# reg_file_mb

`src/rtl/reg_file_mb.sv`:
```
// Register file with two combinational read ports, one write port and a
// one-entry pending buffer that holds write-back while a multiply is busy.
module reg_file_mb #(
    parameter int DATA_W  = 32,
    parameter int ADDR_W  = 5,
    parameter int MUL_LAT = 32,
    parameter int BYPASS  = 1
) (
    input  logic              clk,
    input  logic              rst_n,
    input  logic              RegWrite,
    input  logic [ADDR_W-1:0] WN,
    input  logic [DATA_W-1:0] WD,
    input  logic [ADDR_W-1:0] RN1,
    input  logic [ADDR_W-1:0] RN2,
    output logic [DATA_W-1:0] RD1,
    output logic [DATA_W-1:0] RD2,
    input  logic              mul_start,
    output logic              mul_busy,
    output logic              wr_stall
);

    localparam int NREG  = 2 ** ADDR_W;
    localparam int CNT_W = $clog2(MUL_LAT + 1);
    localparam logic [CNT_W-1:0] LAT = CNT_W'(MUL_LAT);

    logic [DATA_W-1:0] regs [NREG];
    logic [CNT_W-1:0]  cnt;
    logic              pend_valid;
    logic [ADDR_W-1:0] pend_addr;
    logic [DATA_W-1:0] pend_data;

    logic wr_valid, accept;

    assign mul_busy = (cnt != '0);
    assign wr_valid = RegWrite && (WN != '0);
    assign accept   = wr_valid && !pend_valid;
    assign wr_stall = wr_valid && pend_valid;

    // A start while busy is ignored, so the countdown is never restarted.
    always_ff @(posedge clk or negedge rst_n) begin
        if (!rst_n)
            cnt <= '0;
        else if (mul_busy)
            cnt <= cnt - CNT_W'(1);
        else if (mul_start)
            cnt <= LAT;
    end

    // Accept and drain are mutually exclusive (pend_valid 0 vs 1), so the
    // array sees at most one write per edge.
    always_ff @(posedge clk or negedge rst_n) begin
        if (!rst_n) begin
            for (int i = 0; i < NREG; i++)
                regs[i] <= '0;
            pend_valid <= 1'b0;
            pend_addr  <= '0;
            pend_data  <= '0;
        end else begin
            if (accept && !mul_busy) begin
                regs[WN] <= WD;
            end else if (pend_valid && !mul_busy) begin
                regs[pend_addr] <= pend_data;
                pend_valid      <= 1'b0;
            end
            if (accept && mul_busy) begin
                pend_valid <= 1'b1;
                pend_addr  <= WN;
                pend_data  <= WD;
            end
        end
    end

    // Later assignments take priority: r0, then the accepted write, then pending.
    always_comb begin
        RD1 = regs[RN1];
        if (BYPASS != 0 && pend_valid && pend_addr == RN1) RD1 = pend_data;
        if (BYPASS != 0 && accept && WN == RN1)            RD1 = WD;
        if (RN1 == '0)                                     RD1 = '0;
    end

    always_comb begin
        RD2 = regs[RN2];
        if (BYPASS != 0 && pend_valid && pend_addr == RN2) RD2 = pend_data;
        if (BYPASS != 0 && accept && WN == RN2)            RD2 = WD;
        if (RN2 == '0)                                     RD2 = '0;
    end

endmodule

```
`config.mk`:
```
export PLATFORM = sky130hd
export DESIGN_NAME = reg_file_mb
export DESIGN_NICKNAME = d
export VERILOG_FILES = /design/src/rtl/reg_file_mb.sv
export SDC_FILE = /design/constraint.sdc
export NUM_CORES = 2
export LEC_CHECK = 0
export CAP_MARGIN = 20
export CORE_MARGIN = 2
export CORE_UTILIZATION = 35
export DETAILED_ROUTE_END_ITERATION = 10
export DONT_BUFFER_PORTS = 1
export REMOVE_ABC_BUFFERS = 1
export SKIP_CTS_REPAIR_TIMING = 1
export SYNTH_ARGS = -nofsm -noshare
export SYNTH_HDL_FRONTEND = slang
export SYNTH_SLANG_ARGS = --single-unit
```
`constraint.sdc`:
```
create_clock -name clk -period 2.71 [get_ports clk]
set_input_delay 0.4065 -clock clk [delete_from_list [all_inputs] [get_ports clk]]
set_output_delay 0.4065 -clock clk [all_outputs]
set_load 0.02 [all_outputs]
```
Figure 1. Routing congestion (reg_file_mb).
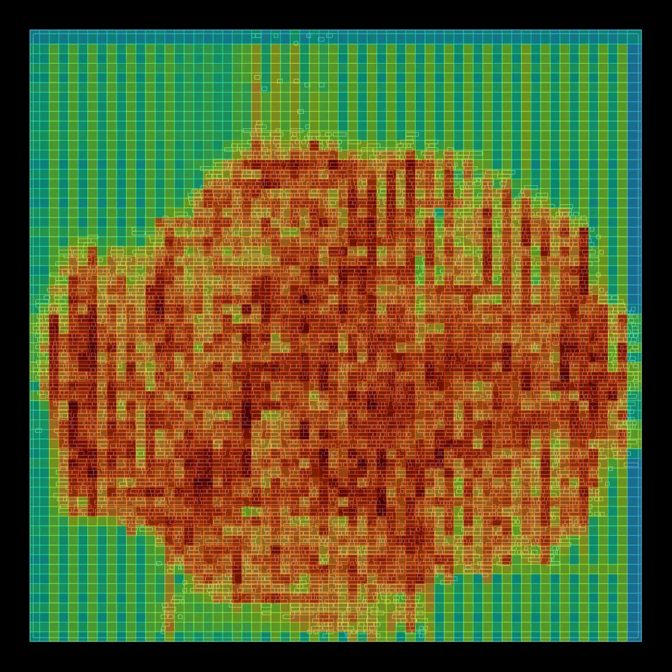
routed len/inst: 37.0 um
post-layout util: 43.2%
met1 Use GR: 36.4%
busiest layer in global routing: met2

Figure 2. Register map, names as in the netlist (reg_file_mb).
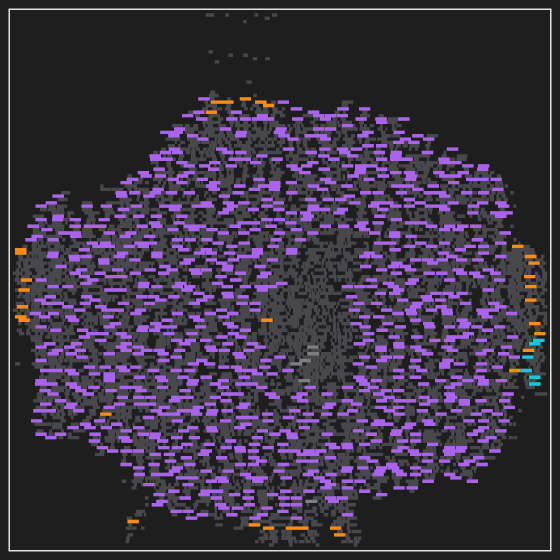
Key: cnt = cyan [flops 6]; regs = purple [flops 1024]; pend_data = orange [flops 32, where widely spread]
Another 6 sequential cells are not coloured.
register area: 26700 um2
sequential power: 16.9 mW

Figure 3. I/O nets highlighted (reg_file_mb).
Scale bar: 100 um.
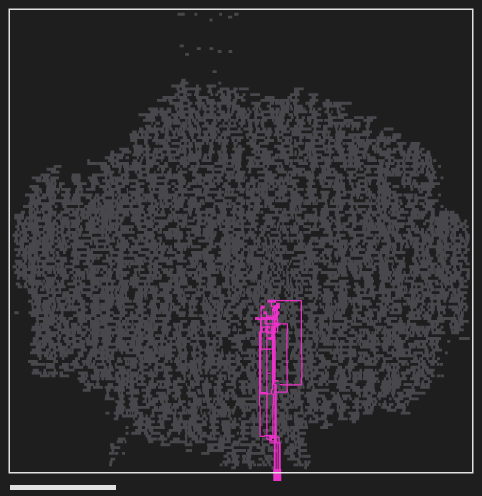
Key: WN = magenta [direction input, edge bottom, end cells 29, buffers 5, wire 1450 um]
total I/O pin count: 117
buffers added on ports: 0

==> results_slide.txt <==
Run Summary

Route
  – Vias: 57800
  – Vias per cell: 7.11
  – Top Layer Used: met5
  – DRC: 0
  – ANT nets after route: 0

Layout
  – Final instance area: 81000 um2
  – Final Net Count: 5587
  – Largest regs: regs (1024), pend_data (32), cnt (6)
  – Multi-input gate area: 38900 um2
  – Flop share of the area: 33.0%
  – Final non-filler cell total: 8127

Floorplanning
  – Chip area: 192000 um2
  – Cell row count: 159
  – Die width: 438 um

Critical path
  – CP Launch Type: flop
  – CP max FO: 3
  – CP bufs+invs: 1
  – Reg2Reg Setup Slack: -0.18 ns
  – R2R cell count: 12
  – Worst EP arrival: 2.98 ns

Yosys
  – Synth Area in Adders: 0.0190%
  – Synth Warn #: 0
  – Mapped Area: 65900 um2
  – Yosys stat area: 65900 um2
  – Post-synthesis async set-or-reset flop share: 100%
  – Sequential area share after synthesis: 40.6%

Placed design
  – Placed cell areas: 72000 um2
  – Pre-CTS worst setup slack: -0.588 ns
  – Placed insts: 7778

CTS
  – TritonCTS clock tree: yes
  – Clk sinks: 1068
  – Longest Clk Path Bufs: 3
  – TritonCTS Buffers: 116

Outcome
  – Status: finished, violations left
  – Failing checks: negative hold slack, negative setup slack

Power and ir drop
  – Largest power group: clock
  – Pwr Total: 48.8 mW
  – PwrDens: 602 nW/um2
  – P_int: 31.6 mW
  – Clk pwr: 17.1 mW
  – Fraction of power consumed by the clock network: 35.0%
  – Seq pwr share: 34.8%

STA
  – Hold Slack: -0.678 ns
  – Clock Skews: 0.0467 ns
  – Setup violators final: 578
  – Slew headroom: 3.63%
  – Fin worst setup slack: -0.677 ns
  – Setup TNS: -71.85 ns
  – Final count of hold timing violations: 274
  – Tcrit/Tclk final: 125%
  – Max-slew violations: 0

GRT
  – Met2 Use GR: 42.2%
  – Vias in the first global route: 55800
  – Largest net degree at the start of global routing: 320
[worst max-delay path by stage]
stage | start | end | slack (ns) | cells past startpoint
6_report | regs[362]$_DFFE_PN0P_ | RD1[10] | -0.68 | 6
3_3_place_gp | RN2[1] | RD2[28] | -0.43 | 8
5_1_grt | pend_valid$_DFFE_PN0P_ | RD1[18] | -0.63 | 9
2_1_floorplan | pend_valid$_DFFE_PN0P_ | RD2[0] | -3.14 | 5
3_5_place_dp | RN2[0] | RD2[28] | -0.59 | 8
4_1_cts | pend_valid$_DFFE_PN0P_ | RD2[28] | -1.12 | 8

# ram_dual_arbiter

Figure 4. Met1 routing (ram_dual_arbiter).
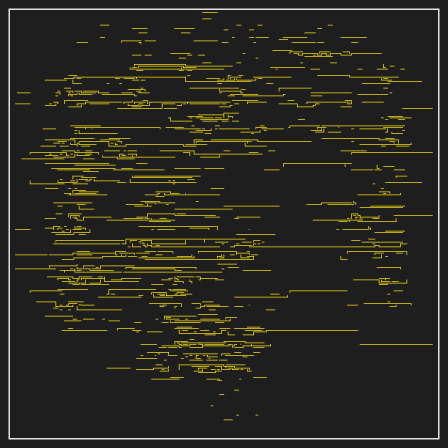
Figure 5. Routed clock nets over the placement (ram_dual_arbiter).
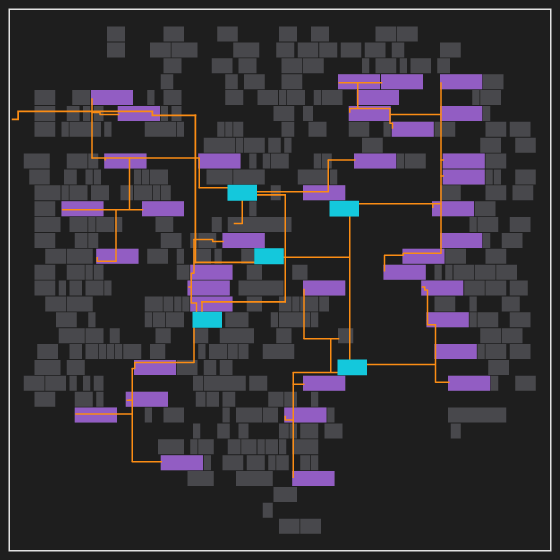
Figure 6. I/O nets highlighted (ram_dual_arbiter).
Scale bar: 20 um.
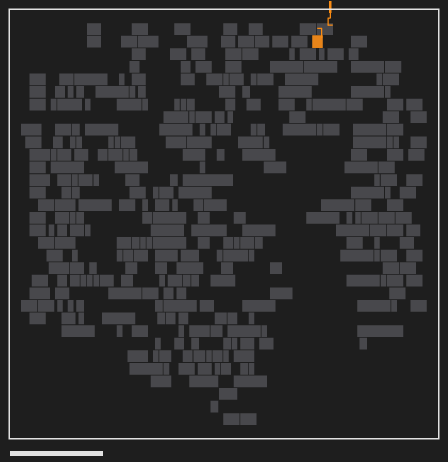
==> config.mk <==
export PLATFORM = sky130hd
export DESIGN_NAME = ram_dual_arbiter
export DESIGN_NICKNAME = d
export VERILOG_FILES = /design/src/rtl/ram_dual_arbiter.sv
export SDC_FILE = /design/constraint.sdc
export NUM_CORES = 1
export LEC_CHECK = 0
export CAP_MARGIN = 25
export CORE_MARGIN = 2
export CORE_UTILIZATION = 27
export CTS_CLUSTER_DIAMETER = 120
export DETAILED_ROUTE_END_ITERATION = 8
export GPL_TIMING_DRIVEN = 0
export PLACE_DENSITY = 0.6
export REMOVE_ABC_BUFFERS = 1
export SYNTH_ARGS = -nofsm -noshare
export SYNTH_HDL_FRONTEND = slang
export SYNTH_SLANG_ARGS = --single-unit
==> constraint.sdc <==
create_clock -name clock -period 4.4 [get_ports clock]
set_clock_uncertainty 0.1 [all_clocks]
set_input_delay 1.1 -clock clock [delete_from_list [all_inputs] [get_ports clock]]
set_output_delay 1.1 -clock clock [all_outputs]
set_load 0.02 [all_outputs]
==> src/rtl/ram_dual_arbiter.sv <==
// ram_dual_arbiter
//   Round-robin arbiter that shares one 2**ADDR_WIDTH x DATA_WIDTH dual-port
//   RAM with a registered read between two requesters. The RAM lives outside
//   this block. Its read and write clocks are both tied to `clock`.
//   The current owner may keep the RAM for up to MAX_BURST consecutive grants
//   while the other requester waits. It keeps going past that limit only when
//   nobody else wants the RAM.
//
// Ports
//   clock, reset          single clock, synchronous active-high reset
//   reqN, weN             requester N access request, write(1)/read(0)
//   addrN, wdataN         requester N address and write data
//   gntN                  access accepted this cycle (combinational)
//   rvalidN, rdataN       read return, one cycle after the granted read
//   ram_data, ram_we      RAM write data and write enable
//   ram_write_addr        RAM write address
//   ram_read_addr         RAM read address
//   ram_q                 RAM registered read data
module ram_dual_arbiter #(
  parameter int ADDR_WIDTH = 6,
  parameter int DATA_WIDTH = 8,
  parameter int MAX_BURST  = 4
) (
  input  logic                  clock,
  input  logic                  reset,
  input  logic                  req0,
  input  logic                  we0,
  input  logic [ADDR_WIDTH-1:0] addr0,
  input  logic [DATA_WIDTH-1:0] wdata0,
  output logic                  gnt0,
  output logic                  rvalid0,
  output logic [DATA_WIDTH-1:0] rdata0,
  input  logic                  req1,
  input  logic                  we1,
  input  logic [ADDR_WIDTH-1:0] addr1,
  input  logic [DATA_WIDTH-1:0] wdata1,
  output logic                  gnt1,
  output logic                  rvalid1,
  output logic [DATA_WIDTH-1:0] rdata1,
  output logic [DATA_WIDTH-1:0] ram_data,
  output logic [ADDR_WIDTH-1:0] ram_write_addr,
  output logic [ADDR_WIDTH-1:0] ram_read_addr,
  output logic                  ram_we,
  input  logic [DATA_WIDTH-1:0] ram_q
);

  localparam int CNT_W = $clog2(MAX_BURST + 1);
  localparam logic [CNT_W-1:0] CNT_MAX = CNT_W'(MAX_BURST);
  localparam logic [CNT_W-1:0] CNT_ONE = CNT_W'(1);

  typedef enum logic [1:0] {OWN_NONE, OWN0, OWN1} owner_t;

  owner_t                owner_q, owner_d;
  logic                  last_q, last_d;
  logic [CNT_W-1:0]      burst_cnt_q, burst_cnt_d;
  logic                  rd_pend0_q, rd_pend0_d;
  logic                  rd_pend1_q, rd_pend1_d;
  logic [DATA_WIDTH-1:0] rdata0_q, rdata0_d;
  logic [DATA_WIDTH-1:0] rdata1_q, rdata1_d;
  logic [ADDR_WIDTH-1:0] addr_q, addr_d;
  logic [DATA_WIDTH-1:0] data_q, data_d;
  logic                  sel0, sel1;

  // State register
  always_ff @(posedge clock) begin
    if (reset) begin
      owner_q     <= OWN_NONE;
      last_q      <= 1'b1;
      burst_cnt_q <= '0;
      rd_pend0_q  <= 1'b0;
      rd_pend1_q  <= 1'b0;
      rdata0_q    <= '0;
      rdata1_q    <= '0;
      addr_q      <= '0;
      data_q      <= '0;
    end else begin
      owner_q     <= owner_d;
      last_q      <= last_d;
      burst_cnt_q <= burst_cnt_d;
      rd_pend0_q  <= rd_pend0_d;
      rd_pend1_q  <= rd_pend1_d;
      rdata0_q    <= rdata0_d;
      rdata1_q    <= rdata1_d;
      addr_q      <= addr_d;
      data_q      <= data_d;
    end
  end

  // Grant decision and next state
  always_comb begin
    sel0        = 1'b0;
    sel1        = 1'b0;
    owner_d     = owner_q;
    burst_cnt_d = burst_cnt_q;
    if (!reset) begin
      case (owner_q)
        OWN0: begin
          if (req0 && (burst_cnt_q < CNT_MAX)) begin
            sel0        = 1'b1;
            burst_cnt_d = burst_cnt_q + CNT_ONE;
          end else if (req0 && !req1) begin
            // Burst limit reached but nobody waiting: start a fresh burst.
            sel0        = 1'b1;
            burst_cnt_d = CNT_ONE;
          end else if (req1) begin
            sel1        = 1'b1;
            owner_d     = OWN1;
            burst_cnt_d = CNT_ONE;
          end else begin
            owner_d     = OWN_NONE;
            burst_cnt_d = '0;
          end
        end
        OWN1: begin
          if (req1 && (burst_cnt_q < CNT_MAX)) begin
            sel1        = 1'b1;
            burst_cnt_d = burst_cnt_q + CNT_ONE;
          end else if (req1 && !req0) begin
            sel1        = 1'b1;
            burst_cnt_d = CNT_ONE;
          end else if (req0) begin
            sel0        = 1'b1;
            owner_d     = OWN0;
            burst_cnt_d = CNT_ONE;
          end else begin
            owner_d     = OWN_NONE;
            burst_cnt_d = '0;
          end
        end
        default: begin
          // Tie from idle goes to whoever was not served last.
          if (req0 && (!req1 || last_q)) begin
            sel0        = 1'b1;
            owner_d     = OWN0;
            burst_cnt_d = CNT_ONE;
          end else if (req1) begin
            sel1        = 1'b1;
            owner_d     = OWN1;
            burst_cnt_d = CNT_ONE;
          end
        end
      endcase
    end

    last_d = last_q;
    if (sel0) last_d = 1'b0;
    if (sel1) last_d = 1'b1;

    rd_pend0_d = sel0 & ~we0;
    rd_pend1_d = sel1 & ~we1;
    // rdata follows ram_q during the return cycle and holds it afterwards.
    rdata0_d = rd_pend0_q ? ram_q : rdata0_q;
    rdata1_d = rd_pend1_q ? ram_q : rdata1_q;

    // RAM address/data hold their last driven value while idle.
    addr_d = addr_q;
    data_d = data_q;
    if (sel0) begin
      addr_d = addr0;
      data_d = wdata0;
    end else if (sel1) begin
      addr_d = addr1;
      data_d = wdata1;
    end
  end

  // Outputs. Returns are masked in the reset cycle so a pending read never
  // surfaces once reset is seen.
  always_comb begin
    gnt0           = sel0;
    gnt1           = sel1;
    ram_we         = (sel0 & we0) | (sel1 & we1);
    ram_write_addr = addr_d;
    ram_read_addr  = addr_d;
    ram_data       = data_d;
    rvalid0        = rd_pend0_q & ~reset;
    rvalid1        = rd_pend1_q & ~reset;
    rdata0         = reset ? '0 : rdata0_d;
    rdata1         = reset ? '0 : rdata1_d;
  end

endmodule
==> results_slide.txt <==
Run Summary

GRT
  – Antenna violations before repair: 0
  – Overflow after GRT: 0

Route
  – Vias per cell: 4.95
  – WL met3: 451 um

Layout
  – # diodes: 0
  – Final Net Count: 368
  – Layout clock buffer count: 5
  – Comb/total area: 38.5%
  – Post-layout util: 41.3%
  – Flop share of the area: 24.1%

Yosys
  – Sequential area share after synthesis: 36.0%
  – Yosys stat area: 2120 um2
  – Mapped Area: 2120 um2
  – Count of library flops with an enable pin: 0
  – Seq cells post-synth: 38
  – Synth top area share: 36.0%
  – Syn Area/Cell: 8.33 um2

CTS
  – Hold bufs inserted after CTS: 0
  – H-tree depth: 2

STA
  – Setup violators final: 0
  – Maximum clock frequency: 234 MHz
  – Setup TNS: 0 ns
  – Max-slew violations: 0
  – Final count of hold timing violations: 0

Power and ir drop
  – P_int: 1.08 mW

Outcome
  – Status: completed

Min path
  – Worst Hold Class: flop to flop

Critical path
  – Reg2Reg Setup Slack: 1.94 ns

Floorplanning
  – Chip area: 8560 um2
About Figure 4:
The longest straight run is 27.1 um. 315 nets have wire on it. The wires run mostly horizontal.
DRT Wirelength: 6040 um
Vias: 2107
met1 Use GR: 18.0%

About Figure 5:
Key: clock drivers = cyan [count 5]; flip-flops = purple [count 38]; clock wires = orange [length 530 um]
There are 6 routed clock nets.
clk pwr: 0.299 mW
Worst-Skew Late Latency: 0.29 ns
fraction of power consumed by the clock network: 15.7%

About Figure 6:
Key: rvalid1 = orange [direction output, edge top, end cells 1, buffers 1, wire 7.20 um]
total I/O pin count: 83
buffers added on ports: 82

[what timing repair did]
action | CTS | global route
gates resized | 22 | 14
pin swaps | 3 | 0
endpoints found under the setup margin | 23 | 13
buffers inserted | 5 | 0
cloned | 1 | 0
[power groups by stage]
stage               clock network [mW]  registers (mW)  logic [mW]
floorplan                            0           0.478       0.668
global placement                     0           0.489        1.09
detailed placement                   0           0.490        1.11
CTS                              0.311           0.486        1.14
global route                     0.318           0.499        1.22
finish                           0.299           0.486        1.12
[layer usage]
metal,up-vias,global-route usage (%)
met5,-,0
met3,4,4.07
met1,963,18.0
li1,1058,-
met4,0,2.99
met2,82,24.3

# sum_out_buffer

**config.mk**
```make
export PLATFORM = sky130hd
export DESIGN_NAME = sum_out_buffer
export DESIGN_NICKNAME = d
export VERILOG_FILES = /design/src/rtl/sum_out_buffer.sv
export SDC_FILE = /design/constraint.sdc
export NUM_CORES = 1
export LEC_CHECK = 0
export ABC_AREA = 1
export ABC_CLOCK_PERIOD_IN_PS = 2330
export CAP_MARGIN = 20
export CORE_MARGIN = 2
export CORE_UTILIZATION = 45
export DETAILED_ROUTE_END_ITERATION = 8
export PLACE_DENSITY = 0.68
export SYNTH_ARGS = -nofsm -noshare
export SYNTH_HDL_FRONTEND = slang
export SYNTH_SLANG_ARGS = --single-unit
```
**constraint.sdc**
```tcl
create_clock -name clk -period 2.33 [get_ports clk]
set_input_delay 0.699 -clock clk [delete_from_list [all_inputs] [get_ports clk]]
set_output_delay 0.699 -clock clk [all_outputs]
set_load 0.02 [all_outputs]
```
**src/rtl/sum_out_buffer.sv**
```systemverilog
// Output FIFO for the noise path: scales each adder2 sum by an arithmetic right
// shift, saturates it to 16 bits, buffers it with its clip flag and counts clips.
module sum_out_buffer #(
   parameter int DEPTH = 4,
   parameter int SHIFT = 4
) (
   input  logic                     clk,
   input  logic                     rst_n,
   input  logic [21:0]              sum,
   input  logic                     in_valid,
   output logic                     in_ready,
   output logic [15:0]              out_data,
   output logic                     out_sat,
   output logic                     out_valid,
   input  logic                     out_ready,
   output logic [$clog2(DEPTH):0]   level,
   output logic [15:0]              sat_count
);

   localparam int AW = $clog2(DEPTH);
   localparam logic [AW:0]   LEVEL_FULL = (AW+1)'(DEPTH);
   localparam logic [AW:0]   LEVEL_ONE  = (AW+1)'(1);
   localparam logic [AW-1:0] PTR_ONE    = AW'(1);

   // Each entry holds {sat, data}.
   logic [16:0]       mem [DEPTH];
   logic [AW-1:0]     wr_ptr_reg;
   logic [AW-1:0]     rd_ptr_reg;
   logic [AW:0]       level_reg;
   logic [15:0]       sat_count_reg;

   logic signed [21:0] scaled;
   logic [15:0]        sat_data;
   logic               sat_flag;
   logic               push;
   logic               pop;

   assign scaled = $signed(sum) >>> SHIFT;

   always_comb begin
      sat_data = scaled[15:0];
      sat_flag = 1'b0;
      if (scaled > 22'sd32767) begin
         sat_data = 16'h7FFF;
         sat_flag = 1'b1;
      end else if (scaled < -22'sd32768) begin
         sat_data = 16'h8000;
         sat_flag = 1'b1;
      end
   end

   assign in_ready  = (level_reg != LEVEL_FULL);
   assign out_valid = (level_reg != '0);
   assign push      = in_valid && in_ready;
   assign pop       = out_valid && out_ready;

   // Storage has no reset; the empty-state mux below keeps stale words invisible.
   always_ff @(posedge clk) begin
      if (push) begin
         mem[wr_ptr_reg] <= {sat_flag, sat_data};
      end
   end

   always_ff @(posedge clk or negedge rst_n) begin
      if (!rst_n) begin
         wr_ptr_reg    <= '0;
         rd_ptr_reg    <= '0;
         level_reg     <= '0;
         sat_count_reg <= '0;
      end else begin
         if (push) begin
            wr_ptr_reg <= wr_ptr_reg + PTR_ONE;
         end
         if (pop) begin
            rd_ptr_reg <= rd_ptr_reg + PTR_ONE;
         end
         case ({push, pop})
            2'b10:   level_reg <= level_reg + LEVEL_ONE;
            2'b01:   level_reg <= level_reg - LEVEL_ONE;
            default: level_reg <= level_reg;
         endcase
         if (push && sat_flag && (sat_count_reg != 16'hFFFF)) begin
            sat_count_reg <= sat_count_reg + 16'd1;
         end
      end
   end

   assign out_data  = out_valid ? mem[rd_ptr_reg][15:0] : 16'h0000;
   assign out_sat   = out_valid ? mem[rd_ptr_reg][16]   : 1'b0;
   assign level     = level_reg;
   assign sat_count = sat_count_reg;

endmodule

```
==> results_slide.txt <==
Run Summary

Outcome
  – Status: finished, violations left
  – Failing checks: negative setup slack

Critical path
  – Reg2Reg Setup Slack: 0.34 ns
  – Crit path DRT: 1.63 ns
  – CP Launch Type: flop
  – Critical-path top delay cell: dfrtp_2

Min path
  – Hold path cells: 2
  – Worst Hold Class: flop to flop

Route
  – ANT nets after route: 0
  – Top Layer Used: met4
  – Vias per cell: 5.02
  – Vias: 3175
  – DRT Wirelength: 9140 um

STA
  – Final count of hold timing violations: 0
  – RSZ-0062 raised after global routing: true
  – Max-slew violations: 0
  – Maximum clock frequency: 426 MHz
  – Setup violators final: 2
  – Fin worst setup slack: -0.0175 ns

Layout
  – P&R area growth vs syn: 26.4%
  – Final instance area: 5310 um2
  – Most numerous logic cells after layout: 113 x nand2_1, 89 x nor2_1, 68 x edfxtp_1
  – Post-layout util: 58.0%
  – Most numerous logic cell after layout: nand2_1
  – Final non-filler cell total: 632
  – # diodes: 0

CTS
  – H-tree depth: 3
  – CTS root buf: clkbuf_8
  – TritonCTS clock tree: yes

Yosys
  – Syn Area/Cell: 9.72 um2
  – Post-synthesis async set-or-reset flop share: 25.3%
  – Cells in synth_stat.txt: 432
  – Count of library flops with an enable pin: 68
  – Synth Area in Adders: 2.27%
  – Simple-gate share of the synthesized area: 20.8%

Placed design
  – Buffers added on ports: 59
  – GPL Wtd Cong: 0.796

GRT
  – Met1 Use GR: 22.8%
  – Largest net degree at the start of global routing: 24
  – Met3 usage: 2.98%

Power and ir drop
  – Leak: 2.14 nW

Floorplanning
  – Die width: 101 um
  – Die Ht: 101 um
==> final cells by class <==
class	count	area [um2]	share of cell area, %
multi-input cells	302	1410	26.6
clock inverters	7	76.3	1.44
flip-flops and latches	91	2620	49.4
clock buffers	9	124	2.33
repair buffers	89	843	15.9
inverters	23	91.3	1.72
well taps	111	139	2.62
==> where the power goes <==
group | leakage (nW) | switching [mW] | total (mW) | internal, mW
Sequential | 0.917 | 0.165 | 2.28 | 2.12
Clock | 0.102 | 0.555 | 1.06 | 0.505
Combinational | 1.12 | 1.70 | 2.87 | 1.17
Total | 2.14 | 2.42 | 6.21 | 3.80
Figure 7. Met1 routing (sum_out_buffer).
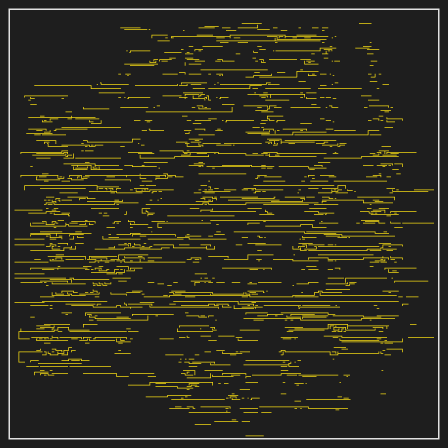
The longest straight run is 37.3 um. 498 nets have wire on it. The layer carries 3950 um of wire. The layer holds 43% of the routed length.

Figure 8. I/O nets highlighted (sum_out_buffer).
Scale bar: 20 um.
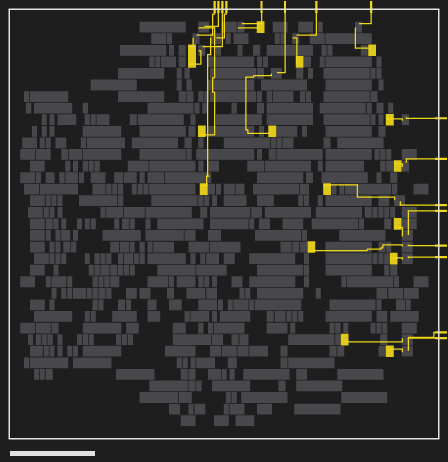
Key: out_data = yellow [direction output, edge 8 right, 8 top, end cells 16, buffers 16, wire 345 um]


# fp_convert_ctrl

File: src/rtl/fp_pkg.sv
// Shared widths, state encoding and saturation limits for the linear-to-float converter.
package fp_pkg;

  localparam int D_W = 12;
  localparam int E_W = 3;
  localparam int F_W = 4;

  localparam logic [E_W-1:0] E_MAX = 3'd7;
  localparam logic [F_W-1:0] F_MAX = 4'd15;

  // The one input value whose magnitude does not fit in D_W-1 bits.
  localparam logic [D_W-1:0] D_MIN_NEG = 12'h800;

  typedef enum logic [1:0] {
    IDLE  = 2'd0,
    NORM  = 2'd1,
    ROUND = 2'd2
  } state_e;

  function automatic logic [D_W-1:0] abs_mag(input logic [D_W-1:0] d);
    return d[D_W-1] ? (~d + 12'd1) : d;
  endfunction

endpackage

File: src/rtl/round.sv
// Combinational round-half-up of a 4-bit significand, carrying into the
// exponent and clamping at the largest representable value.
module round
  import fp_pkg::*;
(
  input  logic [E_W-1:0] e_in,
  input  logic [F_W-1:0] f_in,
  input  logic           fifth,
  output logic [E_W-1:0] e_out,
  output logic [F_W-1:0] f_out
);

  // NOTE: every output gets a default before the branches so no latch is inferred.
  always_comb begin
    e_out = e_in;
    f_out = f_in;
    if (fifth) begin
      if (f_in != F_MAX) begin
        f_out = f_in + 4'd1;
      end else if (e_in != E_MAX) begin
        // 1.111 rounds up to 10.000, renormalised as 1.000 with the next exponent.
        e_out = e_in + 3'd1;
        f_out = 4'd8;
      end
    end
  end

endmodule

File: src/rtl/fp_convert_ctrl.sv
// Sequential converter from a 12-bit two's-complement value to sign/3-bit
// exponent/4-bit significand: normalise one bit per cycle, then round.
module fp_convert_ctrl
  import fp_pkg::*;
(
  input  logic           clk,
  input  logic           rst,
  input  logic           start,
  input  logic [D_W-1:0] D,
  output logic           busy,
  output logic           done,
  output logic           S,
  output logic [E_W-1:0] E,
  output logic [F_W-1:0] F
);

  state_e         state_q, state_d;
  logic           sign_q, sign_d;
  logic [D_W-1:0] mag_q, mag_d;
  logic [E_W-1:0] exp_q, exp_d;
  logic           sat_q, sat_d;
  logic           sat_wait_q, sat_wait_d;
  logic           s_q, s_d;
  logic [E_W-1:0] e_q, e_d;
  logic [F_W-1:0] f_q, f_d;
  logic           done_q, done_d;

  logic [E_W-1:0] rnd_e;
  logic [F_W-1:0] rnd_f;

  round u_round (
    .e_in  (exp_q),
    .f_in  (mag_q[10:7]),
    .fifth (mag_q[6]),
    .e_out (rnd_e),
    .f_out (rnd_f)
  );

  always_comb begin
    state_d    = state_q;
    sign_d     = sign_q;
    mag_d      = mag_q;
    exp_d      = exp_q;
    sat_d      = sat_q;
    sat_wait_d = sat_wait_q;
    s_d        = s_q;
    e_d        = e_q;
    f_d        = f_q;
    done_d     = 1'b0;

    unique case (state_q)
      IDLE: begin
        if (start) begin
          sign_d = D[D_W-1];
          mag_d  = abs_mag(D);
          exp_d  = E_MAX;
          if (D == D_MIN_NEG) begin
            sat_d      = 1'b1;
            sat_wait_d = 1'b1;
            state_d    = ROUND;
          end else begin
            sat_d   = 1'b0;
            state_d = NORM;
          end
        end
      end

      NORM: begin
        // Bit 11 is only ever set for the saturating input, which bypasses NORM.
        if (mag_q[11:10] != 2'b00 || exp_q == '0) begin
          state_d = ROUND;
        end else begin
          mag_d = {mag_q[10:0], 1'b0};
          exp_d = exp_q - 3'd1;
        end
      end

      ROUND: begin
        // Saturation skips NORM, so it idles one cycle here to keep latency at two.
        if (sat_wait_q) begin
          sat_wait_d = 1'b0;
        end else begin
          done_d  = 1'b1;
          state_d = IDLE;
          if (sat_q) begin
            s_d   = 1'b1;
            e_d   = E_MAX;
            f_d   = F_MAX;
            sat_d = 1'b0;
          end else begin
            s_d = sign_q;
            e_d = rnd_e;
            f_d = rnd_f;
          end
        end
      end

      default: state_d = IDLE;
    endcase
  end

  // NOTE: state flops use non-blocking assignments so every register samples pre-edge values.
  always_ff @(posedge clk) begin
    if (rst) begin
      state_q    <= IDLE;
      sign_q     <= 1'b0;
      mag_q      <= '0;
      exp_q      <= '0;
      sat_q      <= 1'b0;
      sat_wait_q <= 1'b0;
      s_q        <= 1'b0;
      e_q        <= '0;
      f_q        <= '0;
      done_q     <= 1'b0;
    end else begin
      state_q    <= state_d;
      sign_q     <= sign_d;
      mag_q      <= mag_d;
      exp_q      <= exp_d;
      sat_q      <= sat_d;
      sat_wait_q <= sat_wait_d;
      s_q        <= s_d;
      e_q        <= e_d;
      f_q        <= f_d;
      done_q     <= done_d;
    end
  end

  assign busy = (state_q != IDLE);
  assign done = done_q;
  assign S    = s_q;
  assign E    = e_q;
  assign F    = f_q;

endmodule

File: config.mk
export PLATFORM = sky130hd
export DESIGN_NAME = fp_convert_ctrl
export DESIGN_NICKNAME = d
export VERILOG_FILES = /design/src/rtl/fp_pkg.sv /design/src/rtl/round.sv /design/src/rtl/fp_convert_ctrl.sv
export SDC_FILE = /design/constraint.sdc
export NUM_CORES = 1
export LEC_CHECK = 0
export ABC_CLOCK_PERIOD_IN_PS = 3850
export CORE_ASPECT_RATIO = 1.2
export CORE_UTILIZATION = 58
export DETAILED_ROUTE_END_ITERATION = 12
export GPL_TIMING_DRIVEN = 0
export HOLD_SLACK_MARGIN = 0.06
export PLACE_DENSITY = 0.87
export SYNTH_ARGS = -nofsm -noshare
export SYNTH_HDL_FRONTEND = slang
export SYNTH_SLANG_ARGS = --single-unit
File: constraint.sdc
create_clock -name clk -period 3.85 [get_ports clk]
set_input_delay 0.9625 -clock clk [delete_from_list [all_inputs] [get_ports clk]]
set_output_delay 0.9625 -clock clk [all_outputs]
set_load 0.05 [all_outputs]
Figure 9. Register map, names as in the netlist (fp_convert_ctrl).
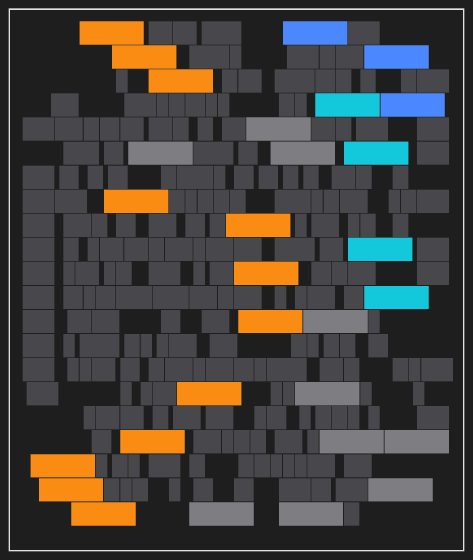
Key: mag_q = orange [flops 12]; E = blue [flops 3]; F = cyan [flops 4]
Another 10 sequential cells are not coloured.

==> results_slide.txt <==
Run Summary

Power and ir drop
  – Largest power group: registers
  – Leak: 0.743 nW
  – P_comb: 0.235 mW

Placed design
  – HPWL Detailed: 3110 um
  – GPL Wtd Cong: 0.893
  – Placed cell areas: 1960 um2
  – Buffers added on ports: 23

Yosys
  – Syn Area/Cell: 8.11 um2

Layout
  – Most numerous logic cells after layout: 29 x dfxtp_1, 23 x clkdlybuf4s50_1, 17 x o21ai_0
  – Final Net Count: 258
  – Final instance area: 2010 um2
  – Bufs w/o clock: 34

Floorplanning
  – Total I/O pin count: 25
  – Die width: 51.2 um

STA
  – Setup violators final: 0
  – Worst Tran Pin Value: 0.807 ns

Critical path
  – R2R Path End: exp_q[2]$_SDFFE_PP0P_
  – Setup crit start: D[5]
  – CP Launch Type: primary input

CTS
  – Post-cts resize count: 0

Outcome
  – Status: completed

Run
  – Tool warnings: 28
-- cells by family (layout without fill, tap and decap cells) --
group	after synthesis	after routing
simple gates	69	69
compound gates	71	71
buf+inv	26	57
fa+ha+maj	5	5
flops	29	29
xor+xnor	5	5
mux	3	3
-- sequential cells by signal (all words and copies together) (netlist names), 2 cells and up --
| register | cells |
|---|---|
| exp_q | 3 |
| E | 3 |
| F | 4 |
| mag_q | 12 |
| state_q | 2 |
-- metal layers --
metal | track usage [%] | wire (um)
met1 | 29.4 | 1700
met3 | 6.91 | 269
met4 | 17.4 | 159
met2 | 54.3 | 2140
met5 | 0 | 0

# timer_scheduler

==> src/rtl/timer_scheduler.sv <==
// Round-robin scheduler sharing one countdown timer among NREQ requesters,
// with a watchdog that aborts a job whose timer never reports expiry.
module timer_scheduler #(
    parameter int NREQ = 4,
    parameter int CW   = 4,
    parameter int WDOG = 64
) (
    input  logic               clk,
    input  logic               rst,
    input  logic [NREQ-1:0]    req,
    input  logic [NREQ*CW-1:0] req_count,
    output logic [NREQ-1:0]    grant,
    output logic [NREQ-1:0]    done,
    output logic               timeout,
    output logic               busy,
    output logic               timer_start,
    output logic [CW-1:0]      timer_count,
    input  logic               timer_reached
);

    localparam int          SW = (NREQ > 1) ? $clog2(NREQ) : 1;
    localparam int          WW = $clog2(WDOG + 1);
    localparam int unsigned NU = NREQ;

    typedef enum logic [1:0] {IDLE, LOAD, RUN, DONE} state_t;

    state_t          state;
    logic [SW-1:0]   rr_ptr;
    logic [SW-1:0]   sel;
    logic [CW-1:0]   cnt;
    logic [WW-1:0]   wdog;

    logic            pick_valid;
    logic [SW-1:0]   pick_idx;
    logic [CW-1:0]   pick_cnt;
    logic [SW-1:0]   rr_next;
    int unsigned     scan_idx;

    function automatic logic [NREQ-1:0] onehot(input logic [SW-1:0] i);
        logic [NREQ-1:0] v;
        v    = '0;
        v[i] = 1'b1;
        return v;
    endfunction

    // First asserted request at or after rr_ptr, wrapping modulo NREQ.
    always_comb begin
        pick_valid = 1'b0;
        pick_idx   = '0;
        pick_cnt   = '0;
        scan_idx   = 0;
        for (int unsigned k = 0; k < NU; k++) begin
            scan_idx = (int'(rr_ptr) + k) % NU;
            if (!pick_valid && req[scan_idx]) begin
                pick_valid = 1'b1;
                pick_idx   = SW'(scan_idx);
                pick_cnt   = req_count[scan_idx*CW +: CW];
            end
        end
    end

    assign rr_next = (sel == SW'(NREQ - 1)) ? '0 : sel + 1'b1;

    always_ff @(posedge clk) begin
        if (rst) begin
            state       <= IDLE;
            rr_ptr      <= '0;
            sel         <= '0;
            cnt         <= '0;
            wdog        <= '0;
            grant       <= '0;
            done        <= '0;
            timeout     <= '0;
            busy        <= 1'b0;
            timer_start <= 1'b0;
            timer_count <= '0;
        end else begin
            done        <= '0;
            timeout     <= 1'b0;
            timer_start <= 1'b0;
            case (state)
                IDLE: begin
                    if (pick_valid) begin
                        state       <= LOAD;
                        sel         <= pick_idx;
                        cnt         <= pick_cnt;
                        grant       <= onehot(pick_idx);
                        busy        <= 1'b1;
                        timer_start <= (pick_cnt != '0);
                        timer_count <= pick_cnt;
                    end
                end
                LOAD: begin
                    wdog <= '0;
                    if (cnt == '0) begin
                        state       <= DONE;
                        done        <= onehot(sel);
                        rr_ptr      <= rr_next;
                        timer_count <= '0;
                    end else begin
                        state <= RUN;
                    end
                end
                RUN: begin
                    if (timer_reached) begin
                        state       <= DONE;
                        done        <= onehot(sel);
                        rr_ptr      <= rr_next;
                        timer_count <= '0;
                    end else if (wdog == WW'(WDOG - 1)) begin
                        state       <= DONE;
                        done        <= onehot(sel);
                        timeout     <= 1'b1;
                        rr_ptr      <= rr_next;
                        timer_count <= '0;
                    end else begin
                        wdog <= wdog + 1'b1;
                    end
                end
                DONE: begin
                    state <= IDLE;
                    grant <= '0;
                    busy  <= 1'b0;
                end
                default: state <= IDLE;
            endcase
        end
    end

endmodule

==> config.mk <==
export PLATFORM = sky130hd
export DESIGN_NAME = timer_scheduler
export DESIGN_NICKNAME = d
export VERILOG_FILES = /design/src/rtl/timer_scheduler.sv
export SDC_FILE = /design/constraint.sdc
export NUM_CORES = 1
export LEC_CHECK = 0
export CORE_MARGIN = 3
export CORE_UTILIZATION = 29
export DETAILED_ROUTE_END_ITERATION = 8
export GPL_TIMING_DRIVEN = 0
export MAX_ROUTING_LAYER = met4
export PLACE_DENSITY = 0.6
export SETUP_SLACK_MARGIN = 0.3
export SLEW_MARGIN = 20
export SYNTH_ARGS = -nofsm -noshare
export SYNTH_HDL_FRONTEND = slang
export SYNTH_SLANG_ARGS = --single-unit
export TNS_END_PERCENT = 20
==> constraint.sdc <==
create_clock -name clk -period 2.4 [get_ports clk]
set_input_delay 0.24 -clock clk [delete_from_list [all_inputs] [get_ports clk]]
set_output_delay 0.24 -clock clk [all_outputs]
set_load 0.02 [all_outputs]
==> results_slide.txt <==
Run Summary

Outcome
  – Status: completed

CTS
  – Post-cts resize count: 1
  – Longest Clk Path Bufs: 2
  – Clk sinks: 32
  – TritonCTS clock tree: yes
  – H-tree depth: 2

GRT
  – Vias in the first global route: 1908
  – Largest net degree at the start of global routing: 11
  – Global-route wire length before repair: 9060 um
  – GRT Total Usage: 13.0%
  – Busiest layer in global routing: met2
  – Antenna violations before repair: 0
  – Met1 Use GR: 17.3%

Route
  – Initial DRC Count: 131
  – Met1 WL: 2750 um
  – DRT Wirelength: 5620 um
  – Vias: 2070
  – Met2 WL post-DR: 2560 um
  – Vias per cell: 5.15

Layout
  – Most numerous logic cells after layout: 32 x dfxtp_1, 32 x clkdlybuf4s50_1, 26 x a21oi_1
  – Layout fillers: 769
  – Comb/total area: 51.0%
  – ClkCell Share: 3.68%
  – Final Net Count: 334
  – Fraction of layout cells with a size suffix above 1: 15.8%
  – Logic Gate Count: 199
  – Final non-filler cell total: 402
  – Biggest register: wdog
  – Max reg flops: 7

Yosys
  – Most common reg cell: dfxtp_1
  – Most used standard cell by instance count after synthesis: dfxtp_1
  – Distinct lib cells: 64
  – Mapped Area: 2290 um2
  – Count of library flops with an enable pin: 0
  – Synth top area share: 28.0%
  – Post-synthesis async set-or-reset flop share: 0%

Critical path
  – CP Launch Type: flop
  – Crit Path Category: flop to flop
  – Reg2Reg Setup Slack: 0.39 ns
  – Worst EP arrival: 2.17 ns
  – Endpoint type of the worst setup path: flop
  – CP max FO: 10
  – Worst reg2reg path startpoint: rr_ptr[0]$_SDFFE_PP0P_
  – R2R Path End: timer_start$_SDFF_PP0_

Floorplanning
  – Chip area: 8990 um2
  – Well Taps: 99
  – FP Util: 30.7%
  – Die Ht: 94.8 um
  – Total I/O pin count: 38

Power and ir drop
  – Seq pwr share: 24.4%
  – Fraction of power consumed by the clock network: 16.2%
  – Max IR drop VDD: 0.534 mV
  – P_int: 1.84 mW
  – Pwr Total: 3.13 mW

STA
  – Tcrit/Tclk final: 83.8%
  – Final count of hold timing violations: 0

Placed design
  – Pre-CTS worst setup slack: -0.0208 ns
  – Buffers added on ports: 35

Min path
  – Hold path cells: 2
  – Hold Path Sink: timer_start$_SDFF_PP0_
  – Worst Hold Class: primary input to flop
[worst max-delay path, stage by stage (launching register included)]
cell and delay (ns):
dfxtp_1 0.40, buf_6 0.19, buf_12 0.15, mux2i_2 0.29, mux2i_1 0.17, a22oi_1 0.18
o221a_1 0.26, and2_4 0.16, a311oi_2 0.09
[kinds of logic after synthesis]
group,after synthesis,synth area share [%]
AND-OR/OR-AND,79,25.6
XOR/XNOR,4,1.53
adder cells (fa/ha/maj),9,4.92
buffers and inverters,27,8.20
flip-flops,32,28.0
multiplexers,18,9.95
AND/OR/NAND/NOR,89,21.8
Figure 10. Routing congestion (timer_scheduler).
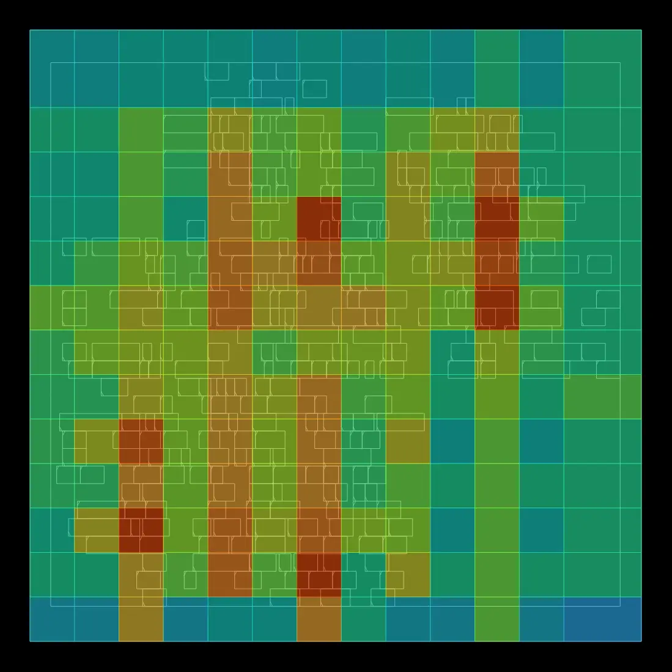
met3 usage: 2.55%
met2 Use GR: 20.3%

Figure 11. Register map, names as in the netlist (timer_scheduler).
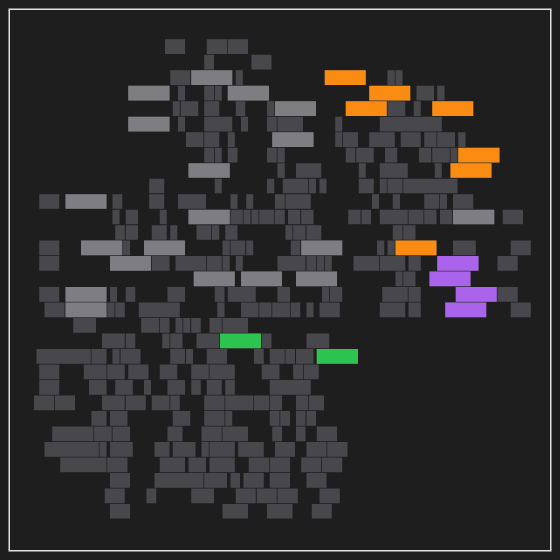
Key: wdog = orange [flops 7, where top right]; done = purple [flops 4, where right middle]; rr_ptr = green [flops 2]
Another 19 sequential cells are not coloured.
flop share of the area: 21.9%
register area: 641 um2
sequential power: 0.764 mW
post-layout util: 39.3%


# tx_fmt_queue

Figure 12. Routed clock nets over the placement (tx_fmt_queue).
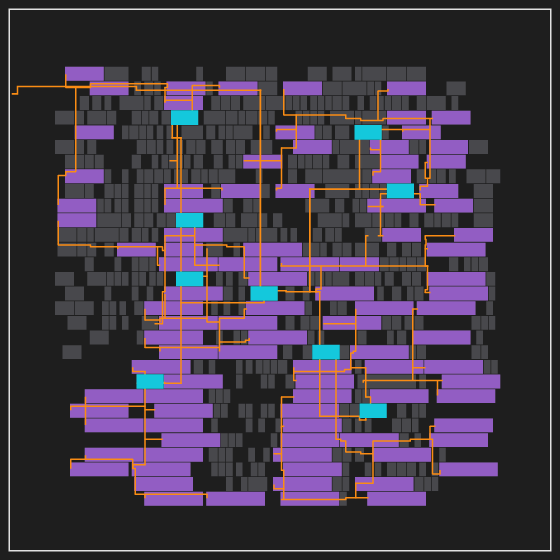
Figure 13. Routing congestion (tx_fmt_queue).
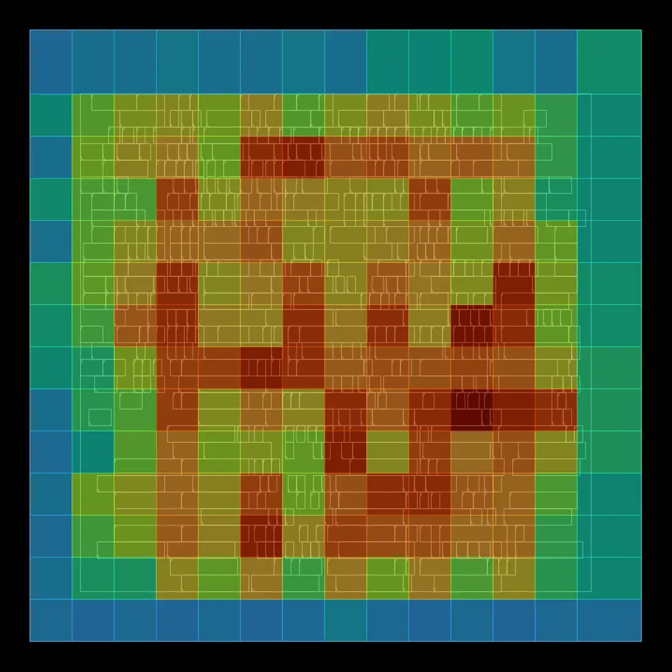
===== src/rtl/tx_fmt_queue.sv =====
// tx_fmt_queue: transmit-side stage between the Lab2 adder/echo logic and the UART.
// Raw echo bytes and 8-bit results (expanded to two uppercase hex digits plus CR/LF)
// are merged into a small circular FIFO. The FIFO is drained one character at a time
// with a fixed strobe/gap/wait handshake against bu_tx_busy.
// Optional build macro: TXQ_PREFIX_EN adds a leading '=' to each expanded result.
module tx_fmt_queue #(
    parameter int DEPTH = 8,
    parameter int AW    = 3
) (
    input  logic       clk,
    input  logic       Gl_rst,
    input  logic [7:0] echo_data,
    input  logic       echo_valid,
    input  logic [7:0] res_data,
    input  logic       res_valid,
    input  logic       bu_tx_busy,
    output logic [7:0] tx_data,
    output logic       tx_data_rdy,
    output logic       fmt_busy,
    output logic       q_full,
    output logic       q_empty,
    output logic       q_ovf
);

    localparam logic [AW:0] FULL_CNT = (AW + 1)'(DEPTH);

`ifdef TXQ_PREFIX_EN
    typedef enum logic [2:0] {
        F_IDLE,
        F_EQ,
        F_HI,
        F_LO,
        F_CR,
        F_LF
    } fmt_state_t;
`else
    typedef enum logic [2:0] {
        F_IDLE,
        F_HI,
        F_LO,
        F_CR,
        F_LF
    } fmt_state_t;
`endif

    typedef enum logic [1:0] {
        T_IDLE,
        T_SEND,
        T_GAP,
        T_WAIT
    } drn_state_t;

    // Storage and state
    logic [7:0]  mem_q [DEPTH];
    logic [AW-1:0] wr_ptr_q, wr_ptr_d;
    logic [AW-1:0] rd_ptr_q, rd_ptr_d;
    logic [AW:0]   cnt_q, cnt_d;
    logic [7:0]  tx_data_q, tx_data_d;
    logic        ovf_q, ovf_d;
    logic [7:0]  res_q, res_d;
    fmt_state_t  fmt_q, fmt_d;
    drn_state_t  drn_q, drn_d;

    // Datapath control
    logic        full, empty;
    logic        pop;
    logic        echo_push;
    logic        fmt_req;
    logic        fmt_push;
    logic        push;
    logic [7:0]  push_data;
    logic [7:0]  fmt_char;
    logic        res_drop;
    logic        echo_drop;

    // ASCII hex digit, uppercase
    function automatic logic [7:0] hex_digit(input logic [3:0] n);
        if (n <= 4'd9) begin
            return 8'h30 + {4'h0, n};
        end
        return 8'h37 + {4'h0, n};
    endfunction

    assign full    = (cnt_q == FULL_CNT);
    assign empty   = (cnt_q == '0);
    assign q_full  = full;
    assign q_empty = empty;
    assign q_ovf   = ovf_q;
    assign tx_data = tx_data_q;
    assign fmt_busy = (fmt_q != F_IDLE);
    // Gated by reset so a strobe never escapes in the reset cycle itself
    assign tx_data_rdy = (drn_q == T_SEND) && !Gl_rst;

    // Write arbitration: echo first, formatter only when echo is absent and room exists
    always_comb begin
        pop       = (drn_q == T_IDLE) && !empty && !bu_tx_busy;
        echo_push = echo_valid && (!full || pop);
        echo_drop = echo_valid && !echo_push;
        fmt_req   = (fmt_q != F_IDLE);
        fmt_push  = fmt_req && !echo_push && !full;
        push      = echo_push || fmt_push;
        res_drop  = res_valid && fmt_req;

        fmt_char = 8'h00;
        case (fmt_q)
`ifdef TXQ_PREFIX_EN
            F_EQ:    fmt_char = 8'h3D;
`endif
            F_HI:    fmt_char = hex_digit(res_q[7:4]);
            F_LO:    fmt_char = hex_digit(res_q[3:0]);
            F_CR:    fmt_char = 8'h0D;
            F_LF:    fmt_char = 8'h0A;
            default: fmt_char = 8'h00;
        endcase

        push_data = echo_push ? echo_data : fmt_char;
    end

    // FIFO pointers, occupancy, output latch and sticky drop flag next-state
    always_comb begin
        wr_ptr_d  = wr_ptr_q;
        rd_ptr_d  = rd_ptr_q;
        cnt_d     = cnt_q;
        tx_data_d = tx_data_q;
        ovf_d     = ovf_q | res_drop | echo_drop;

        if (push) begin
            wr_ptr_d = wr_ptr_q + AW'(1);
        end
        if (pop) begin
            rd_ptr_d  = rd_ptr_q + AW'(1);
            tx_data_d = mem_q[rd_ptr_q];
        end
        if (push && !pop) begin
            cnt_d = cnt_q + (AW + 1)'(1);
        end else if (pop && !push) begin
            cnt_d = cnt_q - (AW + 1)'(1);
        end
    end

    // Formatter FSM: walk through the characters of one result, advancing only on a granted push
    always_comb begin
        fmt_d = fmt_q;
        res_d = res_q;
        case (fmt_q)
            F_IDLE: begin
                if (res_valid) begin
                    res_d = res_data;
`ifdef TXQ_PREFIX_EN
                    fmt_d = F_EQ;
`else
                    fmt_d = F_HI;
`endif
                end
            end
`ifdef TXQ_PREFIX_EN
            F_EQ:    if (fmt_push) fmt_d = F_HI;
`endif
            F_HI:    if (fmt_push) fmt_d = F_LO;
            F_LO:    if (fmt_push) fmt_d = F_CR;
            F_CR:    if (fmt_push) fmt_d = F_LF;
            F_LF:    if (fmt_push) fmt_d = F_IDLE;
            default: fmt_d = F_IDLE;
        endcase
    end

    // Drain FSM: pop, strobe, one blind gap cycle, then wait for the UART to go idle
    always_comb begin
        drn_d = drn_q;
        case (drn_q)
            T_IDLE:  if (pop) drn_d = T_SEND;
            T_SEND:  drn_d = T_GAP;
            T_GAP:   drn_d = T_WAIT;
            T_WAIT:  if (!bu_tx_busy) drn_d = T_IDLE;
            default: drn_d = T_IDLE;
        endcase
    end

    // Control and status registers
    always_ff @(posedge clk) begin
        if (Gl_rst) begin
            wr_ptr_q  <= '0;
            rd_ptr_q  <= '0;
            cnt_q     <= '0;
            tx_data_q <= '0;
            ovf_q     <= 1'b0;
            res_q     <= '0;
            fmt_q     <= F_IDLE;
            drn_q     <= T_IDLE;
        end else begin
            wr_ptr_q  <= wr_ptr_d;
            rd_ptr_q  <= rd_ptr_d;
            cnt_q     <= cnt_d;
            tx_data_q <= tx_data_d;
            ovf_q     <= ovf_d;
            res_q     <= res_d;
            fmt_q     <= fmt_d;
            drn_q     <= drn_d;
        end
    end

    // FIFO storage; contents need no reset since the pointers and count define validity
    always_ff @(posedge clk) begin
        if (push && !Gl_rst) begin
            mem_q[wr_ptr_q] <= push_data;
        end
    end

endmodule


===== config.mk =====
export PLATFORM = sky130hd
export DESIGN_NAME = tx_fmt_queue
export DESIGN_NICKNAME = d
export VERILOG_FILES = /design/src/rtl/tx_fmt_queue.sv
export SDC_FILE = /design/constraint.sdc
export NUM_CORES = 1
export LEC_CHECK = 0
export ABC_AREA = 1
export CORE_MARGIN = 8
export CORE_UTILIZATION = 63
export DETAILED_ROUTE_END_ITERATION = 7
export PLACE_DENSITY = 0.85
export RECOVER_POWER = 25
export SKIP_CTS_REPAIR_TIMING = 1
export SYNTH_ARGS = -nofsm -noshare
export SYNTH_HDL_FRONTEND = slang
export SYNTH_SLANG_ARGS = --single-unit

===== constraint.sdc =====
create_clock -name clk -period 6.04 [get_ports clk]
set_input_delay 0.906 -clock clk [delete_from_list [all_inputs] [get_ports clk]]
set_output_delay 0.906 -clock clk [all_outputs]
set_load 0.01 [all_outputs]

==> results_slide.txt <==
Run Summary

Layout
  – # diodes: 0
  – Final Net Count: 550
  – Max reg flops: 64
  – Most numerous logic cell after layout: nand2_1
  – Fraction of layout cells with a size suffix above 1: 5.97%
  – Post-layout util: 73.4%
  – Final non-filler cell total: 615
  – Biggest register: mem_q
  – Most numerous logic cells after layout: 94 x nand2_1, 66 x nor2_1, 64 x edfxtp_1
  – Final instance area: 5020 um2

GRT
  – Overflow after GRT: 0
  – Global-route wire length before repair: 16400 um
  – Met2 Use GR: 32.7%

Critical path
  – Crit Path Category: primary input to output pin
  – R2R Path End: mem_q[0][3]$_DFFE_PP_
  – Critical-path top delay cell: dlygate4sd3_1
  – Worst reg2reg path startpoint: drn_q[0]$_SDFFE_PP0P_
  – CP Launch Type: primary input
  – CP top delay family: buffers and inverters
  – CP Depth: 3
  – Crit path capture: tx_data_rdy
  – Endpoint type of the worst setup path: output pin
  – CP peak stage delay: 0.98 ns

Placed design
  – Placed insts: 599
  – Pre-CTS worst setup slack: 2.36 ns
  – Buffers added on ports: 33

Route
  – Initial DRC Count: 237
  – Vias: 3447
  – Vias per cell: 5.60
  – DRT Pass-1 Iters: 4

STA
  – Hold Slack: 0.464 ns
  – RSZ-0062 raised after global routing: false
  – Maximum clock frequency: 293 MHz
  – Fin worst setup slack: 2.63 ns
  – Worst Tran Pin Value: 1.18 ns
  – Final Critical Period: 3.41 ns
  – Max-slew violations: 0
  – Tcrit/Tclk final: 56.5%
  – Final count of hold timing violations: 0
  – Setup violators final: 0

Floorplanning
  – Die Ht: 100 um
  – Die width: 100 um
  – Cell row count: 30
  – FP Util: 65.4%

Yosys
  – Syn Area/Cell: 9.20 um2
  – Seq cells post-synth: 96
  – Mapped Area: 4470 um2
  – Synth top area share: 43.0%
  – Post-synth top area cell: edfxtp_1
  – Synth Warn #: 0
  – Most common reg cell: edfxtp_1
  – Floorplan net count: 522
  – XOR Share, Synth: 0.980%
  – Synthesized netlist cell count: 486
  – Yosys stat area: 4470 um2

Outcome
  – Status: completed

Power and ir drop
  – Max IR drop VDD: 0.190 mV

CTS
  – Clock-pin slew on the worst setup and hold paths: 0.09 ns
  – Worst-Skew Late Latency: 0.36 ns

Run
  – Tool warnings: 32

Min path
  – Hold Path Origin: tx_data[0]$_SDFFE_PP0N_
About Figure 12:
Key: flip-flops = purple [count 96]; clock wires = orange [length 977 um]; clock drivers = cyan [count 9]
Position of the flops: widely spread.
clk pwr: 0.416 mW
fraction of power consumed by the clock network: 19.5%
Clock Skews: 0.00710 ns

About Figure 13:
routed len/inst: 16.2 um
met3 usage: 5.54%

[cell type report]
class / instances / area (um2)
multi-input cells: 331 / 1640
clock buffers: 11 / 131
flip-flops and latches: 96 / 2560
fillers: 489 / 1820
repair buffers: 34 / 338
inverters: 42 / 158
well taps: 96 / 120
clock inverters: 5 / 63.8
[metal layers]
metal	up-vias	routed length, um
met1	1586	4050
met5	-	0
li1	1682	-
met4	0	348
met3	30	953
met2	149	4600
[power breakdown]
part           internal (mW)  switching (mW)
logic                  0.282           0.530
registers              0.823          0.0823
clock network          0.196           0.220
total                   1.30           0.833

# normalizer

===== config.mk =====
export PLATFORM = sky130hd
export DESIGN_NAME = normalizer
export DESIGN_NICKNAME = d
export VERILOG_FILES = /design/src/rtl/normalizer_pkg.sv /design/src/rtl/mux2.sv /design/src/rtl/normalizer.sv
export SDC_FILE = /design/constraint.sdc
export NUM_CORES = 1
export LEC_CHECK = 0
export ABC_AREA = 1
export ABC_CLOCK_PERIOD_IN_PS = 3900
export CORE_MARGIN = 5
export CORE_UTILIZATION = 52
export DETAILED_ROUTE_END_ITERATION = 6
export PLACE_DENSITY = 0.84
export SLEW_MARGIN = 25
export SYNTH_ARGS = -nofsm -noshare
export SYNTH_HDL_FRONTEND = slang
export SYNTH_HIERARCHICAL = 1
export SYNTH_SLANG_ARGS = --single-unit

===== constraint.sdc =====
create_clock -name clk -period 3.9 [get_ports clk]
set_input_delay 0.78 -clock clk [delete_from_list [all_inputs] [get_ports clk]]
set_output_delay 0.78 -clock clk [all_outputs]
set_load 0.02 [all_outputs]

===== src/rtl/normalizer_pkg.sv =====
// ---------------------------------------------------------------------------
// normalizer_pkg
// Shared definitions for the iterative left-normalizer.
//   state_t       : FSM state type (IDLE waits for a request, SEARCH runs
//                   one binary stage per cycle)
//   WIDTH_DEFAULT : default data width
//   NUM_STAGES    : number of binary search stages for the default width
// ---------------------------------------------------------------------------
package normalizer_pkg;

  typedef enum logic {
    S_IDLE   = 1'b0,
    S_SEARCH = 1'b1
  } state_t;

  localparam int WIDTH_DEFAULT = 32;
  localparam int NUM_STAGES    = $clog2(WIDTH_DEFAULT);

endpackage


===== src/rtl/mux2.sv =====
// ---------------------------------------------------------------------------
// mux2
// Generic two-input multiplexer cell.
//   sel : 0 selects a, 1 selects b
//   a   : input 0 (BITS wide)
//   b   : input 1 (BITS wide)
//   y   : selected output (BITS wide)
// ---------------------------------------------------------------------------
module mux2 #(
  parameter int BITS = 1
) (
  input  logic            sel,
  input  logic [BITS-1:0] a,
  input  logic [BITS-1:0] b,
  output logic [BITS-1:0] y
);

  assign y = sel ? b : a;

endmodule


===== src/rtl/normalizer.sv =====
// ---------------------------------------------------------------------------
// normalizer
// Iterative left-normalizer. Finds the leading-zero count of the operand and
// returns the operand shifted left so that its MSB is set. Searches one
// binary stage per cycle, largest step first (WIDTH/2 down to 1), so
// out == in << amount when done pulses.
//   clk     : clock, rising edge
//   reset   : asynchronous, active-high reset
//   start   : request, sampled only while busy is low
//   in      : operand, sampled with an accepted start
//   busy    : search in progress
//   done    : one-cycle pulse, results valid
//   out     : normalized value
//   amount  : leading-zero count, 0..WIDTH
//   is_zero : operand was zero
// ---------------------------------------------------------------------------
module normalizer
  import normalizer_pkg::*;
#(
  parameter  int WIDTH    = WIDTH_DEFAULT,
  localparam int AMT_BITS = $clog2(WIDTH) + 1
) (
  input  logic                clk,
  input  logic                reset,
  input  logic                start,
  input  logic [WIDTH-1:0]    in,
  output logic                busy,
  output logic                done,
  output logic [WIDTH-1:0]    out,
  output logic [AMT_BITS-1:0] amount,
  output logic                is_zero
);

  localparam int STAGES = $clog2(WIDTH);
  localparam int K_BITS = (STAGES > 1) ? $clog2(STAGES) : 1;
  localparam logic [K_BITS-1:0] LAST_K = K_BITS'(STAGES - 1);

  state_t              state;
  logic [K_BITS-1:0]   k;
  logic [WIDTH-1:0]    shreg;
  logic [WIDTH-1:0]    shreg_shifted;
  logic [WIDTH-1:0]    shreg_next;
  logic [AMT_BITS-1:0] amount_q;
  logic                done_q;
  logic                is_zero_q;
  logic                top_zero;

  // Step size of stage kk is 2^kk bits.
  function automatic logic [WIDTH-1:0] shl_pow2(input logic [WIDTH-1:0] d,
                                                input logic [K_BITS-1:0] kk);
    return d << (32'd1 << kk);
  endfunction

  // True when the top 2^kk bits of d are all zero.
  function automatic logic top_bits_zero(input logic [WIDTH-1:0] d,
                                         input logic [K_BITS-1:0] kk);
    logic [31:0] step;
    step = 32'd1 << kk;
    return (d >> (32'(WIDTH) - step)) == '0;
  endfunction

  assign shreg_shifted = shl_pow2(shreg, k);
  assign top_zero      = top_bits_zero(shreg, k);

  // Each stage either keeps the register or takes the shifted copy.
  mux2 #(
    .BITS(WIDTH)
  ) u_stage_mux (
    .sel(top_zero),
    .a  (shreg),
    .b  (shreg_shifted),
    .y  (shreg_next)
  );

  // A zero operand skips the search entirely and reports in one cycle. A
  // nonzero operand walks k from the largest stage down to 0; each stage that
  // shifts records its weight in amount, which builds the count bit by bit.
  always_ff @(posedge clk or posedge reset) begin
    if (reset) begin
      state     <= S_IDLE;
      k         <= '0;
      shreg     <= '0;
      amount_q  <= '0;
      done_q    <= 1'b0;
      is_zero_q <= 1'b0;
    end else begin
      done_q <= 1'b0;
      case (state)
        S_IDLE: begin
          if (start) begin
            if (in == '0) begin
              shreg     <= '0;
              amount_q  <= AMT_BITS'(WIDTH);
              is_zero_q <= 1'b1;
              done_q    <= 1'b1;
            end else begin
              shreg     <= in;
              amount_q  <= '0;
              is_zero_q <= 1'b0;
              k         <= LAST_K;
              state     <= S_SEARCH;
            end
          end
        end
        S_SEARCH: begin
          shreg <= shreg_next;
          if (top_zero) begin
            amount_q[k] <= 1'b1;
          end
          if (k == '0) begin
            state  <= S_IDLE;
            done_q <= 1'b1;
          end else begin
            k <= k - 1'b1;
          end
        end
        default: state <= S_IDLE;
      endcase
    end
  end

  assign busy    = (state == S_SEARCH);
  assign done    = done_q;
  assign out     = shreg;
  assign amount  = amount_q;
  assign is_zero = is_zero_q;

endmodule


==> results_slide.txt <==
Run Summary

Layout
  – Layout clock buffer count: 7
  – Comb/total area: 56.4%
  – Data buffer area share: 18.6%
  – Final instance area: 6890 um2
  – Most numerous logic cell after layout: nand2_1
  – Final Net Count: 1075
  – Bufs w/o clock: 124
  – Most numerous logic cells after layout: 343 x nand2_1, 79 x inv_1, 76 x o21ai_0

CTS
  – TritonCTS clock tree: yes
  – Clk sinks: 44

GRT
  – Largest net degree at the start of global routing: 50
  – Met2 Use GR: 46.9%

Critical path
  – R2R Path End: out[31]$_DFFE_PP0P_
  – Worst reg2reg path startpoint: k[1]$_DFFE_PP0P_
  – Setup crit start: k[1]$_DFFE_PP0P_
  – Crit path DRT: 4.09 ns

Yosys
  – Synthesized netlist cell count: 969
  – Synth top area share: 23.5%
  – Yosys stat area: 5550 um2
  – Seq cells post-synth: 44
  – Post-synth top area cell: nand2_1
  – Most used standard cell by instance count after synthesis: nand2_1

STA
  – Final count of hold timing violations: 0
  – Tcrit/Tclk final: 97.1%

Route
  – WL met3: 2120 um
  – DRC: 0

Outcome
  – Status: completed

Floorplanning
  – Core area: 10400 um2
  – Cell row count: 37
  – Total I/O pin count: 76

Min path
  – Hold path cells: 2

Run
  – Maxcap violations: 0

Placed design
  – Buffers added on ports: 75
==> sequential cells by signal (all words and copies together), names as in the netlist <==
name and count:
amount 6, busy 1, done 1, is_zero 1, k 3, out 32
==> cells by family (layout without fill, tap and decap cells) <==
| group | count (synthesis) | in the layout | synth area share, % |
|---|---|---|---|
| simple gates | 555 | 555 | 43.1 |
| flops | 44 | 44 | 19.8 |
| compound gates | 204 | 204 | 21.9 |
| xor+xnor | 1 | 1 | 0.293 |
| buf+inv | 158 | 223 | 13.3 |
| fa+ha+maj | 7 | 7 | 1.58 |
Figure 14. Register map, names as in the netlist (normalizer).
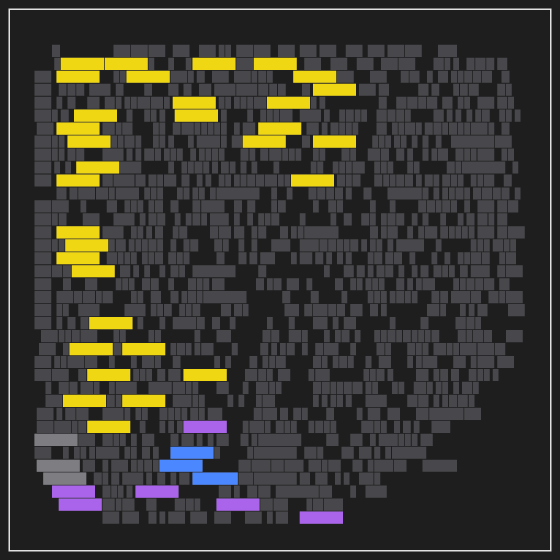
Key: out = yellow [flops 32]; amount = purple [flops 6]; k = blue [flops 3]
post-layout util: 66.4%
register area: 1100 um2

Figure 15. Met1 routing (normalizer).
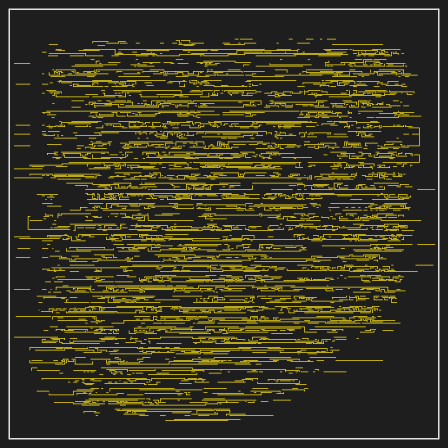
The layer holds 41% of the routed length. The wires run mostly horizontal. The longest straight run is 38.6 um.


# dmem_port_arbiter

===== src/rtl/rv32_pkg.sv =====
// Shared types for the memory-stage data port. These are the owner IDs that
// go into the ID FIFO and the state encoding of the data-cache port arbiter.
package rv32_pkg;

  typedef enum logic {
    DMEM_PTW = 1'b0,
    DMEM_LSU = 1'b1
  } dmem_owner_e;

  typedef enum logic {
    ARB_IDLE = 1'b0,
    ARB_LOCK = 1'b1
  } dmem_arb_state_e;

endpackage


===== src/rtl/dmem_id_fifo.sv =====
// In-order FIFO of 1-bit owner IDs, one entry per outstanding cache access.
// A push is allowed while full when a pop happens in the same cycle.
module dmem_id_fifo #(
  parameter int DEPTH = 2
) (
  input  logic clk_i,
  input  logic rst_i,
  input  logic push_i,
  input  logic push_id_i,
  input  logic pop_i,
  output logic head_o,
  output logic full_o,
  output logic empty_o
);

  localparam int PTR_W = (DEPTH > 1) ? $clog2(DEPTH) : 1;
  localparam int CNT_W = $clog2(DEPTH + 1);

  logic [DEPTH-1:0] r_mem;
  logic [PTR_W-1:0] r_wr_ptr;
  logic [PTR_W-1:0] r_rd_ptr;
  logic [CNT_W-1:0] r_count;
  logic             w_do_push;
  logic             w_do_pop;

  function automatic logic [PTR_W-1:0] nextPtr(input logic [PTR_W-1:0] ptr);
    if (ptr == PTR_W'(DEPTH - 1)) begin
      return '0;
    end
    return ptr + PTR_W'(1);
  endfunction

  assign full_o    = (r_count == CNT_W'(DEPTH));
  assign empty_o   = (r_count == '0);
  assign head_o    = r_mem[r_rd_ptr];
  assign w_do_pop  = pop_i && !empty_o;
  assign w_do_push = push_i && (!full_o || w_do_pop);

  always_ff @(posedge clk_i or posedge rst_i) begin
    if (rst_i) begin
      r_mem    <= '0;
      r_wr_ptr <= '0;
      r_rd_ptr <= '0;
      r_count  <= '0;
    end else begin
      if (w_do_push) begin
        r_mem[r_wr_ptr] <= push_id_i;
        r_wr_ptr        <= nextPtr(r_wr_ptr);
      end
      if (w_do_pop) begin
        r_rd_ptr <= nextPtr(r_rd_ptr);
      end
      case ({w_do_push, w_do_pop})
        2'b10:   r_count <= r_count + CNT_W'(1);
        2'b01:   r_count <= r_count - CNT_W'(1);
        default: r_count <= r_count;
      endcase
    end
  end

endmodule


===== src/rtl/dmem_port_arbiter.sv =====
// Shares the single data-cache request port between the page-table walker and
// the load/store unit, and routes in-order cache responses back to their issuer.
module dmem_port_arbiter
  import rv32_pkg::*;
#(
  parameter int ADDR_W     = 32,
  parameter int DATA_W     = 32,
  parameter int MAX_OUT    = 2,
  parameter int STARVE_LIM = 4
) (
  input  logic                clk_i,
  input  logic                rst_i,
  input  logic                ptw_req_i,
  input  logic [ADDR_W-1:0]   ptw_addr_i,
  output logic                ptw_gnt_o,
  output logic                ptw_rsp_valid_o,
  output logic [DATA_W-1:0]   ptw_rsp_data_o,
  output logic                ptw_rsp_err_o,
  input  logic                lsu_req_i,
  input  logic [ADDR_W-1:0]   lsu_addr_i,
  input  logic                lsu_we_i,
  input  logic [DATA_W/8-1:0] lsu_be_i,
  input  logic [DATA_W-1:0]   lsu_wdata_i,
  output logic                lsu_gnt_o,
  output logic                lsu_rsp_valid_o,
  output logic [DATA_W-1:0]   lsu_rsp_data_o,
  output logic                lsu_rsp_err_o,
  output logic                dc_req_o,
  output logic [ADDR_W-1:0]   dc_addr_o,
  output logic                dc_we_o,
  output logic [DATA_W/8-1:0] dc_be_o,
  output logic [DATA_W-1:0]   dc_wdata_o,
  input  logic                dc_gnt_i,
  input  logic                dc_rsp_valid_i,
  input  logic [DATA_W-1:0]   dc_rsp_data_i,
  input  logic                dc_rsp_err_i,
  output logic                busy_o,
  output logic                protocol_err_o
);

  localparam int CNT_W = $clog2(STARVE_LIM + 1);

  dmem_arb_state_e r_state;
  dmem_owner_e     r_owner;
  logic [CNT_W-1:0] r_starve_cnt;
  logic            r_protocol_err;

  dmem_owner_e w_owner;
  logic        w_active;
  logic        w_starved;
  logic        w_room;
  logic        w_accept;
  logic        w_pop_valid;
  logic        w_full;
  logic        w_empty;
  logic        w_head;

  assign w_starved = (r_starve_cnt == CNT_W'(STARVE_LIM));

  // A locked owner keeps the port; otherwise PTW wins unless a waiting LSU is starved.
  always_comb begin
    w_owner  = DMEM_PTW;
    w_active = 1'b0;
    if (r_state == ARB_LOCK) begin
      w_owner  = r_owner;
      w_active = 1'b1;
    end else if (ptw_req_i && !(w_starved && lsu_req_i)) begin
      w_owner  = DMEM_PTW;
      w_active = 1'b1;
    end else if (lsu_req_i) begin
      w_owner  = DMEM_LSU;
      w_active = 1'b1;
    end
    if (rst_i) begin
      w_active = 1'b0;
    end
  end

  always_comb begin
    dc_addr_o  = '0;
    dc_we_o    = 1'b0;
    dc_be_o    = '0;
    dc_wdata_o = '0;
    if (w_active) begin
      if (w_owner == DMEM_PTW) begin
        dc_addr_o = ptw_addr_i;
        dc_be_o   = '1;
      end else begin
        dc_addr_o  = lsu_addr_i;
        dc_we_o    = lsu_we_i;
        dc_be_o    = lsu_be_i;
        dc_wdata_o = lsu_wdata_i;
      end
    end
  end

  assign w_pop_valid = dc_rsp_valid_i && !w_empty;
  assign w_room      = !w_full || w_pop_valid;
  assign dc_req_o    = w_active && w_room;
  assign w_accept    = dc_req_o && dc_gnt_i;
  assign ptw_gnt_o   = w_accept && (w_owner == DMEM_PTW);
  assign lsu_gnt_o   = w_accept && (w_owner == DMEM_LSU);

  assign ptw_rsp_valid_o = w_pop_valid && (w_head == DMEM_PTW);
  assign lsu_rsp_valid_o = w_pop_valid && (w_head == DMEM_LSU);
  assign ptw_rsp_data_o  = ptw_rsp_valid_o ? dc_rsp_data_i : '0;
  assign lsu_rsp_data_o  = lsu_rsp_valid_o ? dc_rsp_data_i : '0;
  assign ptw_rsp_err_o   = ptw_rsp_valid_o && dc_rsp_err_i;
  assign lsu_rsp_err_o   = lsu_rsp_valid_o && dc_rsp_err_i;

  assign busy_o         = !w_empty || (r_state == ARB_LOCK);
  assign protocol_err_o = r_protocol_err;

  dmem_id_fifo #(
    .DEPTH(MAX_OUT)
  ) u_id_fifo (
    .clk_i    (clk_i),
    .rst_i    (rst_i),
    .push_i   (w_accept),
    .push_id_i(w_owner),
    .pop_i    (dc_rsp_valid_i),
    .head_o   (w_head),
    .full_o   (w_full),
    .empty_o  (w_empty)
  );

  always_ff @(posedge clk_i or posedge rst_i) begin
    if (rst_i) begin
      r_state <= ARB_IDLE;
      r_owner <= DMEM_PTW;
    end else begin
      case (r_state)
        ARB_IDLE: begin
          if (dc_req_o && !dc_gnt_i) begin
            r_state <= ARB_LOCK;
            r_owner <= w_owner;
          end
        end
        ARB_LOCK: begin
          if (w_accept) begin
            r_state <= ARB_IDLE;
          end
        end
        default: r_state <= ARB_IDLE;
      endcase
    end
  end

  always_ff @(posedge clk_i or posedge rst_i) begin
    if (rst_i) begin
      r_starve_cnt <= '0;
    end else if (lsu_gnt_o) begin
      r_starve_cnt <= '0;
    end else if (lsu_req_i && !w_starved) begin
      r_starve_cnt <= r_starve_cnt + CNT_W'(1);
    end
  end

  // A response with nothing outstanding means the cache and arbiter lost sync.
  always_ff @(posedge clk_i or posedge rst_i) begin
    if (rst_i) begin
      r_protocol_err <= 1'b0;
    end else if (dc_rsp_valid_i && w_empty) begin
      r_protocol_err <= 1'b1;
    end
  end

endmodule


===== config.mk =====
export PLATFORM = sky130hd
export DESIGN_NAME = dmem_port_arbiter
export DESIGN_NICKNAME = d
export VERILOG_FILES = /design/src/rtl/rv32_pkg.sv /design/src/rtl/dmem_id_fifo.sv /design/src/rtl/dmem_port_arbiter.sv
export SDC_FILE = /design/constraint.sdc
export NUM_CORES = 1
export LEC_CHECK = 0
export ABC_AREA = 1
export CORE_AREA = 2 2 109 111
export CTS_CLUSTER_SIZE = 24
export DETAILED_ROUTE_END_ITERATION = 7
export DIE_AREA = 0 0 111 113
export PLACE_DENSITY = 0.65
export SYNTH_ARGS = -nofsm -noshare
export SYNTH_HDL_FRONTEND = slang
export SYNTH_SLANG_ARGS = --single-unit

===== constraint.sdc =====
create_clock -name clk_i -period 2.1 [get_ports clk_i]
set_clock_uncertainty 0.2 [all_clocks]
set_input_delay 0.315 -clock clk_i [delete_from_list [all_inputs] [get_ports clk_i]]
set_output_delay 0.315 -clock clk_i [all_outputs]
set_load 0.05 [all_outputs]

Figure 16. Met1 routing (dmem_port_arbiter).
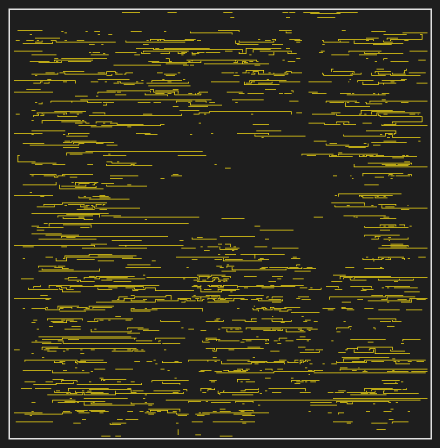
676 nets have wire on it. The longest straight run is 67.2 um. The layer holds 34% of the routed length.

Figure 17. I/O nets highlighted (dmem_port_arbiter).
Scale bar: 20 um.
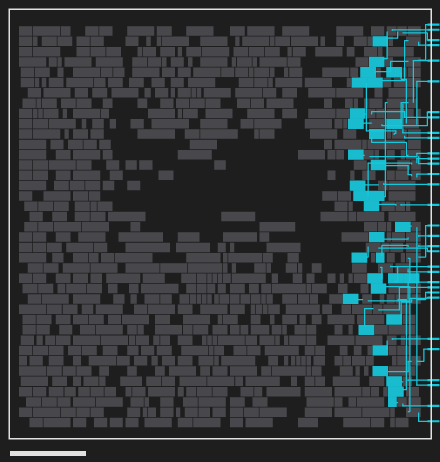
Key: lsu_rsp_data_o = cyan [direction output, edge right, end cells 32, buffers 32, wire 645 um]
total I/O pin count: 282
buffers added on ports: 281

==> results_slide.txt <==
Run Summary

Yosys
  – Count of library flops with an enable pin: 0
  – Synth Area in Adders: 2.00%
  – Simple-gate share of the synthesized area: 51.9%
  – Synthesized netlist cell count: 376
  – Multiplexer share: 0%
  – XOR Share, Synth: 2.34%
  – Synth top area share: 36.0%
  – Mapped Area: 1870 um2

Floorplanning
  – Cell row count: 39

GRT
  – Global-route wire length before repair: 21000 um

Layout
  – Post-layout util: 71.9%
  – Comb/total area: 30.7%
  – Final instance area: 8100 um2
  – Register area: 302 um2

CTS
  – Clock-pin slew on the worst setup and hold paths: 0.04 ns
  – TritonCTS clock tree: yes

Outcome
  – Failing checks: negative setup slack
  – Status: finished, violations left

Power and ir drop
  – Seq pwr share: 4.8%
  – NetSw: 4.68 mW

Route
  – DRT Wirelength: 14400 um

Critical path
  – Crit path capture: dc_wdata_o[21]
  – Crit path cell chain: inv_1 > ha_2 > nand2_2 > nand2_2 > nand2_4 > nand2_8 > clkinv_8 > buf_12 > buf_16 > nor2_4 > buf_12

STA
  – Setup violators final: 71
  – Fin worst setup slack: -0.306 ns
  – Maximum clock frequency: 416 MHz

Placed design
  – GPL Wtd Cong: 0.870
  – HPWL Detailed: 10100 um
Figure 18. Routed clock nets over the placement (dmem_port_arbiter).
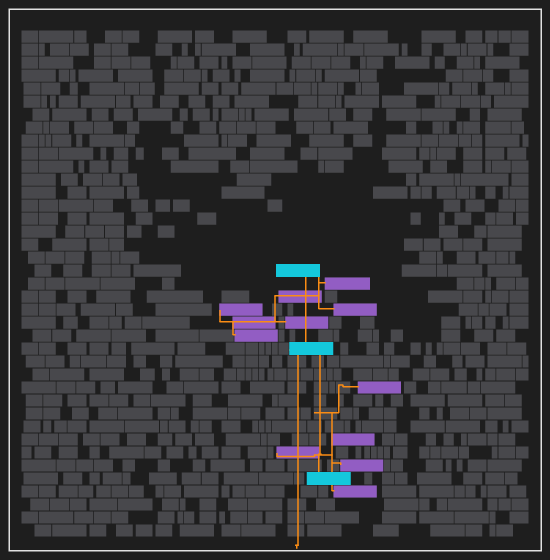
Key: flip-flops = purple [count 12]; clock drivers = cyan [count 3]; clock wires = orange [length 193 um]
There are 4 routed clock nets.

[worst max-delay path, delay by kind of cell (launching register included)]
| kind | cells | cell delay (ns) |
|---|---|---|
| adders and majority gates | 1 | 0.18 |
| and+or+nand+nor | 5 | 0.48 |
| buffers and inverters | 5 | 0.61 |
| DFF | 1 | 0.37 |
[flip-flops by register name, summed over array words and instances (netlist names), named ones only]
signal	flops
r_starve_cnt	3
u_id_fifo.r_count	2
u_id_fifo.r_mem	2
protocol_err_o	1
r_owner	1
u_id_fifo.r_rd_ptr	1
u_id_fifo.r_wr_ptr	1

# iobus_intr_ctrl

Figure 19. Met1 routing (iobus_intr_ctrl).
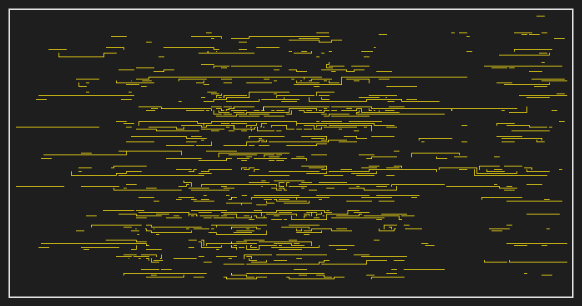
Figure 20. I/O nets highlighted (iobus_intr_ctrl).
Scale bar: 20 um.
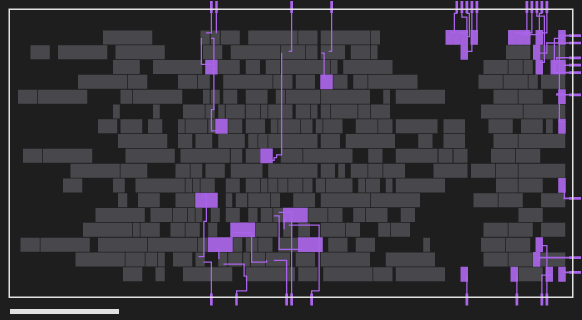
## src/rtl/iobus_intr_ctrl.sv

```systemverilog
// iobus_intr_ctrl: OTTER IOBUS interrupt controller, sticky edge-pending bits.
// Optional per-source debounce (DB_CYCLES) enabled by INTR_CTRL_DEBOUNCE_EN.
module iobus_intr_ctrl #(
  parameter int unsigned N_SRC     = 8,
  parameter logic [31:0] BASE_ADDR = 32'h1100_0200,
  parameter int unsigned DB_CYCLES = 4
) (
  input  logic             clk,
  input  logic             RST_N,
  input  logic [N_SRC-1:0] SRC_IN,
  input  logic [31:0]      IOBUS_ADDR,
  input  logic [31:0]      IOBUS_OUT,
  input  logic             IOBUS_WR,
  output logic [31:0]      RD_DATA,
  output logic             RD_HIT,
  output logic             INTR
);

  localparam logic [1:0] SEL_PEND  = 2'd0;
  localparam logic [1:0] SEL_EN    = 2'd1;
  localparam logic [1:0] SEL_CLAIM = 2'd2;
  localparam logic [1:0] SEL_RAW   = 2'd3;

  logic [N_SRC-1:0] r_sync1;
  logic [N_SRC-1:0] r_sync2;
  logic [N_SRC-1:0] r_prev;
  logic [N_SRC-1:0] r_pend;
  logic [N_SRC-1:0] r_en;

  logic [N_SRC-1:0] w_level;
  logic [N_SRC-1:0] w_rise;
  logic [N_SRC-1:0] w_clr;
  logic [N_SRC-1:0] w_act;
  logic [1:0]       w_sel;
  logic             w_wr;
  logic             w_any;
  logic [4:0]       w_idx;
  logic [31:0]      w_claim;

  assign w_sel  = IOBUS_ADDR[3:2];
  assign RD_HIT = (IOBUS_ADDR[31:4] == BASE_ADDR[31:4]);
  assign w_wr   = IOBUS_WR && RD_HIT;

  always_ff @(posedge clk or negedge RST_N) begin
    if (!RST_N) begin
      r_sync1 <= '0;
      r_sync2 <= '0;
    end else begin
      r_sync1 <= SRC_IN;
      r_sync2 <= r_sync1;
    end
  end

`ifdef INTR_CTRL_DEBOUNCE_EN
  localparam int unsigned CW = $clog2(DB_CYCLES + 1);

  logic [CW-1:0]    r_db_cnt [N_SRC];
  logic [N_SRC-1:0] r_db_lvl;
  logic             w_unused;

  // level follows sync2 only after DB_CYCLES straight cycles of disagreement
  always_ff @(posedge clk or negedge RST_N) begin
    if (!RST_N) begin
      r_db_lvl <= '0;
      for (int i = 0; i < N_SRC; i++) r_db_cnt[i] <= '0;
    end else begin
      for (int i = 0; i < N_SRC; i++) begin
        if (r_sync2[i] == r_db_lvl[i]) begin
          r_db_cnt[i] <= '0;
        end else if (r_db_cnt[i] == CW'(DB_CYCLES - 1)) begin
          r_db_cnt[i] <= '0;
          r_db_lvl[i] <= r_sync2[i];
        end else begin
          r_db_cnt[i] <= r_db_cnt[i] + 1'b1;
        end
      end
    end
  end

  assign w_level  = r_db_lvl;
  assign w_unused = ^{IOBUS_ADDR[1:0], IOBUS_OUT};
`else
  logic w_unused;

  assign w_level  = r_sync2;
  assign w_unused = ^{IOBUS_ADDR[1:0], IOBUS_OUT, (DB_CYCLES != 0)};
`endif

  assign w_rise = w_level & ~r_prev;
  assign w_clr  = (w_wr && w_sel == SEL_PEND) ? IOBUS_OUT[N_SRC-1:0] : '0;
  assign w_act  = r_pend & r_en;
  assign w_any  = |w_act;

  // set wins over a same-cycle W1C
  always_ff @(posedge clk or negedge RST_N) begin
    if (!RST_N) begin
      r_prev <= '0;
      r_pend <= '0;
      r_en   <= '0;
      INTR   <= 1'b0;
    end else begin
      r_prev <= w_level;
      r_pend <= (r_pend & ~w_clr) | w_rise;
      INTR   <= w_any;
      if (w_wr && w_sel == SEL_EN) r_en <= IOBUS_OUT[N_SRC-1:0];
    end
  end

  always_comb begin
    w_idx = '0;
    for (int i = N_SRC - 1; i >= 0; i--) begin
      if (w_act[i]) w_idx = 5'(i);
    end
  end

  assign w_claim = {w_any, 26'd0, w_idx};

  always_comb begin
    RD_DATA = '0;
    if (RD_HIT) begin
      unique case (w_sel)
        SEL_PEND:  RD_DATA[N_SRC-1:0] = r_pend;
        SEL_EN:    RD_DATA[N_SRC-1:0] = r_en;
        SEL_CLAIM: RD_DATA = w_claim;
        SEL_RAW:   RD_DATA[N_SRC-1:0] = w_level;
      endcase
    end
  end

endmodule

```

## config.mk

```make
export PLATFORM = sky130hd
export DESIGN_NAME = iobus_intr_ctrl
export DESIGN_NICKNAME = d
export VERILOG_FILES = /design/src/rtl/iobus_intr_ctrl.sv
export SDC_FILE = /design/constraint.sdc
export NUM_CORES = 1
export LEC_CHECK = 0
export CAP_MARGIN = 20
export CORE_ASPECT_RATIO = 0.5
export CORE_UTILIZATION = 38
export DETAILED_ROUTE_END_ITERATION = 7
export GPL_ROUTABILITY_DRIVEN = 0
export MAX_ROUTING_LAYER = met4
export PLACE_DENSITY = 0.79
export SKIP_CTS_REPAIR_TIMING = 1
export SLEW_MARGIN = 20
export SYNTH_ARGS = -nofsm -noshare
export SYNTH_HDL_FRONTEND = slang
export SYNTH_SLANG_ARGS = --single-unit
export TNS_END_PERCENT = 10
```

## constraint.sdc

```tcl
create_clock -name clk -period 1.7 [get_ports clk]
set_input_delay 0.34 -clock clk [delete_from_list [all_inputs] [get_ports clk]]
set_output_delay 0.34 -clock clk [all_outputs]
set_load 0.005 [all_outputs]
```

==> results_slide.txt <==
Run Summary

Outcome
  – Status: finished, violations left
  – Failing checks: negative setup slack

Yosys
  – Synth top area share: 52.6%
  – Syn Area/Cell: 11.3 um2
  – Post-synth top area cell: dfrtp_1
  – Most used standard cell by instance count after synthesis: dfrtp_1

Route
  – Met1 WL: 2180 um
  – Met2 WL post-DR: 2470 um
  – Top Layer Used: met4
  – DRC: 0

Critical path
  – CP max FO: 5
  – R2R Path End: INTR$_DFF_PN0_
  – Worst reg2reg path startpoint: r_en[6]$_DFFE_PN0P_
  – Crit path cell chain: dlymetal6s2s_1 > nor4b_4 > and4_4 > nand3_4 > buf_6 > a211oi_2 > buf_2
  – Reg2Reg Setup Slack: 0.43 ns
  – Critical-path top delay cell: and4_4

STA
  – Final Critical Period: 2.02 ns
  – Setup violators final: 10
  – Setup TNS: -2.34 ns
  – Fin worst setup slack: -0.320 ns

Power and ir drop
  – Combinational cell fraction of total power: 12.6%
  – Net Sw Frac: 23.8%

Floorplanning
  – Die width: 103 um
  – Total I/O pin count: 109
  – Cell row count: 17

Min path
  – Worst Hold Class: primary input to asynchronous set/reset pin

CTS
  – TritonCTS clock tree: yes
## Picture notes: Figure 19
The layer carries 2180 um of wire. The layer holds 43% of the routed length.
DRT Wirelength: 5110 um
met1 Use GR: 19.7%
Vias: 1680

## Picture notes: Figure 20
Key: RD_DATA = purple [direction output, edge 14 top, 9 bottom, 9 right, end cells 32, buffers 9, wire 322 um]

final cells by class:
type / instances / area, um2
Clock inverter: 2 / 10.0
Sequential cell: 41 / 1030
Timing Repair Buffer: 100 / 952
Clock buffer: 6 / 72.6
Inverter: 11 / 41.3
Multi-Input combinational cell: 118 / 916
Fill cell: 334 / 1560
Tap cell: 66 / 82.6
cells by family (layout without fill, tap and decap cells):
family,Yosys count,count (layout),synth area share [%]
other,1,23,0.192
AOI/OAI and AO/OA,30,30,11.1
DFF,41,41,52.6
muxes,14,14,7.77
and+or+nand+nor,50,51,16.7
buffers and inverters,37,119,11.6

# multi_blinker

==> src/rtl/blink_pkg.sv <==
// Shared helpers for the multi-channel blinker: reset rate value and derived field widths.
// Pure elaboration-time functions; no logic, no latency, no flow control.
package blink_pkg;

   function automatic int rate_rst(input int rate_w);
      return 1 << (rate_w / 2);
   endfunction

   function automatic int flash_w(input int max_flash);
      return $clog2(max_flash + 1);
   endfunction

   // Phase runs 0..2F+1, so 2*MAX_FLASH+2 distinct values.
   function automatic int phase_w(input int max_flash);
      return $clog2(2 * max_flash + 2);
   endfunction

   function automatic int sel_w(input int channels);
      return (channels > 1) ? $clog2(channels) : 1;
   endfunction

endpackage

==> src/rtl/blink_channel.sv <==
// One LED channel: one-hot rate, beat timer, flash/gap phase counter and pending flash count.
// Writes and beats land on the next edge; led is decoded from registered state; never stalls.
module blink_channel
   import blink_pkg::*;
#(
   parameter int RATE_W    = 4,
   parameter int MAX_FLASH = 4,
   localparam int FLASH_W  = flash_w(MAX_FLASH),
   localparam int PHASE_W  = phase_w(MAX_FLASH)
) (
   input  logic               i_clk,
   input  logic               i_rst_n,
   input  logic               i_count_en,
   input  logic               i_restart,
   input  logic               i_shl,
   input  logic               i_shr,
   input  logic               i_flash_wr,
   input  logic [FLASH_W-1:0] i_flash_val,
   output logic               o_led,
   output logic [RATE_W-1:0]  o_rate
);

   localparam logic [RATE_W-1:0]  RATE_RST  = RATE_W'(rate_rst(RATE_W));
   localparam logic [FLASH_W-1:0] FLASH_MAX = FLASH_W'(MAX_FLASH);

   logic [RATE_W-1:0]  r_rate;
   logic [RATE_W-1:0]  r_timer;
   logic [PHASE_W-1:0] r_phase;
   logic [FLASH_W-1:0] r_f_act;
   logic [FLASH_W-1:0] r_f_pend;

   logic [RATE_W-1:0]  w_rate_nxt;
   logic [FLASH_W-1:0] w_flash_clamped;
   logic [PHASE_W-1:0] w_gap_start;
   logic [PHASE_W-1:0] w_phase_last;

   assign w_gap_start     = {r_f_act, 1'b0};
   assign w_phase_last    = {r_f_act, 1'b1};
   assign w_flash_clamped = (i_flash_val > FLASH_MAX) ? FLASH_MAX : i_flash_val;

   // Opposing shifts cancel; each direction saturates at its end bit.
   always_comb begin
      w_rate_nxt = r_rate;
      if (i_shl && !i_shr && !r_rate[RATE_W-1]) begin
         w_rate_nxt = r_rate << 1;
      end else if (i_shr && !i_shl && !r_rate[0]) begin
         w_rate_nxt = r_rate >> 1;
      end
   end

   always_ff @(posedge i_clk or negedge i_rst_n) begin
      if (!i_rst_n) begin
         r_rate   <= RATE_RST;
         r_timer  <= RATE_RST;
         r_phase  <= '0;
         r_f_act  <= FLASH_W'(1);
         r_f_pend <= FLASH_W'(1);
      end else begin
         r_rate <= w_rate_nxt;
         if (i_flash_wr) begin
            r_f_pend <= w_flash_clamped;
         end
         // Timer reloads use the pre-shift rate, so a shift only shows at the next boundary.
         if (i_restart) begin
            r_phase <= '0;
            r_timer <= r_rate;
            r_f_act <= r_f_pend;
         end else if (i_count_en) begin
            if (r_timer == RATE_W'(1)) begin
               r_timer <= r_rate;
               if (r_phase == w_phase_last) begin
                  r_phase <= '0;
                  r_f_act <= r_f_pend;
               end else begin
                  r_phase <= r_phase + PHASE_W'(1);
               end
            end else begin
               r_timer <= r_timer - RATE_W'(1);
            end
         end
      end
   end

   assign o_led  = (r_f_act != '0) && !r_phase[0] && (r_phase < w_gap_start);
   assign o_rate = r_rate;

endmodule

==> src/rtl/multi_blinker.sv <==
// CHANNELS independent programmable blinkers sharing one beat tick, with a common phase restart.
// Writes and beats take effect on the next edge; cur_rate is a combinational mux; never stalls.
module multi_blinker
   import blink_pkg::*;
#(
   parameter int CHANNELS  = 4,
   parameter int RATE_W    = 4,
   parameter int MAX_FLASH = 4,
   localparam int SEL_W    = sel_w(CHANNELS),
   localparam int FLASH_W  = flash_w(MAX_FLASH)
) (
   input  logic                clk,
   input  logic                rst,
   input  logic                count_en,
   input  logic [SEL_W-1:0]    sel,
   input  logic                shift_left,
   input  logic                shift_right,
   input  logic                flash_wr,
   input  logic [FLASH_W-1:0]  flash_val,
   input  logic                restart,
   output logic [CHANNELS-1:0] led,
   output logic [RATE_W-1:0]   cur_rate
);

   logic [RATE_W-1:0]   w_rate [CHANNELS];
   logic [CHANNELS-1:0] w_sel_hit;

   // An out-of-range sel matches no channel: writes drop and cur_rate reads zero.
   always_comb begin
      w_sel_hit = '0;
      cur_rate  = '0;
      for (int i = 0; i < CHANNELS; i++) begin
         if (sel == SEL_W'(i)) begin
            w_sel_hit[i] = 1'b1;
            cur_rate     = w_rate[i];
         end
      end
   end

   for (genvar g = 0; g < CHANNELS; g++) begin : g_ch
      blink_channel #(
         .RATE_W    (RATE_W),
         .MAX_FLASH (MAX_FLASH)
      ) u_ch (
         .i_clk       (clk),
         .i_rst_n     (rst),
         .i_count_en  (count_en),
         .i_restart   (restart),
         .i_shl       (shift_left  & w_sel_hit[g]),
         .i_shr       (shift_right & w_sel_hit[g]),
         .i_flash_wr  (flash_wr    & w_sel_hit[g]),
         .i_flash_val (flash_val),
         .o_led       (led[g]),
         .o_rate      (w_rate[g])
      );
   end

endmodule

==> config.mk <==
export PLATFORM = sky130hd
export DESIGN_NAME = multi_blinker
export DESIGN_NICKNAME = d
export VERILOG_FILES = /design/src/rtl/blink_pkg.sv /design/src/rtl/blink_channel.sv /design/src/rtl/multi_blinker.sv
export SDC_FILE = /design/constraint.sdc
export NUM_CORES = 1
export LEC_CHECK = 0
export ABC_AREA = 0
export CORE_MARGIN = 2
export CORE_UTILIZATION = 61
export DETAILED_ROUTE_END_ITERATION = 8
export GPL_TIMING_DRIVEN = 1
export PLACE_DENSITY = 0.8
export SLEW_MARGIN = 40
export SYNTH_ARGS = -nofsm -noshare
export SYNTH_HDL_FRONTEND = slang
export SYNTH_SLANG_ARGS = --single-unit
==> constraint.sdc <==
create_clock -name clk -period 1.9 [get_ports clk]
set_input_delay 0.38 -clock clk [delete_from_list [all_inputs] [get_ports clk]]
set_output_delay 0.38 -clock clk [all_outputs]
set_load 0.05 [all_outputs]
Figure 21. Routing congestion (multi_blinker).
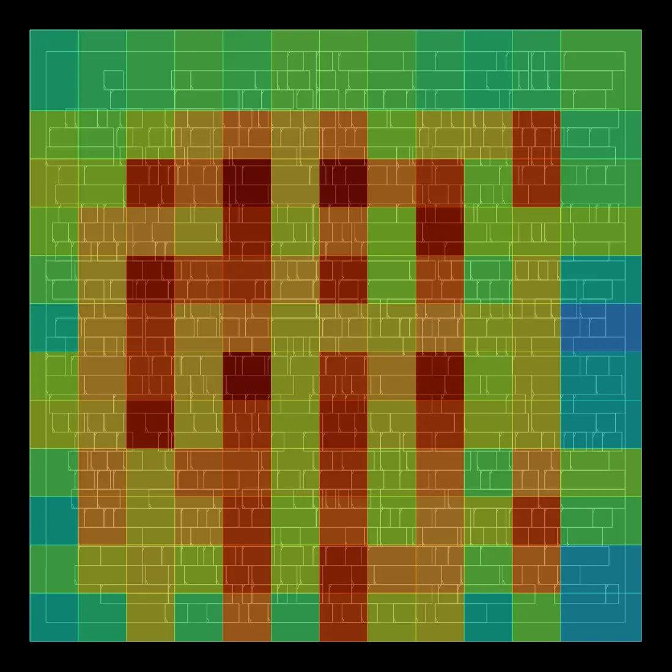
met1 Use GR: 36.1%
busiest layer in global routing: met2

Figure 22. Met1 routing (multi_blinker).
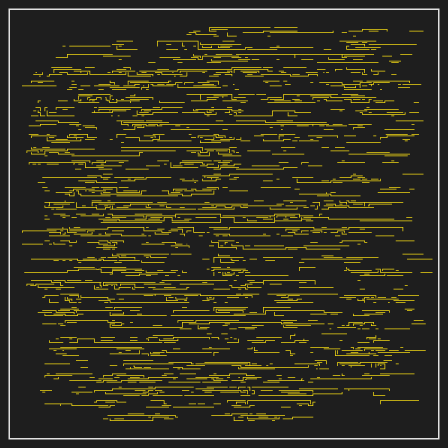
The wires run mostly horizontal. The longest straight run is 34.5 um. The layer holds 43% of the routed length. The layer carries 4250 um of wire.

Figure 23. Register map, names as in the netlist (multi_blinker).
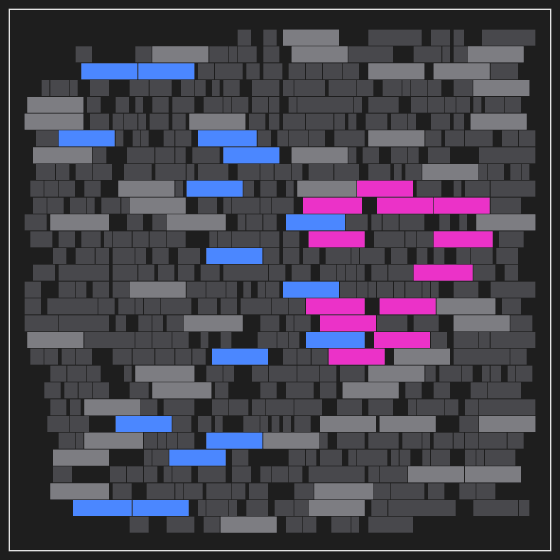
Key: g_ch.u_ch.r_timer = blue [flops 16]; g_ch.u_ch.r_f_pend = magenta [flops 12]
register area: 1830 um2
sequential power: 2.46 mW
post-layout util: 80.5%

==> results_slide.txt <==
Run Summary

Outcome
  – Status: finished, violations left
  – Failing checks: negative setup slack

STA
  – Fin worst setup slack: -0.252 ns
  – Setup violators final: 4

Placed design
  – GPL Wtd Cong: 0.855
  – Placed insts: 550

Floorplanning
  – Chip area: 7640 um2
  – Cell row count: 30

Critical path
  – CP max FO: 2
  – Reg2Reg Setup Slack: 0.17 ns
  – Critical-path top delay cell: dfrtp_1
  – Crit Path Category: flop to output pin
  – Crit path cell chain: inv_2 > ha_4 > nor2b_4 > o21ai_2 > nor4b_4 > buf_4 > buf_12
  – Worst EP arrival: 1.77 ns
  – Endpoint type of the worst setup path: output pin

Yosys
  – Most used standard cell by instance count after synthesis: dfrtp_1
  – Post-synthesis async set-or-reset flop share: 100%
  – Seq cells post-synth: 72
  – Mapped Area: 4250 um2
  – Post-synth top area cell: dfrtp_1
  – Top non-seq family: simple AND/OR/NAND/NOR gates
  – Syn Area/Cell: 10.4 um2

Power and ir drop
  – Seq pwr share: 39.8%
  – Combinational cell fraction of total power: 40.4%
  – NetSw: 2.21 mW
  – Fraction of power consumed by the clock network: 19.8%

CTS
  – H-tree depth: 3
  – Longest Clk Path Bufs: 2
  – Postcts setup bufs: 9

Route
  – DRT Pass-1 Iters: 5
  – Vias: 3687
  – Top Layer Used: met4
  – Met1 WL: 4250 um

Layout
  – Final Net Count: 531
  – Most numerous logic cell after layout: buf_4
## final cells by class
class / count / area (um2) / area share [%]
Clock buffer: 11 / 141 / 2.60
Clock inverter: 5 / 56.3 / 1.04
Inverter: 36 / 135 / 2.49
Multi-Input combinational cell: 279 / 2330 / 42.8
Sequential cell: 72 / 1830 / 33.6
Tap cell: 80 / 100 / 1.84
Timing Repair Buffer: 97 / 847 / 15.6
## kinds of logic (layout without fill, tap and decap cells)
family / count (synthesis) / in the layout
compound gates: 103 / 103
fa+ha+maj: 24 / 24
xor+xnor: 4 / 4
flops: 72 / 72
simple gates: 125 / 125
mux: 23 / 23
buf+inv: 58 / 149

# frame_readout

==> src/rtl/frame_readout.sv <==
// frame_readout: reads frame SRAM words 0..last_addr and streams each word
// as four LSB-first bytes on a valid/ready interface.
module frame_readout #(
    parameter int RD_LAT = 2,
    parameter int AW = 18
) (
    input  logic          clk,
    input  logic          reset_n,
    input  logic          start,
    input  logic          abort,
    input  logic [AW-1:0] last_addr,
    output logic          s1_RE,
    output logic [AW-1:0] s1_Addr,
    input  logic [31:0]   s1_RD,
    output logic          tx_valid,
    output logic [7:0]    tx_data,
    input  logic          tx_ready,
    output logic          busy,
    output logic          done
);
    localparam logic [2:0] IDLE = 3'd0, RD = 3'd1, WAIT = 3'd2, SEND = 3'd3, FIN = 3'd4;

    logic [2:0]    state, cnt;
    logic [1:0]    idx;
    logic [31:0]   word;
    logic [AW-1:0] addr, lim;
    logic          hs;

    assign hs       = tx_valid && tx_ready;
    assign s1_RE    = state != RD;
    assign s1_Addr  = addr;
    assign tx_valid = state == SEND;
    assign busy     = (state == RD) || (state == WAIT) || (state == SEND);
    assign done     = state == FIN;
    assign tx_data  = idx == 2'd0 ? word[7:0] :
                      idx == 2'd1 ? word[15:8] :
                      idx == 2'd2 ? word[23:16] : word[31:24];

    always_ff @(posedge clk or negedge reset_n) begin
        if (!reset_n) begin
            state <= IDLE;
            cnt   <= '0;
            idx   <= '0;
            word  <= '0;
            addr  <= '0;
            lim   <= '0;
        end else if (abort && state != IDLE) begin
            state <= IDLE;
        end else begin
            case (state)
                IDLE: if (start) begin
                    lim   <= last_addr;
                    addr  <= '0;
                    idx   <= '0;
                    state <= RD;
                end
                RD: begin
                    cnt   <= 3'd1;
                    state <= WAIT;
                end
                // cnt counts cycles since the RE-low cycle; data is valid when it reaches RD_LAT
                WAIT: if (cnt == 3'(RD_LAT)) begin
                    word  <= s1_RD;
                    idx   <= '0;
                    state <= SEND;
                end else begin
                    cnt <= cnt + 3'd1;
                end
                SEND: if (hs) begin
                    idx <= idx + 2'd1;
                    if (idx == 2'd3) begin
                        if (addr == lim) begin
                            state <= FIN;
                        end else begin
                            addr  <= addr + AW'(1);
                            state <= RD;
                        end
                    end
                end
                FIN: state <= IDLE;
                default: state <= IDLE;
            endcase
        end
    end
endmodule

==> config.mk <==
export PLATFORM = sky130hd
export DESIGN_NAME = frame_readout
export DESIGN_NICKNAME = d
export VERILOG_FILES = /design/src/rtl/frame_readout.sv
export SDC_FILE = /design/constraint.sdc
export NUM_CORES = 1
export LEC_CHECK = 0
export ABC_AREA = 1
export CORE_MARGIN = 3
export CORE_UTILIZATION = 60
export CTS_BUF_LIST = sky130_fd_sc_hd__clkbuf_16
export CTS_CLUSTER_DIAMETER = 50
export DETAILED_ROUTE_END_ITERATION = 10
export DONT_BUFFER_PORTS = 1
export GPL_TIMING_DRIVEN = 1
export MAX_ROUTING_LAYER = met4
export PLACE_DENSITY = 0.74
export SYNTH_ARGS = -nofsm -noshare
export SYNTH_HDL_FRONTEND = slang
export SYNTH_SLANG_ARGS = --single-unit
export TNS_END_PERCENT = 30
==> constraint.sdc <==
create_clock -name clk -period 2 [get_ports clk]
set_input_delay 0.4 -clock clk [delete_from_list [all_inputs] [get_ports clk]]
set_output_delay 0.4 -clock clk [all_outputs]
set_load 0.02 [all_outputs]
Figure 24. Met1 routing (frame_readout).
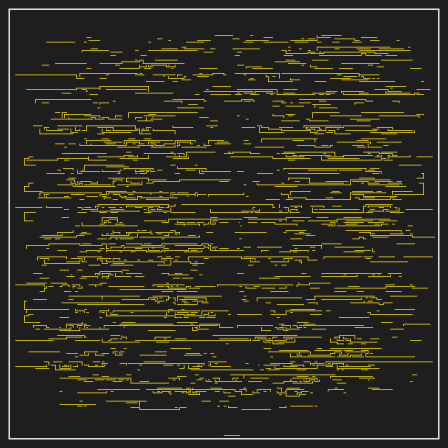
525 nets have wire on it. The layer carries 4020 um of wire.
Vias: 3351
met1 Use GR: 30.7%

Figure 25. Routed clock nets over the placement (frame_readout).
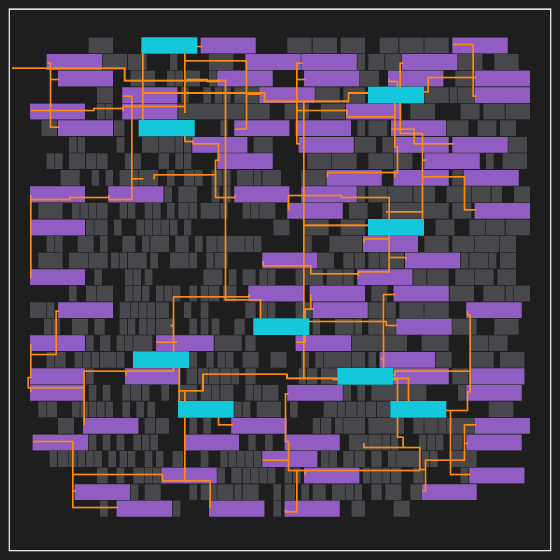
Key: flip-flops = purple [count 76]; clock wires = orange [length 996 um]; clock drivers = cyan [count 9]
Position of the flops: widely spread.

==> results_slide.txt <==
Run Summary

Outcome
  – Status: finished, violations left
  – Failing checks: negative hold slack, negative setup slack

GRT
  – GRT Total Usage: 26.9%

Placed design
  – Placed insts: 574

CTS
  – TritonCTS clock tree: yes
  – H-tree depth: 3

Layout
  – # diodes: 0

STA
  – Hold Slack: -0.244 ns
  – Final count of hold timing violations: 76
  – Fin worst setup slack: -0.182 ns
  – Setup violators final: 8

Power and ir drop
  – Combinational cell fraction of total power: 38.6%

Yosys
  – Most used standard cell by instance count after synthesis: nand2_1

Floorplanning
  – Well Taps: 77
  – Cell row count: 29

Route
  – DRT Wirelength: 9780 um

Critical path
  – CP Depth: 6
Figure 26. Routing congestion (frame_readout).
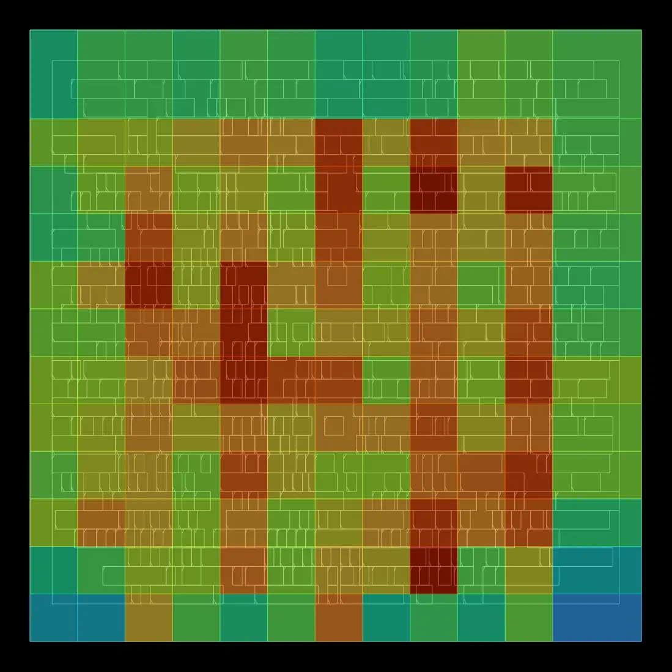
post-layout util: 75.2%
routed len/inst: 16.4 um
busiest layer in global routing: met2
met3 usage: 7.36%

through the flow:
stage	worst slack, ns	TNS [ns]
finish	-0.182	-0.841
global route	-0.211	-1.29
CTS	-0.0568	-0.329
detailed placement	-0.102	-0.565
global placement	-0.0189	-0.0746
floorplan	0.0685	0
routing by layer:
| layer | global-route usage (%) | vias to the layer above | routed length (um) |
|---|---|---|---|
| met5 | - | - | 0 |
| met4 | 10.6 | 0 | 232 |
| met3 | 7.36 | 22 | 632 |
| met2 | 44.9 | 98 | 4900 |
| met1 | 30.7 | 1607 | 4020 |
| li1 | - | 1624 | - |

# settle_timer

Figure 27. Met1 routing (settle_timer).
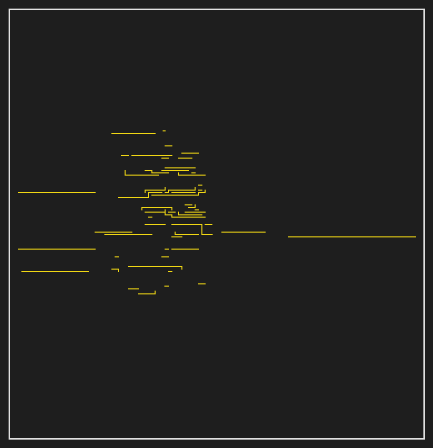
Figure 28. Placed cells, one colour a class (settle_timer).
Fill, decap, tap and diode cells in grey.
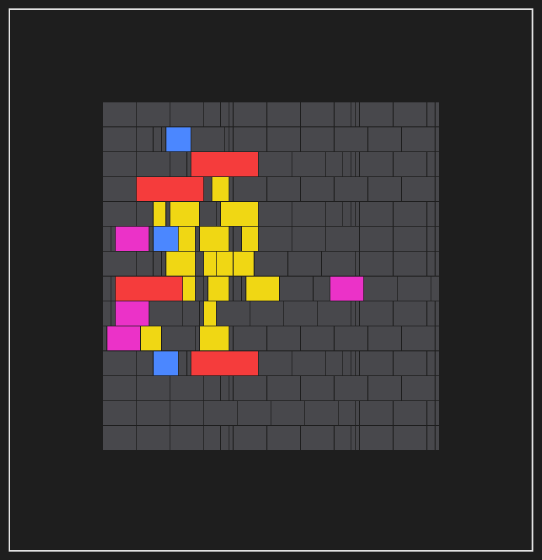
==> src/rtl/truth_table_checker_settle_timer.sv <==
// settle_timer: counts 0..SETTLE-1 while enabled and flags the last count.
//   clk, nrst (sync active-low), clear (sync zero), en (count), tick (count == SETTLE-1)
module settle_timer #(
   parameter int SETTLE = 10
) (
   input  logic clk,
   input  logic nrst,
   input  logic clear,
   input  logic en,
   output logic tick
);
   localparam int W = (SETTLE > 1) ? $clog2(SETTLE) : 1;
   logic [W-1:0] r_cnt;
   assign tick = (r_cnt == W'(SETTLE - 1));
   always_ff @(posedge clk) begin
      if (!nrst || clear) r_cnt <= '0;
      else if (en)        r_cnt <= tick ? '0 : r_cnt + W'(1);
   end
endmodule

==> config.mk <==
export PLATFORM = sky130hd
export DESIGN_NAME = settle_timer
export DESIGN_NICKNAME = d
export VERILOG_FILES = /design/src/rtl/truth_table_checker_settle_timer.sv
export SDC_FILE = /design/constraint.sdc
export NUM_CORES = 1
export LEC_CHECK = 0
export CAP_MARGIN = 20
export CORE_AREA = 10 10 47 49
export CTS_BUF_LIST = sky130_fd_sc_hd__clkbuf_4 sky130_fd_sc_hd__clkbuf_8 sky130_fd_sc_hd__clkbuf_16
export DETAILED_ROUTE_END_ITERATION = 16
export DIE_AREA = 0 0 57 59
export GPL_TIMING_DRIVEN = 0
export SKIP_CTS_REPAIR_TIMING = 1
export SYNTH_ARGS = -nofsm -noshare
export SYNTH_HDL_FRONTEND = slang
export SYNTH_SLANG_ARGS = --single-unit
==> constraint.sdc <==
create_clock -name clk -period 2.77 [get_ports clk]
set_clock_uncertainty 0.1 [all_clocks]
set_input_delay 0.6925 -clock clk [delete_from_list [all_inputs] [get_ports clk]]
set_output_delay 0.6925 -clock clk [all_outputs]
set_load 0.05 [all_outputs]
==> results_slide.txt <==
Run Summary

STA
  – Setup violators final: 0
  – Worst Tran Pin Value: 0.505 ns
  – Final count of hold timing violations: 0
  – Slew headroom: 66.2%
  – Setup TNS: 0 ns
  – RSZ-0062 raised after global routing: false
  – Maximum clock frequency: 400 MHz
  – Final Critical Period: 2.50 ns
  – Tcrit/Tclk final: 90.2%

Yosys
  – Syn Area/Cell: 9.06 um2
  – Distinct lib cells: 15
  – Sequential area share after synthesis: 42.1%
  – Cells in synth_stat.txt: 21
  – Count of library flops with an enable pin: 0
  – Synth top area share: 42.1%
  – Most used standard cell by instance count after synthesis: dfxtp_1
  – Synth cell count leaders: 4 x dfxtp_1, 2 x nand2_1, 2 x nor2_1, 2 x o21ai_0
  – Yosys stat area: 190 um2
  – Post-synthesis async set-or-reset flop share: 0%
  – Synth Area in Adders: 0%
  – Top non-seq family: simple AND/OR/NAND/NOR gates
  – Floorplan net count: 25
  – Multiplexer share: 0%
  – Simple-gate share of the synthesized area: 36.2%
  – Synth Warn #: 0
  – Post-Synth AOI/OAI Area: 12.5%

Critical path
  – CP max FO: 3
  – Crit path cell chain: nor2b_2 > and3b_2 > clkdlybuf4s50_1
  – Endpoint type of the worst setup path: output pin
  – Crit Path Category: flop to output pin

CTS
  – TritonCTS clock tree: yes
  – TritonCTS Buffers: 3
  – Longest Clk Path Bufs: 2
  – CTS root buf: clkbuf_4
  – H-tree depth: 1

Placed design
  – Placed cell areas: 250 um2
  – Pre-CTS worst setup slack: 0.495 ns
  – Buffers added on ports: 4
  – HPWL Detailed: 291 um

GRT
  – Busiest layer in global routing: met4
  – Met2 Use GR: 3.10%
  – Met3 usage: 1.29%

Route
  – WL met3: 19 um
  – DRT Pass-1 Iters: 2
  – Met2 WL post-DR: 145 um
  – DRC: 0

Layout
  – Comb/total area: 40.4%
  – Multi-input gate area: 110 um2
  – ClkCell Share: 8.26%
  – Biggest Area Class: logic gates
  – Post-layout util: 19.5%
  – Inverters excl. clock: 0
  – FFs & Latches: 4
  – Most numerous logic cells after layout: 4 x clkdlybuf4s50_1, 4 x dfxtp_1, 3 x clkbuf_4
  – Final Net Count: 34

Outcome
  – Status: completed

Floorplanning
  – Total I/O pin count: 5
  – Chip area: 3360 um2

Power and ir drop
  – Max IR drop VDD: 0.151 mV
  – Net Sw Frac: 18.4%
  – P_comb: 0.00882 mW

Min path
  – Worst Hold Class: flop to flop
## Picture notes: Figure 27
The longest straight run is 17.5 um. 30 nets have wire on it.
met1 Use GR: 1.89%
DRT Wirelength: 357 um
Vias: 166

## Picture notes: Figure 28
Key: remaining buffers and delay cells = magenta [cells 4, share of their area 16%]; sequential cells = red [cells 4, share of their area 32%]; combinational and other logic = yellow [cells 17, share of their area 44%]; clock drivers = blue [cells 3, share of their area 8.9%]
final instance area: 273 um2
flop share of the area: 29.4%
cell row count: 14
core area: 1400 um2

-- path summary, 6_finish.rpt --
| kind | startpoint | to | slack [ns] | depth (start not counted) |
|---|---|---|---|---|
| hold / removal | r_cnt[3]$_SDFFE_PP0P_ | r_cnt[3]$_SDFFE_PP0P_ | 0.40 | 2 |
| setup / recovery | r_cnt[3]$_SDFFE_PP0P_ | tick | 0.27 | 3 |
| hold reg to reg | r_cnt[3]$_SDFFE_PP0P_ | r_cnt[3]$_SDFFE_PP0P_ | 0.40 | 2 |
| setup reg to reg | r_cnt[0]$_SDFFE_PP0P_ | r_cnt[1]$_SDFFE_PP0P_ | 1.68 | 3 |

# divider_seq_ctrl

`src/rtl/div_ctrl_pkg.sv`:
```
// Shared types and widths for the sequenced 16/8 restoring divider controller.
package div_ctrl_pkg;

  localparam int N_W   = 16;
  localparam int D_W   = 8;
  localparam int CNT_W = 3;

  typedef enum logic [1:0] {
    IDLE = 2'd0,
    CALC = 2'd1,
    DONE = 2'd2
  } state_t;

endpackage

```
`src/rtl/div_row8.sv`:
```
// One 8-cell ripple-borrow subtractor row computing x - y; every cell switches
// to the approximate borrow (bout = ~bin) when approx_i is set.
module div_row8
  import div_ctrl_pkg::*;
(
  input  logic [D_W-1:0] x_i,
  input  logic [D_W-1:0] y_i,
  input  logic           approx_i,
  output logic [D_W-1:0] diff_o,
  output logic           bout_msb_o
);

  always_comb begin
    logic b;
    b      = 1'b0;
    diff_o = '0;
    for (int j = 0; j < D_W; j++) begin
      diff_o[j] = x_i[j] ^ y_i[j] ^ b;
      if (approx_i) b = ~b;
      else          b = (~x_i[j] & y_i[j]) | (~(x_i[j] ^ y_i[j]) & b);
    end
    bout_msb_o = b;
  end

endmodule

```
`src/rtl/divider_seq_ctrl.sv`:
```
// Iterative 16/8 unsigned restoring divider: one subtractor row reused over
// eight cycles, with divide-by-zero and quotient-overflow short-cuts.
module divider_seq_ctrl
  import div_ctrl_pkg::*;
#(
  parameter int APPROX_ROWS = 6
) (
  input  logic           clk,
  input  logic           rst,
  input  logic           in_valid,
  output logic           in_ready,
  input  logic [N_W-1:0] in_n,
  input  logic [D_W-1:0] in_d,
  input  logic           in_approx,
  output logic           out_valid,
  input  logic           out_ready,
  output logic [D_W-1:0] out_q,
  output logic [D_W-1:0] out_r,
  output logic           out_dz,
  output logic           out_ovf
);

  state_t            state_q, state_d;
  logic [D_W-1:0]    n_lo_q, n_lo_d;
  logic [D_W-1:0]    d_q, d_d;
  logic              approx_q, approx_d;
  logic [D_W-1:0]    rem_q, rem_d;
  logic [D_W-1:0]    quo_q, quo_d;
  logic [CNT_W-1:0]  k_q, k_d;
  logic              dz_q, dz_d;
  logic              ovf_q, ovf_d;

  logic [D_W:0]      t;
  logic [D_W-1:0]    row_diff;
  logic              row_bout;
  logic              row_approx;
  logic              qbit;

  // Shifted partial remainder: the dividend bit for this row enters at the LSB.
  assign t          = {rem_q, n_lo_q[k_q]};
  assign row_approx = approx_q && (32'(k_q) < APPROX_ROWS);
  assign qbit       = t[D_W] | ~row_bout;

  div_row8 u_row (
    .x_i        (t[D_W-1:0]),
    .y_i        (d_q),
    .approx_i   (row_approx),
    .diff_o     (row_diff),
    .bout_msb_o (row_bout)
  );

  always_ff @(posedge clk) begin
    if (rst) begin
      state_q  <= IDLE;
      n_lo_q   <= '0;
      d_q      <= '0;
      approx_q <= 1'b0;
      rem_q    <= '0;
      quo_q    <= '0;
      k_q      <= '0;
      dz_q     <= 1'b0;
      ovf_q    <= 1'b0;
    end else begin
      state_q  <= state_d;
      n_lo_q   <= n_lo_d;
      d_q      <= d_d;
      approx_q <= approx_d;
      rem_q    <= rem_d;
      quo_q    <= quo_d;
      k_q      <= k_d;
      dz_q     <= dz_d;
      ovf_q    <= ovf_d;
    end
  end

  always_comb begin
    state_d  = state_q;
    n_lo_d   = n_lo_q;
    d_d      = d_q;
    approx_d = approx_q;
    rem_d    = rem_q;
    quo_d    = quo_q;
    k_d      = k_q;
    dz_d     = dz_q;
    ovf_d    = ovf_q;

    case (state_q)
      IDLE: begin
        if (in_valid) begin
          n_lo_d   = in_n[D_W-1:0];
          d_d      = in_d;
          approx_d = in_approx;
          k_d      = CNT_W'(D_W - 1);
          dz_d     = 1'b0;
          ovf_d    = 1'b0;
          if (in_d == '0) begin
            dz_d    = 1'b1;
            quo_d   = '1;
            rem_d   = in_n[D_W-1:0];
            state_d = DONE;
          end else if (in_n[N_W-1:D_W] >= in_d) begin
            ovf_d   = 1'b1;
            quo_d   = '1;
            rem_d   = in_n[D_W-1:0];
            state_d = DONE;
          end else begin
            quo_d   = '0;
            rem_d   = in_n[N_W-1:D_W];
            state_d = CALC;
          end
        end
      end
      CALC: begin
        quo_d[k_q] = qbit;
        rem_d      = qbit ? row_diff : t[D_W-1:0];
        // Counter holds at zero; leaving CALC is what ends the iteration.
        if (k_q == '0) state_d = DONE;
        else           k_d     = k_q - 1'b1;
      end
      DONE: begin
        if (out_ready) state_d = IDLE;
      end
      default: state_d = IDLE;
    endcase
  end

  assign in_ready  = (state_q == IDLE) && !rst;
  assign out_valid = (state_q == DONE);
  assign out_q     = quo_q;
  assign out_r     = rem_q;
  assign out_dz    = dz_q;
  assign out_ovf   = ovf_q;

endmodule

```
`config.mk`:
```
export PLATFORM = sky130hd
export DESIGN_NAME = divider_seq_ctrl
export DESIGN_NICKNAME = d
export VERILOG_FILES = /design/src/rtl/div_ctrl_pkg.sv /design/src/rtl/div_row8.sv /design/src/rtl/divider_seq_ctrl.sv
export SDC_FILE = /design/constraint.sdc
export NUM_CORES = 1
export LEC_CHECK = 0
export CAP_MARGIN = 20
export CORE_AREA = 3 3 94 96
export CTS_CLUSTER_SIZE = 16
export DETAILED_ROUTE_END_ITERATION = 10
export DIE_AREA = 0 0 97 99
export PLACE_DENSITY = 0.57
export SLEW_MARGIN = 20
export SYNTH_ARGS = -nofsm -noshare
export SYNTH_HDL_FRONTEND = slang
export SYNTH_SLANG_ARGS = --single-unit
```
`constraint.sdc`:
```
create_clock -name clk -period 15.25 [get_ports clk]
set_input_delay 2.2875 -clock clk [delete_from_list [all_inputs] [get_ports clk]]
set_output_delay 2.2875 -clock clk [all_outputs]
set_load 0.05 [all_outputs]
```
Figure 29. Register map, names as in the netlist (divider_seq_ctrl).
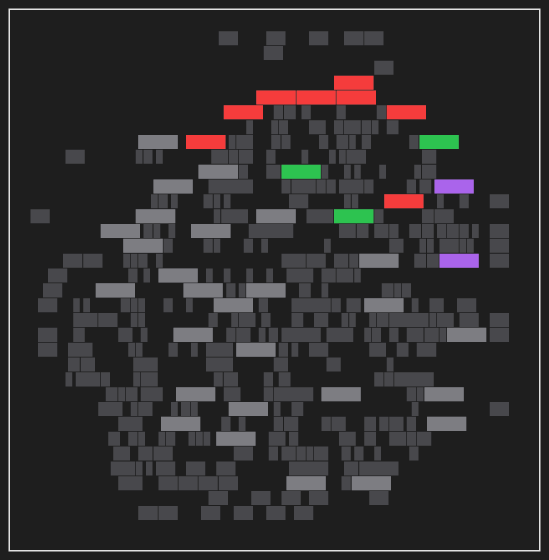
Key: k_q = green [flops 3]; out_q = red [flops 8]; state_q = purple [flops 2]
Another 27 sequential cells are not coloured.

==> results_slide.txt <==
Run Summary

Outcome
  – Status: completed

Placed design
  – Pre-CTS worst setup slack: 8.97 ns
  – Placed cell areas: 2970 um2

Yosys
  – Post-Synth AOI/OAI Area: 24.3%
  – Post-synth top area cell: dfxtp_1
  – Count of library flops with an enable pin: 0
  – Synth Warn #: 0
  – Most used standard cell by instance count after synthesis: nand2_1
  – Most common reg cell: dfxtp_1
  – Yosys stat area: 2430 um2
  – Floorplan net count: 356
  – Mapped Area: 2430 um2

Power and ir drop
  – Largest power group: combinational logic
  – NetSw: 0.146 mW

STA
  – Hold Slack: 0.458 ns
  – Setup violators final: 0
  – Final Critical Period: 6.29 ns
  – RSZ-0062 raised after global routing: false
  – Final count of hold timing violations: 0

Layout
  – Layout clock buffer count: 7
  – Data buffer area share: 16.7%
  – Register area: 801 um2
  – Final non-filler cell total: 451
  – P&R area growth vs syn: 26.1%

Floorplanning
  – Well Taps: 105
  – Chip area: 9600 um2

Critical path
  – Critical-path top delay cell: clkdlybuf4s50_1
  – Most used cell, CP: clkdlybuf4s50_1
  – CP top delay family: buffers and inverters
  – Crit path DRT: 12.96 ns

CTS
  – Longest Clk Path Bufs: 2
  – Clk sinks: 40

Min path
  – Worst Hold Class: flop to flop
Figure 30. Routed clock nets over the placement (divider_seq_ctrl).
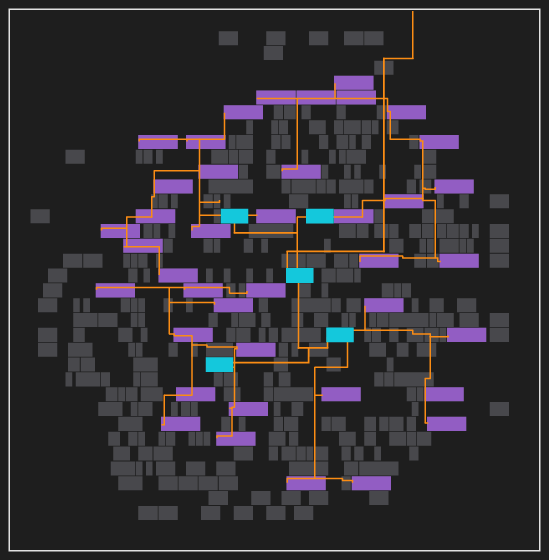
Key: clock wires = orange [length 556 um]; flip-flops = purple [count 40]; clock drivers = cyan [count 5]
There are 6 routed clock nets.

## worst paths after layout
kind | from | endpoint | slack [ns]
worst max register to register | k_q[2]$_SDFFE_PP0P_ | out_r[6]$_SDFFE_PP0P_ | 9.07
worst min-delay path | n_lo_q[6]$_SDFFE_PP0P_ | n_lo_q[6]$_SDFFE_PP0P_ | 0.46
worst max-delay path | rst | in_ready | 8.96
worst min register to register | n_lo_q[6]$_SDFFE_PP0P_ | n_lo_q[6]$_SDFFE_PP0P_ | 0.46
## metal layers
layer	track usage (%)	wire (um)
met5	0	0
met4	4.75	114
met3	2.83	436
met2	23.6	3270
met1	21.3	3430

# logic_stream_reducer_flat

==> config.mk <==
export PLATFORM = sky130hd
export DESIGN_NAME = logic_stream_reducer_flat
export DESIGN_NICKNAME = d
export VERILOG_FILES = /design/src/rtl/logic_stream_reducer_if.sv /design/src/rtl/logic_stream_reducer.sv /design/src/flat_wrapper.sv
export SDC_FILE = /design/constraint.sdc
export NUM_CORES = 1
export LEC_CHECK = 0
export ABC_AREA = 1
export CELL_PAD_IN_SITES_DETAIL_PLACEMENT = 1
export CELL_PAD_IN_SITES_GLOBAL_PLACEMENT = 1
export CORE_MARGIN = 1.5
export CORE_UTILIZATION = 40
export DETAILED_ROUTE_END_ITERATION = 6
export PLACE_DENSITY = 0.86
export RECOVER_POWER = 25
export SYNTH_ARGS = -nofsm -noshare
export SYNTH_HDL_FRONTEND = slang
export SYNTH_SLANG_ARGS = --single-unit
==> constraint.sdc <==
create_clock -name clk -period 3.02 [get_ports clk]
set_input_delay 0.453 -clock clk [delete_from_list [all_inputs] [get_ports clk]]
set_output_delay 0.453 -clock clk [all_outputs]
set_load 0.02 [all_outputs]
==> src/rtl/logic_stream_reducer_if.sv <==
// Stream bundle for logic_stream_reducer: operand-pair input channel and
// accumulated-result output channel.
interface logic_stream_reducer_if #(
    parameter int WIDTH   = 8,
    parameter int MAX_LEN = 16
);
    localparam int CNT_W = $clog2(MAX_LEN + 1);

    // Both channels use valid/ready: a transfer happens on a rising clock edge
    // where valid && ready; the sender holds its payload stable while valid is
    // high and ready is low, and valid never waits on ready.
    logic             in_valid;
    logic             in_ready;
    logic [WIDTH-1:0] in_a;
    logic [WIDTH-1:0] in_b;
    logic [1:0]       in_op;
    logic             in_last;

    logic             out_valid;
    logic             out_ready;
    logic [WIDTH-1:0] out_data;
    logic [CNT_W-1:0] out_count;
    logic             out_overflow;

    // The reducer itself.
    modport slave (
        input  in_valid, in_a, in_b, in_op, in_last, out_ready,
        output in_ready, out_valid, out_data, out_count, out_overflow
    );

    // Producer of operand beats and consumer of results.
    modport master (
        output in_valid, in_a, in_b, in_op, in_last, out_ready,
        input  in_ready, out_valid, out_data, out_count, out_overflow
    );
endinterface

==> src/rtl/logic_stream_reducer.sv <==
// Folds the bitwise AND/OR/XOR/XNOR of each operand pair across a packet into
// one word, reported with a saturating beat count and an overflow flag.
module logic_stream_reducer #(
    parameter int WIDTH   = 8,
    parameter int MAX_LEN = 16
) (
    input  logic                   clk,
    input  logic                   rst,
    logic_stream_reducer_if.slave  stream,
    output logic [1:0]             dbg_state_o
);
    localparam int CNT_W = $clog2(MAX_LEN + 1);
    localparam logic [CNT_W-1:0] MAX_CNT = CNT_W'(MAX_LEN);
    localparam logic [CNT_W-1:0] ONE_CNT = CNT_W'(1);

    typedef enum logic [1:0] {
        S_IDLE  = 2'd0,
        S_ACCUM = 2'd1,
        S_HOLD  = 2'd2
    } state_e;

    state_e           state_q, state_d;
    logic [WIDTH-1:0] acc_q, acc_d;
    logic [CNT_W-1:0] count_q, count_d;
    logic             ovf_q, ovf_d;
    logic [1:0]       op_q, op_d;

    logic             out_valid_q, out_valid_d;
    logic [WIDTH-1:0] out_data_q, out_data_d;
    logic [CNT_W-1:0] out_count_q, out_count_d;
    logic             out_ovf_q, out_ovf_d;

    logic             accept;
    logic [1:0]       beat_op;
    logic [WIDTH-1:0] beat_r;
    logic [WIDTH-1:0] fold_r;

    function automatic logic [WIDTH-1:0] apply_op(
        input logic [1:0]       op,
        input logic [WIDTH-1:0] x,
        input logic [WIDTH-1:0] y
    );
        logic [WIDTH-1:0] res;
        case (op)
            2'b00:   res = x & y;
            2'b01:   res = x | y;
            2'b10:   res = x ^ y;
            default: res = ~(x ^ y);
        endcase
        return res;
    endfunction

    assign stream.in_ready     = !rst && (state_q != S_HOLD);
    assign stream.out_valid    = out_valid_q;
    assign stream.out_data     = out_data_q;
    assign stream.out_count    = out_count_q;
    assign stream.out_overflow = out_ovf_q;
    assign dbg_state_o         = state_q;

    assign accept = stream.in_valid && (state_q != S_HOLD);

    // The first beat of a packet uses the incoming op; later beats reuse the latched one.
    assign beat_op = (state_q == S_IDLE) ? stream.in_op : op_q;
    assign beat_r  = apply_op(beat_op, stream.in_a, stream.in_b);
    assign fold_r  = apply_op(op_q, acc_q, beat_r);

    always_comb begin
        state_d     = state_q;
        acc_d       = acc_q;
        count_d     = count_q;
        ovf_d       = ovf_q;
        op_d        = op_q;
        out_valid_d = out_valid_q;
        out_data_d  = out_data_q;
        out_count_d = out_count_q;
        out_ovf_d   = out_ovf_q;

        case (state_q)
            S_IDLE: begin
                if (accept) begin
                    op_d    = stream.in_op;
                    acc_d   = beat_r;
                    count_d = ONE_CNT;
                    ovf_d   = 1'b0;
                    if (stream.in_last) begin
                        state_d     = S_HOLD;
                        out_valid_d = 1'b1;
                        out_data_d  = beat_r;
                        out_count_d = ONE_CNT;
                        out_ovf_d   = 1'b0;
                    end else begin
                        state_d = S_ACCUM;
                    end
                end
            end

            S_ACCUM: begin
                if (accept) begin
                    acc_d = fold_r;
                    // Count saturates; any beat beyond MAX_LEN marks the packet overflowed.
                    if (count_q == MAX_CNT) begin
                        ovf_d = 1'b1;
                    end else begin
                        count_d = count_q + ONE_CNT;
                    end
                    if (stream.in_last) begin
                        state_d     = S_HOLD;
                        out_valid_d = 1'b1;
                        out_data_d  = acc_d;
                        out_count_d = count_d;
                        out_ovf_d   = ovf_d;
                    end
                end
            end

            S_HOLD: begin
                if (stream.out_ready) begin
                    state_d     = S_IDLE;
                    out_valid_d = 1'b0;
                    acc_d       = '0;
                    count_d     = '0;
                    ovf_d       = 1'b0;
                end
            end

            default: begin
                state_d     = S_IDLE;
                out_valid_d = 1'b0;
            end
        endcase
    end

    always_ff @(posedge clk or posedge rst) begin
        if (rst) begin
            state_q     <= S_IDLE;
            acc_q       <= '0;
            count_q     <= '0;
            ovf_q       <= 1'b0;
            op_q        <= 2'b00;
            out_valid_q <= 1'b0;
            out_data_q  <= '0;
            out_count_q <= '0;
            out_ovf_q   <= 1'b0;
        end else begin
            state_q     <= state_d;
            acc_q       <= acc_d;
            count_q     <= count_d;
            ovf_q       <= ovf_d;
            op_q        <= op_d;
            out_valid_q <= out_valid_d;
            out_data_q  <= out_data_d;
            out_count_q <= out_count_d;
            out_ovf_q   <= out_ovf_d;
        end
    end
endmodule
==> src/flat_wrapper.sv <==
// flat-port wrapper written by rule: the top's interface ports become plain ports
module logic_stream_reducer_flat 
#(
    parameter int WIDTH   = 8,
    parameter int MAX_LEN = 16
)
  (clk, rst, dbg_state_o, stream_in_valid, stream_in_a, stream_in_b, stream_in_op, stream_in_last, stream_out_ready, stream_in_ready, stream_out_valid, stream_out_data, stream_out_count, stream_out_overflow);
  logic_stream_reducer_if #(.WIDTH(WIDTH), .MAX_LEN(MAX_LEN)) stream_i ();
  input  logic clk;
  input  logic rst;
  output logic [1:0] dbg_state_o;
  input wire logic [$bits(stream_i.in_valid)-1:0] stream_in_valid;
  input wire logic [$bits(stream_i.in_a)-1:0] stream_in_a;
  input wire logic [$bits(stream_i.in_b)-1:0] stream_in_b;
  input wire logic [$bits(stream_i.in_op)-1:0] stream_in_op;
  input wire logic [$bits(stream_i.in_last)-1:0] stream_in_last;
  input wire logic [$bits(stream_i.out_ready)-1:0] stream_out_ready;
  output wire logic [$bits(stream_i.in_ready)-1:0] stream_in_ready;
  output wire logic [$bits(stream_i.out_valid)-1:0] stream_out_valid;
  output wire logic [$bits(stream_i.out_data)-1:0] stream_out_data;
  output wire logic [$bits(stream_i.out_count)-1:0] stream_out_count;
  output wire logic [$bits(stream_i.out_overflow)-1:0] stream_out_overflow;
  assign stream_i.in_valid = stream_in_valid;
  assign stream_i.in_a = stream_in_a;
  assign stream_i.in_b = stream_in_b;
  assign stream_i.in_op = stream_in_op;
  assign stream_i.in_last = stream_in_last;
  assign stream_i.out_ready = stream_out_ready;
  assign stream_in_ready = stream_i.in_ready;
  assign stream_out_valid = stream_i.out_valid;
  assign stream_out_data = stream_i.out_data;
  assign stream_out_count = stream_i.out_count;
  assign stream_out_overflow = stream_i.out_overflow;
  logic_stream_reducer #(.WIDTH(WIDTH), .MAX_LEN(MAX_LEN)) u_core (.clk(clk), .rst(rst), .stream(stream_i), .dbg_state_o(dbg_state_o));
endmodule
==> results_slide.txt <==
Run Summary

Layout
  – Final Net Count: 506
  – # diodes: 0
  – Multi-input gate area: 1760 um2
  – Layout fillers: 962
  – Flop share of the area: 23.7%
  – Most numerous logic cells after layout: 135 x nand2_1, 63 x inv_1, 39 x clkdlybuf4s50_1
  – Most numerous logic cell after layout: nand2_1
  – Logic Gate Count: 298
  – P&R area growth vs syn: 17.7%
  – Biggest Area Class: logic gates
  – Final instance area: 3490 um2

Yosys
  – Cells in synth_stat.txt: 413
  – Synth cell count leaders: 135 x nand2_1, 63 x inv_1, 33 x dfrtp_1
  – Seq cells post-synth: 33
  – Mapped Area: 2960 um2
  – Distinct lib cells: 31
  – Synthesized netlist cell count: 413
  – Synth Warn #: 0
  – Syn Area/Cell: 7.17 um2
  – Largest cells by area: dfrtp_1 28%, nand2_1 17%, ha_1 13%
  – Post-Synth AOI/OAI Area: 10.4%
  – Synth top area share: 27.9%

Power and ir drop
  – Leak: 1.91 nW
  – Clk pwr: 0.341 mW
  – Combinational cell fraction of total power: 71.7%
  – Largest power group: combinational logic
  – Sequential power: 0.746 mW
  – Net Sw Frac: 55.5%
  – P_comb: 2.75 mW
  – NetSw: 2.13 mW

Critical path
  – Worst EP arrival: 2.95 ns
  – Crit path DRT: 3.20 ns
  – R2R cell count: 18
  – Setup crit start: u_core.dbg_state_o[0]$_DFFE_PP0P_
  – Worst reg2reg path startpoint: u_core.dbg_state_o[0]$_DFFE_PP0P_

CTS
  – Hold bufs inserted after CTS: 0
  – H-tree depth: 2
  – Post-cts resize count: 0
  – Postcts setup bufs: 0
  – CTS root buf: clkbuf_8

STA
  – Slew headroom: -25.1%
  – Tcrit/Tclk final: 91.7%
  – Final count of hold timing violations: 0
  – Max-slew violations: 34
  – Setup violators final: 0
  – Worst Tran Pin Value: 1.88 ns
  – Fin worst setup slack: 0.251 ns
  – Hold Slack: 0.471 ns

Min path
  – Hold Path Origin: u_core.stream.out_overflow$_DFFE_PP0P_
  – Worst Hold Class: flop to flop
  – Hold path cells: 2
  – Hold Path Sink: u_core.stream.out_overflow$_DFFE_PP0P_

GRT
  – Busiest layer in global routing: met2
  – Largest net degree at the start of global routing: 34

Outcome
  – Failing checks: max-capacitance violations, max-slew violations
  – Status: finished, violations left

Route
  – DRC: 0
  – ANT nets after route: 0
  – Met1 WL: 3500 um
  – Top Layer Used: met4
  – Met2 WL post-DR: 3810 um
  – Vias: 2727

Floorplanning
  – FP Util: 41.1%

Placed design
  – Placed insts: 544
  – Pre-CTS worst setup slack: 0.257 ns

Run
  – Maxcap violations: 1
-- critical path, cell delays in order, from the launching register on --
cell and delay [ns]:
dfrtp_1 0.43, inv_1 0.14, ha_1 0.29, inv_1 0.10, nand2_2 0.08, nand2_2 0.16
nand2_2 0.17, nor2_1 0.09, nor2_4 0.13, nand2_1 0.09, ha_1 0.29, inv_1 0.07
a21oi_1 0.07, a31oi_1 0.17, nand2_1 0.07, nand2_1 0.09, nand2_1 0.09, nand2_1 0.07
nand2_1 0.06
Figure 31. Routed clock nets over the placement (logic_stream_reducer_flat).
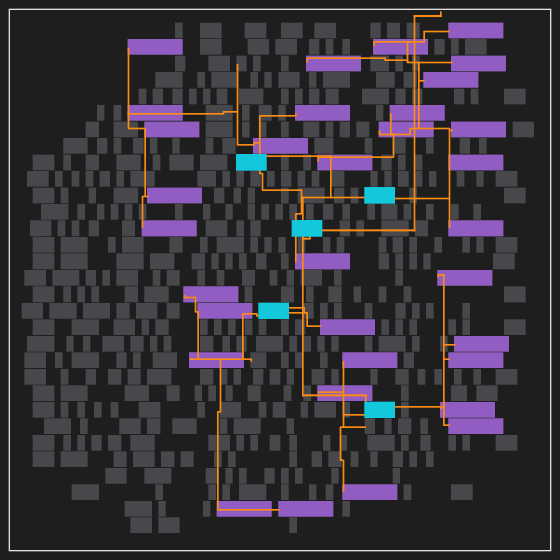
Key: clock drivers = cyan [count 5]; clock wires = orange [length 536 um]; flip-flops = purple [count 33]
There are 6 routed clock nets.

Figure 32. Routing congestion (logic_stream_reducer_flat).
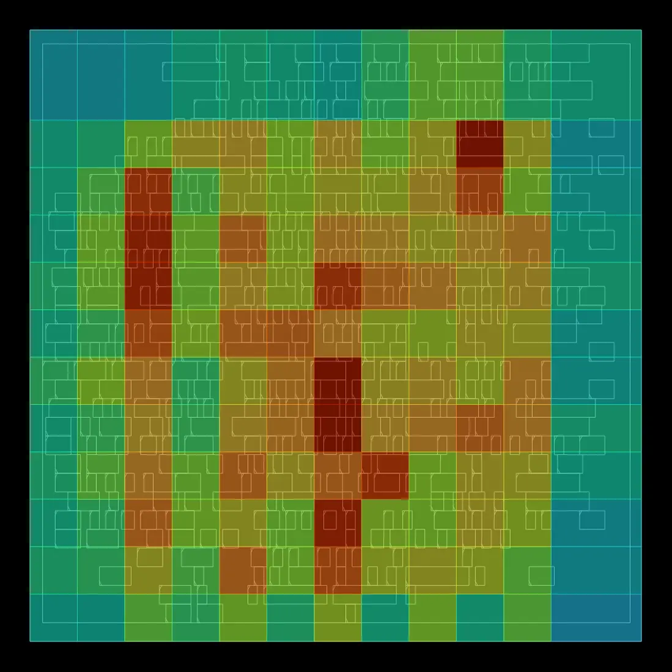
routed len/inst: 13.9 um
met1 Use GR: 24.7%

Figure 33. I/O nets highlighted (logic_stream_reducer_flat).
Scale bar: 20 um.
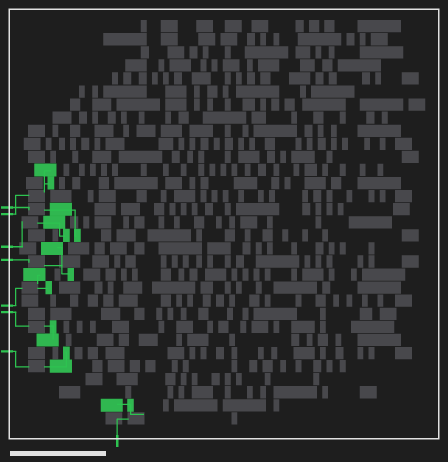
Key: stream_in_b = green [direction input, edge 7 left, 1 bottom, end cells 16, buffers 8, wire 110 um]
total I/O pin count: 41
buffers added on ports: 40


# tl_cache_pipe_reg

Figure 34. Routing congestion (tl_cache_pipe_reg).
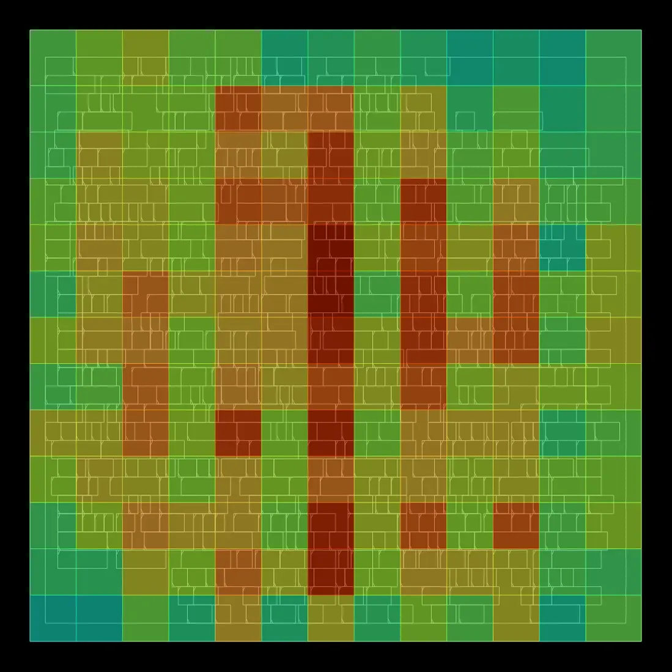
File: src/rtl/tl_cache_pipe_reg.sv
// Elastic TL -> C stage pipeline register with optional two-entry skid buffer,
// kill-based flush, saturating hit/miss counters and a sticky hit&miss error flag.
module tl_cache_pipe_reg #(
    parameter int unsigned ADDR_W  = 20,
    parameter int unsigned WAY_W   = 2,
    parameter int unsigned SKID_EN = 1,
    parameter int unsigned CNT_W   = 16
) (
    input  logic              clk_i,
    input  logic              rst_i,
    input  logic              kill_i,
    input  logic              in_valid_i,
    output logic              in_ready_o,
    input  logic [ADDR_W-1:0] tl_addr_i,
    input  logic              tl_rqst_byte_i,
    input  logic [WAY_W-1:0]  tl_hit_way_i,
    input  logic [WAY_W-1:0]  tl_lru_way_i,
    input  logic              tl_hit_i,
    input  logic              tl_miss_i,
    output logic              out_valid_o,
    input  logic              out_ready_i,
    output logic [ADDR_W-1:0] c_addr_o,
    output logic              c_rqst_byte_o,
    output logic [WAY_W-1:0]  c_hit_way_o,
    output logic [WAY_W-1:0]  c_lru_way_o,
    output logic              c_hit_o,
    output logic              c_miss_o,
    output logic [CNT_W-1:0]  hit_cnt_o,
    output logic [CNT_W-1:0]  miss_cnt_o,
    output logic              err_o
);

    localparam int unsigned PW = ADDR_W + 2 * WAY_W + 3;

    logic [PW-1:0]    in_pld;
    logic [PW-1:0]    main_q, main_d;
    logic [PW-1:0]    skid_q, skid_d;
    logic [PW-1:0]    main_gated;
    logic             main_valid_q, main_valid_d;
    logic             skid_valid_q, skid_valid_d;
    logic [CNT_W-1:0] hit_cnt_q, hit_cnt_d;
    logic [CNT_W-1:0] miss_cnt_q, miss_cnt_d;
    logic             err_q, err_d;
    logic             in_xfer, out_xfer;

    assign in_pld = {tl_addr_i, tl_rqst_byte_i, tl_hit_way_i, tl_lru_way_i, tl_hit_i, tl_miss_i};

    // Skid variant keeps in_ready_o purely registered; the bare variant trades that for one less entry.
    always_comb begin
        if (SKID_EN != 0) begin
            in_ready_o = ~skid_valid_q;
        end else begin
            in_ready_o = ~kill_i & (~main_valid_q | out_ready_i);
        end
    end

    assign out_valid_o = main_valid_q;
    assign in_xfer     = in_valid_i & in_ready_o;
    assign out_xfer    = out_valid_o & out_ready_i;

    assign main_gated = main_valid_q ? main_q : '0;
    assign {c_addr_o, c_rqst_byte_o, c_hit_way_o, c_lru_way_o, c_hit_o, c_miss_o} = main_gated;

    assign hit_cnt_o  = hit_cnt_q;
    assign miss_cnt_o = miss_cnt_q;
    assign err_o      = err_q;

    always_comb begin
        main_d       = main_q;
        main_valid_d = main_valid_q;
        skid_d       = skid_q;
        skid_valid_d = skid_valid_q;
        if (kill_i) begin
            main_d       = '0;
            main_valid_d = 1'b0;
            skid_d       = '0;
            skid_valid_d = 1'b0;
        end else begin
            if (out_xfer) begin
                if (skid_valid_q) begin
                    main_d       = skid_q;
                    main_valid_d = 1'b1;
                    skid_valid_d = 1'b0;
                end else begin
                    main_valid_d = 1'b0;
                end
            end
            // in_xfer cannot coincide with a skid->main move since in_ready_o is low then.
            if (in_xfer) begin
                if (!main_valid_q || (out_xfer && !skid_valid_q)) begin
                    main_d       = in_pld;
                    main_valid_d = 1'b1;
                end else begin
                    skid_d       = in_pld;
                    skid_valid_d = 1'b1;
                end
            end
        end
        if (SKID_EN == 0) begin
            skid_d       = '0;
            skid_valid_d = 1'b0;
        end
    end

    always_comb begin
        hit_cnt_d  = hit_cnt_q;
        miss_cnt_d = miss_cnt_q;
        err_d      = err_q;
        if (!kill_i) begin
            if (out_xfer && c_hit_o && (hit_cnt_q != '1)) begin
                hit_cnt_d = hit_cnt_q + CNT_W'(1);
            end
            if (out_xfer && c_miss_o && (miss_cnt_q != '1)) begin
                miss_cnt_d = miss_cnt_q + CNT_W'(1);
            end
            if (in_xfer && tl_hit_i && tl_miss_i) begin
                err_d = 1'b1;
            end
        end
    end

    always_ff @(posedge clk_i) begin
        if (rst_i) begin
            main_q       <= '0;
            main_valid_q <= 1'b0;
            skid_q       <= '0;
            skid_valid_q <= 1'b0;
            hit_cnt_q    <= '0;
            miss_cnt_q   <= '0;
            err_q        <= 1'b0;
        end else begin
            main_q       <= main_d;
            main_valid_q <= main_valid_d;
            skid_q       <= skid_d;
            skid_valid_q <= skid_valid_d;
            hit_cnt_q    <= hit_cnt_d;
            miss_cnt_q   <= miss_cnt_d;
            err_q        <= err_d;
        end
    end

endmodule

File: config.mk
export PLATFORM = sky130hd
export DESIGN_NAME = tl_cache_pipe_reg
export DESIGN_NICKNAME = d
export VERILOG_FILES = /design/src/rtl/tl_cache_pipe_reg.sv
export SDC_FILE = /design/constraint.sdc
export NUM_CORES = 1
export LEC_CHECK = 0
export ABC_CLOCK_PERIOD_IN_PS = 4140
export CORE_MARGIN = 2
export CORE_UTILIZATION = 54
export DETAILED_ROUTE_END_ITERATION = 8
export PLACE_DENSITY = 0.85
export SYNTH_ARGS = -nofsm -noshare
export SYNTH_HDL_FRONTEND = slang
export SYNTH_SLANG_ARGS = --single-unit
export TNS_END_PERCENT = 50
File: constraint.sdc
create_clock -name clk_i -period 4.14 [get_ports clk_i]
set_clock_uncertainty 0.15 [all_clocks]
set_input_delay 0.828 -clock clk_i [delete_from_list [all_inputs] [get_ports clk_i]]
set_output_delay 0.828 -clock clk_i [all_outputs]
set_load 0.01 [all_outputs]
==> results_slide.txt <==
Run Summary

Route
  – Vias: 3851
  – Routed len/inst: 14.9 um
  – Initial DRC Count: 187
  – DRT Pass-1 Iters: 4

Layout
  – Logic Gate Count: 360
  – Final instance area: 5280 um2
  – Final non-filler cell total: 674
  – Flop share of the area: 33.8%
  – Biggest Area Class: logic gates
  – Register area: 1780 um2
  – Most numerous logic cell after layout: clkdlybuf4s50_1

Yosys
  – Syn Area/Cell: 8.39 um2
  – Largest cells by area: dfxtp_1 43%, mux2i_1 7.1%, nand2_1 6.4%
  – Sequential area share after synthesis: 43.5%
  – Synth Warn #: 0
  – Floorplan net count: 522

Floorplanning
  – Die width: 91.1 um
  – Core area: 7290 um2
  – Well Taps: 99
  – Chip area: 8300 um2
  – FP Util: 56.2%

CTS
  – TritonCTS clock tree: yes
  – Post-cts resize count: 0
  – CTS root buf: clkbuf_8

Placed design
  – GPL Wtd Cong: 0.840
  – Placed insts: 658
  – Pre-CTS worst setup slack: 0.947 ns

Min path
  – Hold Path Origin: skid_q[9]$_SDFFE_PP0P_

STA
  – RSZ-0062 raised after global routing: false
  – Max-slew violations: 0

Power and ir drop
  – Combinational cell fraction of total power: 7.4%
  – PwrDens: 288 nW/um2
  – Leak: 1.88 nW
  – P_int: 1.16 mW

Critical path
  – Crit path capture: c_hit_way_o[1]
  – Crit Path Category: flop to output pin

Run
  – Maxcap violations: 0

Outcome
  – Status: completed

GRT
  – Busiest layer in global routing: met2
  – Antenna violations before repair: 0
  – Largest net degree at the start of global routing: 55
## Picture notes: Figure 34
post-layout util: 72.4%
met1 Use GR: 29.9%

[kinds of logic (layout without fill, tap and decap cells)]
logic type	after synthesis	count (layout)
and+or+nand+nor	216	216
AOI/OAI and AO/OA	107	107
DFF	89	89
buffers and inverters	39	126
muxes	35	35
adders and majority gates	2	2
[state kept, by name (all words and copies together), names as in the netlist]
| name | cells |
|---|---|
| out_valid_o | 1 |
| skid_q | 27 |
| hit_cnt_o | 16 |
| miss_cnt_o | 16 |
| main_q | 27 |
| skid_valid_q | 1 |
| err_o | 1 |

# if_id_stage

Figure 35. Register map, names as in the netlist (if_id_stage).
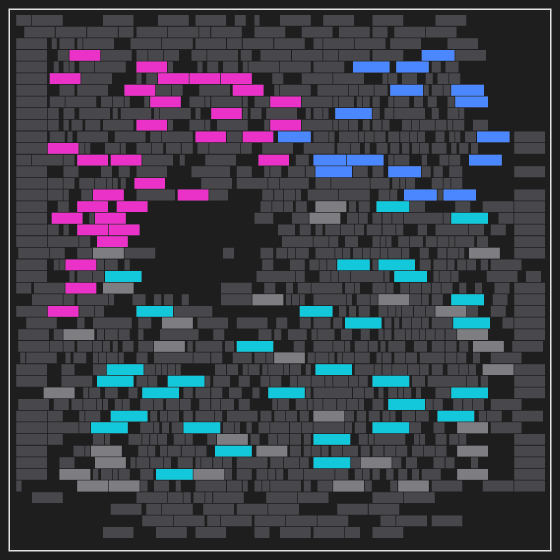
Figure 36. Routing congestion (if_id_stage).
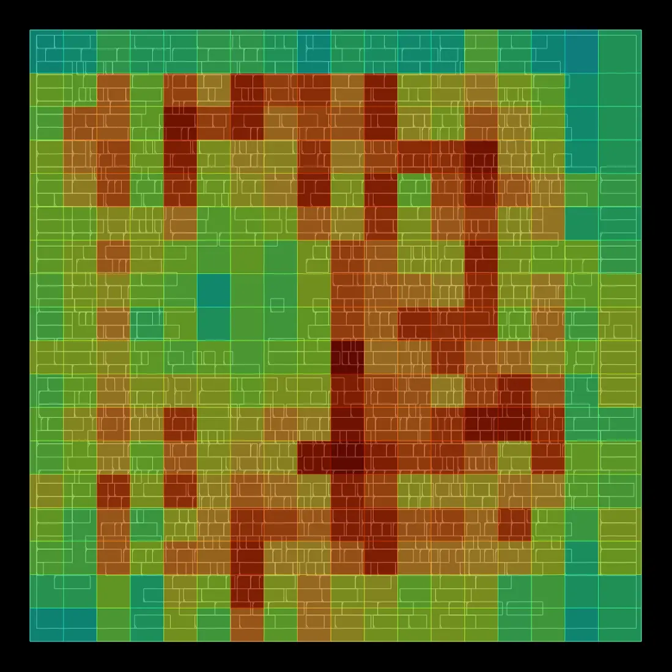
**src/rtl/if_id_stage.sv**
```systemverilog
// rtl/if_id_stage.sv - MIPS instruction-fetch stage with IF/ID pipeline register
//
// Purpose:
//   Holds the fetch PC and drives the instruction-memory address. It latches the
//   fetched word into the IF/ID register for decode. It handles load-use stalls,
//   branch/jump redirects that squash IF/ID, and instruction-memory wait states.
//   It also counts the bubbles loaded into IF/ID.
//
// Ports:
//   Clk           in   1   clock, all state changes on rising edge
//   Reset         in   1   synchronous, active-low reset
//   Stall         in   1   hold PC and IF/ID
//   BranchTaken   in   1   redirect fetch to BranchTarget, squash IF/ID
//   BranchTarget  in   32  redirect address, low two bits ignored
//   ImemAddr      out  32  instruction address (equals PC)
//   ImemData      in   32  instruction word at ImemAddr
//   ImemValid     in   1   ImemData valid this cycle (0 = wait state)
//   PC            out  32  current fetch PC
//   ID_Instr      out  32  IF/ID instruction register
//   ID_PCPlus4    out  32  IF/ID copy of fetch PC + 4
//   ID_Valid      out  1   1 = real instruction, 0 = bubble
//   ID_Opcode     out  6   ID_Instr[31:26]
//   ID_Rs         out  5   ID_Instr[25:21]
//   ID_Rt         out  5   ID_Instr[20:16]
//   ID_Rd         out  5   ID_Instr[15:11]
//   ID_Funct      out  6   ID_Instr[5:0]
//   ID_Imm16      out  16  ID_Instr[15:0], feeds the sign extender
//   BubbleCount   out  16  saturating count of bubbles loaded into IF/ID

module if_id_stage #(
  parameter logic [31:0] RESET_PC  = 32'h0000_0000,
  parameter logic [31:0] NOP_INSTR = 32'h0000_0000
) (
  input  logic        Clk,
  input  logic        Reset,
  input  logic        Stall,
  input  logic        BranchTaken,
  input  logic [31:0] BranchTarget,
  output logic [31:0] ImemAddr,
  input  logic [31:0] ImemData,
  input  logic        ImemValid,
  output logic [31:0] PC,
  output logic [31:0] ID_Instr,
  output logic [31:0] ID_PCPlus4,
  output logic        ID_Valid,
  output logic [5:0]  ID_Opcode,
  output logic [4:0]  ID_Rs,
  output logic [4:0]  ID_Rt,
  output logic [4:0]  ID_Rd,
  output logic [5:0]  ID_Funct,
  output logic [15:0] ID_Imm16,
  output logic [15:0] BubbleCount
);

  logic [31:0] pc_plus4;
  logic        bubble_load;

  // Wraps modulo 2^32 naturally.
  assign pc_plus4 = PC + 32'd4;

  // A bubble enters IF/ID on a redirect, or on a memory wait state when not
  // stalled. A stall freezes IF/ID, so it never counts.
  assign bubble_load = BranchTaken | (~Stall & ~ImemValid);

  assign ImemAddr  = PC;
  assign ID_Opcode = ID_Instr[31:26];
  assign ID_Rs     = ID_Instr[25:21];
  assign ID_Rt     = ID_Instr[20:16];
  assign ID_Rd     = ID_Instr[15:11];
  assign ID_Funct  = ID_Instr[5:0];
  assign ID_Imm16  = ID_Instr[15:0];

  // Priority: redirect beats stall, and stall beats fetch or wait.
  always_ff @(posedge Clk) begin
    if (!Reset) begin
      PC         <= RESET_PC;
      ID_Instr   <= NOP_INSTR;
      ID_PCPlus4 <= 32'h0000_0000;
      ID_Valid   <= 1'b0;
    end else if (BranchTaken) begin
      // Word fetched this cycle is dropped (no delay slot); ID_PCPlus4 is held.
      PC       <= BranchTarget & ~32'h0000_0003;
      ID_Instr <= NOP_INSTR;
      ID_Valid <= 1'b0;
    end else if (Stall) begin
      // Hold everything; the same PC is refetched after release.
    end else if (ImemValid) begin
      PC         <= pc_plus4;
      ID_Instr   <= ImemData;
      ID_PCPlus4 <= pc_plus4;
      ID_Valid   <= 1'b1;
    end else begin
      ID_Instr <= NOP_INSTR;
      ID_Valid <= 1'b0;
    end
  end

  always_ff @(posedge Clk) begin
    if (!Reset) begin
      BubbleCount <= 16'h0000;
    end else if (bubble_load && (BubbleCount != 16'hFFFF)) begin
      BubbleCount <= BubbleCount + 16'd1;
    end
  end

endmodule

```
**config.mk**
```make
export PLATFORM = sky130hd
export DESIGN_NAME = if_id_stage
export DESIGN_NICKNAME = d
export VERILOG_FILES = /design/src/rtl/if_id_stage.sv
export SDC_FILE = /design/constraint.sdc
export NUM_CORES = 1
export LEC_CHECK = 0
export CAP_MARGIN = 20
export CORE_UTILIZATION = 39
export CTS_CLUSTER_DIAMETER = 40
export DETAILED_ROUTE_END_ITERATION = 7
export PLACE_DENSITY = 0.8
export SYNTH_ARGS = -nofsm -noshare
export SYNTH_HDL_FRONTEND = slang
export SYNTH_SLANG_ARGS = --single-unit
```
**constraint.sdc**
```tcl
create_clock -name Clk -period 1.9 [get_ports Clk]
set_input_delay 0.475 -clock Clk [delete_from_list [all_inputs] [get_ports Clk]]
set_output_delay 0.475 -clock Clk [all_outputs]
set_load 0.1 [all_outputs]
```
==> results_slide.txt <==
Run Summary

CTS
  – Worst-Skew Late Latency: 0.35 ns
  – TritonCTS Buffers: 9
  – Clock-pin slew on the worst setup and hold paths: 0.08 ns

Layout
  – Final instance area: 11000 um2
  – Layout fillers: 954

Yosys
  – Post-synthesis async set-or-reset flop share: 0%
  – Simple-gate share of the synthesized area: 24.9%
  – Synth cell count leaders: 109 x dfxtp_1, 79 x buf_4, 62 x nor2_1

Placed design
  – Placed cell areas: 10700 um2

Power and ir drop
  – Leak: 4.06 nW
  – Largest power group: combinational logic

Floorplanning
  – Cell row count: 45
  – Chip area: 15900 um2
  – FP Util: 39.7%

Critical path
  – R2R cell count: 4
  – Worst EP arrival: 2.09 ns

Run
  – Maxcap violations: 0

STA
  – Setup violators final: 0
  – Clock Skews: 0.0105 ns

Route
  – Vias per cell: 5.71
  – DRC: 0

Min path
  – Hold path cells: 2

GRT
  – Global-route wire length before repair: 33900 um

Outcome
  – Status: completed
Notes on Figure 35 above:
Key: BubbleCount = blue [flops 16, where top right]; ImemAddr = cyan [flops 30]; ID_Instr = magenta [flops 32]
post-layout util: 72.9%
sequential power: 2.54 mW
flop share of the area: 20.9%
register area: 2310 um2

Notes on Figure 36 above:
met1 Use GR: 31.7%
busiest layer in global routing: met2
met2 Use GR: 46.7%

==> layout make-up <==
cell class	count	area share, %
sequential	109	20.9
clock inverter	4	0.181
clock buffer	12	2.42
antenna	1	0.0227
multi-input combinational	492	28.8
timing repair buffer	333	45.2
inverter	9	0.306
tap	188	2.13
==> state kept, by name, indices dropped and copies added, names as in the netlist <==
name,count
ID_Instr,32
BubbleCount,16
ID_Valid,1
ID_PCPlus4,30
ImemAddr,30
==> routing by layer <==
layer	GRT usage, %	up-vias
met5	0	-
met4	8.65	2
met3	6.46	40
met2	46.7	342
met1	31.7	3105
li1	-	3066

# keypad_hex_entry

Figure 37. Met1 routing (keypad_hex_entry).
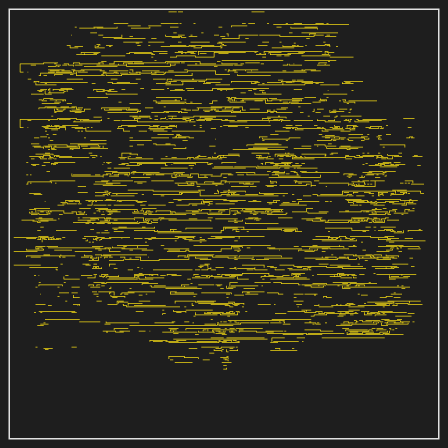
Figure 38. Routed clock nets over the placement (keypad_hex_entry).
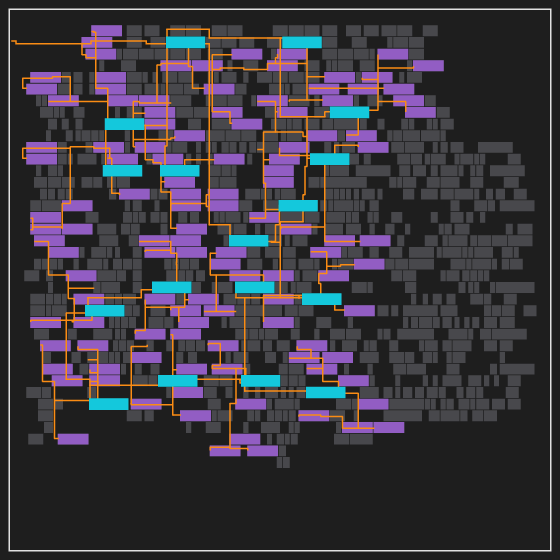
Figure 39. Routing congestion (keypad_hex_entry).
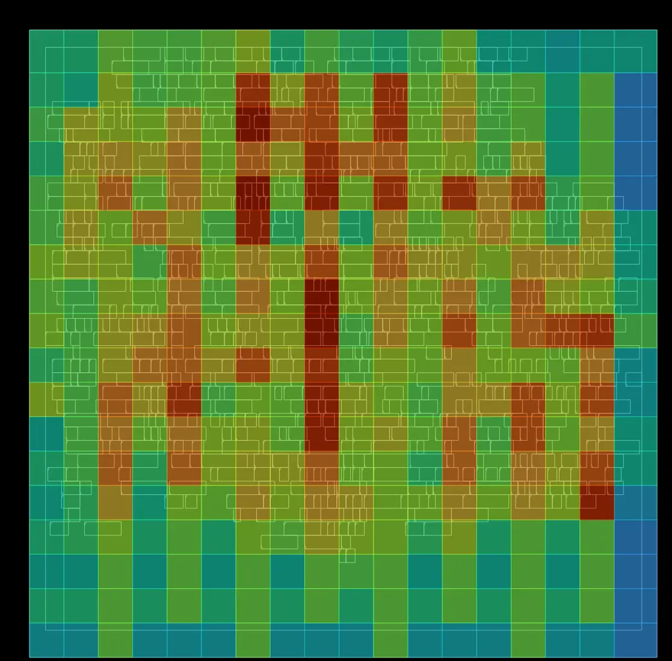
<file path="config.mk">
export PLATFORM = sky130hd
export DESIGN_NAME = keypad_hex_entry
export DESIGN_NICKNAME = d
export VERILOG_FILES = /design/src/rtl/keypad_hex_entry_pkg.sv /design/src/rtl/keypad_hex_entry_kp_scan.sv /design/src/rtl/keypad_hex_entry.sv
export SDC_FILE = /design/constraint.sdc
export NUM_CORES = 1
export LEC_CHECK = 0
export CAP_MARGIN = 40
export CORE_MARGIN = 3
export CORE_UTILIZATION = 45
export CTS_CLUSTER_SIZE = 10
export DETAILED_ROUTE_END_ITERATION = 8
export PLACE_DENSITY = 0.7
export SLEW_MARGIN = 30
export SYNTH_ARGS = -nofsm -noshare
export SYNTH_HDL_FRONTEND = slang
export SYNTH_HIERARCHICAL = 1
export SYNTH_SLANG_ARGS = --single-unit
</file>
<file path="constraint.sdc">
create_clock -name clk -period 26.7 [get_ports clk]
set_input_delay 6.675 -clock clk [delete_from_list [all_inputs] [get_ports clk]]
set_output_delay 6.675 -clock clk [all_outputs]
set_load 0.02 [all_outputs]
</file>
<file path="src/rtl/keypad_hex_entry_pkg.sv">
// Shared definitions for the keypad hex entry block: FSM encoding, key map and
// default timing parameters.
package keypad_hex_entry_pkg;

   localparam int unsigned SCAN_DIV_DEF = 1000;
   localparam int unsigned DEB_CNT_DEF  = 8;
   localparam int unsigned NUM_KEYS     = 16;

   typedef enum logic {
      ST_IDLE = 1'b0,
      ST_HELD = 1'b1
   } kp_state_t;

   // Index is 4*row + col; value is the hex code printed on the key.
   localparam logic [3:0] KEY_MAP [NUM_KEYS] = '{
      4'h1, 4'h2, 4'h3, 4'hA,
      4'h4, 4'h5, 4'h6, 4'hB,
      4'h7, 4'h8, 4'h9, 4'hC,
      4'hE, 4'h0, 4'hF, 4'hD
   };

endpackage

</file>
<file path="src/rtl/keypad_hex_entry_kp_scan.sv">
// Keypad column scanner: synchronises the rows, rotates the active-low column
// drive every SCAN_DIV cycles and assembles a 16-bit pressed-key snapshot.
//   clk          system clock
//   i_clr        synchronous active-high reset
//   i_row        keypad rows, active-low, asynchronous
//   o_col        column drive, exactly one bit low
//   o_snap       snapshot, bit 4*c+r set when row r of column c is pressed
//   o_scan_done  one-cycle strobe when o_snap holds a complete scan
module kp_scan
   import keypad_hex_entry_pkg::*;
#(
   parameter int unsigned SCAN_DIV = SCAN_DIV_DEF
) (
   input  logic        clk,
   input  logic        i_clr,
   input  logic [3:0]  i_row,
   output logic [3:0]  o_col,
   output logic [15:0] o_snap,
   output logic        o_scan_done
);

   localparam int unsigned DIV_W = $clog2(SCAN_DIV);
   localparam logic [DIV_W-1:0] DIV_LAST = DIV_W'(SCAN_DIV - 1);

   logic [3:0]       r_row_meta;
   logic [3:0]       r_row_sync;
   logic [DIV_W-1:0] r_div;
   logic [1:0]       r_col_idx;
   logic [3:0]       r_col;
   logic [15:0]      r_snap;
   logic             r_scan_done;
   logic             w_tc;
   logic [3:0]       w_pressed;

   assign w_tc      = (r_div == DIV_LAST);
   assign w_pressed = ~r_row_sync;

   // Synchroniser resets to "no key" so reset never fakes a press.
   always_ff @(posedge clk) begin
      if (i_clr) begin
         r_row_meta  <= 4'hF;
         r_row_sync  <= 4'hF;
         r_div       <= '0;
         r_col_idx   <= 2'd0;
         r_col       <= 4'b1110;
         r_snap      <= '0;
         r_scan_done <= 1'b0;
      end else begin
         r_row_meta  <= i_row;
         r_row_sync  <= r_row_meta;
         r_scan_done <= w_tc && (r_col_idx == 2'd3);
         if (w_tc) begin
            // Sample at the end of the window so the sync chain has settled.
            r_div                           <= '0;
            r_snap[{r_col_idx, 2'b00} +: 4] <= w_pressed;
            r_col                           <= {r_col[2:0], r_col[3]};
            r_col_idx                       <= r_col_idx + 2'd1;
         end else begin
            r_div <= r_div + DIV_W'(1);
         end
      end
   end

   assign o_col       = r_col;
   assign o_snap      = r_snap;
   assign o_scan_done = r_scan_done;

endmodule

</file>
<file path="src/rtl/keypad_hex_entry.sv">
// Keypad hex entry: scans and debounces a 4x4 keypad and shifts each accepted
// key code into a 32-bit word.
//   clk        system clock
//   clr        synchronous active-high reset
//   row        keypad rows, active-low, asynchronous
//   col        keypad columns, exactly one bit low
//   value      entered word, newest digit in value[3:0]
//   key_code   code of the last accepted key
//   key_valid  one-cycle pulse per accepted key
//   digit_cnt  digits entered since reset, saturating at 8
module keypad_hex_entry
   import keypad_hex_entry_pkg::*;
#(
   parameter int unsigned SCAN_DIV = SCAN_DIV_DEF,
   parameter int unsigned DEB_CNT  = DEB_CNT_DEF
) (
   input  logic        clk,
   input  logic        clr,
   input  logic [3:0]  row,
   output logic [3:0]  col,
   output logic [31:0] value,
   output logic [3:0]  key_code,
   output logic        key_valid,
   output logic [3:0]  digit_cnt
);

   localparam int unsigned CNT_W = $clog2(DEB_CNT + 1);
   localparam logic [CNT_W-1:0] CNT_MAX = CNT_W'(DEB_CNT);
   localparam logic [3:0] DIGITS_MAX = 4'd8;

   logic [15:0]      w_snap;
   logic             w_scan_done;
   logic [15:0]      r_prev_snap;
   logic [CNT_W-1:0] r_stable_cnt;
   logic [CNT_W-1:0] w_cnt_nxt;
   logic [15:0]      r_stable;
   logic             r_stable_upd;
   kp_state_t        r_state;
   kp_state_t        w_state_nxt;
   logic             w_emit;
   logic [4:0]       w_ones;
   logic [3:0]       w_idx;
   logic [3:0]       w_code;
   logic [31:0]      r_value;
   logic [3:0]       r_key_code;
   logic             r_key_valid;
   logic [3:0]       r_digit_cnt;

   kp_scan #(
      .SCAN_DIV (SCAN_DIV)
   ) u_scan (
      .clk         (clk),
      .i_clr       (clr),
      .i_row       (row),
      .o_col       (col),
      .o_snap      (w_snap),
      .o_scan_done (w_scan_done)
   );

   // Stability counter: any change between full scans restarts it.
   always_comb begin
      w_cnt_nxt = '0;
      if (w_snap == r_prev_snap) begin
         w_cnt_nxt = (r_stable_cnt == CNT_MAX) ? r_stable_cnt : r_stable_cnt + CNT_W'(1);
      end
   end

   // Debounce: accept the snapshot once it has been stable for DEB_CNT scans.
   always_ff @(posedge clk) begin
      if (clr) begin
         r_prev_snap  <= '0;
         r_stable_cnt <= '0;
         r_stable     <= '0;
         r_stable_upd <= 1'b0;
      end else begin
         r_stable_upd <= 1'b0;
         if (w_scan_done) begin
            r_prev_snap  <= w_snap;
            r_stable_cnt <= w_cnt_nxt;
            if (w_cnt_nxt == CNT_MAX) begin
               r_stable     <= w_snap;
               r_stable_upd <= 1'b1;
            end
         end
      end
   end

   // Popcount and position of the pressed key in the accepted state.
   always_comb begin
      w_ones = '0;
      w_idx  = '0;
      for (int i = 0; i < 16; i++) begin
         if (r_stable[i]) begin
            w_ones = w_ones + 5'd1;
            w_idx  = 4'(i);
         end
      end
      // Snapshot bit is 4*c+r, key map index is 4*r+c.
      w_code = KEY_MAP[{w_idx[1:0], w_idx[3:2]}];
   end

   // FSM next state: emit on a single key from IDLE, wait for full release.
   always_comb begin
      w_state_nxt = r_state;
      w_emit      = 1'b0;
      if (r_stable_upd) begin
         case (r_state)
            ST_IDLE: begin
               if (w_ones == 5'd1) begin
                  w_emit      = 1'b1;
                  w_state_nxt = ST_HELD;
               end
            end
            ST_HELD: begin
               if (r_stable == '0) begin
                  w_state_nxt = ST_IDLE;
               end
            end
            default: w_state_nxt = ST_IDLE;
         endcase
      end
   end

   // FSM state register.
   always_ff @(posedge clk) begin
      if (clr) begin
         r_state <= ST_IDLE;
      end else begin
         r_state <= w_state_nxt;
      end
   end

   // Entry shift register and output pulse.
   always_ff @(posedge clk) begin
      if (clr) begin
         r_value     <= '0;
         r_key_code  <= '0;
         r_key_valid <= 1'b0;
         r_digit_cnt <= '0;
      end else begin
         r_key_valid <= w_emit;
         if (w_emit) begin
            r_key_code <= w_code;
            r_value    <= {r_value[27:0], w_code};
            if (r_digit_cnt != DIGITS_MAX) begin
               r_digit_cnt <= r_digit_cnt + 4'd1;
            end
         end
      end
   end

   assign value     = r_value;
   assign key_code  = r_key_code;
   assign key_valid = r_key_valid;
   assign digit_cnt = r_digit_cnt;

endmodule

</file>
==> results_slide.txt <==
Run Summary

Outcome
  – Status: completed

Yosys
  – Syn Area/Cell: 8.86 um2
  – XOR Share, Synth: 10.9%
  – Floorplan net count: 765
  – Count of library flops with an enable pin: 0
  – Most common reg cell: dfxtp_1
  – Mapped Area: 6470 um2
  – Seq cells post-synth: 116
  – Sequential area share after synthesis: 35.9%
  – Post-synth top area cell: dfxtp_1
  – Post-Synth AOI/OAI Area: 8.82%
  – Top non-seq family: simple AND/OR/NAND/NOR gates
  – Multiplexer share: 12.6%

Layout
  – Register area: 2320 um2
  – Biggest Area Class: logic gates
  – Logic Gate Count: 546
  – Final Net Count: 795
  – Comb/total area: 50.6%
  – ClkCell Share: 7.40%
  – Bufs w/o clock: 54
  – Layout clock buffer count: 21
  – Inverters excl. clock: 25
  – Multi-input gate area: 3830 um2

Critical path
  – Worst EP arrival: 11.33 ns
  – CP Depth: 49
  – CP Launch Type: flop
  – Worst reg2reg path startpoint: r_stable[1]$_SDFFE_PP0P_
  – Crit path DRT: 26.96 ns
  – Critical-path top delay cell: a21oi_4
  – Crit path capture: value[23]$_SDFFE_PP0P_

STA
  – Maximum clock frequency: 90.4 MHz
  – Clock Skews: 0.00930 ns

Floorplanning
  – Die Ht: 126 um
  – Total I/O pin count: 51
  – Core area: 14000 um2
  – Die width: 126 um
  – Chip area: 15800 um2
  – Cell row count: 43

CTS
  – H-tree depth: 4
  – Hold bufs inserted after CTS: 0
  – Worst-Skew Late Latency: 0.41 ns
  – Clock-pin slew on the worst setup and hold paths: 0.05 ns
  – TritonCTS clock tree: yes
  – Clk sinks: 116

Route
  – Vias per cell: 5.36
  – DRT Wirelength: 13500 um
  – DRT Pass-1 Iters: 4
  – Met1 WL: 6240 um

GRT
  – Overflow after GRT: 0

Power and ir drop
  – Leak: 3.03 nW

Run
  – Tool warnings: 36
Notes on Figure 37 above:
748 nets have wire on it. The longest straight run is 27.6 um.

Notes on Figure 38 above:
Key: clock wires = orange [length 1400 um]; flip-flops = purple [count 116]; clock drivers = cyan [count 17]
There are 18 routed clock nets.

Notes on Figure 39 above:
GRT Total Usage: 17.3%
busiest layer in global routing: met2
met3 usage: 4.28%

kinds of logic (layout without fill, tap and decap cells):
group | Yosys count | in the layout
AND/OR/NAND/NOR | 287 | 287
buffers and inverters | 68 | 106
flip-flops | 116 | 116
XOR/XNOR | 63 | 63
AND-OR/OR-AND | 89 | 89
adder cells (fa/ha/maj) | 29 | 29
multiplexers | 78 | 78
power by group:
part / switching (mW) / internal, mW
clock: 0.0718 / 0.143
sequential: 0.00115 / 0.175
combinational: 0.00378 / 0.00259

# ulpi_rx_decoder

Figure 40. Met1 routing (ulpi_rx_decoder).
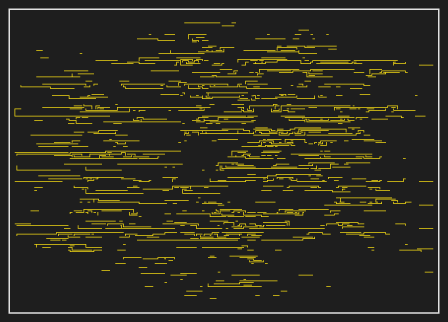
Figure 41. Routed clock nets over the placement (ulpi_rx_decoder).
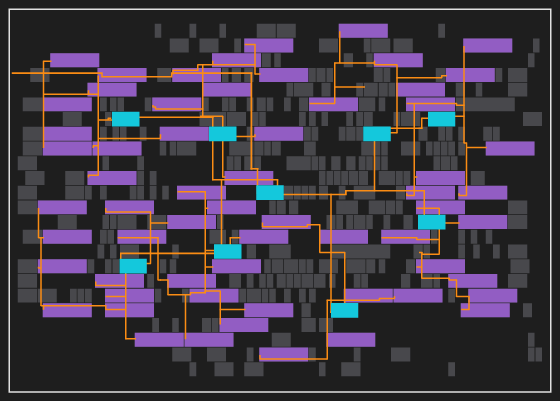
[src/rtl/ulpi_rx_decoder.sv]
`default_nettype none
// ============================================================================
//  Module      : ulpi_rx_decoder
//  Description : ULPI receive-side decoder for the USB3300 sniffer. Registers
//                DIR/NXT/data, handles bus turnaround, decodes RX CMD bytes
//                into line/VBUS/event status and frames packet data bytes
//                (SOP/EOP/length/error) for the capture FIFO.
//                Optional feature macro: ULPI_RX_TIMESTAMP_EN (latches a
//                free-running 16-bit cycle counter on each packet's SOP).
//  Revision    : 1.0 - initial release
// ============================================================================
module ulpi_rx_decoder #(
  parameter int MAX_PKT_LEN = 1027,
  parameter int LEN_W       = 11
) (
  input  logic             clk_ext,
  input  logic             rst,
  input  logic             DIR,
  input  logic             NXT,
  input  logic [7:0]       ULPI_DATA_IN,
  input  logic             RX_FULL,
  output logic [7:0]       RX_DATA,
  output logic             RX_VALID,
  output logic             RX_SOP,
  output logic             RX_EOP,
  output logic [LEN_W-1:0] PKT_LEN,
  output logic             RX_ERR,
  output logic [1:0]       LINESTATE,
  output logic [1:0]       VBUS_STATE,
  output logic [1:0]       RX_EVENT,
  output logic             ID_GND,
  output logic             RXCMD_UPD,
  output logic             RX_ACTIVE,
  output logic [15:0]      RX_TSTAMP
);

  localparam logic [LEN_W-1:0] c_MAX_LEN = LEN_W'(MAX_PKT_LEN);

  typedef enum logic [2:0] {
    S_SYNC = 3'd0,
    S_IDLE = 3'd1,
    S_TURN = 3'd2,
    S_CMD  = 3'd3,
    S_PKT  = 3'd4
  } state_t;

  state_t           r_state;
  state_t           w_state_nxt;

  logic             r_dir;
  logic             r_nxt;
  logic [7:0]       r_data;
  logic             r_full;
  logic             r_in_vld;

  logic [LEN_W-1:0] r_len;
  logic             r_rxerr;
  logic             r_ovf;
  logic             r_trunc;

  logic             w_rxcmd;
  logic             w_data;
  logic             w_eop;
  logic             w_err_evt;
  logic             w_accept;
  logic             w_unused;

  // Alt_int (RX CMD bit 7) carries no information for the sniffer.
  assign w_unused = r_data[7];

  // Input stage: every PHY pin is sampled once. RX_FULL travels with the data
  // so the full flag applies to the byte on the bus in the same cycle.
  always_ff @(posedge clk_ext or negedge rst) begin
    if (!rst) begin
      r_dir    <= 1'b0;
      r_nxt    <= 1'b0;
      r_data   <= 8'h00;
      r_full   <= 1'b0;
      r_in_vld <= 1'b0;
    end else begin
      r_dir    <= DIR;
      r_nxt    <= NXT;
      r_data   <= ULPI_DATA_IN;
      r_full   <= RX_FULL;
      r_in_vld <= 1'b1;
    end
  end

  // State register.
  always_ff @(posedge clk_ext or negedge rst) begin
    if (!rst) r_state <= S_SYNC;
    else      r_state <= w_state_nxt;
  end

  // Next-state and sample classification. The sample that moves IDLE->TURN
  // is the rising turnaround and is discarded; from TURN the following
  // sample is already PHY data and is handled exactly like CMD. Any sample
  // with DIR low after DIR was high is the falling turnaround.
  always_comb begin
    w_state_nxt = r_state;
    w_rxcmd     = 1'b0;
    w_data      = 1'b0;
    w_eop       = 1'b0;
    w_err_evt   = 1'b0;
    case (r_state)
      S_SYNC: begin
        // r_in_vld blocks the reset value of r_dir from looking like DIR=0.
        if (r_in_vld && !r_dir) w_state_nxt = S_IDLE;
      end
      S_IDLE: begin
        if (r_dir) w_state_nxt = S_TURN;
      end
      S_TURN, S_CMD: begin
        if (!r_dir) begin
          w_state_nxt = S_IDLE;
        end else if (r_nxt) begin
          w_data      = 1'b1;
          w_state_nxt = S_PKT;
        end else begin
          w_rxcmd = 1'b1;
          if (r_data[5:4] == 2'b01) w_state_nxt = S_PKT;
          else                      w_state_nxt = S_CMD;
        end
      end
      S_PKT: begin
        if (!r_dir) begin
          w_eop       = 1'b1;
          w_state_nxt = S_IDLE;
        end else if (r_nxt) begin
          w_data = 1'b1;
        end else begin
          w_rxcmd = 1'b1;
          case (r_data[5:4])
            2'b00, 2'b10: begin
              w_eop       = 1'b1;
              w_state_nxt = S_CMD;
            end
            2'b11:   w_err_evt = 1'b1;
            default: ;
          endcase
        end
      end
      default: w_state_nxt = S_SYNC;
    endcase
  end

  // A data byte reaches the FIFO only when there is room and the length
  // limit has not been reached.
  assign w_accept = w_data && !r_full && (r_len != c_MAX_LEN);

  // Output framing, status capture, length counter and sticky error flags.
  always_ff @(posedge clk_ext or negedge rst) begin
    if (!rst) begin
      RX_DATA    <= 8'h00;
      RX_VALID   <= 1'b0;
      RX_SOP     <= 1'b0;
      RX_EOP     <= 1'b0;
      PKT_LEN    <= '0;
      RX_ERR     <= 1'b0;
      LINESTATE  <= 2'b00;
      VBUS_STATE <= 2'b00;
      RX_EVENT   <= 2'b00;
      ID_GND     <= 1'b0;
      RXCMD_UPD  <= 1'b0;
      RX_ACTIVE  <= 1'b0;
      r_len      <= '0;
      r_rxerr    <= 1'b0;
      r_ovf      <= 1'b0;
      r_trunc    <= 1'b0;
    end else begin
      RX_VALID  <= 1'b0;
      RX_SOP    <= 1'b0;
      RX_EOP    <= 1'b0;
      RX_ERR    <= 1'b0;
      RXCMD_UPD <= 1'b0;
      RX_ACTIVE <= (w_state_nxt == S_PKT);

      if (w_rxcmd) begin
        LINESTATE  <= r_data[1:0];
        VBUS_STATE <= r_data[3:2];
        RX_EVENT   <= r_data[5:4];
        ID_GND     <= r_data[6];
        RXCMD_UPD  <= 1'b1;
      end

      if (w_data) begin
        if (r_full) begin
          r_ovf <= 1'b1;
        end else if (r_len == c_MAX_LEN) begin
          r_trunc <= 1'b1;
        end
      end

      if (w_accept) begin
        RX_DATA  <= r_data;
        RX_VALID <= 1'b1;
        RX_SOP   <= (r_len == '0);
        r_len    <= r_len + LEN_W'(1);
      end

      if (w_err_evt) r_rxerr <= 1'b1;

      // EOP is only raised on RX CMD or turnaround samples, so it can never
      // share a cycle with a data byte or SOP.
      if (w_eop) begin
        RX_EOP  <= 1'b1;
        PKT_LEN <= r_len;
        RX_ERR  <= r_rxerr | r_ovf | r_trunc;
        r_len   <= '0;
        r_rxerr <= 1'b0;
        r_ovf   <= 1'b0;
        r_trunc <= 1'b0;
      end
    end
  end

`ifdef ULPI_RX_TIMESTAMP_EN
  logic [15:0] r_ts_cnt;
  logic [15:0] r_tstamp;

  // Free-running cycle counter, sampled when a packet's first byte is taken.
  always_ff @(posedge clk_ext or negedge rst) begin
    if (!rst) begin
      r_ts_cnt <= 16'h0000;
      r_tstamp <= 16'h0000;
    end else begin
      r_ts_cnt <= r_ts_cnt + 16'h0001;
      if (w_accept && (r_len == '0)) r_tstamp <= r_ts_cnt;
    end
  end

  assign RX_TSTAMP = r_tstamp;
`else
  assign RX_TSTAMP = 16'h0000;
`endif

endmodule
`default_nettype wire

[config.mk]
export PLATFORM = sky130hd
export DESIGN_NAME = ulpi_rx_decoder
export DESIGN_NICKNAME = d
export VERILOG_FILES = /design/src/rtl/ulpi_rx_decoder.sv
export SDC_FILE = /design/constraint.sdc
export NUM_CORES = 1
export LEC_CHECK = 0
export ABC_AREA = 1
export CAP_MARGIN = 20
export CORE_ASPECT_RATIO = 0.7
export CORE_UTILIZATION = 40
export DETAILED_ROUTE_END_ITERATION = 7
export HOLD_SLACK_MARGIN = 0.02
export PLACE_DENSITY_LB_ADDON = 0.3
export SETUP_SLACK_MARGIN = 0.02
export SYNTH_ARGS = -nofsm -noshare
export SYNTH_HDL_FRONTEND = slang
export SYNTH_SLANG_ARGS = --single-unit
[constraint.sdc]
create_clock -name clk_ext -period 2.9 [get_ports clk_ext]
set_clock_uncertainty 0.05 [all_clocks]
set_input_delay 0.435 -clock clk_ext [delete_from_list [all_inputs] [get_ports clk_ext]]
set_output_delay 0.435 -clock clk_ext [all_outputs]
set_load 0.05 [all_outputs]
==> results_slide.txt <==
Run Summary

Layout
  – Final Net Count: 357
  – FFs & Latches: 61
  – Inverters excl. clock: 25
  – Fraction of layout cells with a size suffix above 1: 9.25%
  – Multi-input gate area: 928 um2
  – Final non-filler cell total: 437
  – Bufs w/o clock: 46
  – # diodes: 0
  – Post-layout util: 52.5%
  – Layout fillers: 572
  – Most numerous logic cells after layout: 97 x nand2_1, 61 x dfrtp_1, 43 x clkdlybuf4s50_1
  – P&R area growth vs syn: 24.1%
  – Register area: 1530 um2
  – Data buffer area share: 13.5%

Power and ir drop
  – P_comb: 0.944 mW
  – Leak: 1.64 nW
  – Max IR drop VDD: 0.631 mV
  – Seq pwr share: 38.5%
  – PwrDens: 862 nW/um2
  – Net Sw Frac: 37.6%

Route
  – DRT Wirelength: 5130 um
  – Routed len/inst: 11.7 um

Critical path
  – Endpoint type of the worst setup path: output pin
  – Crit path capture: ID_GND
  – Crit path DRT: 2.41 ns
  – CP Depth: 1
  – CP Launch Type: flop
  – R2R Path End: r_len[6]$_DFFE_PN0P_
  – Critical-path top delay cell: clkdlybuf4s50_1

Placed design
  – Placed insts: 422
  – GPL Wtd Cong: 0.779

GRT
  – Vias in the first global route: 1827
  – Largest net degree at the start of global routing: 38
  – Antenna violations before repair: 0
  – Met2 Use GR: 22.7%

Yosys
  – Simple-gate share of the synthesized area: 25.4%
  – Synthesized netlist cell count: 294
  – Synth Warn #: 0
  – Seq cells post-synth: 61
  – XOR Share, Synth: 0.980%
  – Mapped Area: 2680 um2
  – Distinct lib cells: 25
  – Top non-seq family: simple AND/OR/NAND/NOR gates
  – Sequential area share after synthesis: 57.0%

STA
  – RSZ-0062 raised after global routing: false
  – Hold Slack: 0.0979 ns
  – Setup TNS: 0 ns
  – Final Critical Period: 2.02 ns
  – Maximum clock frequency: 496 MHz

Outcome
  – Status: completed

Floorplanning
  – Cell row count: 24
  – FP Util: 42.3%
  – Die Ht: 70.5 um
  – Chip area: 7040 um2
  – Die width: 99.8 um

CTS
  – TritonCTS clock tree: yes
  – Postcts setup bufs: 0
About Figure 40:
306 nets have wire on it. The wires run mostly horizontal.
Vias: 1936
met1 Use GR: 23.3%

About Figure 41:
Key: clock drivers = cyan [count 9]; flip-flops = purple [count 61]; clock wires = orange [length 792 um]
Position of the flops: widely spread.
clk pwr: 0.822 mW
fraction of power consumed by the clock network: 28.7%
Worst-Skew Late Latency: 0.33 ns

Yosys cell counts, drive strengths merged:
library cell	instances	area share (%)
a211oi	2	0.56
a21oi	3	0.56
a31oi	2	0.47
buf	24	7.0
conb	2	0.28
dfrtp	61	57
ha	2	0.93
inv	25	3.5
nand2	101	15
nand3	25	5.8
nand4	2	0.47
nor2	22	3.9
nor3	4	0.75
o211ai	1	0.28
o21ai	14	2.8
o21bai	1	0.28
xor2	3	0.98
metal layers:
metal,up-vias,routed length [um]
met5,-,0
met4,0,53
met3,6,361
met2,65,2140
met1,883,2580
li1,982,-

# projection_router_flat

## src/rtl/projection_router_pkg.sv

```systemverilog
// Shared definitions for the projection word, used by the calculation stage and by projection_router.
// Field offsets/widths, the valid-word marker and the packed word layout live here.
package projection_router_pkg;

  localparam int PROJ_W        = 54;
  localparam int MARKER_LSB    = 44;
  localparam int MARKER_W      = 10;
  localparam int PHI_PROJ_LSB  = 30;
  localparam int PHI_PROJ_W    = 14;
  localparam int Z_PROJ_LSB    = 18;
  localparam int Z_PROJ_W      = 12;
  localparam int PHI_DER_LSB   = 9;
  localparam int PHI_DER_W     = 9;
  localparam int Z_DER_LSB     = 0;
  localparam int Z_DER_W       = 9;

  localparam logic [MARKER_W-1:0] MARKER = 10'h3ff;

  typedef struct packed {
    logic [MARKER_W-1:0]   marker;
    logic [PHI_PROJ_W-1:0] phi_proj;
    logic [Z_PROJ_W-1:0]   z_proj;
    logic [PHI_DER_W-1:0]  phi_der;
    logic [Z_DER_W-1:0]    z_der;
  } proj_word_t;

  // Signed phi turned into an unsigned offset so the MSBs index regions in phi order.
  function automatic logic [PHI_PROJ_W-1:0] phi_offset(input logic [PHI_PROJ_W-1:0] phi);
    return {~phi[PHI_PROJ_W-1], phi[PHI_PROJ_W-2:0]};
  endfunction

endpackage

```

## src/rtl/projection_router_if.sv

```systemverilog
// Projection input stream and region-memory write port of projection_router.
// Valid-only stream: a word transfers on every cycle proj_valid is high; there is no ready, the sink always accepts.
interface projection_router_if #(
  parameter int NREG       = 4,
  parameter int DEPTH_BITS = 6
);
  import projection_router_pkg::*;

  proj_word_t            proj_in;
  logic                  proj_valid;
  logic [NREG-1:0]       wr_en;
  logic [DEPTH_BITS:0]   wr_addr;
  proj_word_t            wr_data;

  modport master (output proj_in, output proj_valid, input wr_en, input wr_addr, input wr_data);
  modport slave  (input proj_in, input proj_valid, output wr_en, output wr_addr, output wr_data);

endinterface

```

## src/rtl/projection_router_region_counter.sv

```systemverilog
// proj_region_counter: per-region entry counter with saturation, sticky overflow and
// end-of-page latch of the count into nproj.
module proj_region_counter #(
  parameter int DEPTH_BITS = 6
) (
  input  logic                  clk,
  input  logic                  reset,
  input  logic                  clr,
  input  logic                  inc,
  output logic [DEPTH_BITS-1:0] entry,
  output logic                  full,
  output logic                  overflow,
  output logic [DEPTH_BITS:0]   nproj
);

  localparam logic [DEPTH_BITS:0] CAP = {1'b1, {DEPTH_BITS{1'b0}}};

  logic [DEPTH_BITS:0] cnt;

  assign entry = cnt[DEPTH_BITS-1:0];
  assign full  = (cnt == CAP);

  always_ff @(posedge clk or posedge reset) begin
    if (reset) begin
      cnt      <= '0;
      overflow <= 1'b0;
      nproj    <= '0;
    end else if (clr) begin
      // A word arriving with the page switch is entry 0 of the new page.
      nproj    <= cnt;
      overflow <= 1'b0;
      cnt      <= {{DEPTH_BITS{1'b0}}, inc};
    end else if (inc) begin
      if (full) overflow <= 1'b1;
      else      cnt      <= cnt + 1'b1;
    end
  end

endmodule

```

## src/rtl/projection_router.sv

```systemverilog
// projection_router: routes marked projection words into NREG double-paged phi-region memories.
// Optional z fiducial cut is enabled by defining PROJ_ZCUT_EN.
module projection_router
  import projection_router_pkg::*;
#(
  parameter int          NREG       = 4,
  parameter int          DEPTH_BITS = 6,
  parameter logic [11:0] ZMAX       = 12'd1800
) (
  input  logic                           clk,
  input  logic                           reset,
  input  logic                           start,
  projection_router_if.slave             bus,
  output logic [NREG*(DEPTH_BITS+1)-1:0] nproj,
  output logic [NREG-1:0]                overflow,
  output logic                           state_dbg
);

  localparam int RB = $clog2(NREG);
  localparam logic [0:0] IDLE = 1'b0;
  localparam logic [0:0] RUN  = 1'b1;

  logic [0:0]            state;
  logic                  page;
  logic                  run_eff;
  logic                  page_eff;
  logic                  z_ok;
  logic                  accept;
  logic                  do_write;
  logic [RB-1:0]         region;
  logic [NREG-1:0]       inc_vec;
  logic [NREG-1:0]       full_vec;
  logic [DEPTH_BITS-1:0] entry_all [NREG];

  // start takes effect before a word presented in the same cycle.
  assign run_eff  = (state == RUN) | start;
  assign page_eff = start ? ~page : page;
  assign region   = RB'(phi_offset(bus.proj_in.phi_proj) >> (PHI_PROJ_W - RB));

`ifdef PROJ_ZCUT_EN
  assign z_ok = !(($signed(bus.proj_in.z_proj) > $signed(ZMAX)) ||
                  ($signed(bus.proj_in.z_proj) < -$signed(ZMAX)));
`else
  logic unused_zmax;
  assign unused_zmax = ^ZMAX;
  assign z_ok        = 1'b1;
`endif

  assign accept   = bus.proj_valid & run_eff & (bus.proj_in.marker == MARKER) & z_ok;
  assign do_write = accept & (start | ~full_vec[region]);

  for (genvar r = 0; r < NREG; r++) begin : g_region
    assign inc_vec[r] = accept && (region == RB'(r));

    proj_region_counter #(.DEPTH_BITS(DEPTH_BITS)) u_cnt (
      .clk      (clk),
      .reset    (reset),
      .clr      (start),
      .inc      (inc_vec[r]),
      .entry    (entry_all[r]),
      .full     (full_vec[r]),
      .overflow (overflow[r]),
      .nproj    (nproj[r*(DEPTH_BITS+1) +: DEPTH_BITS+1])
    );
  end

  always_ff @(posedge clk or posedge reset) begin
    if (reset) begin
      state <= IDLE;
      page  <= 1'b1;
    end else if (start) begin
      state <= RUN;
      page  <= ~page;
    end
  end

  always_ff @(posedge clk or posedge reset) begin
    if (reset) begin
      bus.wr_en   <= '0;
      bus.wr_addr <= '0;
      bus.wr_data <= '0;
    end else begin
      bus.wr_en <= do_write ? (NREG'(1) << region) : '0;
      if (do_write) begin
        bus.wr_addr <= {page_eff, (start ? {DEPTH_BITS{1'b0}} : entry_all[region])};
        bus.wr_data <= bus.proj_in;
      end
    end
  end

  assign state_dbg = state;

endmodule

```

## src/flat_wrapper.sv

```systemverilog
// flat-port wrapper written by rule: the top's interface ports become plain ports
module projection_router_flat import projection_router_pkg::*;
#(
  parameter int          NREG       = 4,
  parameter int          DEPTH_BITS = 6,
  parameter logic [11:0] ZMAX       = 12'd1800
)
  (clk, reset, start, nproj, overflow, state_dbg, bus_proj_in, bus_proj_valid, bus_wr_en, bus_wr_addr, bus_wr_data);
  projection_router_if #(.NREG(NREG), .DEPTH_BITS(DEPTH_BITS)) bus_i ();
  input  logic clk;
  input  logic reset;
  input  logic start;
  output logic [NREG*(DEPTH_BITS+1)-1:0] nproj;
  output logic [NREG-1:0] overflow;
  output logic state_dbg;
  input wire logic [$bits(bus_i.proj_in)-1:0] bus_proj_in;
  input wire logic [$bits(bus_i.proj_valid)-1:0] bus_proj_valid;
  output wire logic [$bits(bus_i.wr_en)-1:0] bus_wr_en;
  output wire logic [$bits(bus_i.wr_addr)-1:0] bus_wr_addr;
  output wire logic [$bits(bus_i.wr_data)-1:0] bus_wr_data;
  assign bus_i.proj_in = bus_proj_in;
  assign bus_i.proj_valid = bus_proj_valid;
  assign bus_wr_en = bus_i.wr_en;
  assign bus_wr_addr = bus_i.wr_addr;
  assign bus_wr_data = bus_i.wr_data;
  projection_router #(.NREG(NREG), .DEPTH_BITS(DEPTH_BITS), .ZMAX(ZMAX)) u_core (.clk(clk), .reset(reset), .start(start), .bus(bus_i), .nproj(nproj), .overflow(overflow), .state_dbg(state_dbg));
endmodule
```

## config.mk

```make
export PLATFORM = sky130hd
export DESIGN_NAME = projection_router_flat
export DESIGN_NICKNAME = d
export VERILOG_FILES = /design/src/rtl/projection_router_pkg.sv /design/src/rtl/projection_router_if.sv /design/src/rtl/projection_router_region_counter.sv /design/src/rtl/projection_router.sv /design/src/flat_wrapper.sv
export SDC_FILE = /design/constraint.sdc
export NUM_CORES = 1
export LEC_CHECK = 0
export CORE_MARGIN = 3
export CORE_UTILIZATION = 49
export DETAILED_ROUTE_END_ITERATION = 7
export MAX_ROUTING_LAYER = met4
export PLACE_DENSITY = 0.76
export SYNTH_ARGS = -nofsm -noshare
export SYNTH_HDL_FRONTEND = slang
export SYNTH_HIERARCHICAL = 1
export SYNTH_SLANG_ARGS = --single-unit
```

## constraint.sdc

```tcl
create_clock -name clk -period 2.95 [get_ports clk]
set_clock_uncertainty 0.2 [all_clocks]
set_input_delay 0.59 -clock clk [delete_from_list [all_inputs] [get_ports clk]]
set_output_delay 0.59 -clock clk [all_outputs]
set_load 0.03 [all_outputs]
```

Figure 42. Routing congestion (projection_router_flat).
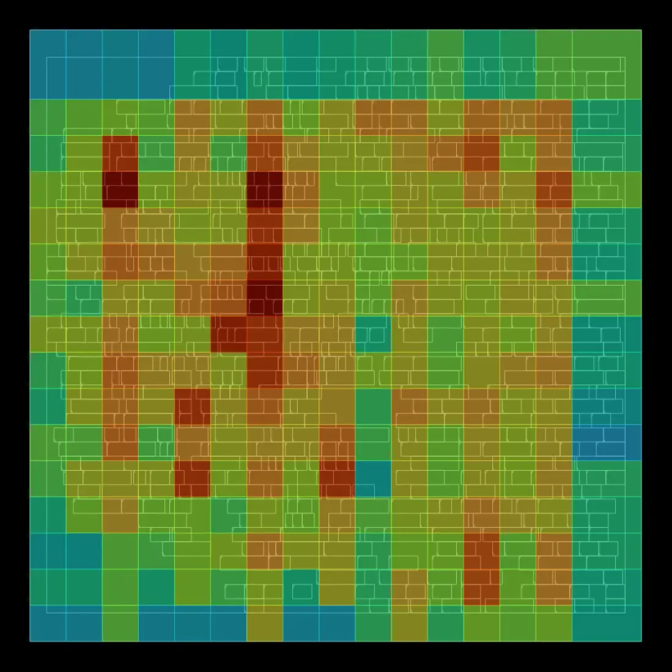
GRT Total Usage: 22.0%
routed len/inst: 18.3 um
met3 usage: 7.20%

Figure 43. Met1 routing (projection_router_flat).
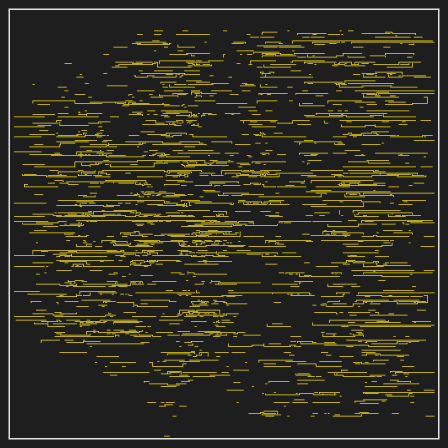
The wires run mostly horizontal. The layer carries 5890 um of wire.
DRT Wirelength: 14000 um
met1 Use GR: 27.7%
Vias: 4068

==> results_slide.txt <==
Run Summary

CTS
  – Hold bufs inserted after CTS: 0
  – Postcts setup bufs: 0
  – Clk sinks: 127

Yosys
  – Cells in synth_stat.txt: 450
  – Multiplexer share: 21.6%
  – Floorplan net count: 516
  – Synthesized netlist cell count: 450
  – Syn Area/Cell: 13.4 um2
  – Sequential area share after synthesis: 52.9%
  – Top non-seq family: multiplexers

Critical path
  – Crit Path Category: flop to flop
  – Reg2Reg Setup Slack: 0.24 ns
  – CP peak stage delay: 0.47 ns
  – Crit path capture: u_core/bus.wr_data[13]$_DFFE_PP0P_

Power and ir drop
  – Pwr Total: 4.26 mW

GRT
  – Met2 Use GR: 34.7%

Outcome
  – Status: completed

Layout
  – Biggest register: u_core/bus.wr_data
  – Most numerous logic cell after layout: clkdlybuf4s50_1
  – Max reg flops: 54
  – Fraction of layout cells with a size suffix above 1: 23.2%

Route
  – Initial DRC Count: 385
  – Vias per cell: 5.32

STA
  – Maximum clock frequency: 369 MHz
  – Hold Slack: 0.264 ns

Run
  – Maxcap violations: 0
==> area by class of cell <==
| cell class | count | area (um2) |
|---|---|---|
| clock buffers | 20 | 447 |
| clock inverters | 12 | 190 |
| fillers | 803 | 3460 |
| inverters | 17 | 63.8 |
| multi-input cells | 263 | 2420 |
| flip-flops and latches | 127 | 3180 |
| well taps | 143 | 179 |
| repair buffers | 182 | 1770 |
==> critical path, delay by kind of cell, from the launching register on <==
kind                     cells  cell delay [ns]
AND/OR/NAND/NOR              4             0.94
flip-flops                   1             0.47
adder cells (fa/ha/maj)      1             0.17
multiplexers                 2             0.45
buffers and inverters        2             0.35

# coin_button_conditioner

Figure 44. Routing congestion (coin_button_conditioner).
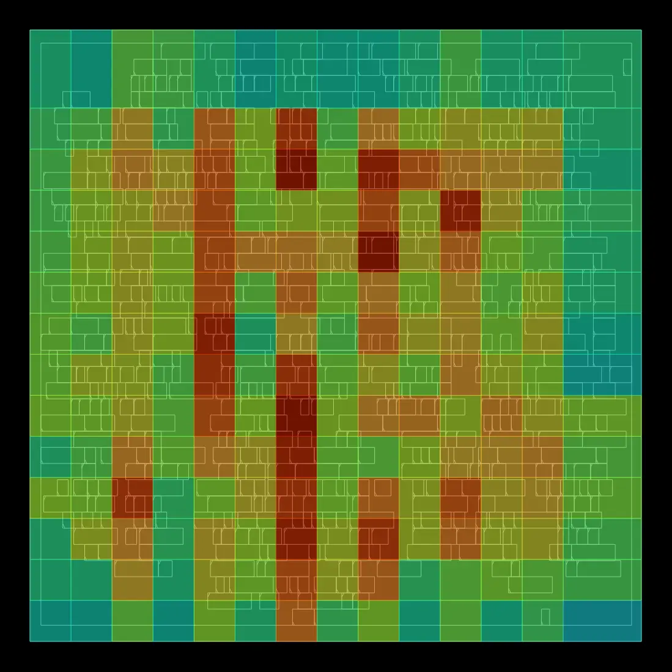
Figure 45. Register map, names as in the netlist (coin_button_conditioner).
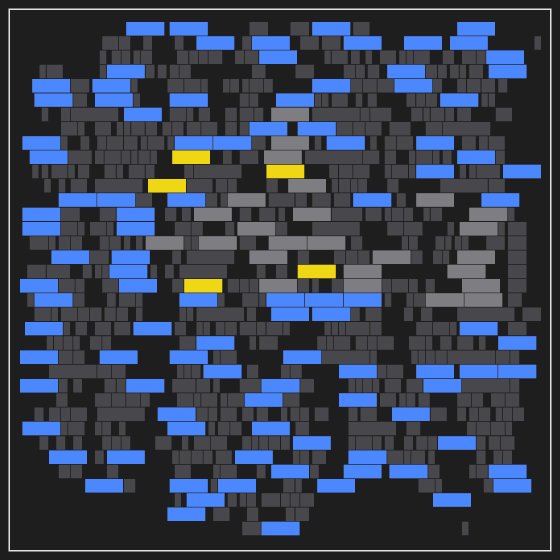
===== src/rtl/coin_button_conditioner.sv =====
// Input stage for the vending controller: synchronises and debounces five buttons,
// turns clean presses into one-cycle events and arbitrates them into coin/cancel/confirm.
module coin_button_conditioner #(
    parameter int DEBOUNCE_CYCLES = 1_000_000,
    parameter int CNT_W           = 20
) (
    input  logic       i_clk,
    input  logic       i_rst,
    input  logic [4:0] i_btn_raw,
    output logic [4:0] o_btn_level,
    output logic       o_coin_valid,
    output logic [6:0] o_coin_cents,
    output logic       o_cancel_pulse,
    output logic       o_confirm_pulse,
    output logic       o_conflict
);

    localparam logic [CNT_W-1:0] CNT_MAX = CNT_W'(DEBOUNCE_CYCLES - 1);

    logic [4:0]            r_s1;
    logic [4:0]            r_s2;
    logic [4:0]            r_stable;
    logic [4:0]            r_prev;
    logic [4:0][CNT_W-1:0] r_cnt;
    logic                  r_pend;

    logic                  r_coin_valid;
    logic [6:0]            r_coin_cents;
    logic                  r_cancel_pulse;
    logic                  r_confirm_pulse;
    logic                  r_conflict;

    logic [4:0]            w_ev;
    logic [2:0]            w_coin_ev;
    logic                  w_cancel_ev;
    logic                  w_confirm_ev;
    logic                  w_cv;
    logic [6:0]            w_cents;
    logic                  w_cp;
    logic                  w_fp;
    logic                  w_cf;
    logic                  w_pend_nxt;

    // Two-flop synchroniser followed by a restart-on-bounce debounce counter per button.
    always_ff @(posedge i_clk) begin
        if (i_rst) begin
            r_s1     <= '0;
            r_s2     <= '0;
            r_stable <= '0;
            r_prev   <= '0;
            r_cnt    <= '0;
        end else begin
            r_s1   <= i_btn_raw;
            r_s2   <= r_s1;
            r_prev <= r_stable;
            for (int i = 0; i < 5; i++) begin
                if (r_s2[i] == r_stable[i]) begin
                    r_cnt[i] <= '0;
                end else if (r_cnt[i] == CNT_MAX) begin
                    r_stable[i] <= r_s2[i];
                    r_cnt[i]    <= '0;
                end else begin
                    r_cnt[i] <= r_cnt[i] + 1'b1;
                end
            end
        end
    end

    assign w_ev         = r_stable & ~r_prev;
    assign w_coin_ev    = w_ev[2:0];
    assign w_cancel_ev  = w_ev[3];
    assign w_confirm_ev = w_ev[4];

    // Cancel beats everything; a confirm arriving with a coin is deferred one cycle.
    always_comb begin
        w_cv       = 1'b0;
        w_cents    = 7'd0;
        w_cp       = 1'b0;
        w_fp       = 1'b0;
        w_cf       = 1'b0;
        w_pend_nxt = r_pend;
        if (w_cancel_ev) begin
            w_cp       = 1'b1;
            w_cf       = (|w_coin_ev) | w_confirm_ev | r_pend;
            w_pend_nxt = 1'b0;
        end else if (|w_coin_ev) begin
            w_cv = 1'b1;
            if (w_coin_ev[0])      w_cents = 7'd50;
            else if (w_coin_ev[1]) w_cents = 7'd25;
            else                   w_cents = 7'd10;
            w_cf = (w_coin_ev[0] & (w_coin_ev[1] | w_coin_ev[2])) |
                   (w_coin_ev[1] & w_coin_ev[2]);
            if (w_confirm_ev) w_pend_nxt = 1'b1;
        end else if (w_confirm_ev || r_pend) begin
            w_fp       = 1'b1;
            w_pend_nxt = 1'b0;
        end
    end

    always_ff @(posedge i_clk) begin
        if (i_rst) begin
            r_pend          <= 1'b0;
            r_coin_valid    <= 1'b0;
            r_coin_cents    <= 7'd0;
            r_cancel_pulse  <= 1'b0;
            r_confirm_pulse <= 1'b0;
            r_conflict      <= 1'b0;
        end else begin
            r_pend          <= w_pend_nxt;
            r_coin_valid    <= w_cv;
            r_coin_cents    <= w_cents;
            r_cancel_pulse  <= w_cp;
            r_confirm_pulse <= w_fp;
            r_conflict      <= w_cf;
        end
    end

    assign o_btn_level     = r_stable;
    assign o_coin_valid    = r_coin_valid;
    assign o_coin_cents    = r_coin_cents;
    assign o_cancel_pulse  = r_cancel_pulse;
    assign o_confirm_pulse = r_confirm_pulse;
    assign o_conflict      = r_conflict;

endmodule

===== config.mk =====
export PLATFORM = sky130hd
export DESIGN_NAME = coin_button_conditioner
export DESIGN_NICKNAME = d
export VERILOG_FILES = /design/src/rtl/coin_button_conditioner.sv
export SDC_FILE = /design/constraint.sdc
export NUM_CORES = 1
export LEC_CHECK = 0
export CORE_MARGIN = 1.5
export CORE_UTILIZATION = 55
export CTS_BUF_LIST = sky130_fd_sc_hd__clkbuf_4 sky130_fd_sc_hd__clkbuf_8 sky130_fd_sc_hd__clkbuf_16
export CTS_CLUSTER_SIZE = 14
export DETAILED_ROUTE_END_ITERATION = 16
export HOLD_SLACK_MARGIN = 0.1
export PLACE_DENSITY = 0.73
export RECOVER_POWER = 50
export SYNTH_ARGS = -nofsm -noshare
export SYNTH_HDL_FRONTEND = slang
export SYNTH_SLANG_ARGS = --single-unit

===== constraint.sdc =====
create_clock -name i_clk -period 3.8 [get_ports i_clk]
set_input_delay 0.57 -clock i_clk [delete_from_list [all_inputs] [get_ports i_clk]]
set_output_delay 0.57 -clock i_clk [all_outputs]
set_load 0.02 [all_outputs]

==> results_slide.txt <==
Run Summary

Outcome
  – Status: completed

Route
  – Vias per cell: 5.47
  – WL met3: 288 um
  – Met1 WL: 4950 um
  – DRT Wirelength: 10500 um
  – Initial DRC Count: 151
  – DRC: 0

Floorplanning
  – Total I/O pin count: 23
  – Core area: 9730 um2
  – FP Util: 56.4%
  – Cell row count: 36

Yosys
  – Distinct lib cells: 43
  – Cells in synth_stat.txt: 619
  – Largest cells by area: dfxtp_1 47%, nor2_1 5.3%, xnor2_1 5.1%
  – Syn Area/Cell: 8.86 um2
  – Yosys stat area: 5480 um2
  – Post-Synth AOI/OAI Area: 9.11%
  – Synth cell count leaders: 130 x dfxtp_1, 77 x nor2_1, 41 x a21oi_1
  – Multiplexer share: 0%
  – Synth Area in Adders: 1.32%

STA
  – Tcrit/Tclk final: 72.9%
  – Final count of hold timing violations: 0
  – Final Critical Period: 2.77 ns
  – Maximum clock frequency: 361 MHz

CTS
  – TritonCTS Buffers: 17
  – CTS root buf: clkbuf_8

Critical path
  – CP bufs+invs: 3
  – CP top delay family: buffers and inverters
  – Crit path cell chain: dlygate4sd3_1 > clkbuf_1 > nor2_1 > o21ai_0 > clkbuf_1 > nor2_1
  – Crit Path Category: primary input to flop
  – R2R Path End: r_cnt[47]$_SDFF_PP0_
  – Worst reg2reg path startpoint: r_cnt[40]$_SDFF_PP0_
  – Endpoint type of the worst setup path: flop

Placed design
  – Buffers added on ports: 20
  – HPWL Detailed: 7150 um
  – GPL Wtd Cong: 0.785

GRT
  – Vias in the first global route: 3930
  – Met2 Use GR: 34.7%
  – Global-route wire length before repair: 17500 um
  – Busiest layer in global routing: met2

Layout
  – FFs & Latches: 130
  – Fraction of layout cells with a size suffix above 1: 6.88%
  – Layout clock buffer count: 19
  – Most numerous logic cells after layout: 130 x dfxtp_1, 77 x nor2_1, 41 x a21oi_1
  – Bufs w/o clock: 23
  – Final Net Count: 653
  – Max reg flops: 100
  – Inverters excl. clock: 20
  – Logic Gate Count: 449
  – Most numerous logic cell after layout: dfxtp_1
  – ClkCell Share: 9.02%

Power and ir drop
  – P_comb: 0.0332 mW
  – Clk pwr: 1.55 mW
  – Combinational cell fraction of total power: 1.1%

Min path
  – Worst Hold Class: flop to flop
  – Hold path cells: 1
  – Hold Path Sink: r_s2[1]$_SDFF_PP0_
Notes on Figure 44 above:
GRT Total Usage: 21.1%
met3 usage: 5.63%

Notes on Figure 45 above:
Key: r_cnt = blue [flops 100, where widely spread]; r_s1 = yellow [flops 5]
register area: 2600 um2
sequential power: 1.37 mW
flop share of the area: 41.0%

kinds of logic (layout without fill, tap and decap cells):
logic type,count (synthesis),in the layout
buffers and inverters,41,75
AOI/OAI and AO/OA,88,88
adders and majority gates,6,6
DFF,130,130
xor gates and xnor gates,60,60
other,1,2
and+or+nand+nor,293,293
per-stage QoR:
stage          std cells  hold slack (ns)  area (um2)
2_1_floorplan        620            0.413        5490
6_report             787            0.438        6340
3_3_place_gp         755            0.418        5780
4_1_cts              787            0.438        6350
3_5_place_dp         755            0.424        5780
5_1_grt              787            0.453        6340

# ram_port_ctrl

--- src/rtl/ram_port_ctrl.sv ---
// Single-port RAM request/response controller with a 2-entry response FIFO.
// Read data bypasses the FIFO when it is empty and the response can be taken immediately.
module ram_port_ctrl #(
  parameter  int DATA_WIDTH = 32,
  parameter  int DEPTH      = 16,
  localparam int ADDR_WIDTH = $clog2(DEPTH),
  localparam int BWEN_WIDTH = DATA_WIDTH / 8
) (
  input  logic                  clock,
  input  logic                  reset_n,
  input  logic                  req_valid,
  output logic                  req_ready,
  input  logic                  req_wen,
  input  logic [BWEN_WIDTH-1:0] req_bwen,
  input  logic [ADDR_WIDTH-1:0] req_addr,
  input  logic [DATA_WIDTH-1:0] req_wdata,
  output logic                  rsp_valid,
  input  logic                  rsp_ready,
  output logic [DATA_WIDTH-1:0] rsp_rdata,
  output logic                  ram_cen,
  output logic                  ram_wen,
  output logic [BWEN_WIDTH-1:0] ram_bwen,
  output logic [ADDR_WIDTH-1:0] ram_addr,
  output logic [DATA_WIDTH-1:0] ram_din,
  input  logic [DATA_WIDTH-1:0] ram_dout
);

  logic                  inflight;
  logic                  wr_ptr;
  logic                  rd_ptr;
  logic [1:0]            fifo_count;
  logic [DATA_WIDTH-1:0] fifo_mem [2];

  logic [1:0] occupancy;
  logic       read_ok;
  logic       accept;
  logic       rd_accept;
  logic       fifo_empty;
  logic       bypass;
  logic       push;
  logic       pop;

  // A read may only issue if its response is guaranteed a FIFO slot.
  always_comb begin
    occupancy  = fifo_count + {1'b0, inflight};
    read_ok    = (occupancy < 2'd2);
    req_ready  = req_wen | read_ok;
    accept     = req_valid & req_ready;
    rd_accept  = accept & ~req_wen;
    fifo_empty = (fifo_count == 2'd0);
  end

  always_comb begin
    ram_cen  = accept;
    ram_wen  = req_wen;
    ram_bwen = req_bwen;
    ram_addr = req_addr;
    ram_din  = req_wdata;
  end

  // Bypass the FIFO only when it holds nothing older than the RAM output.
  always_comb begin
    bypass    = inflight & fifo_empty;
    rsp_valid = inflight | ~fifo_empty;
    rsp_rdata = bypass ? ram_dout : fifo_mem[rd_ptr];
    push      = inflight & ~(bypass & rsp_ready);
    pop       = ~fifo_empty & rsp_ready;
  end

  always_ff @(posedge clock or negedge reset_n) begin
    if (!reset_n) begin
      inflight <= 1'b0;
    end else begin
      inflight <= rd_accept;
    end
  end

  always_ff @(posedge clock or negedge reset_n) begin
    if (!reset_n) begin
      wr_ptr     <= 1'b0;
      rd_ptr     <= 1'b0;
      fifo_count <= 2'd0;
    end else begin
      if (push) begin
        wr_ptr <= ~wr_ptr;
      end
      if (pop) begin
        rd_ptr <= ~rd_ptr;
      end
      case ({push, pop})
        2'b10:   fifo_count <= fifo_count + 2'd1;
        2'b01:   fifo_count <= fifo_count - 2'd1;
        default: fifo_count <= fifo_count;
      endcase
    end
  end

  always_ff @(posedge clock) begin
    if (push) begin
      fifo_mem[wr_ptr] <= ram_dout;
    end
  end

`ifndef SYNTHESIS
  always_ff @(posedge clock) begin
    if (reset_n) begin
      assert (!(push && fifo_count == 2'd2))
        else $error("response FIFO overflow");
    end
  end
`endif

endmodule

--- config.mk ---
export PLATFORM = sky130hd
export DESIGN_NAME = ram_port_ctrl
export DESIGN_NICKNAME = d
export VERILOG_FILES = /design/src/rtl/ram_port_ctrl.sv
export SDC_FILE = /design/constraint.sdc
export NUM_CORES = 1
export LEC_CHECK = 0
export CAP_MARGIN = 20
export CORE_MARGIN = 3
export CORE_UTILIZATION = 41
export DETAILED_ROUTE_END_ITERATION = 7
export PLACE_DENSITY = 0.87
export SKIP_LAST_GASP = 1
export SYNTH_ARGS = -nofsm -noshare
export SYNTH_HDL_FRONTEND = slang
export SYNTH_SLANG_ARGS = --single-unit
--- constraint.sdc ---
create_clock -name clock -period 3.1 [get_ports clock]
set_input_delay 0.62 -clock clock [delete_from_list [all_inputs] [get_ports clock]]
set_output_delay 0.62 -clock clock [all_outputs]
set_load 0.01 [all_outputs]
Figure 46. I/O nets highlighted (ram_port_ctrl).
Scale bar: 20 um.
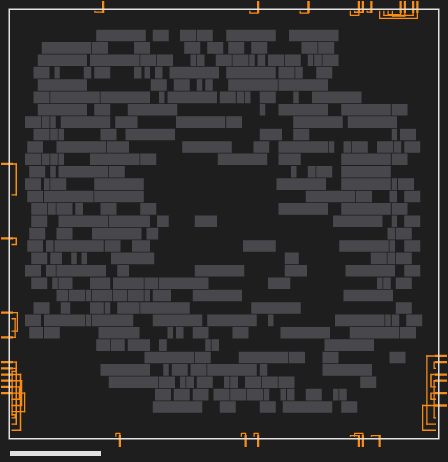
Key: ram_din = orange [direction output, edge 10 top, 10 left, 6 right, 6 bottom, end cells 0, buffers 0, wire 201 um]

Figure 47. Routed clock nets over the placement (ram_port_ctrl).
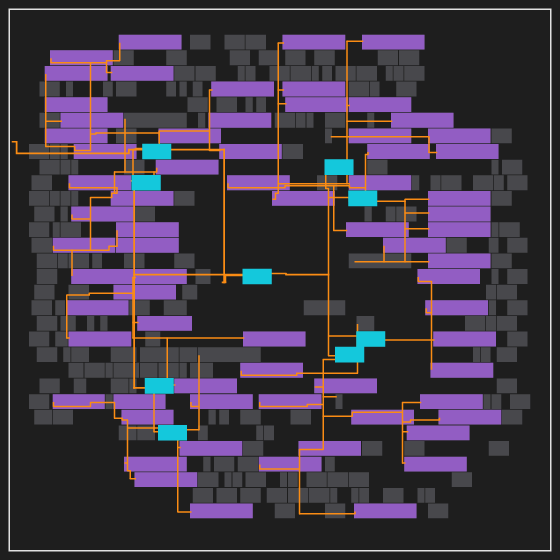
Key: clock drivers = cyan [count 9]; clock wires = orange [length 863 um]; flip-flops = purple [count 69]
Position of the flops: widely spread. There are 10 routed clock nets.
Clock Skews: 0.00704 ns
Worst-Skew Late Latency: 0.33 ns
clk pwr: 0.872 mW

==> results_slide.txt <==
Run Summary

Power and ir drop
  – P_comb: 1.05 mW
  – Fraction of power consumed by the clock network: 27.1%
  – Combinational cell fraction of total power: 32.8%
  – P_int: 2.29 mW
  – Seq pwr share: 40.1%

Layout
  – Register area: 2050 um2
  – Flop share of the area: 52.0%
  – Layout clock buffer count: 10
  – Layout fillers: 635
  – Multi-input gate area: 767 um2
  – Max reg flops: 64
  – Bufs w/o clock: 75
  – FFs & Latches: 69
  – Most numerous logic cells after layout: 72 x clkdlybuf4s50_1, 64 x edfxtp_1, 32 x mux2i_1, 32 x nand2_1, 32 x o21ai_0
  – Biggest register: fifo_mem
  – # diodes: 0

Placed design
  – GPL Wtd Cong: 0.647
  – HPWL Detailed: 3670 um
  – Pre-CTS worst setup slack: 0.515 ns

Route
  – Routed len/inst: 15.1 um
  – DRT Wirelength: 5680 um
  – Vias: 1798
  – ANT nets after route: 0

Yosys
  – Cells in synth_stat.txt: 239
  – Synth top area share: 60.5%
  – Most common reg cell: edfxtp_1
  – Post-synthesis async set-or-reset flop share: 7.25%
  – Floorplan net count: 317
  – Sequential area share after synthesis: 64.5%

CTS
  – Clock-pin slew on the worst setup and hold paths: 0.07 ns
  – Hold bufs inserted after CTS: 0
  – Postcts setup bufs: 0
  – CTS root buf: clkbuf_8
  – TritonCTS clock tree: yes

Outcome
  – Status: completed

Floorplanning
  – Core area: 7370 um2
  – Die Ht: 94.0 um
  – Well Taps: 99
  – Total I/O pin count: 153

Critical path
  – R2R Path End: fifo_mem[1][11]$_DFFE_PP_
  – R2R cell count: 2
  – Critical-path top delay cell: clkdlybuf4s50_1
  – Setup crit start: fifo_count[0]$_DFFE_PN0P_
  – Endpoint type of the worst setup path: output pin
  – Crit path DRT: 2.48 ns

STA
  – Tcrit/Tclk final: 89.7%
  – Fin worst setup slack: 0.319 ns

GRT
  – Overflow after GRT: 0
  – Largest net degree at the start of global routing: 33
  – GRT Total Usage: 13.4%
per-layer routing:
layer  GRT usage (%)  wire (um)
met5               0          0
met1            15.4       2350
met2            22.1       2850
met3            3.77        340
met4            7.94        139
kinds of logic (layout without fill, tap and decap cells):
family,Yosys count,after routing,share of synthesized area (%)
mux,32,32,10.1
xor+xnor,5,5,1.38
compound gates,35,35,5.91
flops,69,69,64.5
buf+inv,55,93,11.8
simple gates,42,42,5.91
fa+ha+maj,1,1,0.394
worst max-delay path: cells and delay by family (launching register included):
family,cells,cell delay (ns)
compound gates,1,0.09
flops,1,0.50
buf+inv,2,0.89
simple gates,2,0.34

# calc_alu_seq_flat

Figure 48. Register map, names as in the netlist (calc_alu_seq_flat).
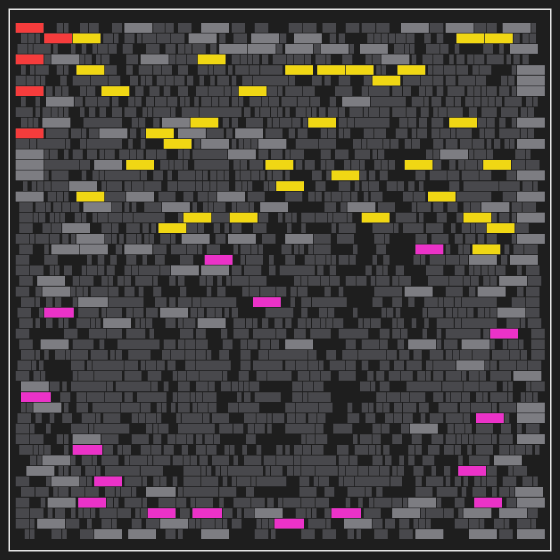
Figure 49. Routed clock nets over the placement (calc_alu_seq_flat).
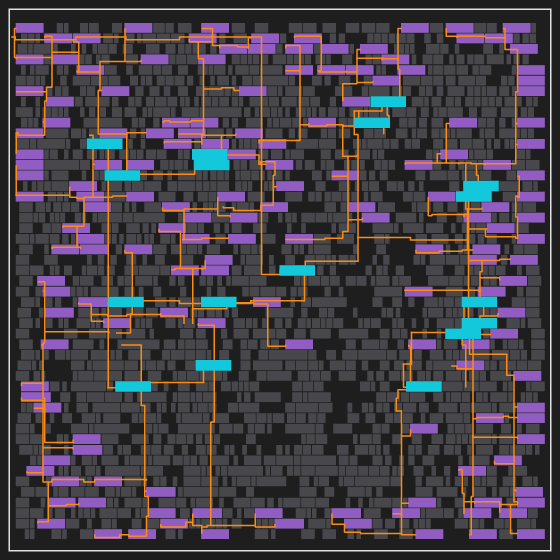
Figure 50. I/O nets highlighted (calc_alu_seq_flat).
Scale bar: 50 um.
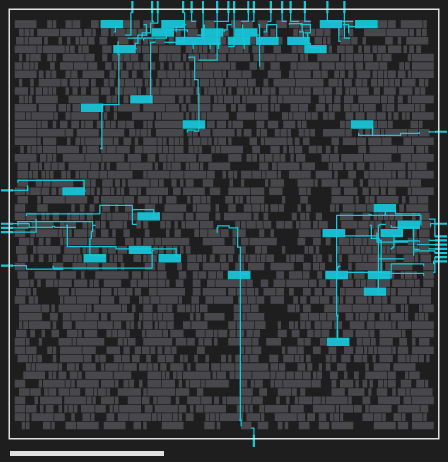
### src/rtl/calc_alu_seq_if.sv
// Request/result bundle of the sequential calculator ALU.
// master drives requests, slave returns results.
interface calc_alu_seq_if #(
    parameter int WIDTH = 16
);
    logic                   start;
    logic                   clear;
    logic [4:0]             operador;
    logic [WIDTH-1:0]       operando1;
    logic [WIDTH-1:0]       operando2;
    logic [2*WIDTH-1:0]     resultado;
    logic                   negativo;
    logic                   error;
    logic                   busy;
    logic                   done;

    modport master (
        output start, clear, operador, operando1, operando2,
        input  resultado, negativo, error, busy, done
    );

    modport slave (
        input  start, clear, operador, operando1, operando2,
        output resultado, negativo, error, busy, done
    );
endinterface

### src/rtl/calc_alu_seq.sv
// Sequential calculator ALU: single-cycle add/sub/and/or,
// shift-add multiply over WIDTH cycles, sign-magnitude result.
module calc_alu_seq #(
    parameter int WIDTH = 16
) (
    input  logic             clk,
    input  logic             reset,
    calc_alu_seq_if.slave    bus
);
    localparam int RW = 2 * WIDTH;
    localparam int CW = $clog2(WIDTH + 1);

    localparam logic [4:0] OP_ADD = 5'h10;
    localparam logic [4:0] OP_SUB = 5'h11;
    localparam logic [4:0] OP_MUL = 5'h12;
    localparam logic [4:0] OP_AND = 5'h14;
    localparam logic [4:0] OP_OR  = 5'h15;

    typedef enum logic [1:0] {
        IDLE,
        EXEC,
        MUL
    } state_t;

    state_t           state;
    state_t           state_nxt;

    logic [4:0]       op_q;
    logic [WIDTH-1:0] a_q;
    logic [WIDTH-1:0] b_q;
    logic [RW-1:0]    acc;
    logic [RW-1:0]    mcand;
    logic [WIDTH-1:0] mplier;
    logic [CW-1:0]    cnt;

    logic [RW-1:0]    alu_res;
    logic             alu_neg;
    logic             alu_err;
    logic [RW-1:0]    acc_sum;
    logic             mul_last;

    assign acc_sum  = mplier[0] ? acc + mcand : acc;
    assign mul_last = (cnt == CW'(WIDTH - 1));

    // State register.
    always_ff @(posedge clk) begin
        if (reset) begin
            state <= IDLE;
        end else begin
            state <= state_nxt;
        end
    end

    // Next-state logic; clear overrides every transition.
    always_comb begin
        state_nxt = state;
        case (state)
            IDLE: begin
                if (bus.start) begin
                    state_nxt = EXEC;
                end
            end
            EXEC: begin
                state_nxt = (op_q == OP_MUL) ? MUL : IDLE;
            end
            MUL: begin
                if (mul_last) begin
                    state_nxt = IDLE;
                end
            end
            default: state_nxt = IDLE;
        endcase
        if (bus.clear) begin
            state_nxt = IDLE;
        end
    end

    // Single-cycle operations on the latched operands.
    always_comb begin
        alu_res = '0;
        alu_neg = 1'b0;
        alu_err = 1'b0;
        case (op_q)
            OP_ADD: alu_res = RW'(a_q) + RW'(b_q);
            OP_SUB: begin
                if (a_q >= b_q) begin
                    alu_res = RW'(a_q - b_q);
                end else begin
                    alu_res = RW'(b_q - a_q);
                    alu_neg = 1'b1;
                end
            end
            OP_AND: alu_res = RW'(a_q & b_q);
            OP_OR:  alu_res = RW'(a_q | b_q);
            OP_MUL: alu_res = '0;
            default: alu_err = 1'b1;
        endcase
    end

    // Request latch, multiply datapath and result registers.
    always_ff @(posedge clk) begin
        if (reset || bus.clear) begin
            op_q          <= '0;
            a_q           <= '0;
            b_q           <= '0;
            acc           <= '0;
            mcand         <= '0;
            mplier        <= '0;
            cnt           <= '0;
            bus.resultado <= '0;
            bus.negativo  <= 1'b0;
            bus.error     <= 1'b0;
            bus.busy      <= 1'b0;
            bus.done      <= 1'b0;
        end else begin
            bus.done <= 1'b0;
            case (state)
                IDLE: begin
                    if (bus.start) begin
                        op_q     <= bus.operador;
                        a_q      <= bus.operando1;
                        b_q      <= bus.operando2;
                        bus.busy <= 1'b1;
                    end
                end
                EXEC: begin
                    if (op_q == OP_MUL) begin
                        acc    <= '0;
                        mcand  <= RW'(a_q);
                        mplier <= b_q;
                        cnt    <= '0;
                    end else begin
                        bus.resultado <= alu_res;
                        bus.negativo  <= alu_neg;
                        bus.error     <= alu_err;
                        bus.done      <= 1'b1;
                        bus.busy      <= 1'b0;
                    end
                end
                MUL: begin
                    acc    <= acc_sum;
                    mcand  <= mcand << 1;
                    mplier <= mplier >> 1;
                    cnt    <= cnt + 1'b1;
                    if (mul_last) begin
                        bus.resultado <= acc_sum;
                        bus.negativo  <= 1'b0;
                        bus.error     <= 1'b0;
                        bus.done      <= 1'b1;
                        bus.busy      <= 1'b0;
                    end
                end
                default: begin
                    bus.busy <= 1'b0;
                end
            endcase
        end
    end
endmodule
### src/flat_wrapper.sv
// flat-port wrapper written by rule: the top's interface ports become plain ports
module calc_alu_seq_flat 
#(
    parameter int WIDTH = 16
)
  (clk, reset, bus_start, bus_clear, bus_operador, bus_operando1, bus_operando2, bus_resultado, bus_negativo, bus_error, bus_busy, bus_done);
  calc_alu_seq_if #(.WIDTH(WIDTH)) bus_i ();
  input  logic clk;
  input  logic reset;
  input wire logic [$bits(bus_i.start)-1:0] bus_start;
  input wire logic [$bits(bus_i.clear)-1:0] bus_clear;
  input wire logic [$bits(bus_i.operador)-1:0] bus_operador;
  input wire logic [$bits(bus_i.operando1)-1:0] bus_operando1;
  input wire logic [$bits(bus_i.operando2)-1:0] bus_operando2;
  output wire logic [$bits(bus_i.resultado)-1:0] bus_resultado;
  output wire logic [$bits(bus_i.negativo)-1:0] bus_negativo;
  output wire logic [$bits(bus_i.error)-1:0] bus_error;
  output wire logic [$bits(bus_i.busy)-1:0] bus_busy;
  output wire logic [$bits(bus_i.done)-1:0] bus_done;
  assign bus_i.start = bus_start;
  assign bus_i.clear = bus_clear;
  assign bus_i.operador = bus_operador;
  assign bus_i.operando1 = bus_operando1;
  assign bus_i.operando2 = bus_operando2;
  assign bus_resultado = bus_i.resultado;
  assign bus_negativo = bus_i.negativo;
  assign bus_error = bus_i.error;
  assign bus_busy = bus_i.busy;
  assign bus_done = bus_i.done;
  calc_alu_seq #(.WIDTH(WIDTH)) u_core (.clk(clk), .reset(reset), .bus(bus_i));
endmodule
### config.mk
export PLATFORM = sky130hd
export DESIGN_NAME = calc_alu_seq_flat
export DESIGN_NICKNAME = d
export VERILOG_FILES = /design/src/rtl/calc_alu_seq_if.sv /design/src/rtl/calc_alu_seq.sv /design/src/flat_wrapper.sv
export SDC_FILE = /design/constraint.sdc
export NUM_CORES = 1
export LEC_CHECK = 0
export CAP_MARGIN = 40
export CORE_UTILIZATION = 61
export DETAILED_ROUTE_END_ITERATION = 12
export PLACE_DENSITY = 0.82
export SETUP_SLACK_MARGIN = 0.1
export SLEW_MARGIN = 20
export SYNTH_ARGS = -nofsm -noshare
export SYNTH_HDL_FRONTEND = slang
export SYNTH_SLANG_ARGS = --single-unit
### constraint.sdc
create_clock -name clk -period 3.1 [get_ports clk]
set_input_delay 0.31 -clock clk [delete_from_list [all_inputs] [get_ports clk]]
set_output_delay 0.31 -clock clk [all_outputs]
set_load 0.05 [all_outputs]
==> results_slide.txt <==
Run Summary

Critical path
  – Endpoint type of the worst setup path: flop
  – CP bufs+invs: 2
  – Reg2Reg Setup Slack: 0.10 ns
  – Critical-path top delay cell: o31a_4

Power and ir drop
  – Pwr Total: 5.55 mW
  – Combinational cell fraction of total power: 21.2%
  – Net Sw Frac: 30.6%
  – Fraction of power consumed by the clock network: 40.9%
  – Clk pwr: 2.27 mW

GRT
  – Busiest layer in global routing: met2
  – Met2 Use GR: 58.5%
  – Met1 Use GR: 53.8%

CTS
  – Hold bufs inserted after CTS: 0
  – TritonCTS clock tree: yes
  – Postcts setup bufs: 4
  – Post-cts resize count: 8
  – Clk sinks: 160

Yosys
  – Synth top area share: 27.9%
  – Most common reg cell: dfxtp_1
  – Mapped Area: 11500 um2
  – Multiplexer share: 5.24%
  – Simple-gate share of the synthesized area: 20.0%
  – Post-Synth AOI/OAI Area: 27.3%
  – Sequential area share after synthesis: 27.9%

Route
  – DRC: 3
  – Routed len/inst: 20.3 um
  – Met2 WL post-DR: 16300 um
  – Met1 WL: 16500 um
  – Vias per cell: 6.34
  – Vias: 11700
  – WL met3: 3580 um

Layout
  – Flop share of the area: 22.6%
  – Register area: 3210 um2
  – Multi-input gate area: 8040 um2
  – FFs & Latches: 160
  – Post-layout util: 77.9%
  – Most numerous logic cells after layout: 177 x nand2_1, 160 x a21oi_1, 152 x dfxtp_1

Outcome
  – Status: finished, violations left
  – Failing checks: design-rule violations

STA
  – RSZ-0062 raised after global routing: true
  – Tcrit/Tclk final: 96.7%
  – Fin worst setup slack: 0.101 ns
  – Final count of hold timing violations: 0
  – Max-slew violations: 0

Floorplanning
  – Well Taps: 229

Placed design
  – Placed insts: 1804

Min path
  – Hold Path Sink: u_core.a_q[4]$_SDFFE_PP0P_
About Figure 48:
Key: u_core.cnt = red [flops 5, where top left]; u_core.acc = yellow [flops 32]; u_core.b_q = magenta [flops 16]

About Figure 49:
Key: flip-flops = purple [count 160]; clock wires = orange [length 2250 um]; clock drivers = cyan [count 17]
Position of the flops: widely spread.

About Figure 50:
Key: bus_resultado = cyan [direction output, edge 17 top, 9 right, 5 left, 1 bottom, end cells 32, buffers 32, wire 1100 um]
total I/O pin count: 77
buffers added on ports: 76

## synthesized netlist by cell type, drive strengths merged (8+ instances only)
master,n
nand4,14
dfxtp,160
nor3,29
mux2i,50
ha,103
mux2,9
a31oi,20
and3,12
a21o,22
buf,25
nand3,40
nand3b,9
o21ai,81
nand2b,11
o31ai,8
o21bai,10
a21oi,164
nand2,179
inv,66
or3,8
clkbuf,74
o22ai,9
a22oi,19
nor4,8
or2,10
xnor2,19
nor2b,13
a211oi,53
and2,11
o21a,8
nor2,145
o211ai,22

# chk_watchdog

Figure 51. Placed cells, one colour a class (chk_watchdog).
Fill, decap, tap and diode cells in grey.
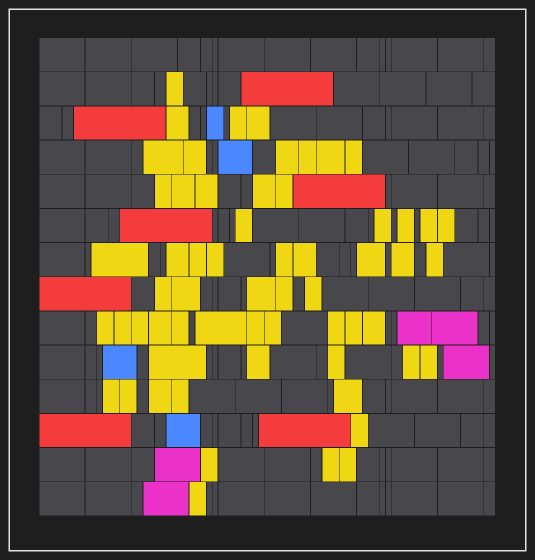
Figure 52. I/O nets highlighted (chk_watchdog).
Scale bar: 10 um.
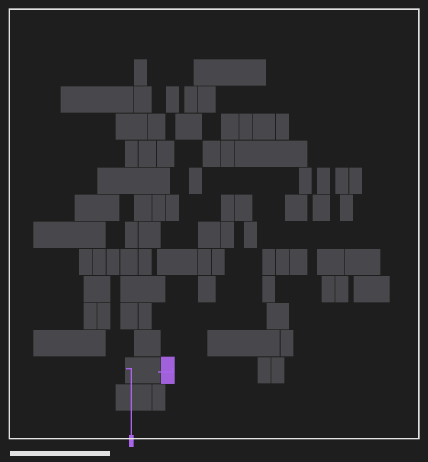
<file path="src/rtl/chk_watchdog.sv">
// Inactivity counter: counts enabled cycles since the last clear and flags when TIMEOUT is reached.
module chk_watchdog #(
  parameter int TIMEOUT = 64
) (
  input  logic clock,
  input  logic reset,
  input  logic clear,
  input  logic enable,
  output logic fired
);

  localparam int CW = $clog2(TIMEOUT + 1);
  localparam logic [CW-1:0] LIMIT = CW'(TIMEOUT);

  logic [CW-1:0] cnt_q, cnt_d;

  // Saturate at the limit so a stalled block keeps firing until it leaves RUN.
  always_comb begin
    cnt_d = cnt_q;
    if (clear)                        cnt_d = '0;
    else if (enable && cnt_q != LIMIT) cnt_d = cnt_q + 1'b1;
  end

  always_ff @(posedge clock) begin
    if (!reset) cnt_q <= '0;
    else        cnt_q <= cnt_d;
  end

  assign fired = enable && (cnt_q == LIMIT);

endmodule

</file>
<file path="config.mk">
export PLATFORM = sky130hd
export DESIGN_NAME = chk_watchdog
export DESIGN_NICKNAME = d
export VERILOG_FILES = /design/src/rtl/chk_watchdog.sv
export SDC_FILE = /design/constraint.sdc
export NUM_CORES = 1
export LEC_CHECK = 0
export ABC_AREA = 1
export CAP_MARGIN = 5
export CORE_AREA = 2 2 39 41
export DETAILED_ROUTE_END_ITERATION = 10
export DIE_AREA = 0 0 41 43
export PLACE_DENSITY = 0.56
export RECOVER_POWER = 100
export SLEW_MARGIN = 20
export SYNTH_ARGS = -nofsm -noshare
export SYNTH_HDL_FRONTEND = slang
export SYNTH_SLANG_ARGS = --single-unit
export TNS_END_PERCENT = 100
</file>
<file path="constraint.sdc">
create_clock -name clock -period 2.9 [get_ports clock]
set_input_delay 0.58 -clock clock [delete_from_list [all_inputs] [get_ports clock]]
set_output_delay 0.58 -clock clock [all_outputs]
set_load 0.005 [all_outputs]
</file>
==> results_slide.txt <==
Run Summary

Yosys
  – Distinct lib cells: 15
  – Largest cells by area: dfxtp_1 31%, inv_1 11%, nand2_1 9.9%
  – Most used standard cell by instance count after synthesis: inv_1

CTS
  – Post-cts resize count: 0
  – Hold bufs inserted after CTS: 0
  – Clock-pin slew on the worst setup and hold paths: 0.06 ns

Critical path
  – Endpoint type of the worst setup path: output pin
  – CP top delay family: buffers and inverters

Power and ir drop
  – Fraction of power consumed by the clock network: 45.2%

Floorplanning
  – Total I/O pin count: 5
  – Cell row count: 14

Layout
  – Data buffer area share: 9.16%
  – Multi-input gate area: 236 um2
  – Fraction of layout cells with a size suffix above 1: 7.89%
  – Most numerous logic cells after layout: 13 x inv_1, 12 x nor2_1, 12 x nand2_1
  – Final Net Count: 83
  – Max reg flops: 7
  – # diodes: 0

GRT
  – Met3 usage: 3.14%

Min path
  – Hold Path Sink: cnt_q[4]$_SDFFE_PP0P_

Route
  – Top Layer Used: met4
  – Vias per cell: 4.50
  – Initial DRC Count: 5

Placed design
  – HPWL Detailed: 614 um

STA
  – Final count of hold timing violations: 0

Run
  – Tool warnings: 27

Outcome
  – Status: completed
About Figure 51:
Key: sequential cells = red [cells 7, share of their area 28%]; remaining buffers and delay cells = magenta [cells 5, share of their area 9.5%]; combinational and other logic = yellow [cells 60, share of their area 57%]; clock drivers and dummy loads = blue [cells 4, share of their area 5.3%]
post-layout util: 37.5%
flop share of the area: 27.0%
core area: 1380 um2

About Figure 52:
Key: clear = purple [direction input, edge bottom, end cells 1, buffers 1, wire 8.80 um]

through the flow:
step | setup WS, ns | util (%) | area, um2 | cells | power (mW)
detailed placement | 0.641 | 36.5 | 505 | 88 | 0.119
global route | 0.226 | 37.5 | 519 | 92 | 0.219
floorplan | 1.35 | - | 457 | 69 | 0.112
global placement | 0.645 | 36.5 | 505 | 88 | 0.119
finish | 0.376 | 37.5 | 519 | 92 | 0.211
CTS | 0.514 | 38.4 | 532 | 92 | 0.213

# multiplier_seq_dsp

Figure 53. Met1 routing (multiplier_seq_dsp).
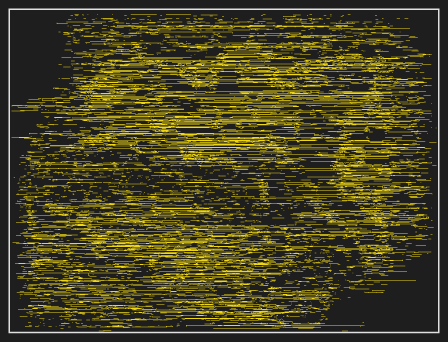
Figure 54. I/O nets highlighted (multiplier_seq_dsp).
Scale bar: 100 um.
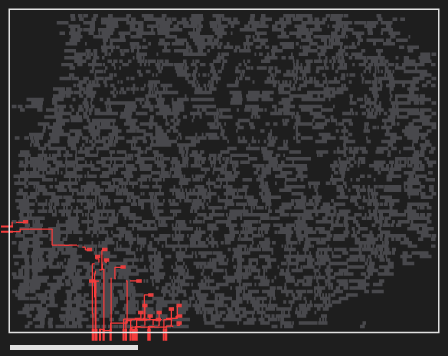
===== config.mk =====
export PLATFORM = sky130hd
export DESIGN_NAME = multiplier_seq_dsp
export DESIGN_NICKNAME = d
export VERILOG_FILES = /design/src/rtl/multiplier_seq_pkg.sv /design/src/rtl/multiplier_seq_dsp_mul.sv /design/src/rtl/multiplier_seq_dsp.sv
export SDC_FILE = /design/constraint.sdc
export NUM_CORES = 2
export LEC_CHECK = 0
export CELL_PAD_IN_SITES_DETAIL_PLACEMENT = 0
export CELL_PAD_IN_SITES_GLOBAL_PLACEMENT = 1
export CORE_ASPECT_RATIO = 0.75
export CORE_UTILIZATION = 40
export CTS_CLUSTER_SIZE = 24
export DETAILED_ROUTE_END_ITERATION = 6
export GPL_TIMING_DRIVEN = 0
export PLACE_DENSITY_LB_ADDON = 0.2
export SLEW_MARGIN = 30
export SYNTH_ARGS = -nofsm -noshare
export SYNTH_HDL_FRONTEND = slang
export SYNTH_SLANG_ARGS = --single-unit

===== constraint.sdc =====
create_clock -name i_clk -period 11.7 [get_ports i_clk]
set_input_delay 2.34 -clock i_clk [delete_from_list [all_inputs] [get_ports i_clk]]
set_output_delay 2.34 -clock i_clk [all_outputs]
set_load 0.1 [all_outputs]

===== src/rtl/multiplier_seq_pkg.sv =====
// Shared constants, state type and helpers for the
// sequential slice-by-slice DSP multiplier.
package multiplier_seq_pkg;

   localparam int DSP_IN_W  = 18;
   localparam int DSP_OUT_W = 36;

   typedef enum logic {
      S_IDLE,
      S_ISSUE
   } issue_st_t;

   // Number of A slices: ceil((a_w-1)/slice_w)
   function automatic int calc_nslice(
      input int a_w,
      input int slice_w
   );
      return (a_w - 1 + slice_w - 1) / slice_w;
   endfunction

endpackage


===== src/rtl/multiplier_seq_dsp_mul.sv =====
// Signed 18x18 multiply with MUL_LAT output registers,
// written so synthesis maps it onto a single DSP block.
module dsp_mul_pipe
   import multiplier_seq_pkg::*;
#(
   parameter int MUL_LAT = 2
) (
   input  logic                 i_clk,
   input  logic [DSP_IN_W-1:0]  i_a,
   input  logic [DSP_IN_W-1:0]  i_b,
   output logic [DSP_OUT_W-1:0] o_p
);

   logic signed [DSP_OUT_W-1:0] prod;
   logic [DSP_OUT_W-1:0] p_q [MUL_LAT];

   assign prod = $signed(i_a) * $signed(i_b);

   // Product pipeline, no reset so it packs into the DSP registers
   always_ff @(posedge i_clk) begin
      p_q[0] <= prod;
      for (int i = 1; i < MUL_LAT; i++) begin
         p_q[i] <= p_q[i-1];
      end
   end

   assign o_p = p_q[MUL_LAT-1];

endmodule


===== src/rtl/multiplier_seq_dsp.sv =====
// Signed A_W x B_W multiplier time-sharing one 18x18 DSP.
// Define MULT_SEQ_ROUND_EN to round and drop SHIFT output LSBs.
module multiplier_seq_dsp
   import multiplier_seq_pkg::*;
#(
   parameter int A_W     = 69,
   parameter int B_W     = 18,
   parameter int SLICE_W = 17,
   parameter int MUL_LAT = 2,
   parameter int SHIFT   = 17
`ifdef MULT_SEQ_ROUND_EN
   , localparam bit RND_EN = 1'b1
`else
   , localparam bit RND_EN = 1'b0
`endif
   , localparam int P_W = A_W + B_W - (RND_EN ? SHIFT : 0)
) (
   input  logic           i_clk,
   input  logic           i_rst,
   input  logic           i_valid,
   input  logic [A_W-1:0] i_a,
   input  logic [B_W-1:0] i_b,
   output logic           o_ready,
   output logic           o_valid,
   output logic [P_W-1:0] o_c
);

   localparam int N      = calc_nslice(A_W, SLICE_W);
   localparam int KW     = $clog2(N);
   localparam int ACC_W  = A_W + B_W;
   localparam int AX_W   = A_W + DSP_IN_W;
   localparam int RND_SH = RND_EN ? SHIFT : 1;
   localparam logic [KW-1:0] K_LAST = KW'(N - 1);
   localparam logic [ACC_W-1:0] RND_K =
      RND_EN ? (ACC_W'(1) << (RND_SH - 1)) : '0;

   issue_st_t st, st_nxt;
   logic [KW-1:0] k, k_nxt;
   logic signed [A_W-1:0] a_r;
   logic signed [B_W-1:0] b_r;
   logic is_last, xfer;

   logic signed [AX_W-1:0] a_x;
   logic [DSP_IN_W-1:0] a_win, sl, b_x;
   logic [DSP_OUT_W-1:0] prod;

   logic [MUL_LAT:0] t_vld, t_first, t_last;
   logic [KW-1:0] t_k [MUL_LAT];

   logic [ACC_W-1:0] al, acc, acc_nxt;

   assign is_last = (st == S_ISSUE) && (k == K_LAST);
   assign o_ready = (st == S_IDLE) || is_last;
   assign xfer    = i_valid && o_ready;

   // Issue state and slice counter registers
   always_ff @(posedge i_clk or posedge i_rst) begin
      if (i_rst) begin
         st <= S_IDLE;
         k  <= '0;
      end else begin
         st <= st_nxt;
         k  <= k_nxt;
      end
   end

   // Next issue state: restart on accept, else walk slices
   always_comb begin
      st_nxt = st;
      k_nxt  = k;
      case (st)
         S_IDLE: begin
            if (i_valid) begin
               st_nxt = S_ISSUE;
               k_nxt  = '0;
            end
         end
         S_ISSUE: begin
            if (k == K_LAST) begin
               if (i_valid) k_nxt = '0;
               else st_nxt = S_IDLE;
            end else begin
               k_nxt = k + 1'b1;
            end
         end
         default: st_nxt = S_IDLE;
      endcase
   end

   // Operand capture on a handshake
   always_ff @(posedge i_clk or posedge i_rst) begin
      if (i_rst) begin
         a_r <= '0;
         b_r <= '0;
      end else if (xfer) begin
         a_r <= i_a;
         b_r <= i_b;
      end
   end

   // Pick slice k: low slices unsigned, top slice signed
   always_comb begin
      a_x   = AX_W'(a_r);
      a_win = DSP_IN_W'(a_x >>> (k * SLICE_W));
      sl    = '0;
      if (k == K_LAST) sl = a_win;
      else sl[SLICE_W-1:0] = a_win[SLICE_W-1:0];
      b_x = DSP_IN_W'(b_r);
   end

   dsp_mul_pipe #(
      .MUL_LAT (MUL_LAT)
   ) u_mul (
      .i_clk (i_clk),
      .i_a   (sl),
      .i_b   (b_x),
      .o_p   (prod)
   );

   // Tags and slice index travel beside the product
   always_ff @(posedge i_clk or posedge i_rst) begin
      if (i_rst) begin
         t_vld   <= '0;
         t_first <= '0;
         t_last  <= '0;
         for (int i = 0; i < MUL_LAT; i++) t_k[i] <= '0;
      end else begin
         t_vld   <= {t_vld[MUL_LAT-1:0], st == S_ISSUE};
         t_first <= {t_first[MUL_LAT-1:0],
                     (st == S_ISSUE) && (k == '0)};
         t_last  <= {t_last[MUL_LAT-1:0], is_last};
         t_k[0]  <= k;
         for (int i = 1; i < MUL_LAT; i++) t_k[i] <= t_k[i-1];
      end
   end

   // Align partial product to its slice weight
   always_ff @(posedge i_clk or posedge i_rst) begin
      if (i_rst) al <= '0;
      else al <= ACC_W'($signed(prod)) << (t_k[MUL_LAT-1] * SLICE_W);
   end

   assign acc_nxt = (t_first[MUL_LAT] ? RND_K : acc) + al;

   // Accumulate slices and publish on the last one
   always_ff @(posedge i_clk or posedge i_rst) begin
      if (i_rst) begin
         acc     <= '0;
         o_valid <= 1'b0;
         o_c     <= '0;
      end else begin
         o_valid <= t_vld[MUL_LAT] && t_last[MUL_LAT];
         if (t_vld[MUL_LAT]) acc <= acc_nxt;
         if (t_vld[MUL_LAT] && t_last[MUL_LAT])
            o_c <= acc_nxt[ACC_W-1:ACC_W-P_W];
      end
   end

endmodule

==> results_slide.txt <==
Run Summary

Outcome
  – Status: completed

Floorplanning
  – Well Taps: 1058
  – Die Ht: 251 um
  – Cell row count: 90
  – Total I/O pin count: 179

Critical path
  – R2R Path End: u_mul.p_q[0][33]$_DFF_P_
  – Crit Path Category: flop to flop
  – CP Launch Type: flop
  – Reg2Reg Setup Slack: 2.37 ns
  – CP Depth: 26
  – Most used cell, CP: fa_1
  – Worst reg2reg path startpoint: k[1]$_DFF_PP0_

Layout
  – Flop share of the area: 27.8%
  – Fraction of layout cells with a size suffix above 1: 11.7%
  – Most numerous logic cells after layout: 426 x inv_1, 365 x dfrtp_1, 330 x fa_1
  – Final instance area: 38100 um2
  – Multi-input gate area: 20300 um2
  – # diodes: 3
  – Most numerous logic cell after layout: inv_1
  – Comb/total area: 53.2%

CTS
  – H-tree depth: 2
  – TritonCTS clock tree: yes
  – Postcts setup bufs: 0

Yosys
  – Cells in synth_stat.txt: 3166
  – Top non-seq family: adder cells
  – Most used standard cell by instance count after synthesis: inv_1
  – Mapped Area: 33000 um2
  – Syn Area/Cell: 10.4 um2
  – Post-Synth AOI/OAI Area: 9.16%
  – Simple-gate share of the synthesized area: 11.8%
  – Synth cell count leaders: 427 x inv_1, 365 x dfrtp_1, 330 x fa_1
  – Most common reg cell: dfrtp_1
  – Distinct lib cells: 76
  – Synth top area share: 27.7%
  – Seq cells post-synth: 437
  – XOR Share, Synth: 3.24%

STA
  – Clock Skews: 0.0199 ns
  – Setup TNS: 0 ns

Route
  – Routed len/inst: 21.0 um
  – WL met3: 6080 um
  – DRC: 0
  – Met2 WL post-DR: 40300 um

Min path
  – Hold Path Sink: u_mul.p_q[0][47]$_DFF_P_

GRT
  – Overflow after GRT: 0
  – Met1 Use GR: 34.8%
  – Antenna violations before repair: 8

Placed design
  – Buffers added on ports: 178
Notes on Figure 53 above:
The wires run mostly horizontal. 3744 nets have wire on it. The layer holds 48% of the routed length.

Notes on Figure 54 above:
Key: i_b = red [direction input, edge 16 bottom, 2 left, end cells 18, buffers 18, wire 717 um]

==> logic make-up (layout without fill, tap and decap cells) <==
family / after synthesis / in the layout
XOR/XNOR: 120 / 120
adder cells (fa/ha/maj): 511 / 511
AND-OR/OR-AND: 467 / 467
other: 0 / 3
flip-flops: 437 / 437
multiplexers: 286 / 286
buffers and inverters: 572 / 853
AND/OR/NAND/NOR: 773 / 773

# bf_channel_sequencer_flat

Figure 55. I/O nets highlighted (bf_channel_sequencer_flat).
Scale bar: 20 um.
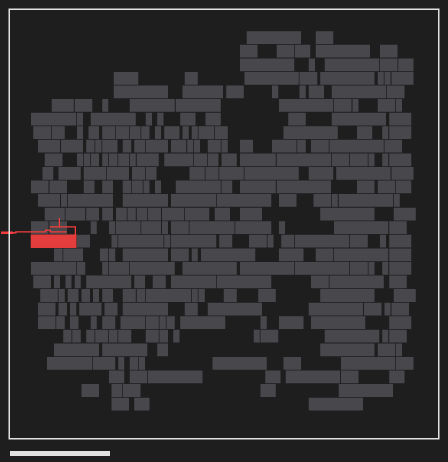
==> config.mk <==
export PLATFORM = sky130hd
export DESIGN_NAME = bf_channel_sequencer_flat
export DESIGN_NICKNAME = d
export VERILOG_FILES = /design/src/rtl/bf_channel_sequencer_if.sv /design/src/rtl/bf_channel_sequencer.sv /design/src/flat_wrapper.sv
export SDC_FILE = /design/constraint.sdc
export NUM_CORES = 1
export LEC_CHECK = 0
export CAP_MARGIN = 5
export CORE_MARGIN = 4
export CORE_UTILIZATION = 46
export CTS_CLUSTER_DIAMETER = 30
export DETAILED_ROUTE_END_ITERATION = 12
export PLACE_DENSITY = 0.87
export SLEW_MARGIN = 25
export SYNTH_ARGS = -nofsm -noshare
export SYNTH_HDL_FRONTEND = slang
export SYNTH_SLANG_ARGS = --single-unit
==> constraint.sdc <==
create_clock -name clk -period 2.4 [get_ports clk]
set_input_delay 0.48 -clock clk [delete_from_list [all_inputs] [get_ports clk]]
set_output_delay 0.48 -clock clk [all_outputs]
set_load 0.03 [all_outputs]
==> src/rtl/bf_channel_sequencer_if.sv <==
// Sample-memory read port and beamformer output stream of bf_channel_sequencer.
// The sequencer drives the master side; memory and beamformer sit on the slave side.
interface bf_channel_sequencer_if #(
    parameter int DATA_W = 16,
    parameter int ADDR_W = 8,
    parameter int PIX_W  = 1
);
    logic              rd_en;
    logic [ADDR_W-1:0] rd_addr;
    logic [DATA_W-1:0] rd_data;
    logic [DATA_W-1:0] out_data;
    logic              out_valid;
    logic              out_ready;
    logic              out_first;
    logic              out_last;
    logic [PIX_W-1:0]  out_pixel;
    logic              out_mode;

    modport master (
        output rd_en, rd_addr,
        input  rd_data,
        output out_data, out_valid, out_first, out_last, out_pixel, out_mode,
        input  out_ready
    );

    modport slave (
        input  rd_en, rd_addr,
        output rd_data,
        input  out_data, out_valid, out_first, out_last, out_pixel, out_mode,
        output out_ready
    );
endinterface

==> src/rtl/bf_channel_sequencer.sv <==
// Streams CHANNELS samples per pixel from sample memory to a beamformer, with a
// drain gap after each pixel; a 2-entry skid FIFO absorbs the 1-cycle read latency.
module bf_channel_sequencer #(
    parameter int CHANNELS   = 128,
    parameter int PIXELS     = 1,
    parameter int DATA_W     = 16,
    parameter int GAP_CYCLES = 5,
    parameter int ADDR_W     = 8,
    parameter int PIX_W      = 1
) (
    input  logic clk,
    input  logic rst,
    input  logic start,
    input  logic abort,
    input  logic mode_in,
    output logic busy,
    output logic done,
    bf_channel_sequencer_if.master bus
);
    localparam int CH_W  = (CHANNELS > 1) ? $clog2(CHANNELS) : 1;
    localparam int GAP_W = (GAP_CYCLES > 1) ? $clog2(GAP_CYCLES) : 1;
    localparam logic [CH_W-1:0]  CH_LAST  = CH_W'(CHANNELS - 1);
    localparam logic [PIX_W-1:0] PIX_LAST = PIX_W'(PIXELS - 1);
    localparam logic [GAP_W-1:0] GAP_LAST = GAP_W'(GAP_CYCLES - 1);

    typedef enum logic [1:0] {IDLE, STREAM, GAP, DONE} state_t;

    typedef struct packed {
        logic [DATA_W-1:0] data;
        logic              first;
        logic              last;
        logic [PIX_W-1:0]  pixel;
    } entry_t;

    state_t            state_q, state_d;
    logic              mode_q, mode_d;
    logic [PIX_W-1:0]  pix_q, pix_d;
    logic [CH_W-1:0]   ch_q, ch_d;
    logic              issued_all_q, issued_all_d;
    logic [GAP_W-1:0]  gap_q, gap_d;

    logic              inflight_q;
    logic              tag_first_q, tag_last_q;
    logic [PIX_W-1:0]  tag_pix_q;

    entry_t            fifo_q [2];
    logic              wr_ptr_q, rd_ptr_q;
    logic [1:0]        count_q;

    entry_t            head;
    logic              rd_en, push, pop, flush, advance;
    logic [2:0]        occupancy;

    assign head          = fifo_q[rd_ptr_q];
    assign bus.out_valid = (count_q != 2'd0);
    assign pop           = bus.out_valid && bus.out_ready;
    assign push          = inflight_q && !flush;

    // Reads are only issued when the returning sample is guaranteed a FIFO slot.
    assign occupancy = {1'b0, count_q} + {2'b00, inflight_q} - {2'b00, pop};
    assign rd_en     = (state_q == STREAM) && !issued_all_q && !abort && (occupancy < 3'd2);

    assign bus.rd_en     = rd_en;
    assign bus.rd_addr   = ADDR_W'(pix_q) * ADDR_W'(CHANNELS) + ADDR_W'(ch_q);
    assign bus.out_data  = bus.out_valid ? head.data  : '0;
    assign bus.out_first = bus.out_valid && head.first;
    assign bus.out_last  = bus.out_valid && head.last;
    assign bus.out_pixel = bus.out_valid ? head.pixel : '0;
    assign bus.out_mode  = mode_q;

    assign busy = (state_q != IDLE);
    assign done = (state_q == DONE) && !abort;

    // NOTE: every output of this block gets a default first, so no path can infer a latch.
    always_comb begin
        state_d      = state_q;
        mode_d       = mode_q;
        pix_d        = pix_q;
        ch_d         = ch_q;
        issued_all_d = issued_all_q;
        gap_d        = gap_q;
        flush        = 1'b0;
        advance      = 1'b0;

        if (rd_en) begin
            if (ch_q == CH_LAST) issued_all_d = 1'b1;
            else                 ch_d         = ch_q + 1'b1;
        end

        unique case (state_q)
            IDLE: begin
                if (start) begin
                    state_d      = STREAM;
                    mode_d       = mode_in;
                    pix_d        = '0;
                    ch_d         = '0;
                    issued_all_d = 1'b0;
                    flush        = 1'b1;
                end
            end
            STREAM: begin
                if (pop && head.last) begin
                    if (GAP_CYCLES == 0) begin
                        advance = 1'b1;
                    end else begin
                        state_d = GAP;
                        gap_d   = '0;
                    end
                end
            end
            GAP: begin
                if (gap_q == GAP_LAST) advance = 1'b1;
                else                   gap_d   = gap_q + 1'b1;
            end
            DONE: begin
                state_d = IDLE;
                pix_d   = '0;
                ch_d    = '0;
            end
        endcase

        if (advance) begin
            if (pix_q == PIX_LAST) begin
                state_d = DONE;
            end else begin
                state_d      = STREAM;
                pix_d        = pix_q + 1'b1;
                ch_d         = '0;
                issued_all_d = 1'b0;
            end
        end

        if (abort && (state_q != IDLE)) begin
            state_d      = IDLE;
            pix_d        = '0;
            ch_d         = '0;
            issued_all_d = 1'b0;
            flush        = 1'b1;
        end
    end

    // NOTE: state registers use non-blocking assignments so all of them update from the same pre-edge values.
    always_ff @(posedge clk or negedge rst) begin
        if (!rst) begin
            state_q      <= IDLE;
            mode_q       <= 1'b0;
            pix_q        <= '0;
            ch_q         <= '0;
            issued_all_q <= 1'b0;
            gap_q        <= '0;
            inflight_q   <= 1'b0;
            tag_first_q  <= 1'b0;
            tag_last_q   <= 1'b0;
            tag_pix_q    <= '0;
            wr_ptr_q     <= 1'b0;
            rd_ptr_q     <= 1'b0;
            count_q      <= 2'd0;
        end else begin
            state_q      <= state_d;
            mode_q       <= mode_d;
            pix_q        <= pix_d;
            ch_q         <= ch_d;
            issued_all_q <= issued_all_d;
            gap_q        <= gap_d;
            inflight_q   <= rd_en;
            if (rd_en) begin
                tag_first_q <= (ch_q == '0);
                tag_last_q  <= (ch_q == CH_LAST);
                tag_pix_q   <= pix_q;
            end
            if (flush) begin
                wr_ptr_q <= 1'b0;
                rd_ptr_q <= 1'b0;
                count_q  <= 2'd0;
            end else begin
                if (push) wr_ptr_q <= ~wr_ptr_q;
                if (pop)  rd_ptr_q <= ~rd_ptr_q;
                count_q <= count_q + {1'b0, push} - {1'b0, pop};
            end
        end
    end

    // NOTE: FIFO storage is not reset; the head is masked by out_valid, so stale entries never reach the outputs.
    always_ff @(posedge clk) begin
        if (push) begin
            fifo_q[wr_ptr_q] <= '{data: bus.rd_data, first: tag_first_q,
                                  last: tag_last_q, pixel: tag_pix_q};
        end
    end
endmodule

==> src/flat_wrapper.sv <==
// flat-port wrapper written by rule: the top's interface ports become plain ports
module bf_channel_sequencer_flat 
#(
    parameter int CHANNELS   = 128,
    parameter int PIXELS     = 1,
    parameter int DATA_W     = 16,
    parameter int GAP_CYCLES = 5,
    parameter int ADDR_W     = 8,
    parameter int PIX_W      = 1
)
  (clk, rst, start, abort, mode_in, busy, done, bus_rd_en, bus_rd_addr, bus_rd_data, bus_out_data, bus_out_valid, bus_out_first, bus_out_last, bus_out_pixel, bus_out_mode, bus_out_ready);
  bf_channel_sequencer_if #(.DATA_W(DATA_W), .ADDR_W(ADDR_W), .PIX_W(PIX_W)) bus_i ();
  input  logic clk;
  input  logic rst;
  input  logic start;
  input  logic abort;
  input  logic mode_in;
  output logic busy;
  output logic done;
  output wire logic [$bits(bus_i.rd_en)-1:0] bus_rd_en;
  output wire logic [$bits(bus_i.rd_addr)-1:0] bus_rd_addr;
  input wire logic [$bits(bus_i.rd_data)-1:0] bus_rd_data;
  output wire logic [$bits(bus_i.out_data)-1:0] bus_out_data;
  output wire logic [$bits(bus_i.out_valid)-1:0] bus_out_valid;
  output wire logic [$bits(bus_i.out_first)-1:0] bus_out_first;
  output wire logic [$bits(bus_i.out_last)-1:0] bus_out_last;
  output wire logic [$bits(bus_i.out_pixel)-1:0] bus_out_pixel;
  output wire logic [$bits(bus_i.out_mode)-1:0] bus_out_mode;
  input wire logic [$bits(bus_i.out_ready)-1:0] bus_out_ready;
  assign bus_rd_en = bus_i.rd_en;
  assign bus_rd_addr = bus_i.rd_addr;
  assign bus_i.rd_data = bus_rd_data;
  assign bus_out_data = bus_i.out_data;
  assign bus_out_valid = bus_i.out_valid;
  assign bus_out_first = bus_i.out_first;
  assign bus_out_last = bus_i.out_last;
  assign bus_out_pixel = bus_i.out_pixel;
  assign bus_out_mode = bus_i.out_mode;
  assign bus_i.out_ready = bus_out_ready;
  bf_channel_sequencer #(.CHANNELS(CHANNELS), .PIXELS(PIXELS), .DATA_W(DATA_W), .GAP_CYCLES(GAP_CYCLES), .ADDR_W(ADDR_W), .PIX_W(PIX_W)) u_core (.clk(clk), .rst(rst), .start(start), .abort(abort), .mode_in(mode_in), .busy(busy), .done(done), .bus(bus_i));
endmodule
==> results_slide.txt <==
Run Summary

Layout
  – Bufs w/o clock: 70
  – Post-layout util: 64.4%
  – Inverters excl. clock: 14
  – Register area: 1720 um2
  – # diodes: 0
  – Most numerous logic cell after layout: edfxtp_1

Critical path
  – Endpoint type of the worst setup path: output pin
  – R2R Path End: u_core.ch_q[5]$_DFF_PN0_
  – Crit path capture: bus_rd_en
  – Worst reg2reg path startpoint: u_core.inflight_q$_DFF_PN0_
  – Crit Path Category: primary input to output pin
  – CP Launch Type: primary input
  – Crit path DRT: 1.92 ns
  – Critical-path top delay cell: fa_2

Yosys
  – Top non-seq family: simple AND/OR/NAND/NOR gates
  – Count of library flops with an enable pin: 38
  – Synth Warn #: 0
  – Post-Synth AOI/OAI Area: 5.71%
  – Syn Area/Cell: 12.3 um2
  – Post-synthesis async set-or-reset flop share: 37.7%
  – Seq cells post-synth: 61
  – Cells in synth_stat.txt: 227
  – XOR Share, Synth: 1.89%
  – Synthesized netlist cell count: 227

STA
  – Final count of hold timing violations: 0
  – Final Critical Period: 2.39 ns
  – Fin worst setup slack: 0.00548 ns
  – Max-slew violations: 0
  – RSZ-0062 raised after global routing: true

CTS
  – Hold bufs inserted after CTS: 0
  – CTS root buf: clkbuf_8
  – Clock-pin slew on the worst setup and hold paths: 0.07 ns
  – Clk sinks: 61
  – TritonCTS Buffers: 9

Power and ir drop
  – Pwr Total: 4.28 mW
  – Fraction of power consumed by the clock network: 22.5%
  – Clk pwr: 0.963 mW
  – NetSw: 1.62 mW
  – Seq pwr share: 32.1%

Route
  – DRC: 0
  – DRT Wirelength: 5830 um
  – Vias: 1998
  – DRT Pass-1 Iters: 4
  – Routed len/inst: 15.3 um
  – ANT nets after route: 0

GRT
  – Vias in the first global route: 1922
  – Global-route wire length before repair: 9510 um
  – GRT Total Usage: 16.8%

Placed design
  – GPL Wtd Cong: 0.907
  – Placed insts: 362

Outcome
  – Status: completed

Floorplanning
  – Chip area: 7360 um2
  – Die Ht: 85.8 um
  – Well Taps: 75
  – FP Util: 47.3%

Min path
  – Hold path cells: 0
Notes on Figure 55 above:
Key: bus_out_mode = red [direction output, edge left, end cells 1, buffers 1, wire 20.5 um]
total I/O pin count: 54
buffers added on ports: 53

==> cells in the mapped netlist (3+ instances only) <==
library cell  instances  share of area [%]
a21oi_1               8                1.4
clkbuf_1              3               0.40
xnor2_1               3               0.94
o21ai_0               6                1.1
a31oi_1               3               0.67
ha_1                 12                5.4
nor2b_1               4               0.90
dfrtp_1              23                 21
o31ai_1               4                1.1
mux2i_1              22                7.9
inv_1                13                1.8
xor2_1                3               0.94
edfxtp_1             38                 41
and3_1                3               0.67
nand3_1               7                1.3
nand2_1              19                2.6
buf_2                 3               0.54
nor2_1               28                3.8


==> notes/layouts.md <==
Pictures saved along the way, in no particular order.

Routed clock nets over the placement.
picture 1
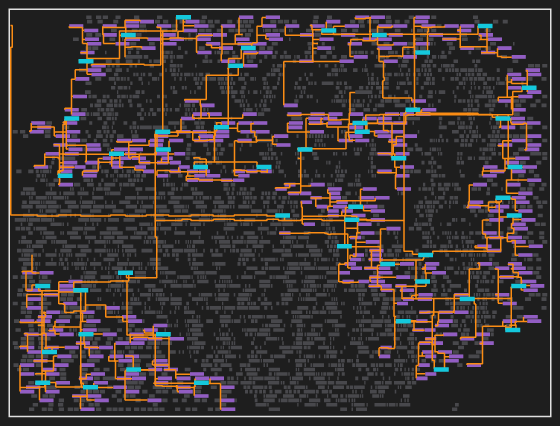
picture 2
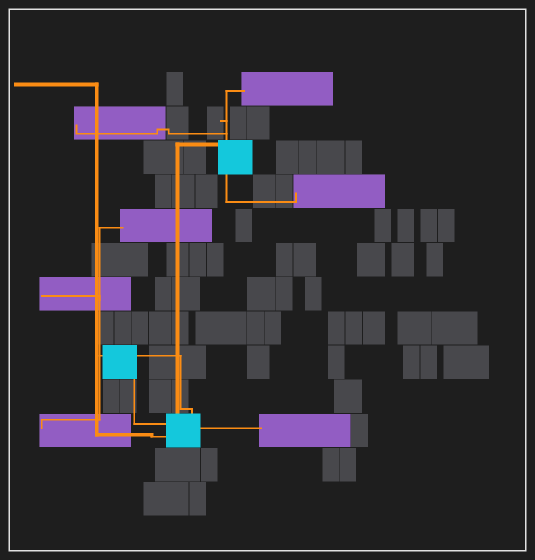
picture 3
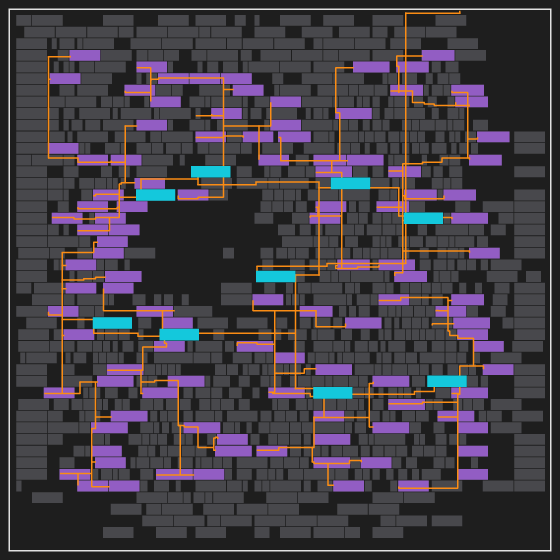
picture 4
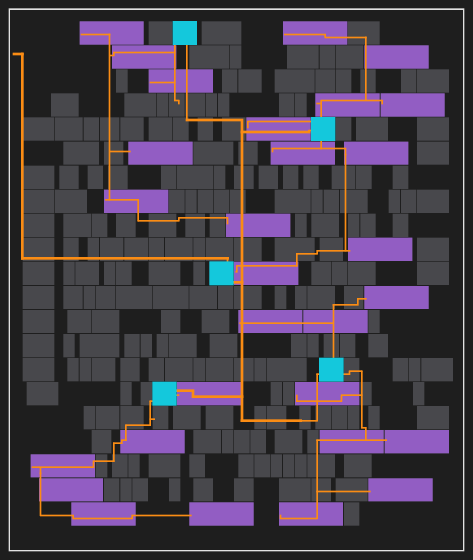
picture 5
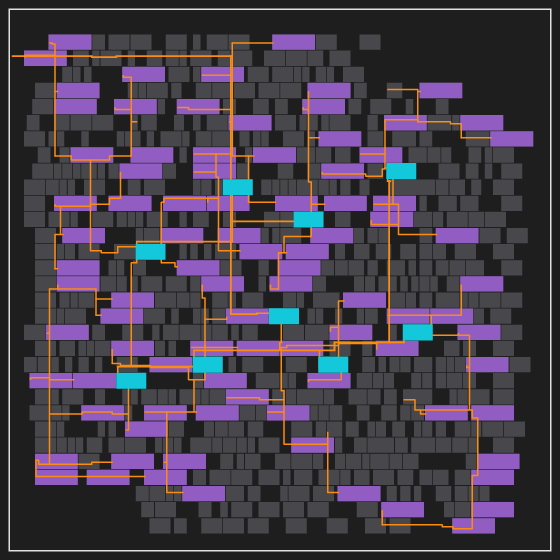
picture 6
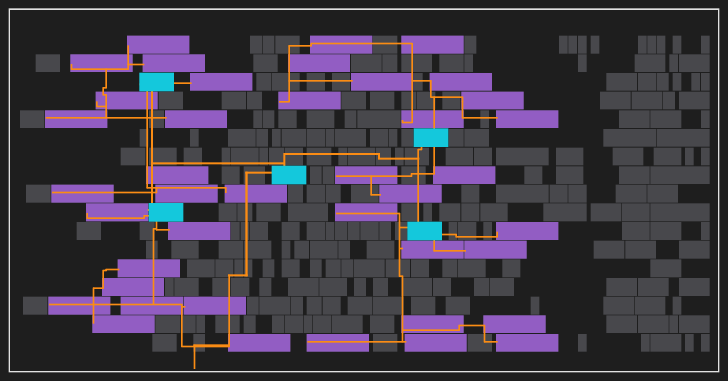
| picture | from |
|---|---|
| picture 1 | multiplier_seq_dsp |
| picture 6 | iobus_intr_ctrl |
| picture 4 | fp_convert_ctrl |
| picture 2 | chk_watchdog |
| picture 3 | if_id_stage |
| picture 5 | tl_cache_pipe_reg |


## Gallery

Register map, names as in the netlist.
Plate I
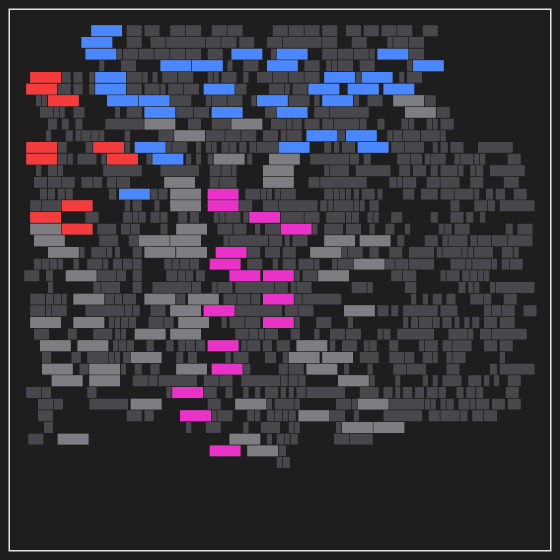
Plate II
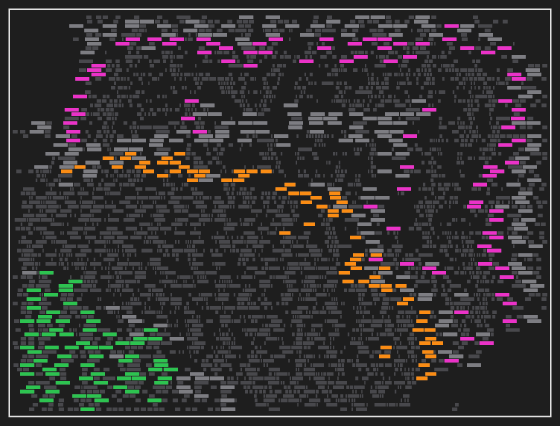
Plate III
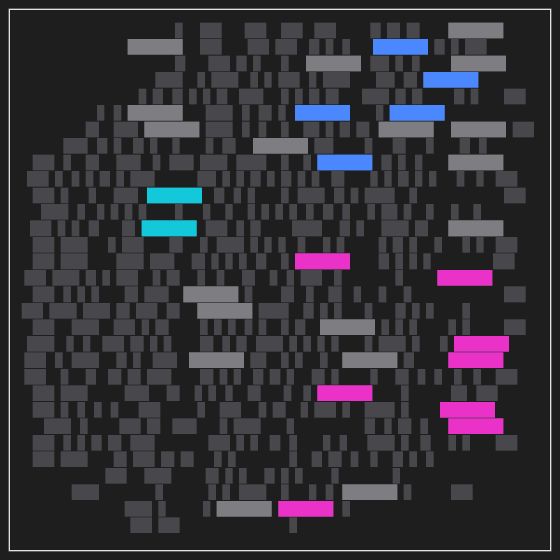
Plate IV
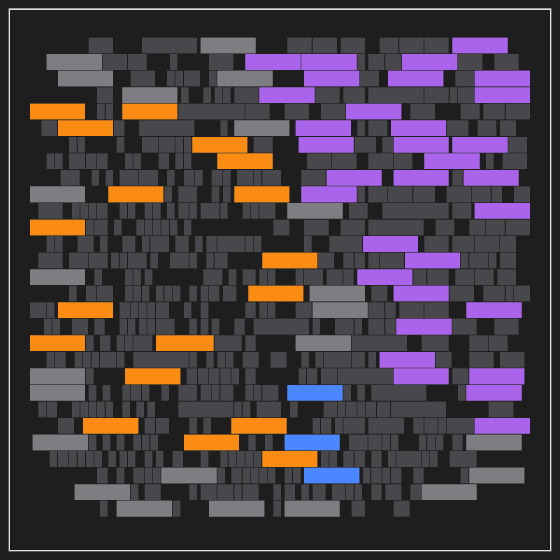
Plate V
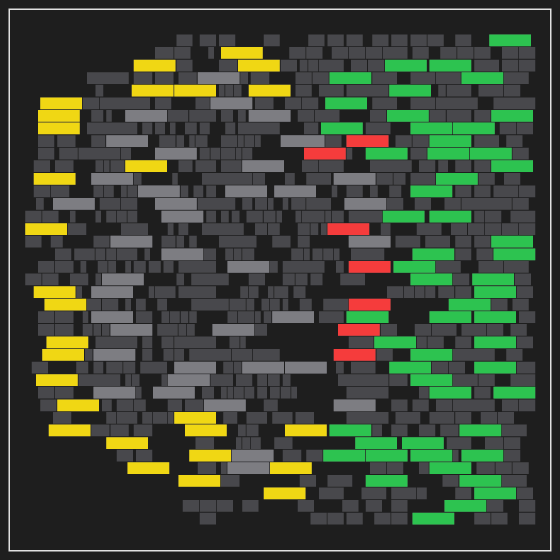
Plate VI
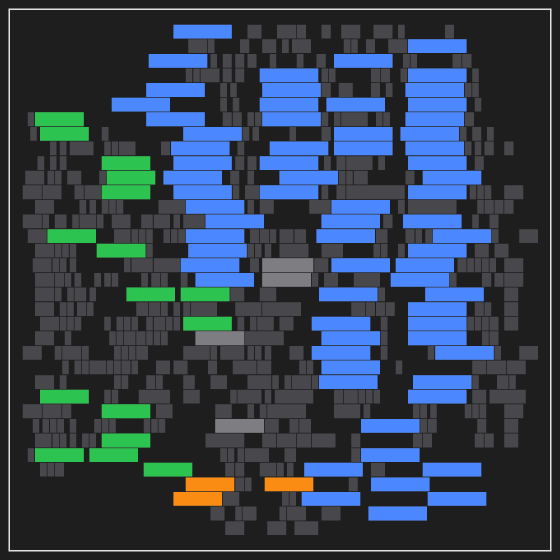
- Plate II = multiplier_seq_dsp
- Plate I = keypad_hex_entry
- Plate VI = sum_out_buffer
- Plate III = logic_stream_reducer_flat
- Plate IV = frame_readout
- Plate V = projection_router_flat
- fewest sequential cells: Plate III
- most cells: Plate II

Key to Plate III:
Key: u_core.count_q = blue [flops 5, where top right]; u_core.op_q = cyan [flops 2]; u_core.stream.out_data = magenta [flops 8]

Power figures rest on the tool's default switching activity, not on a simulated workload.
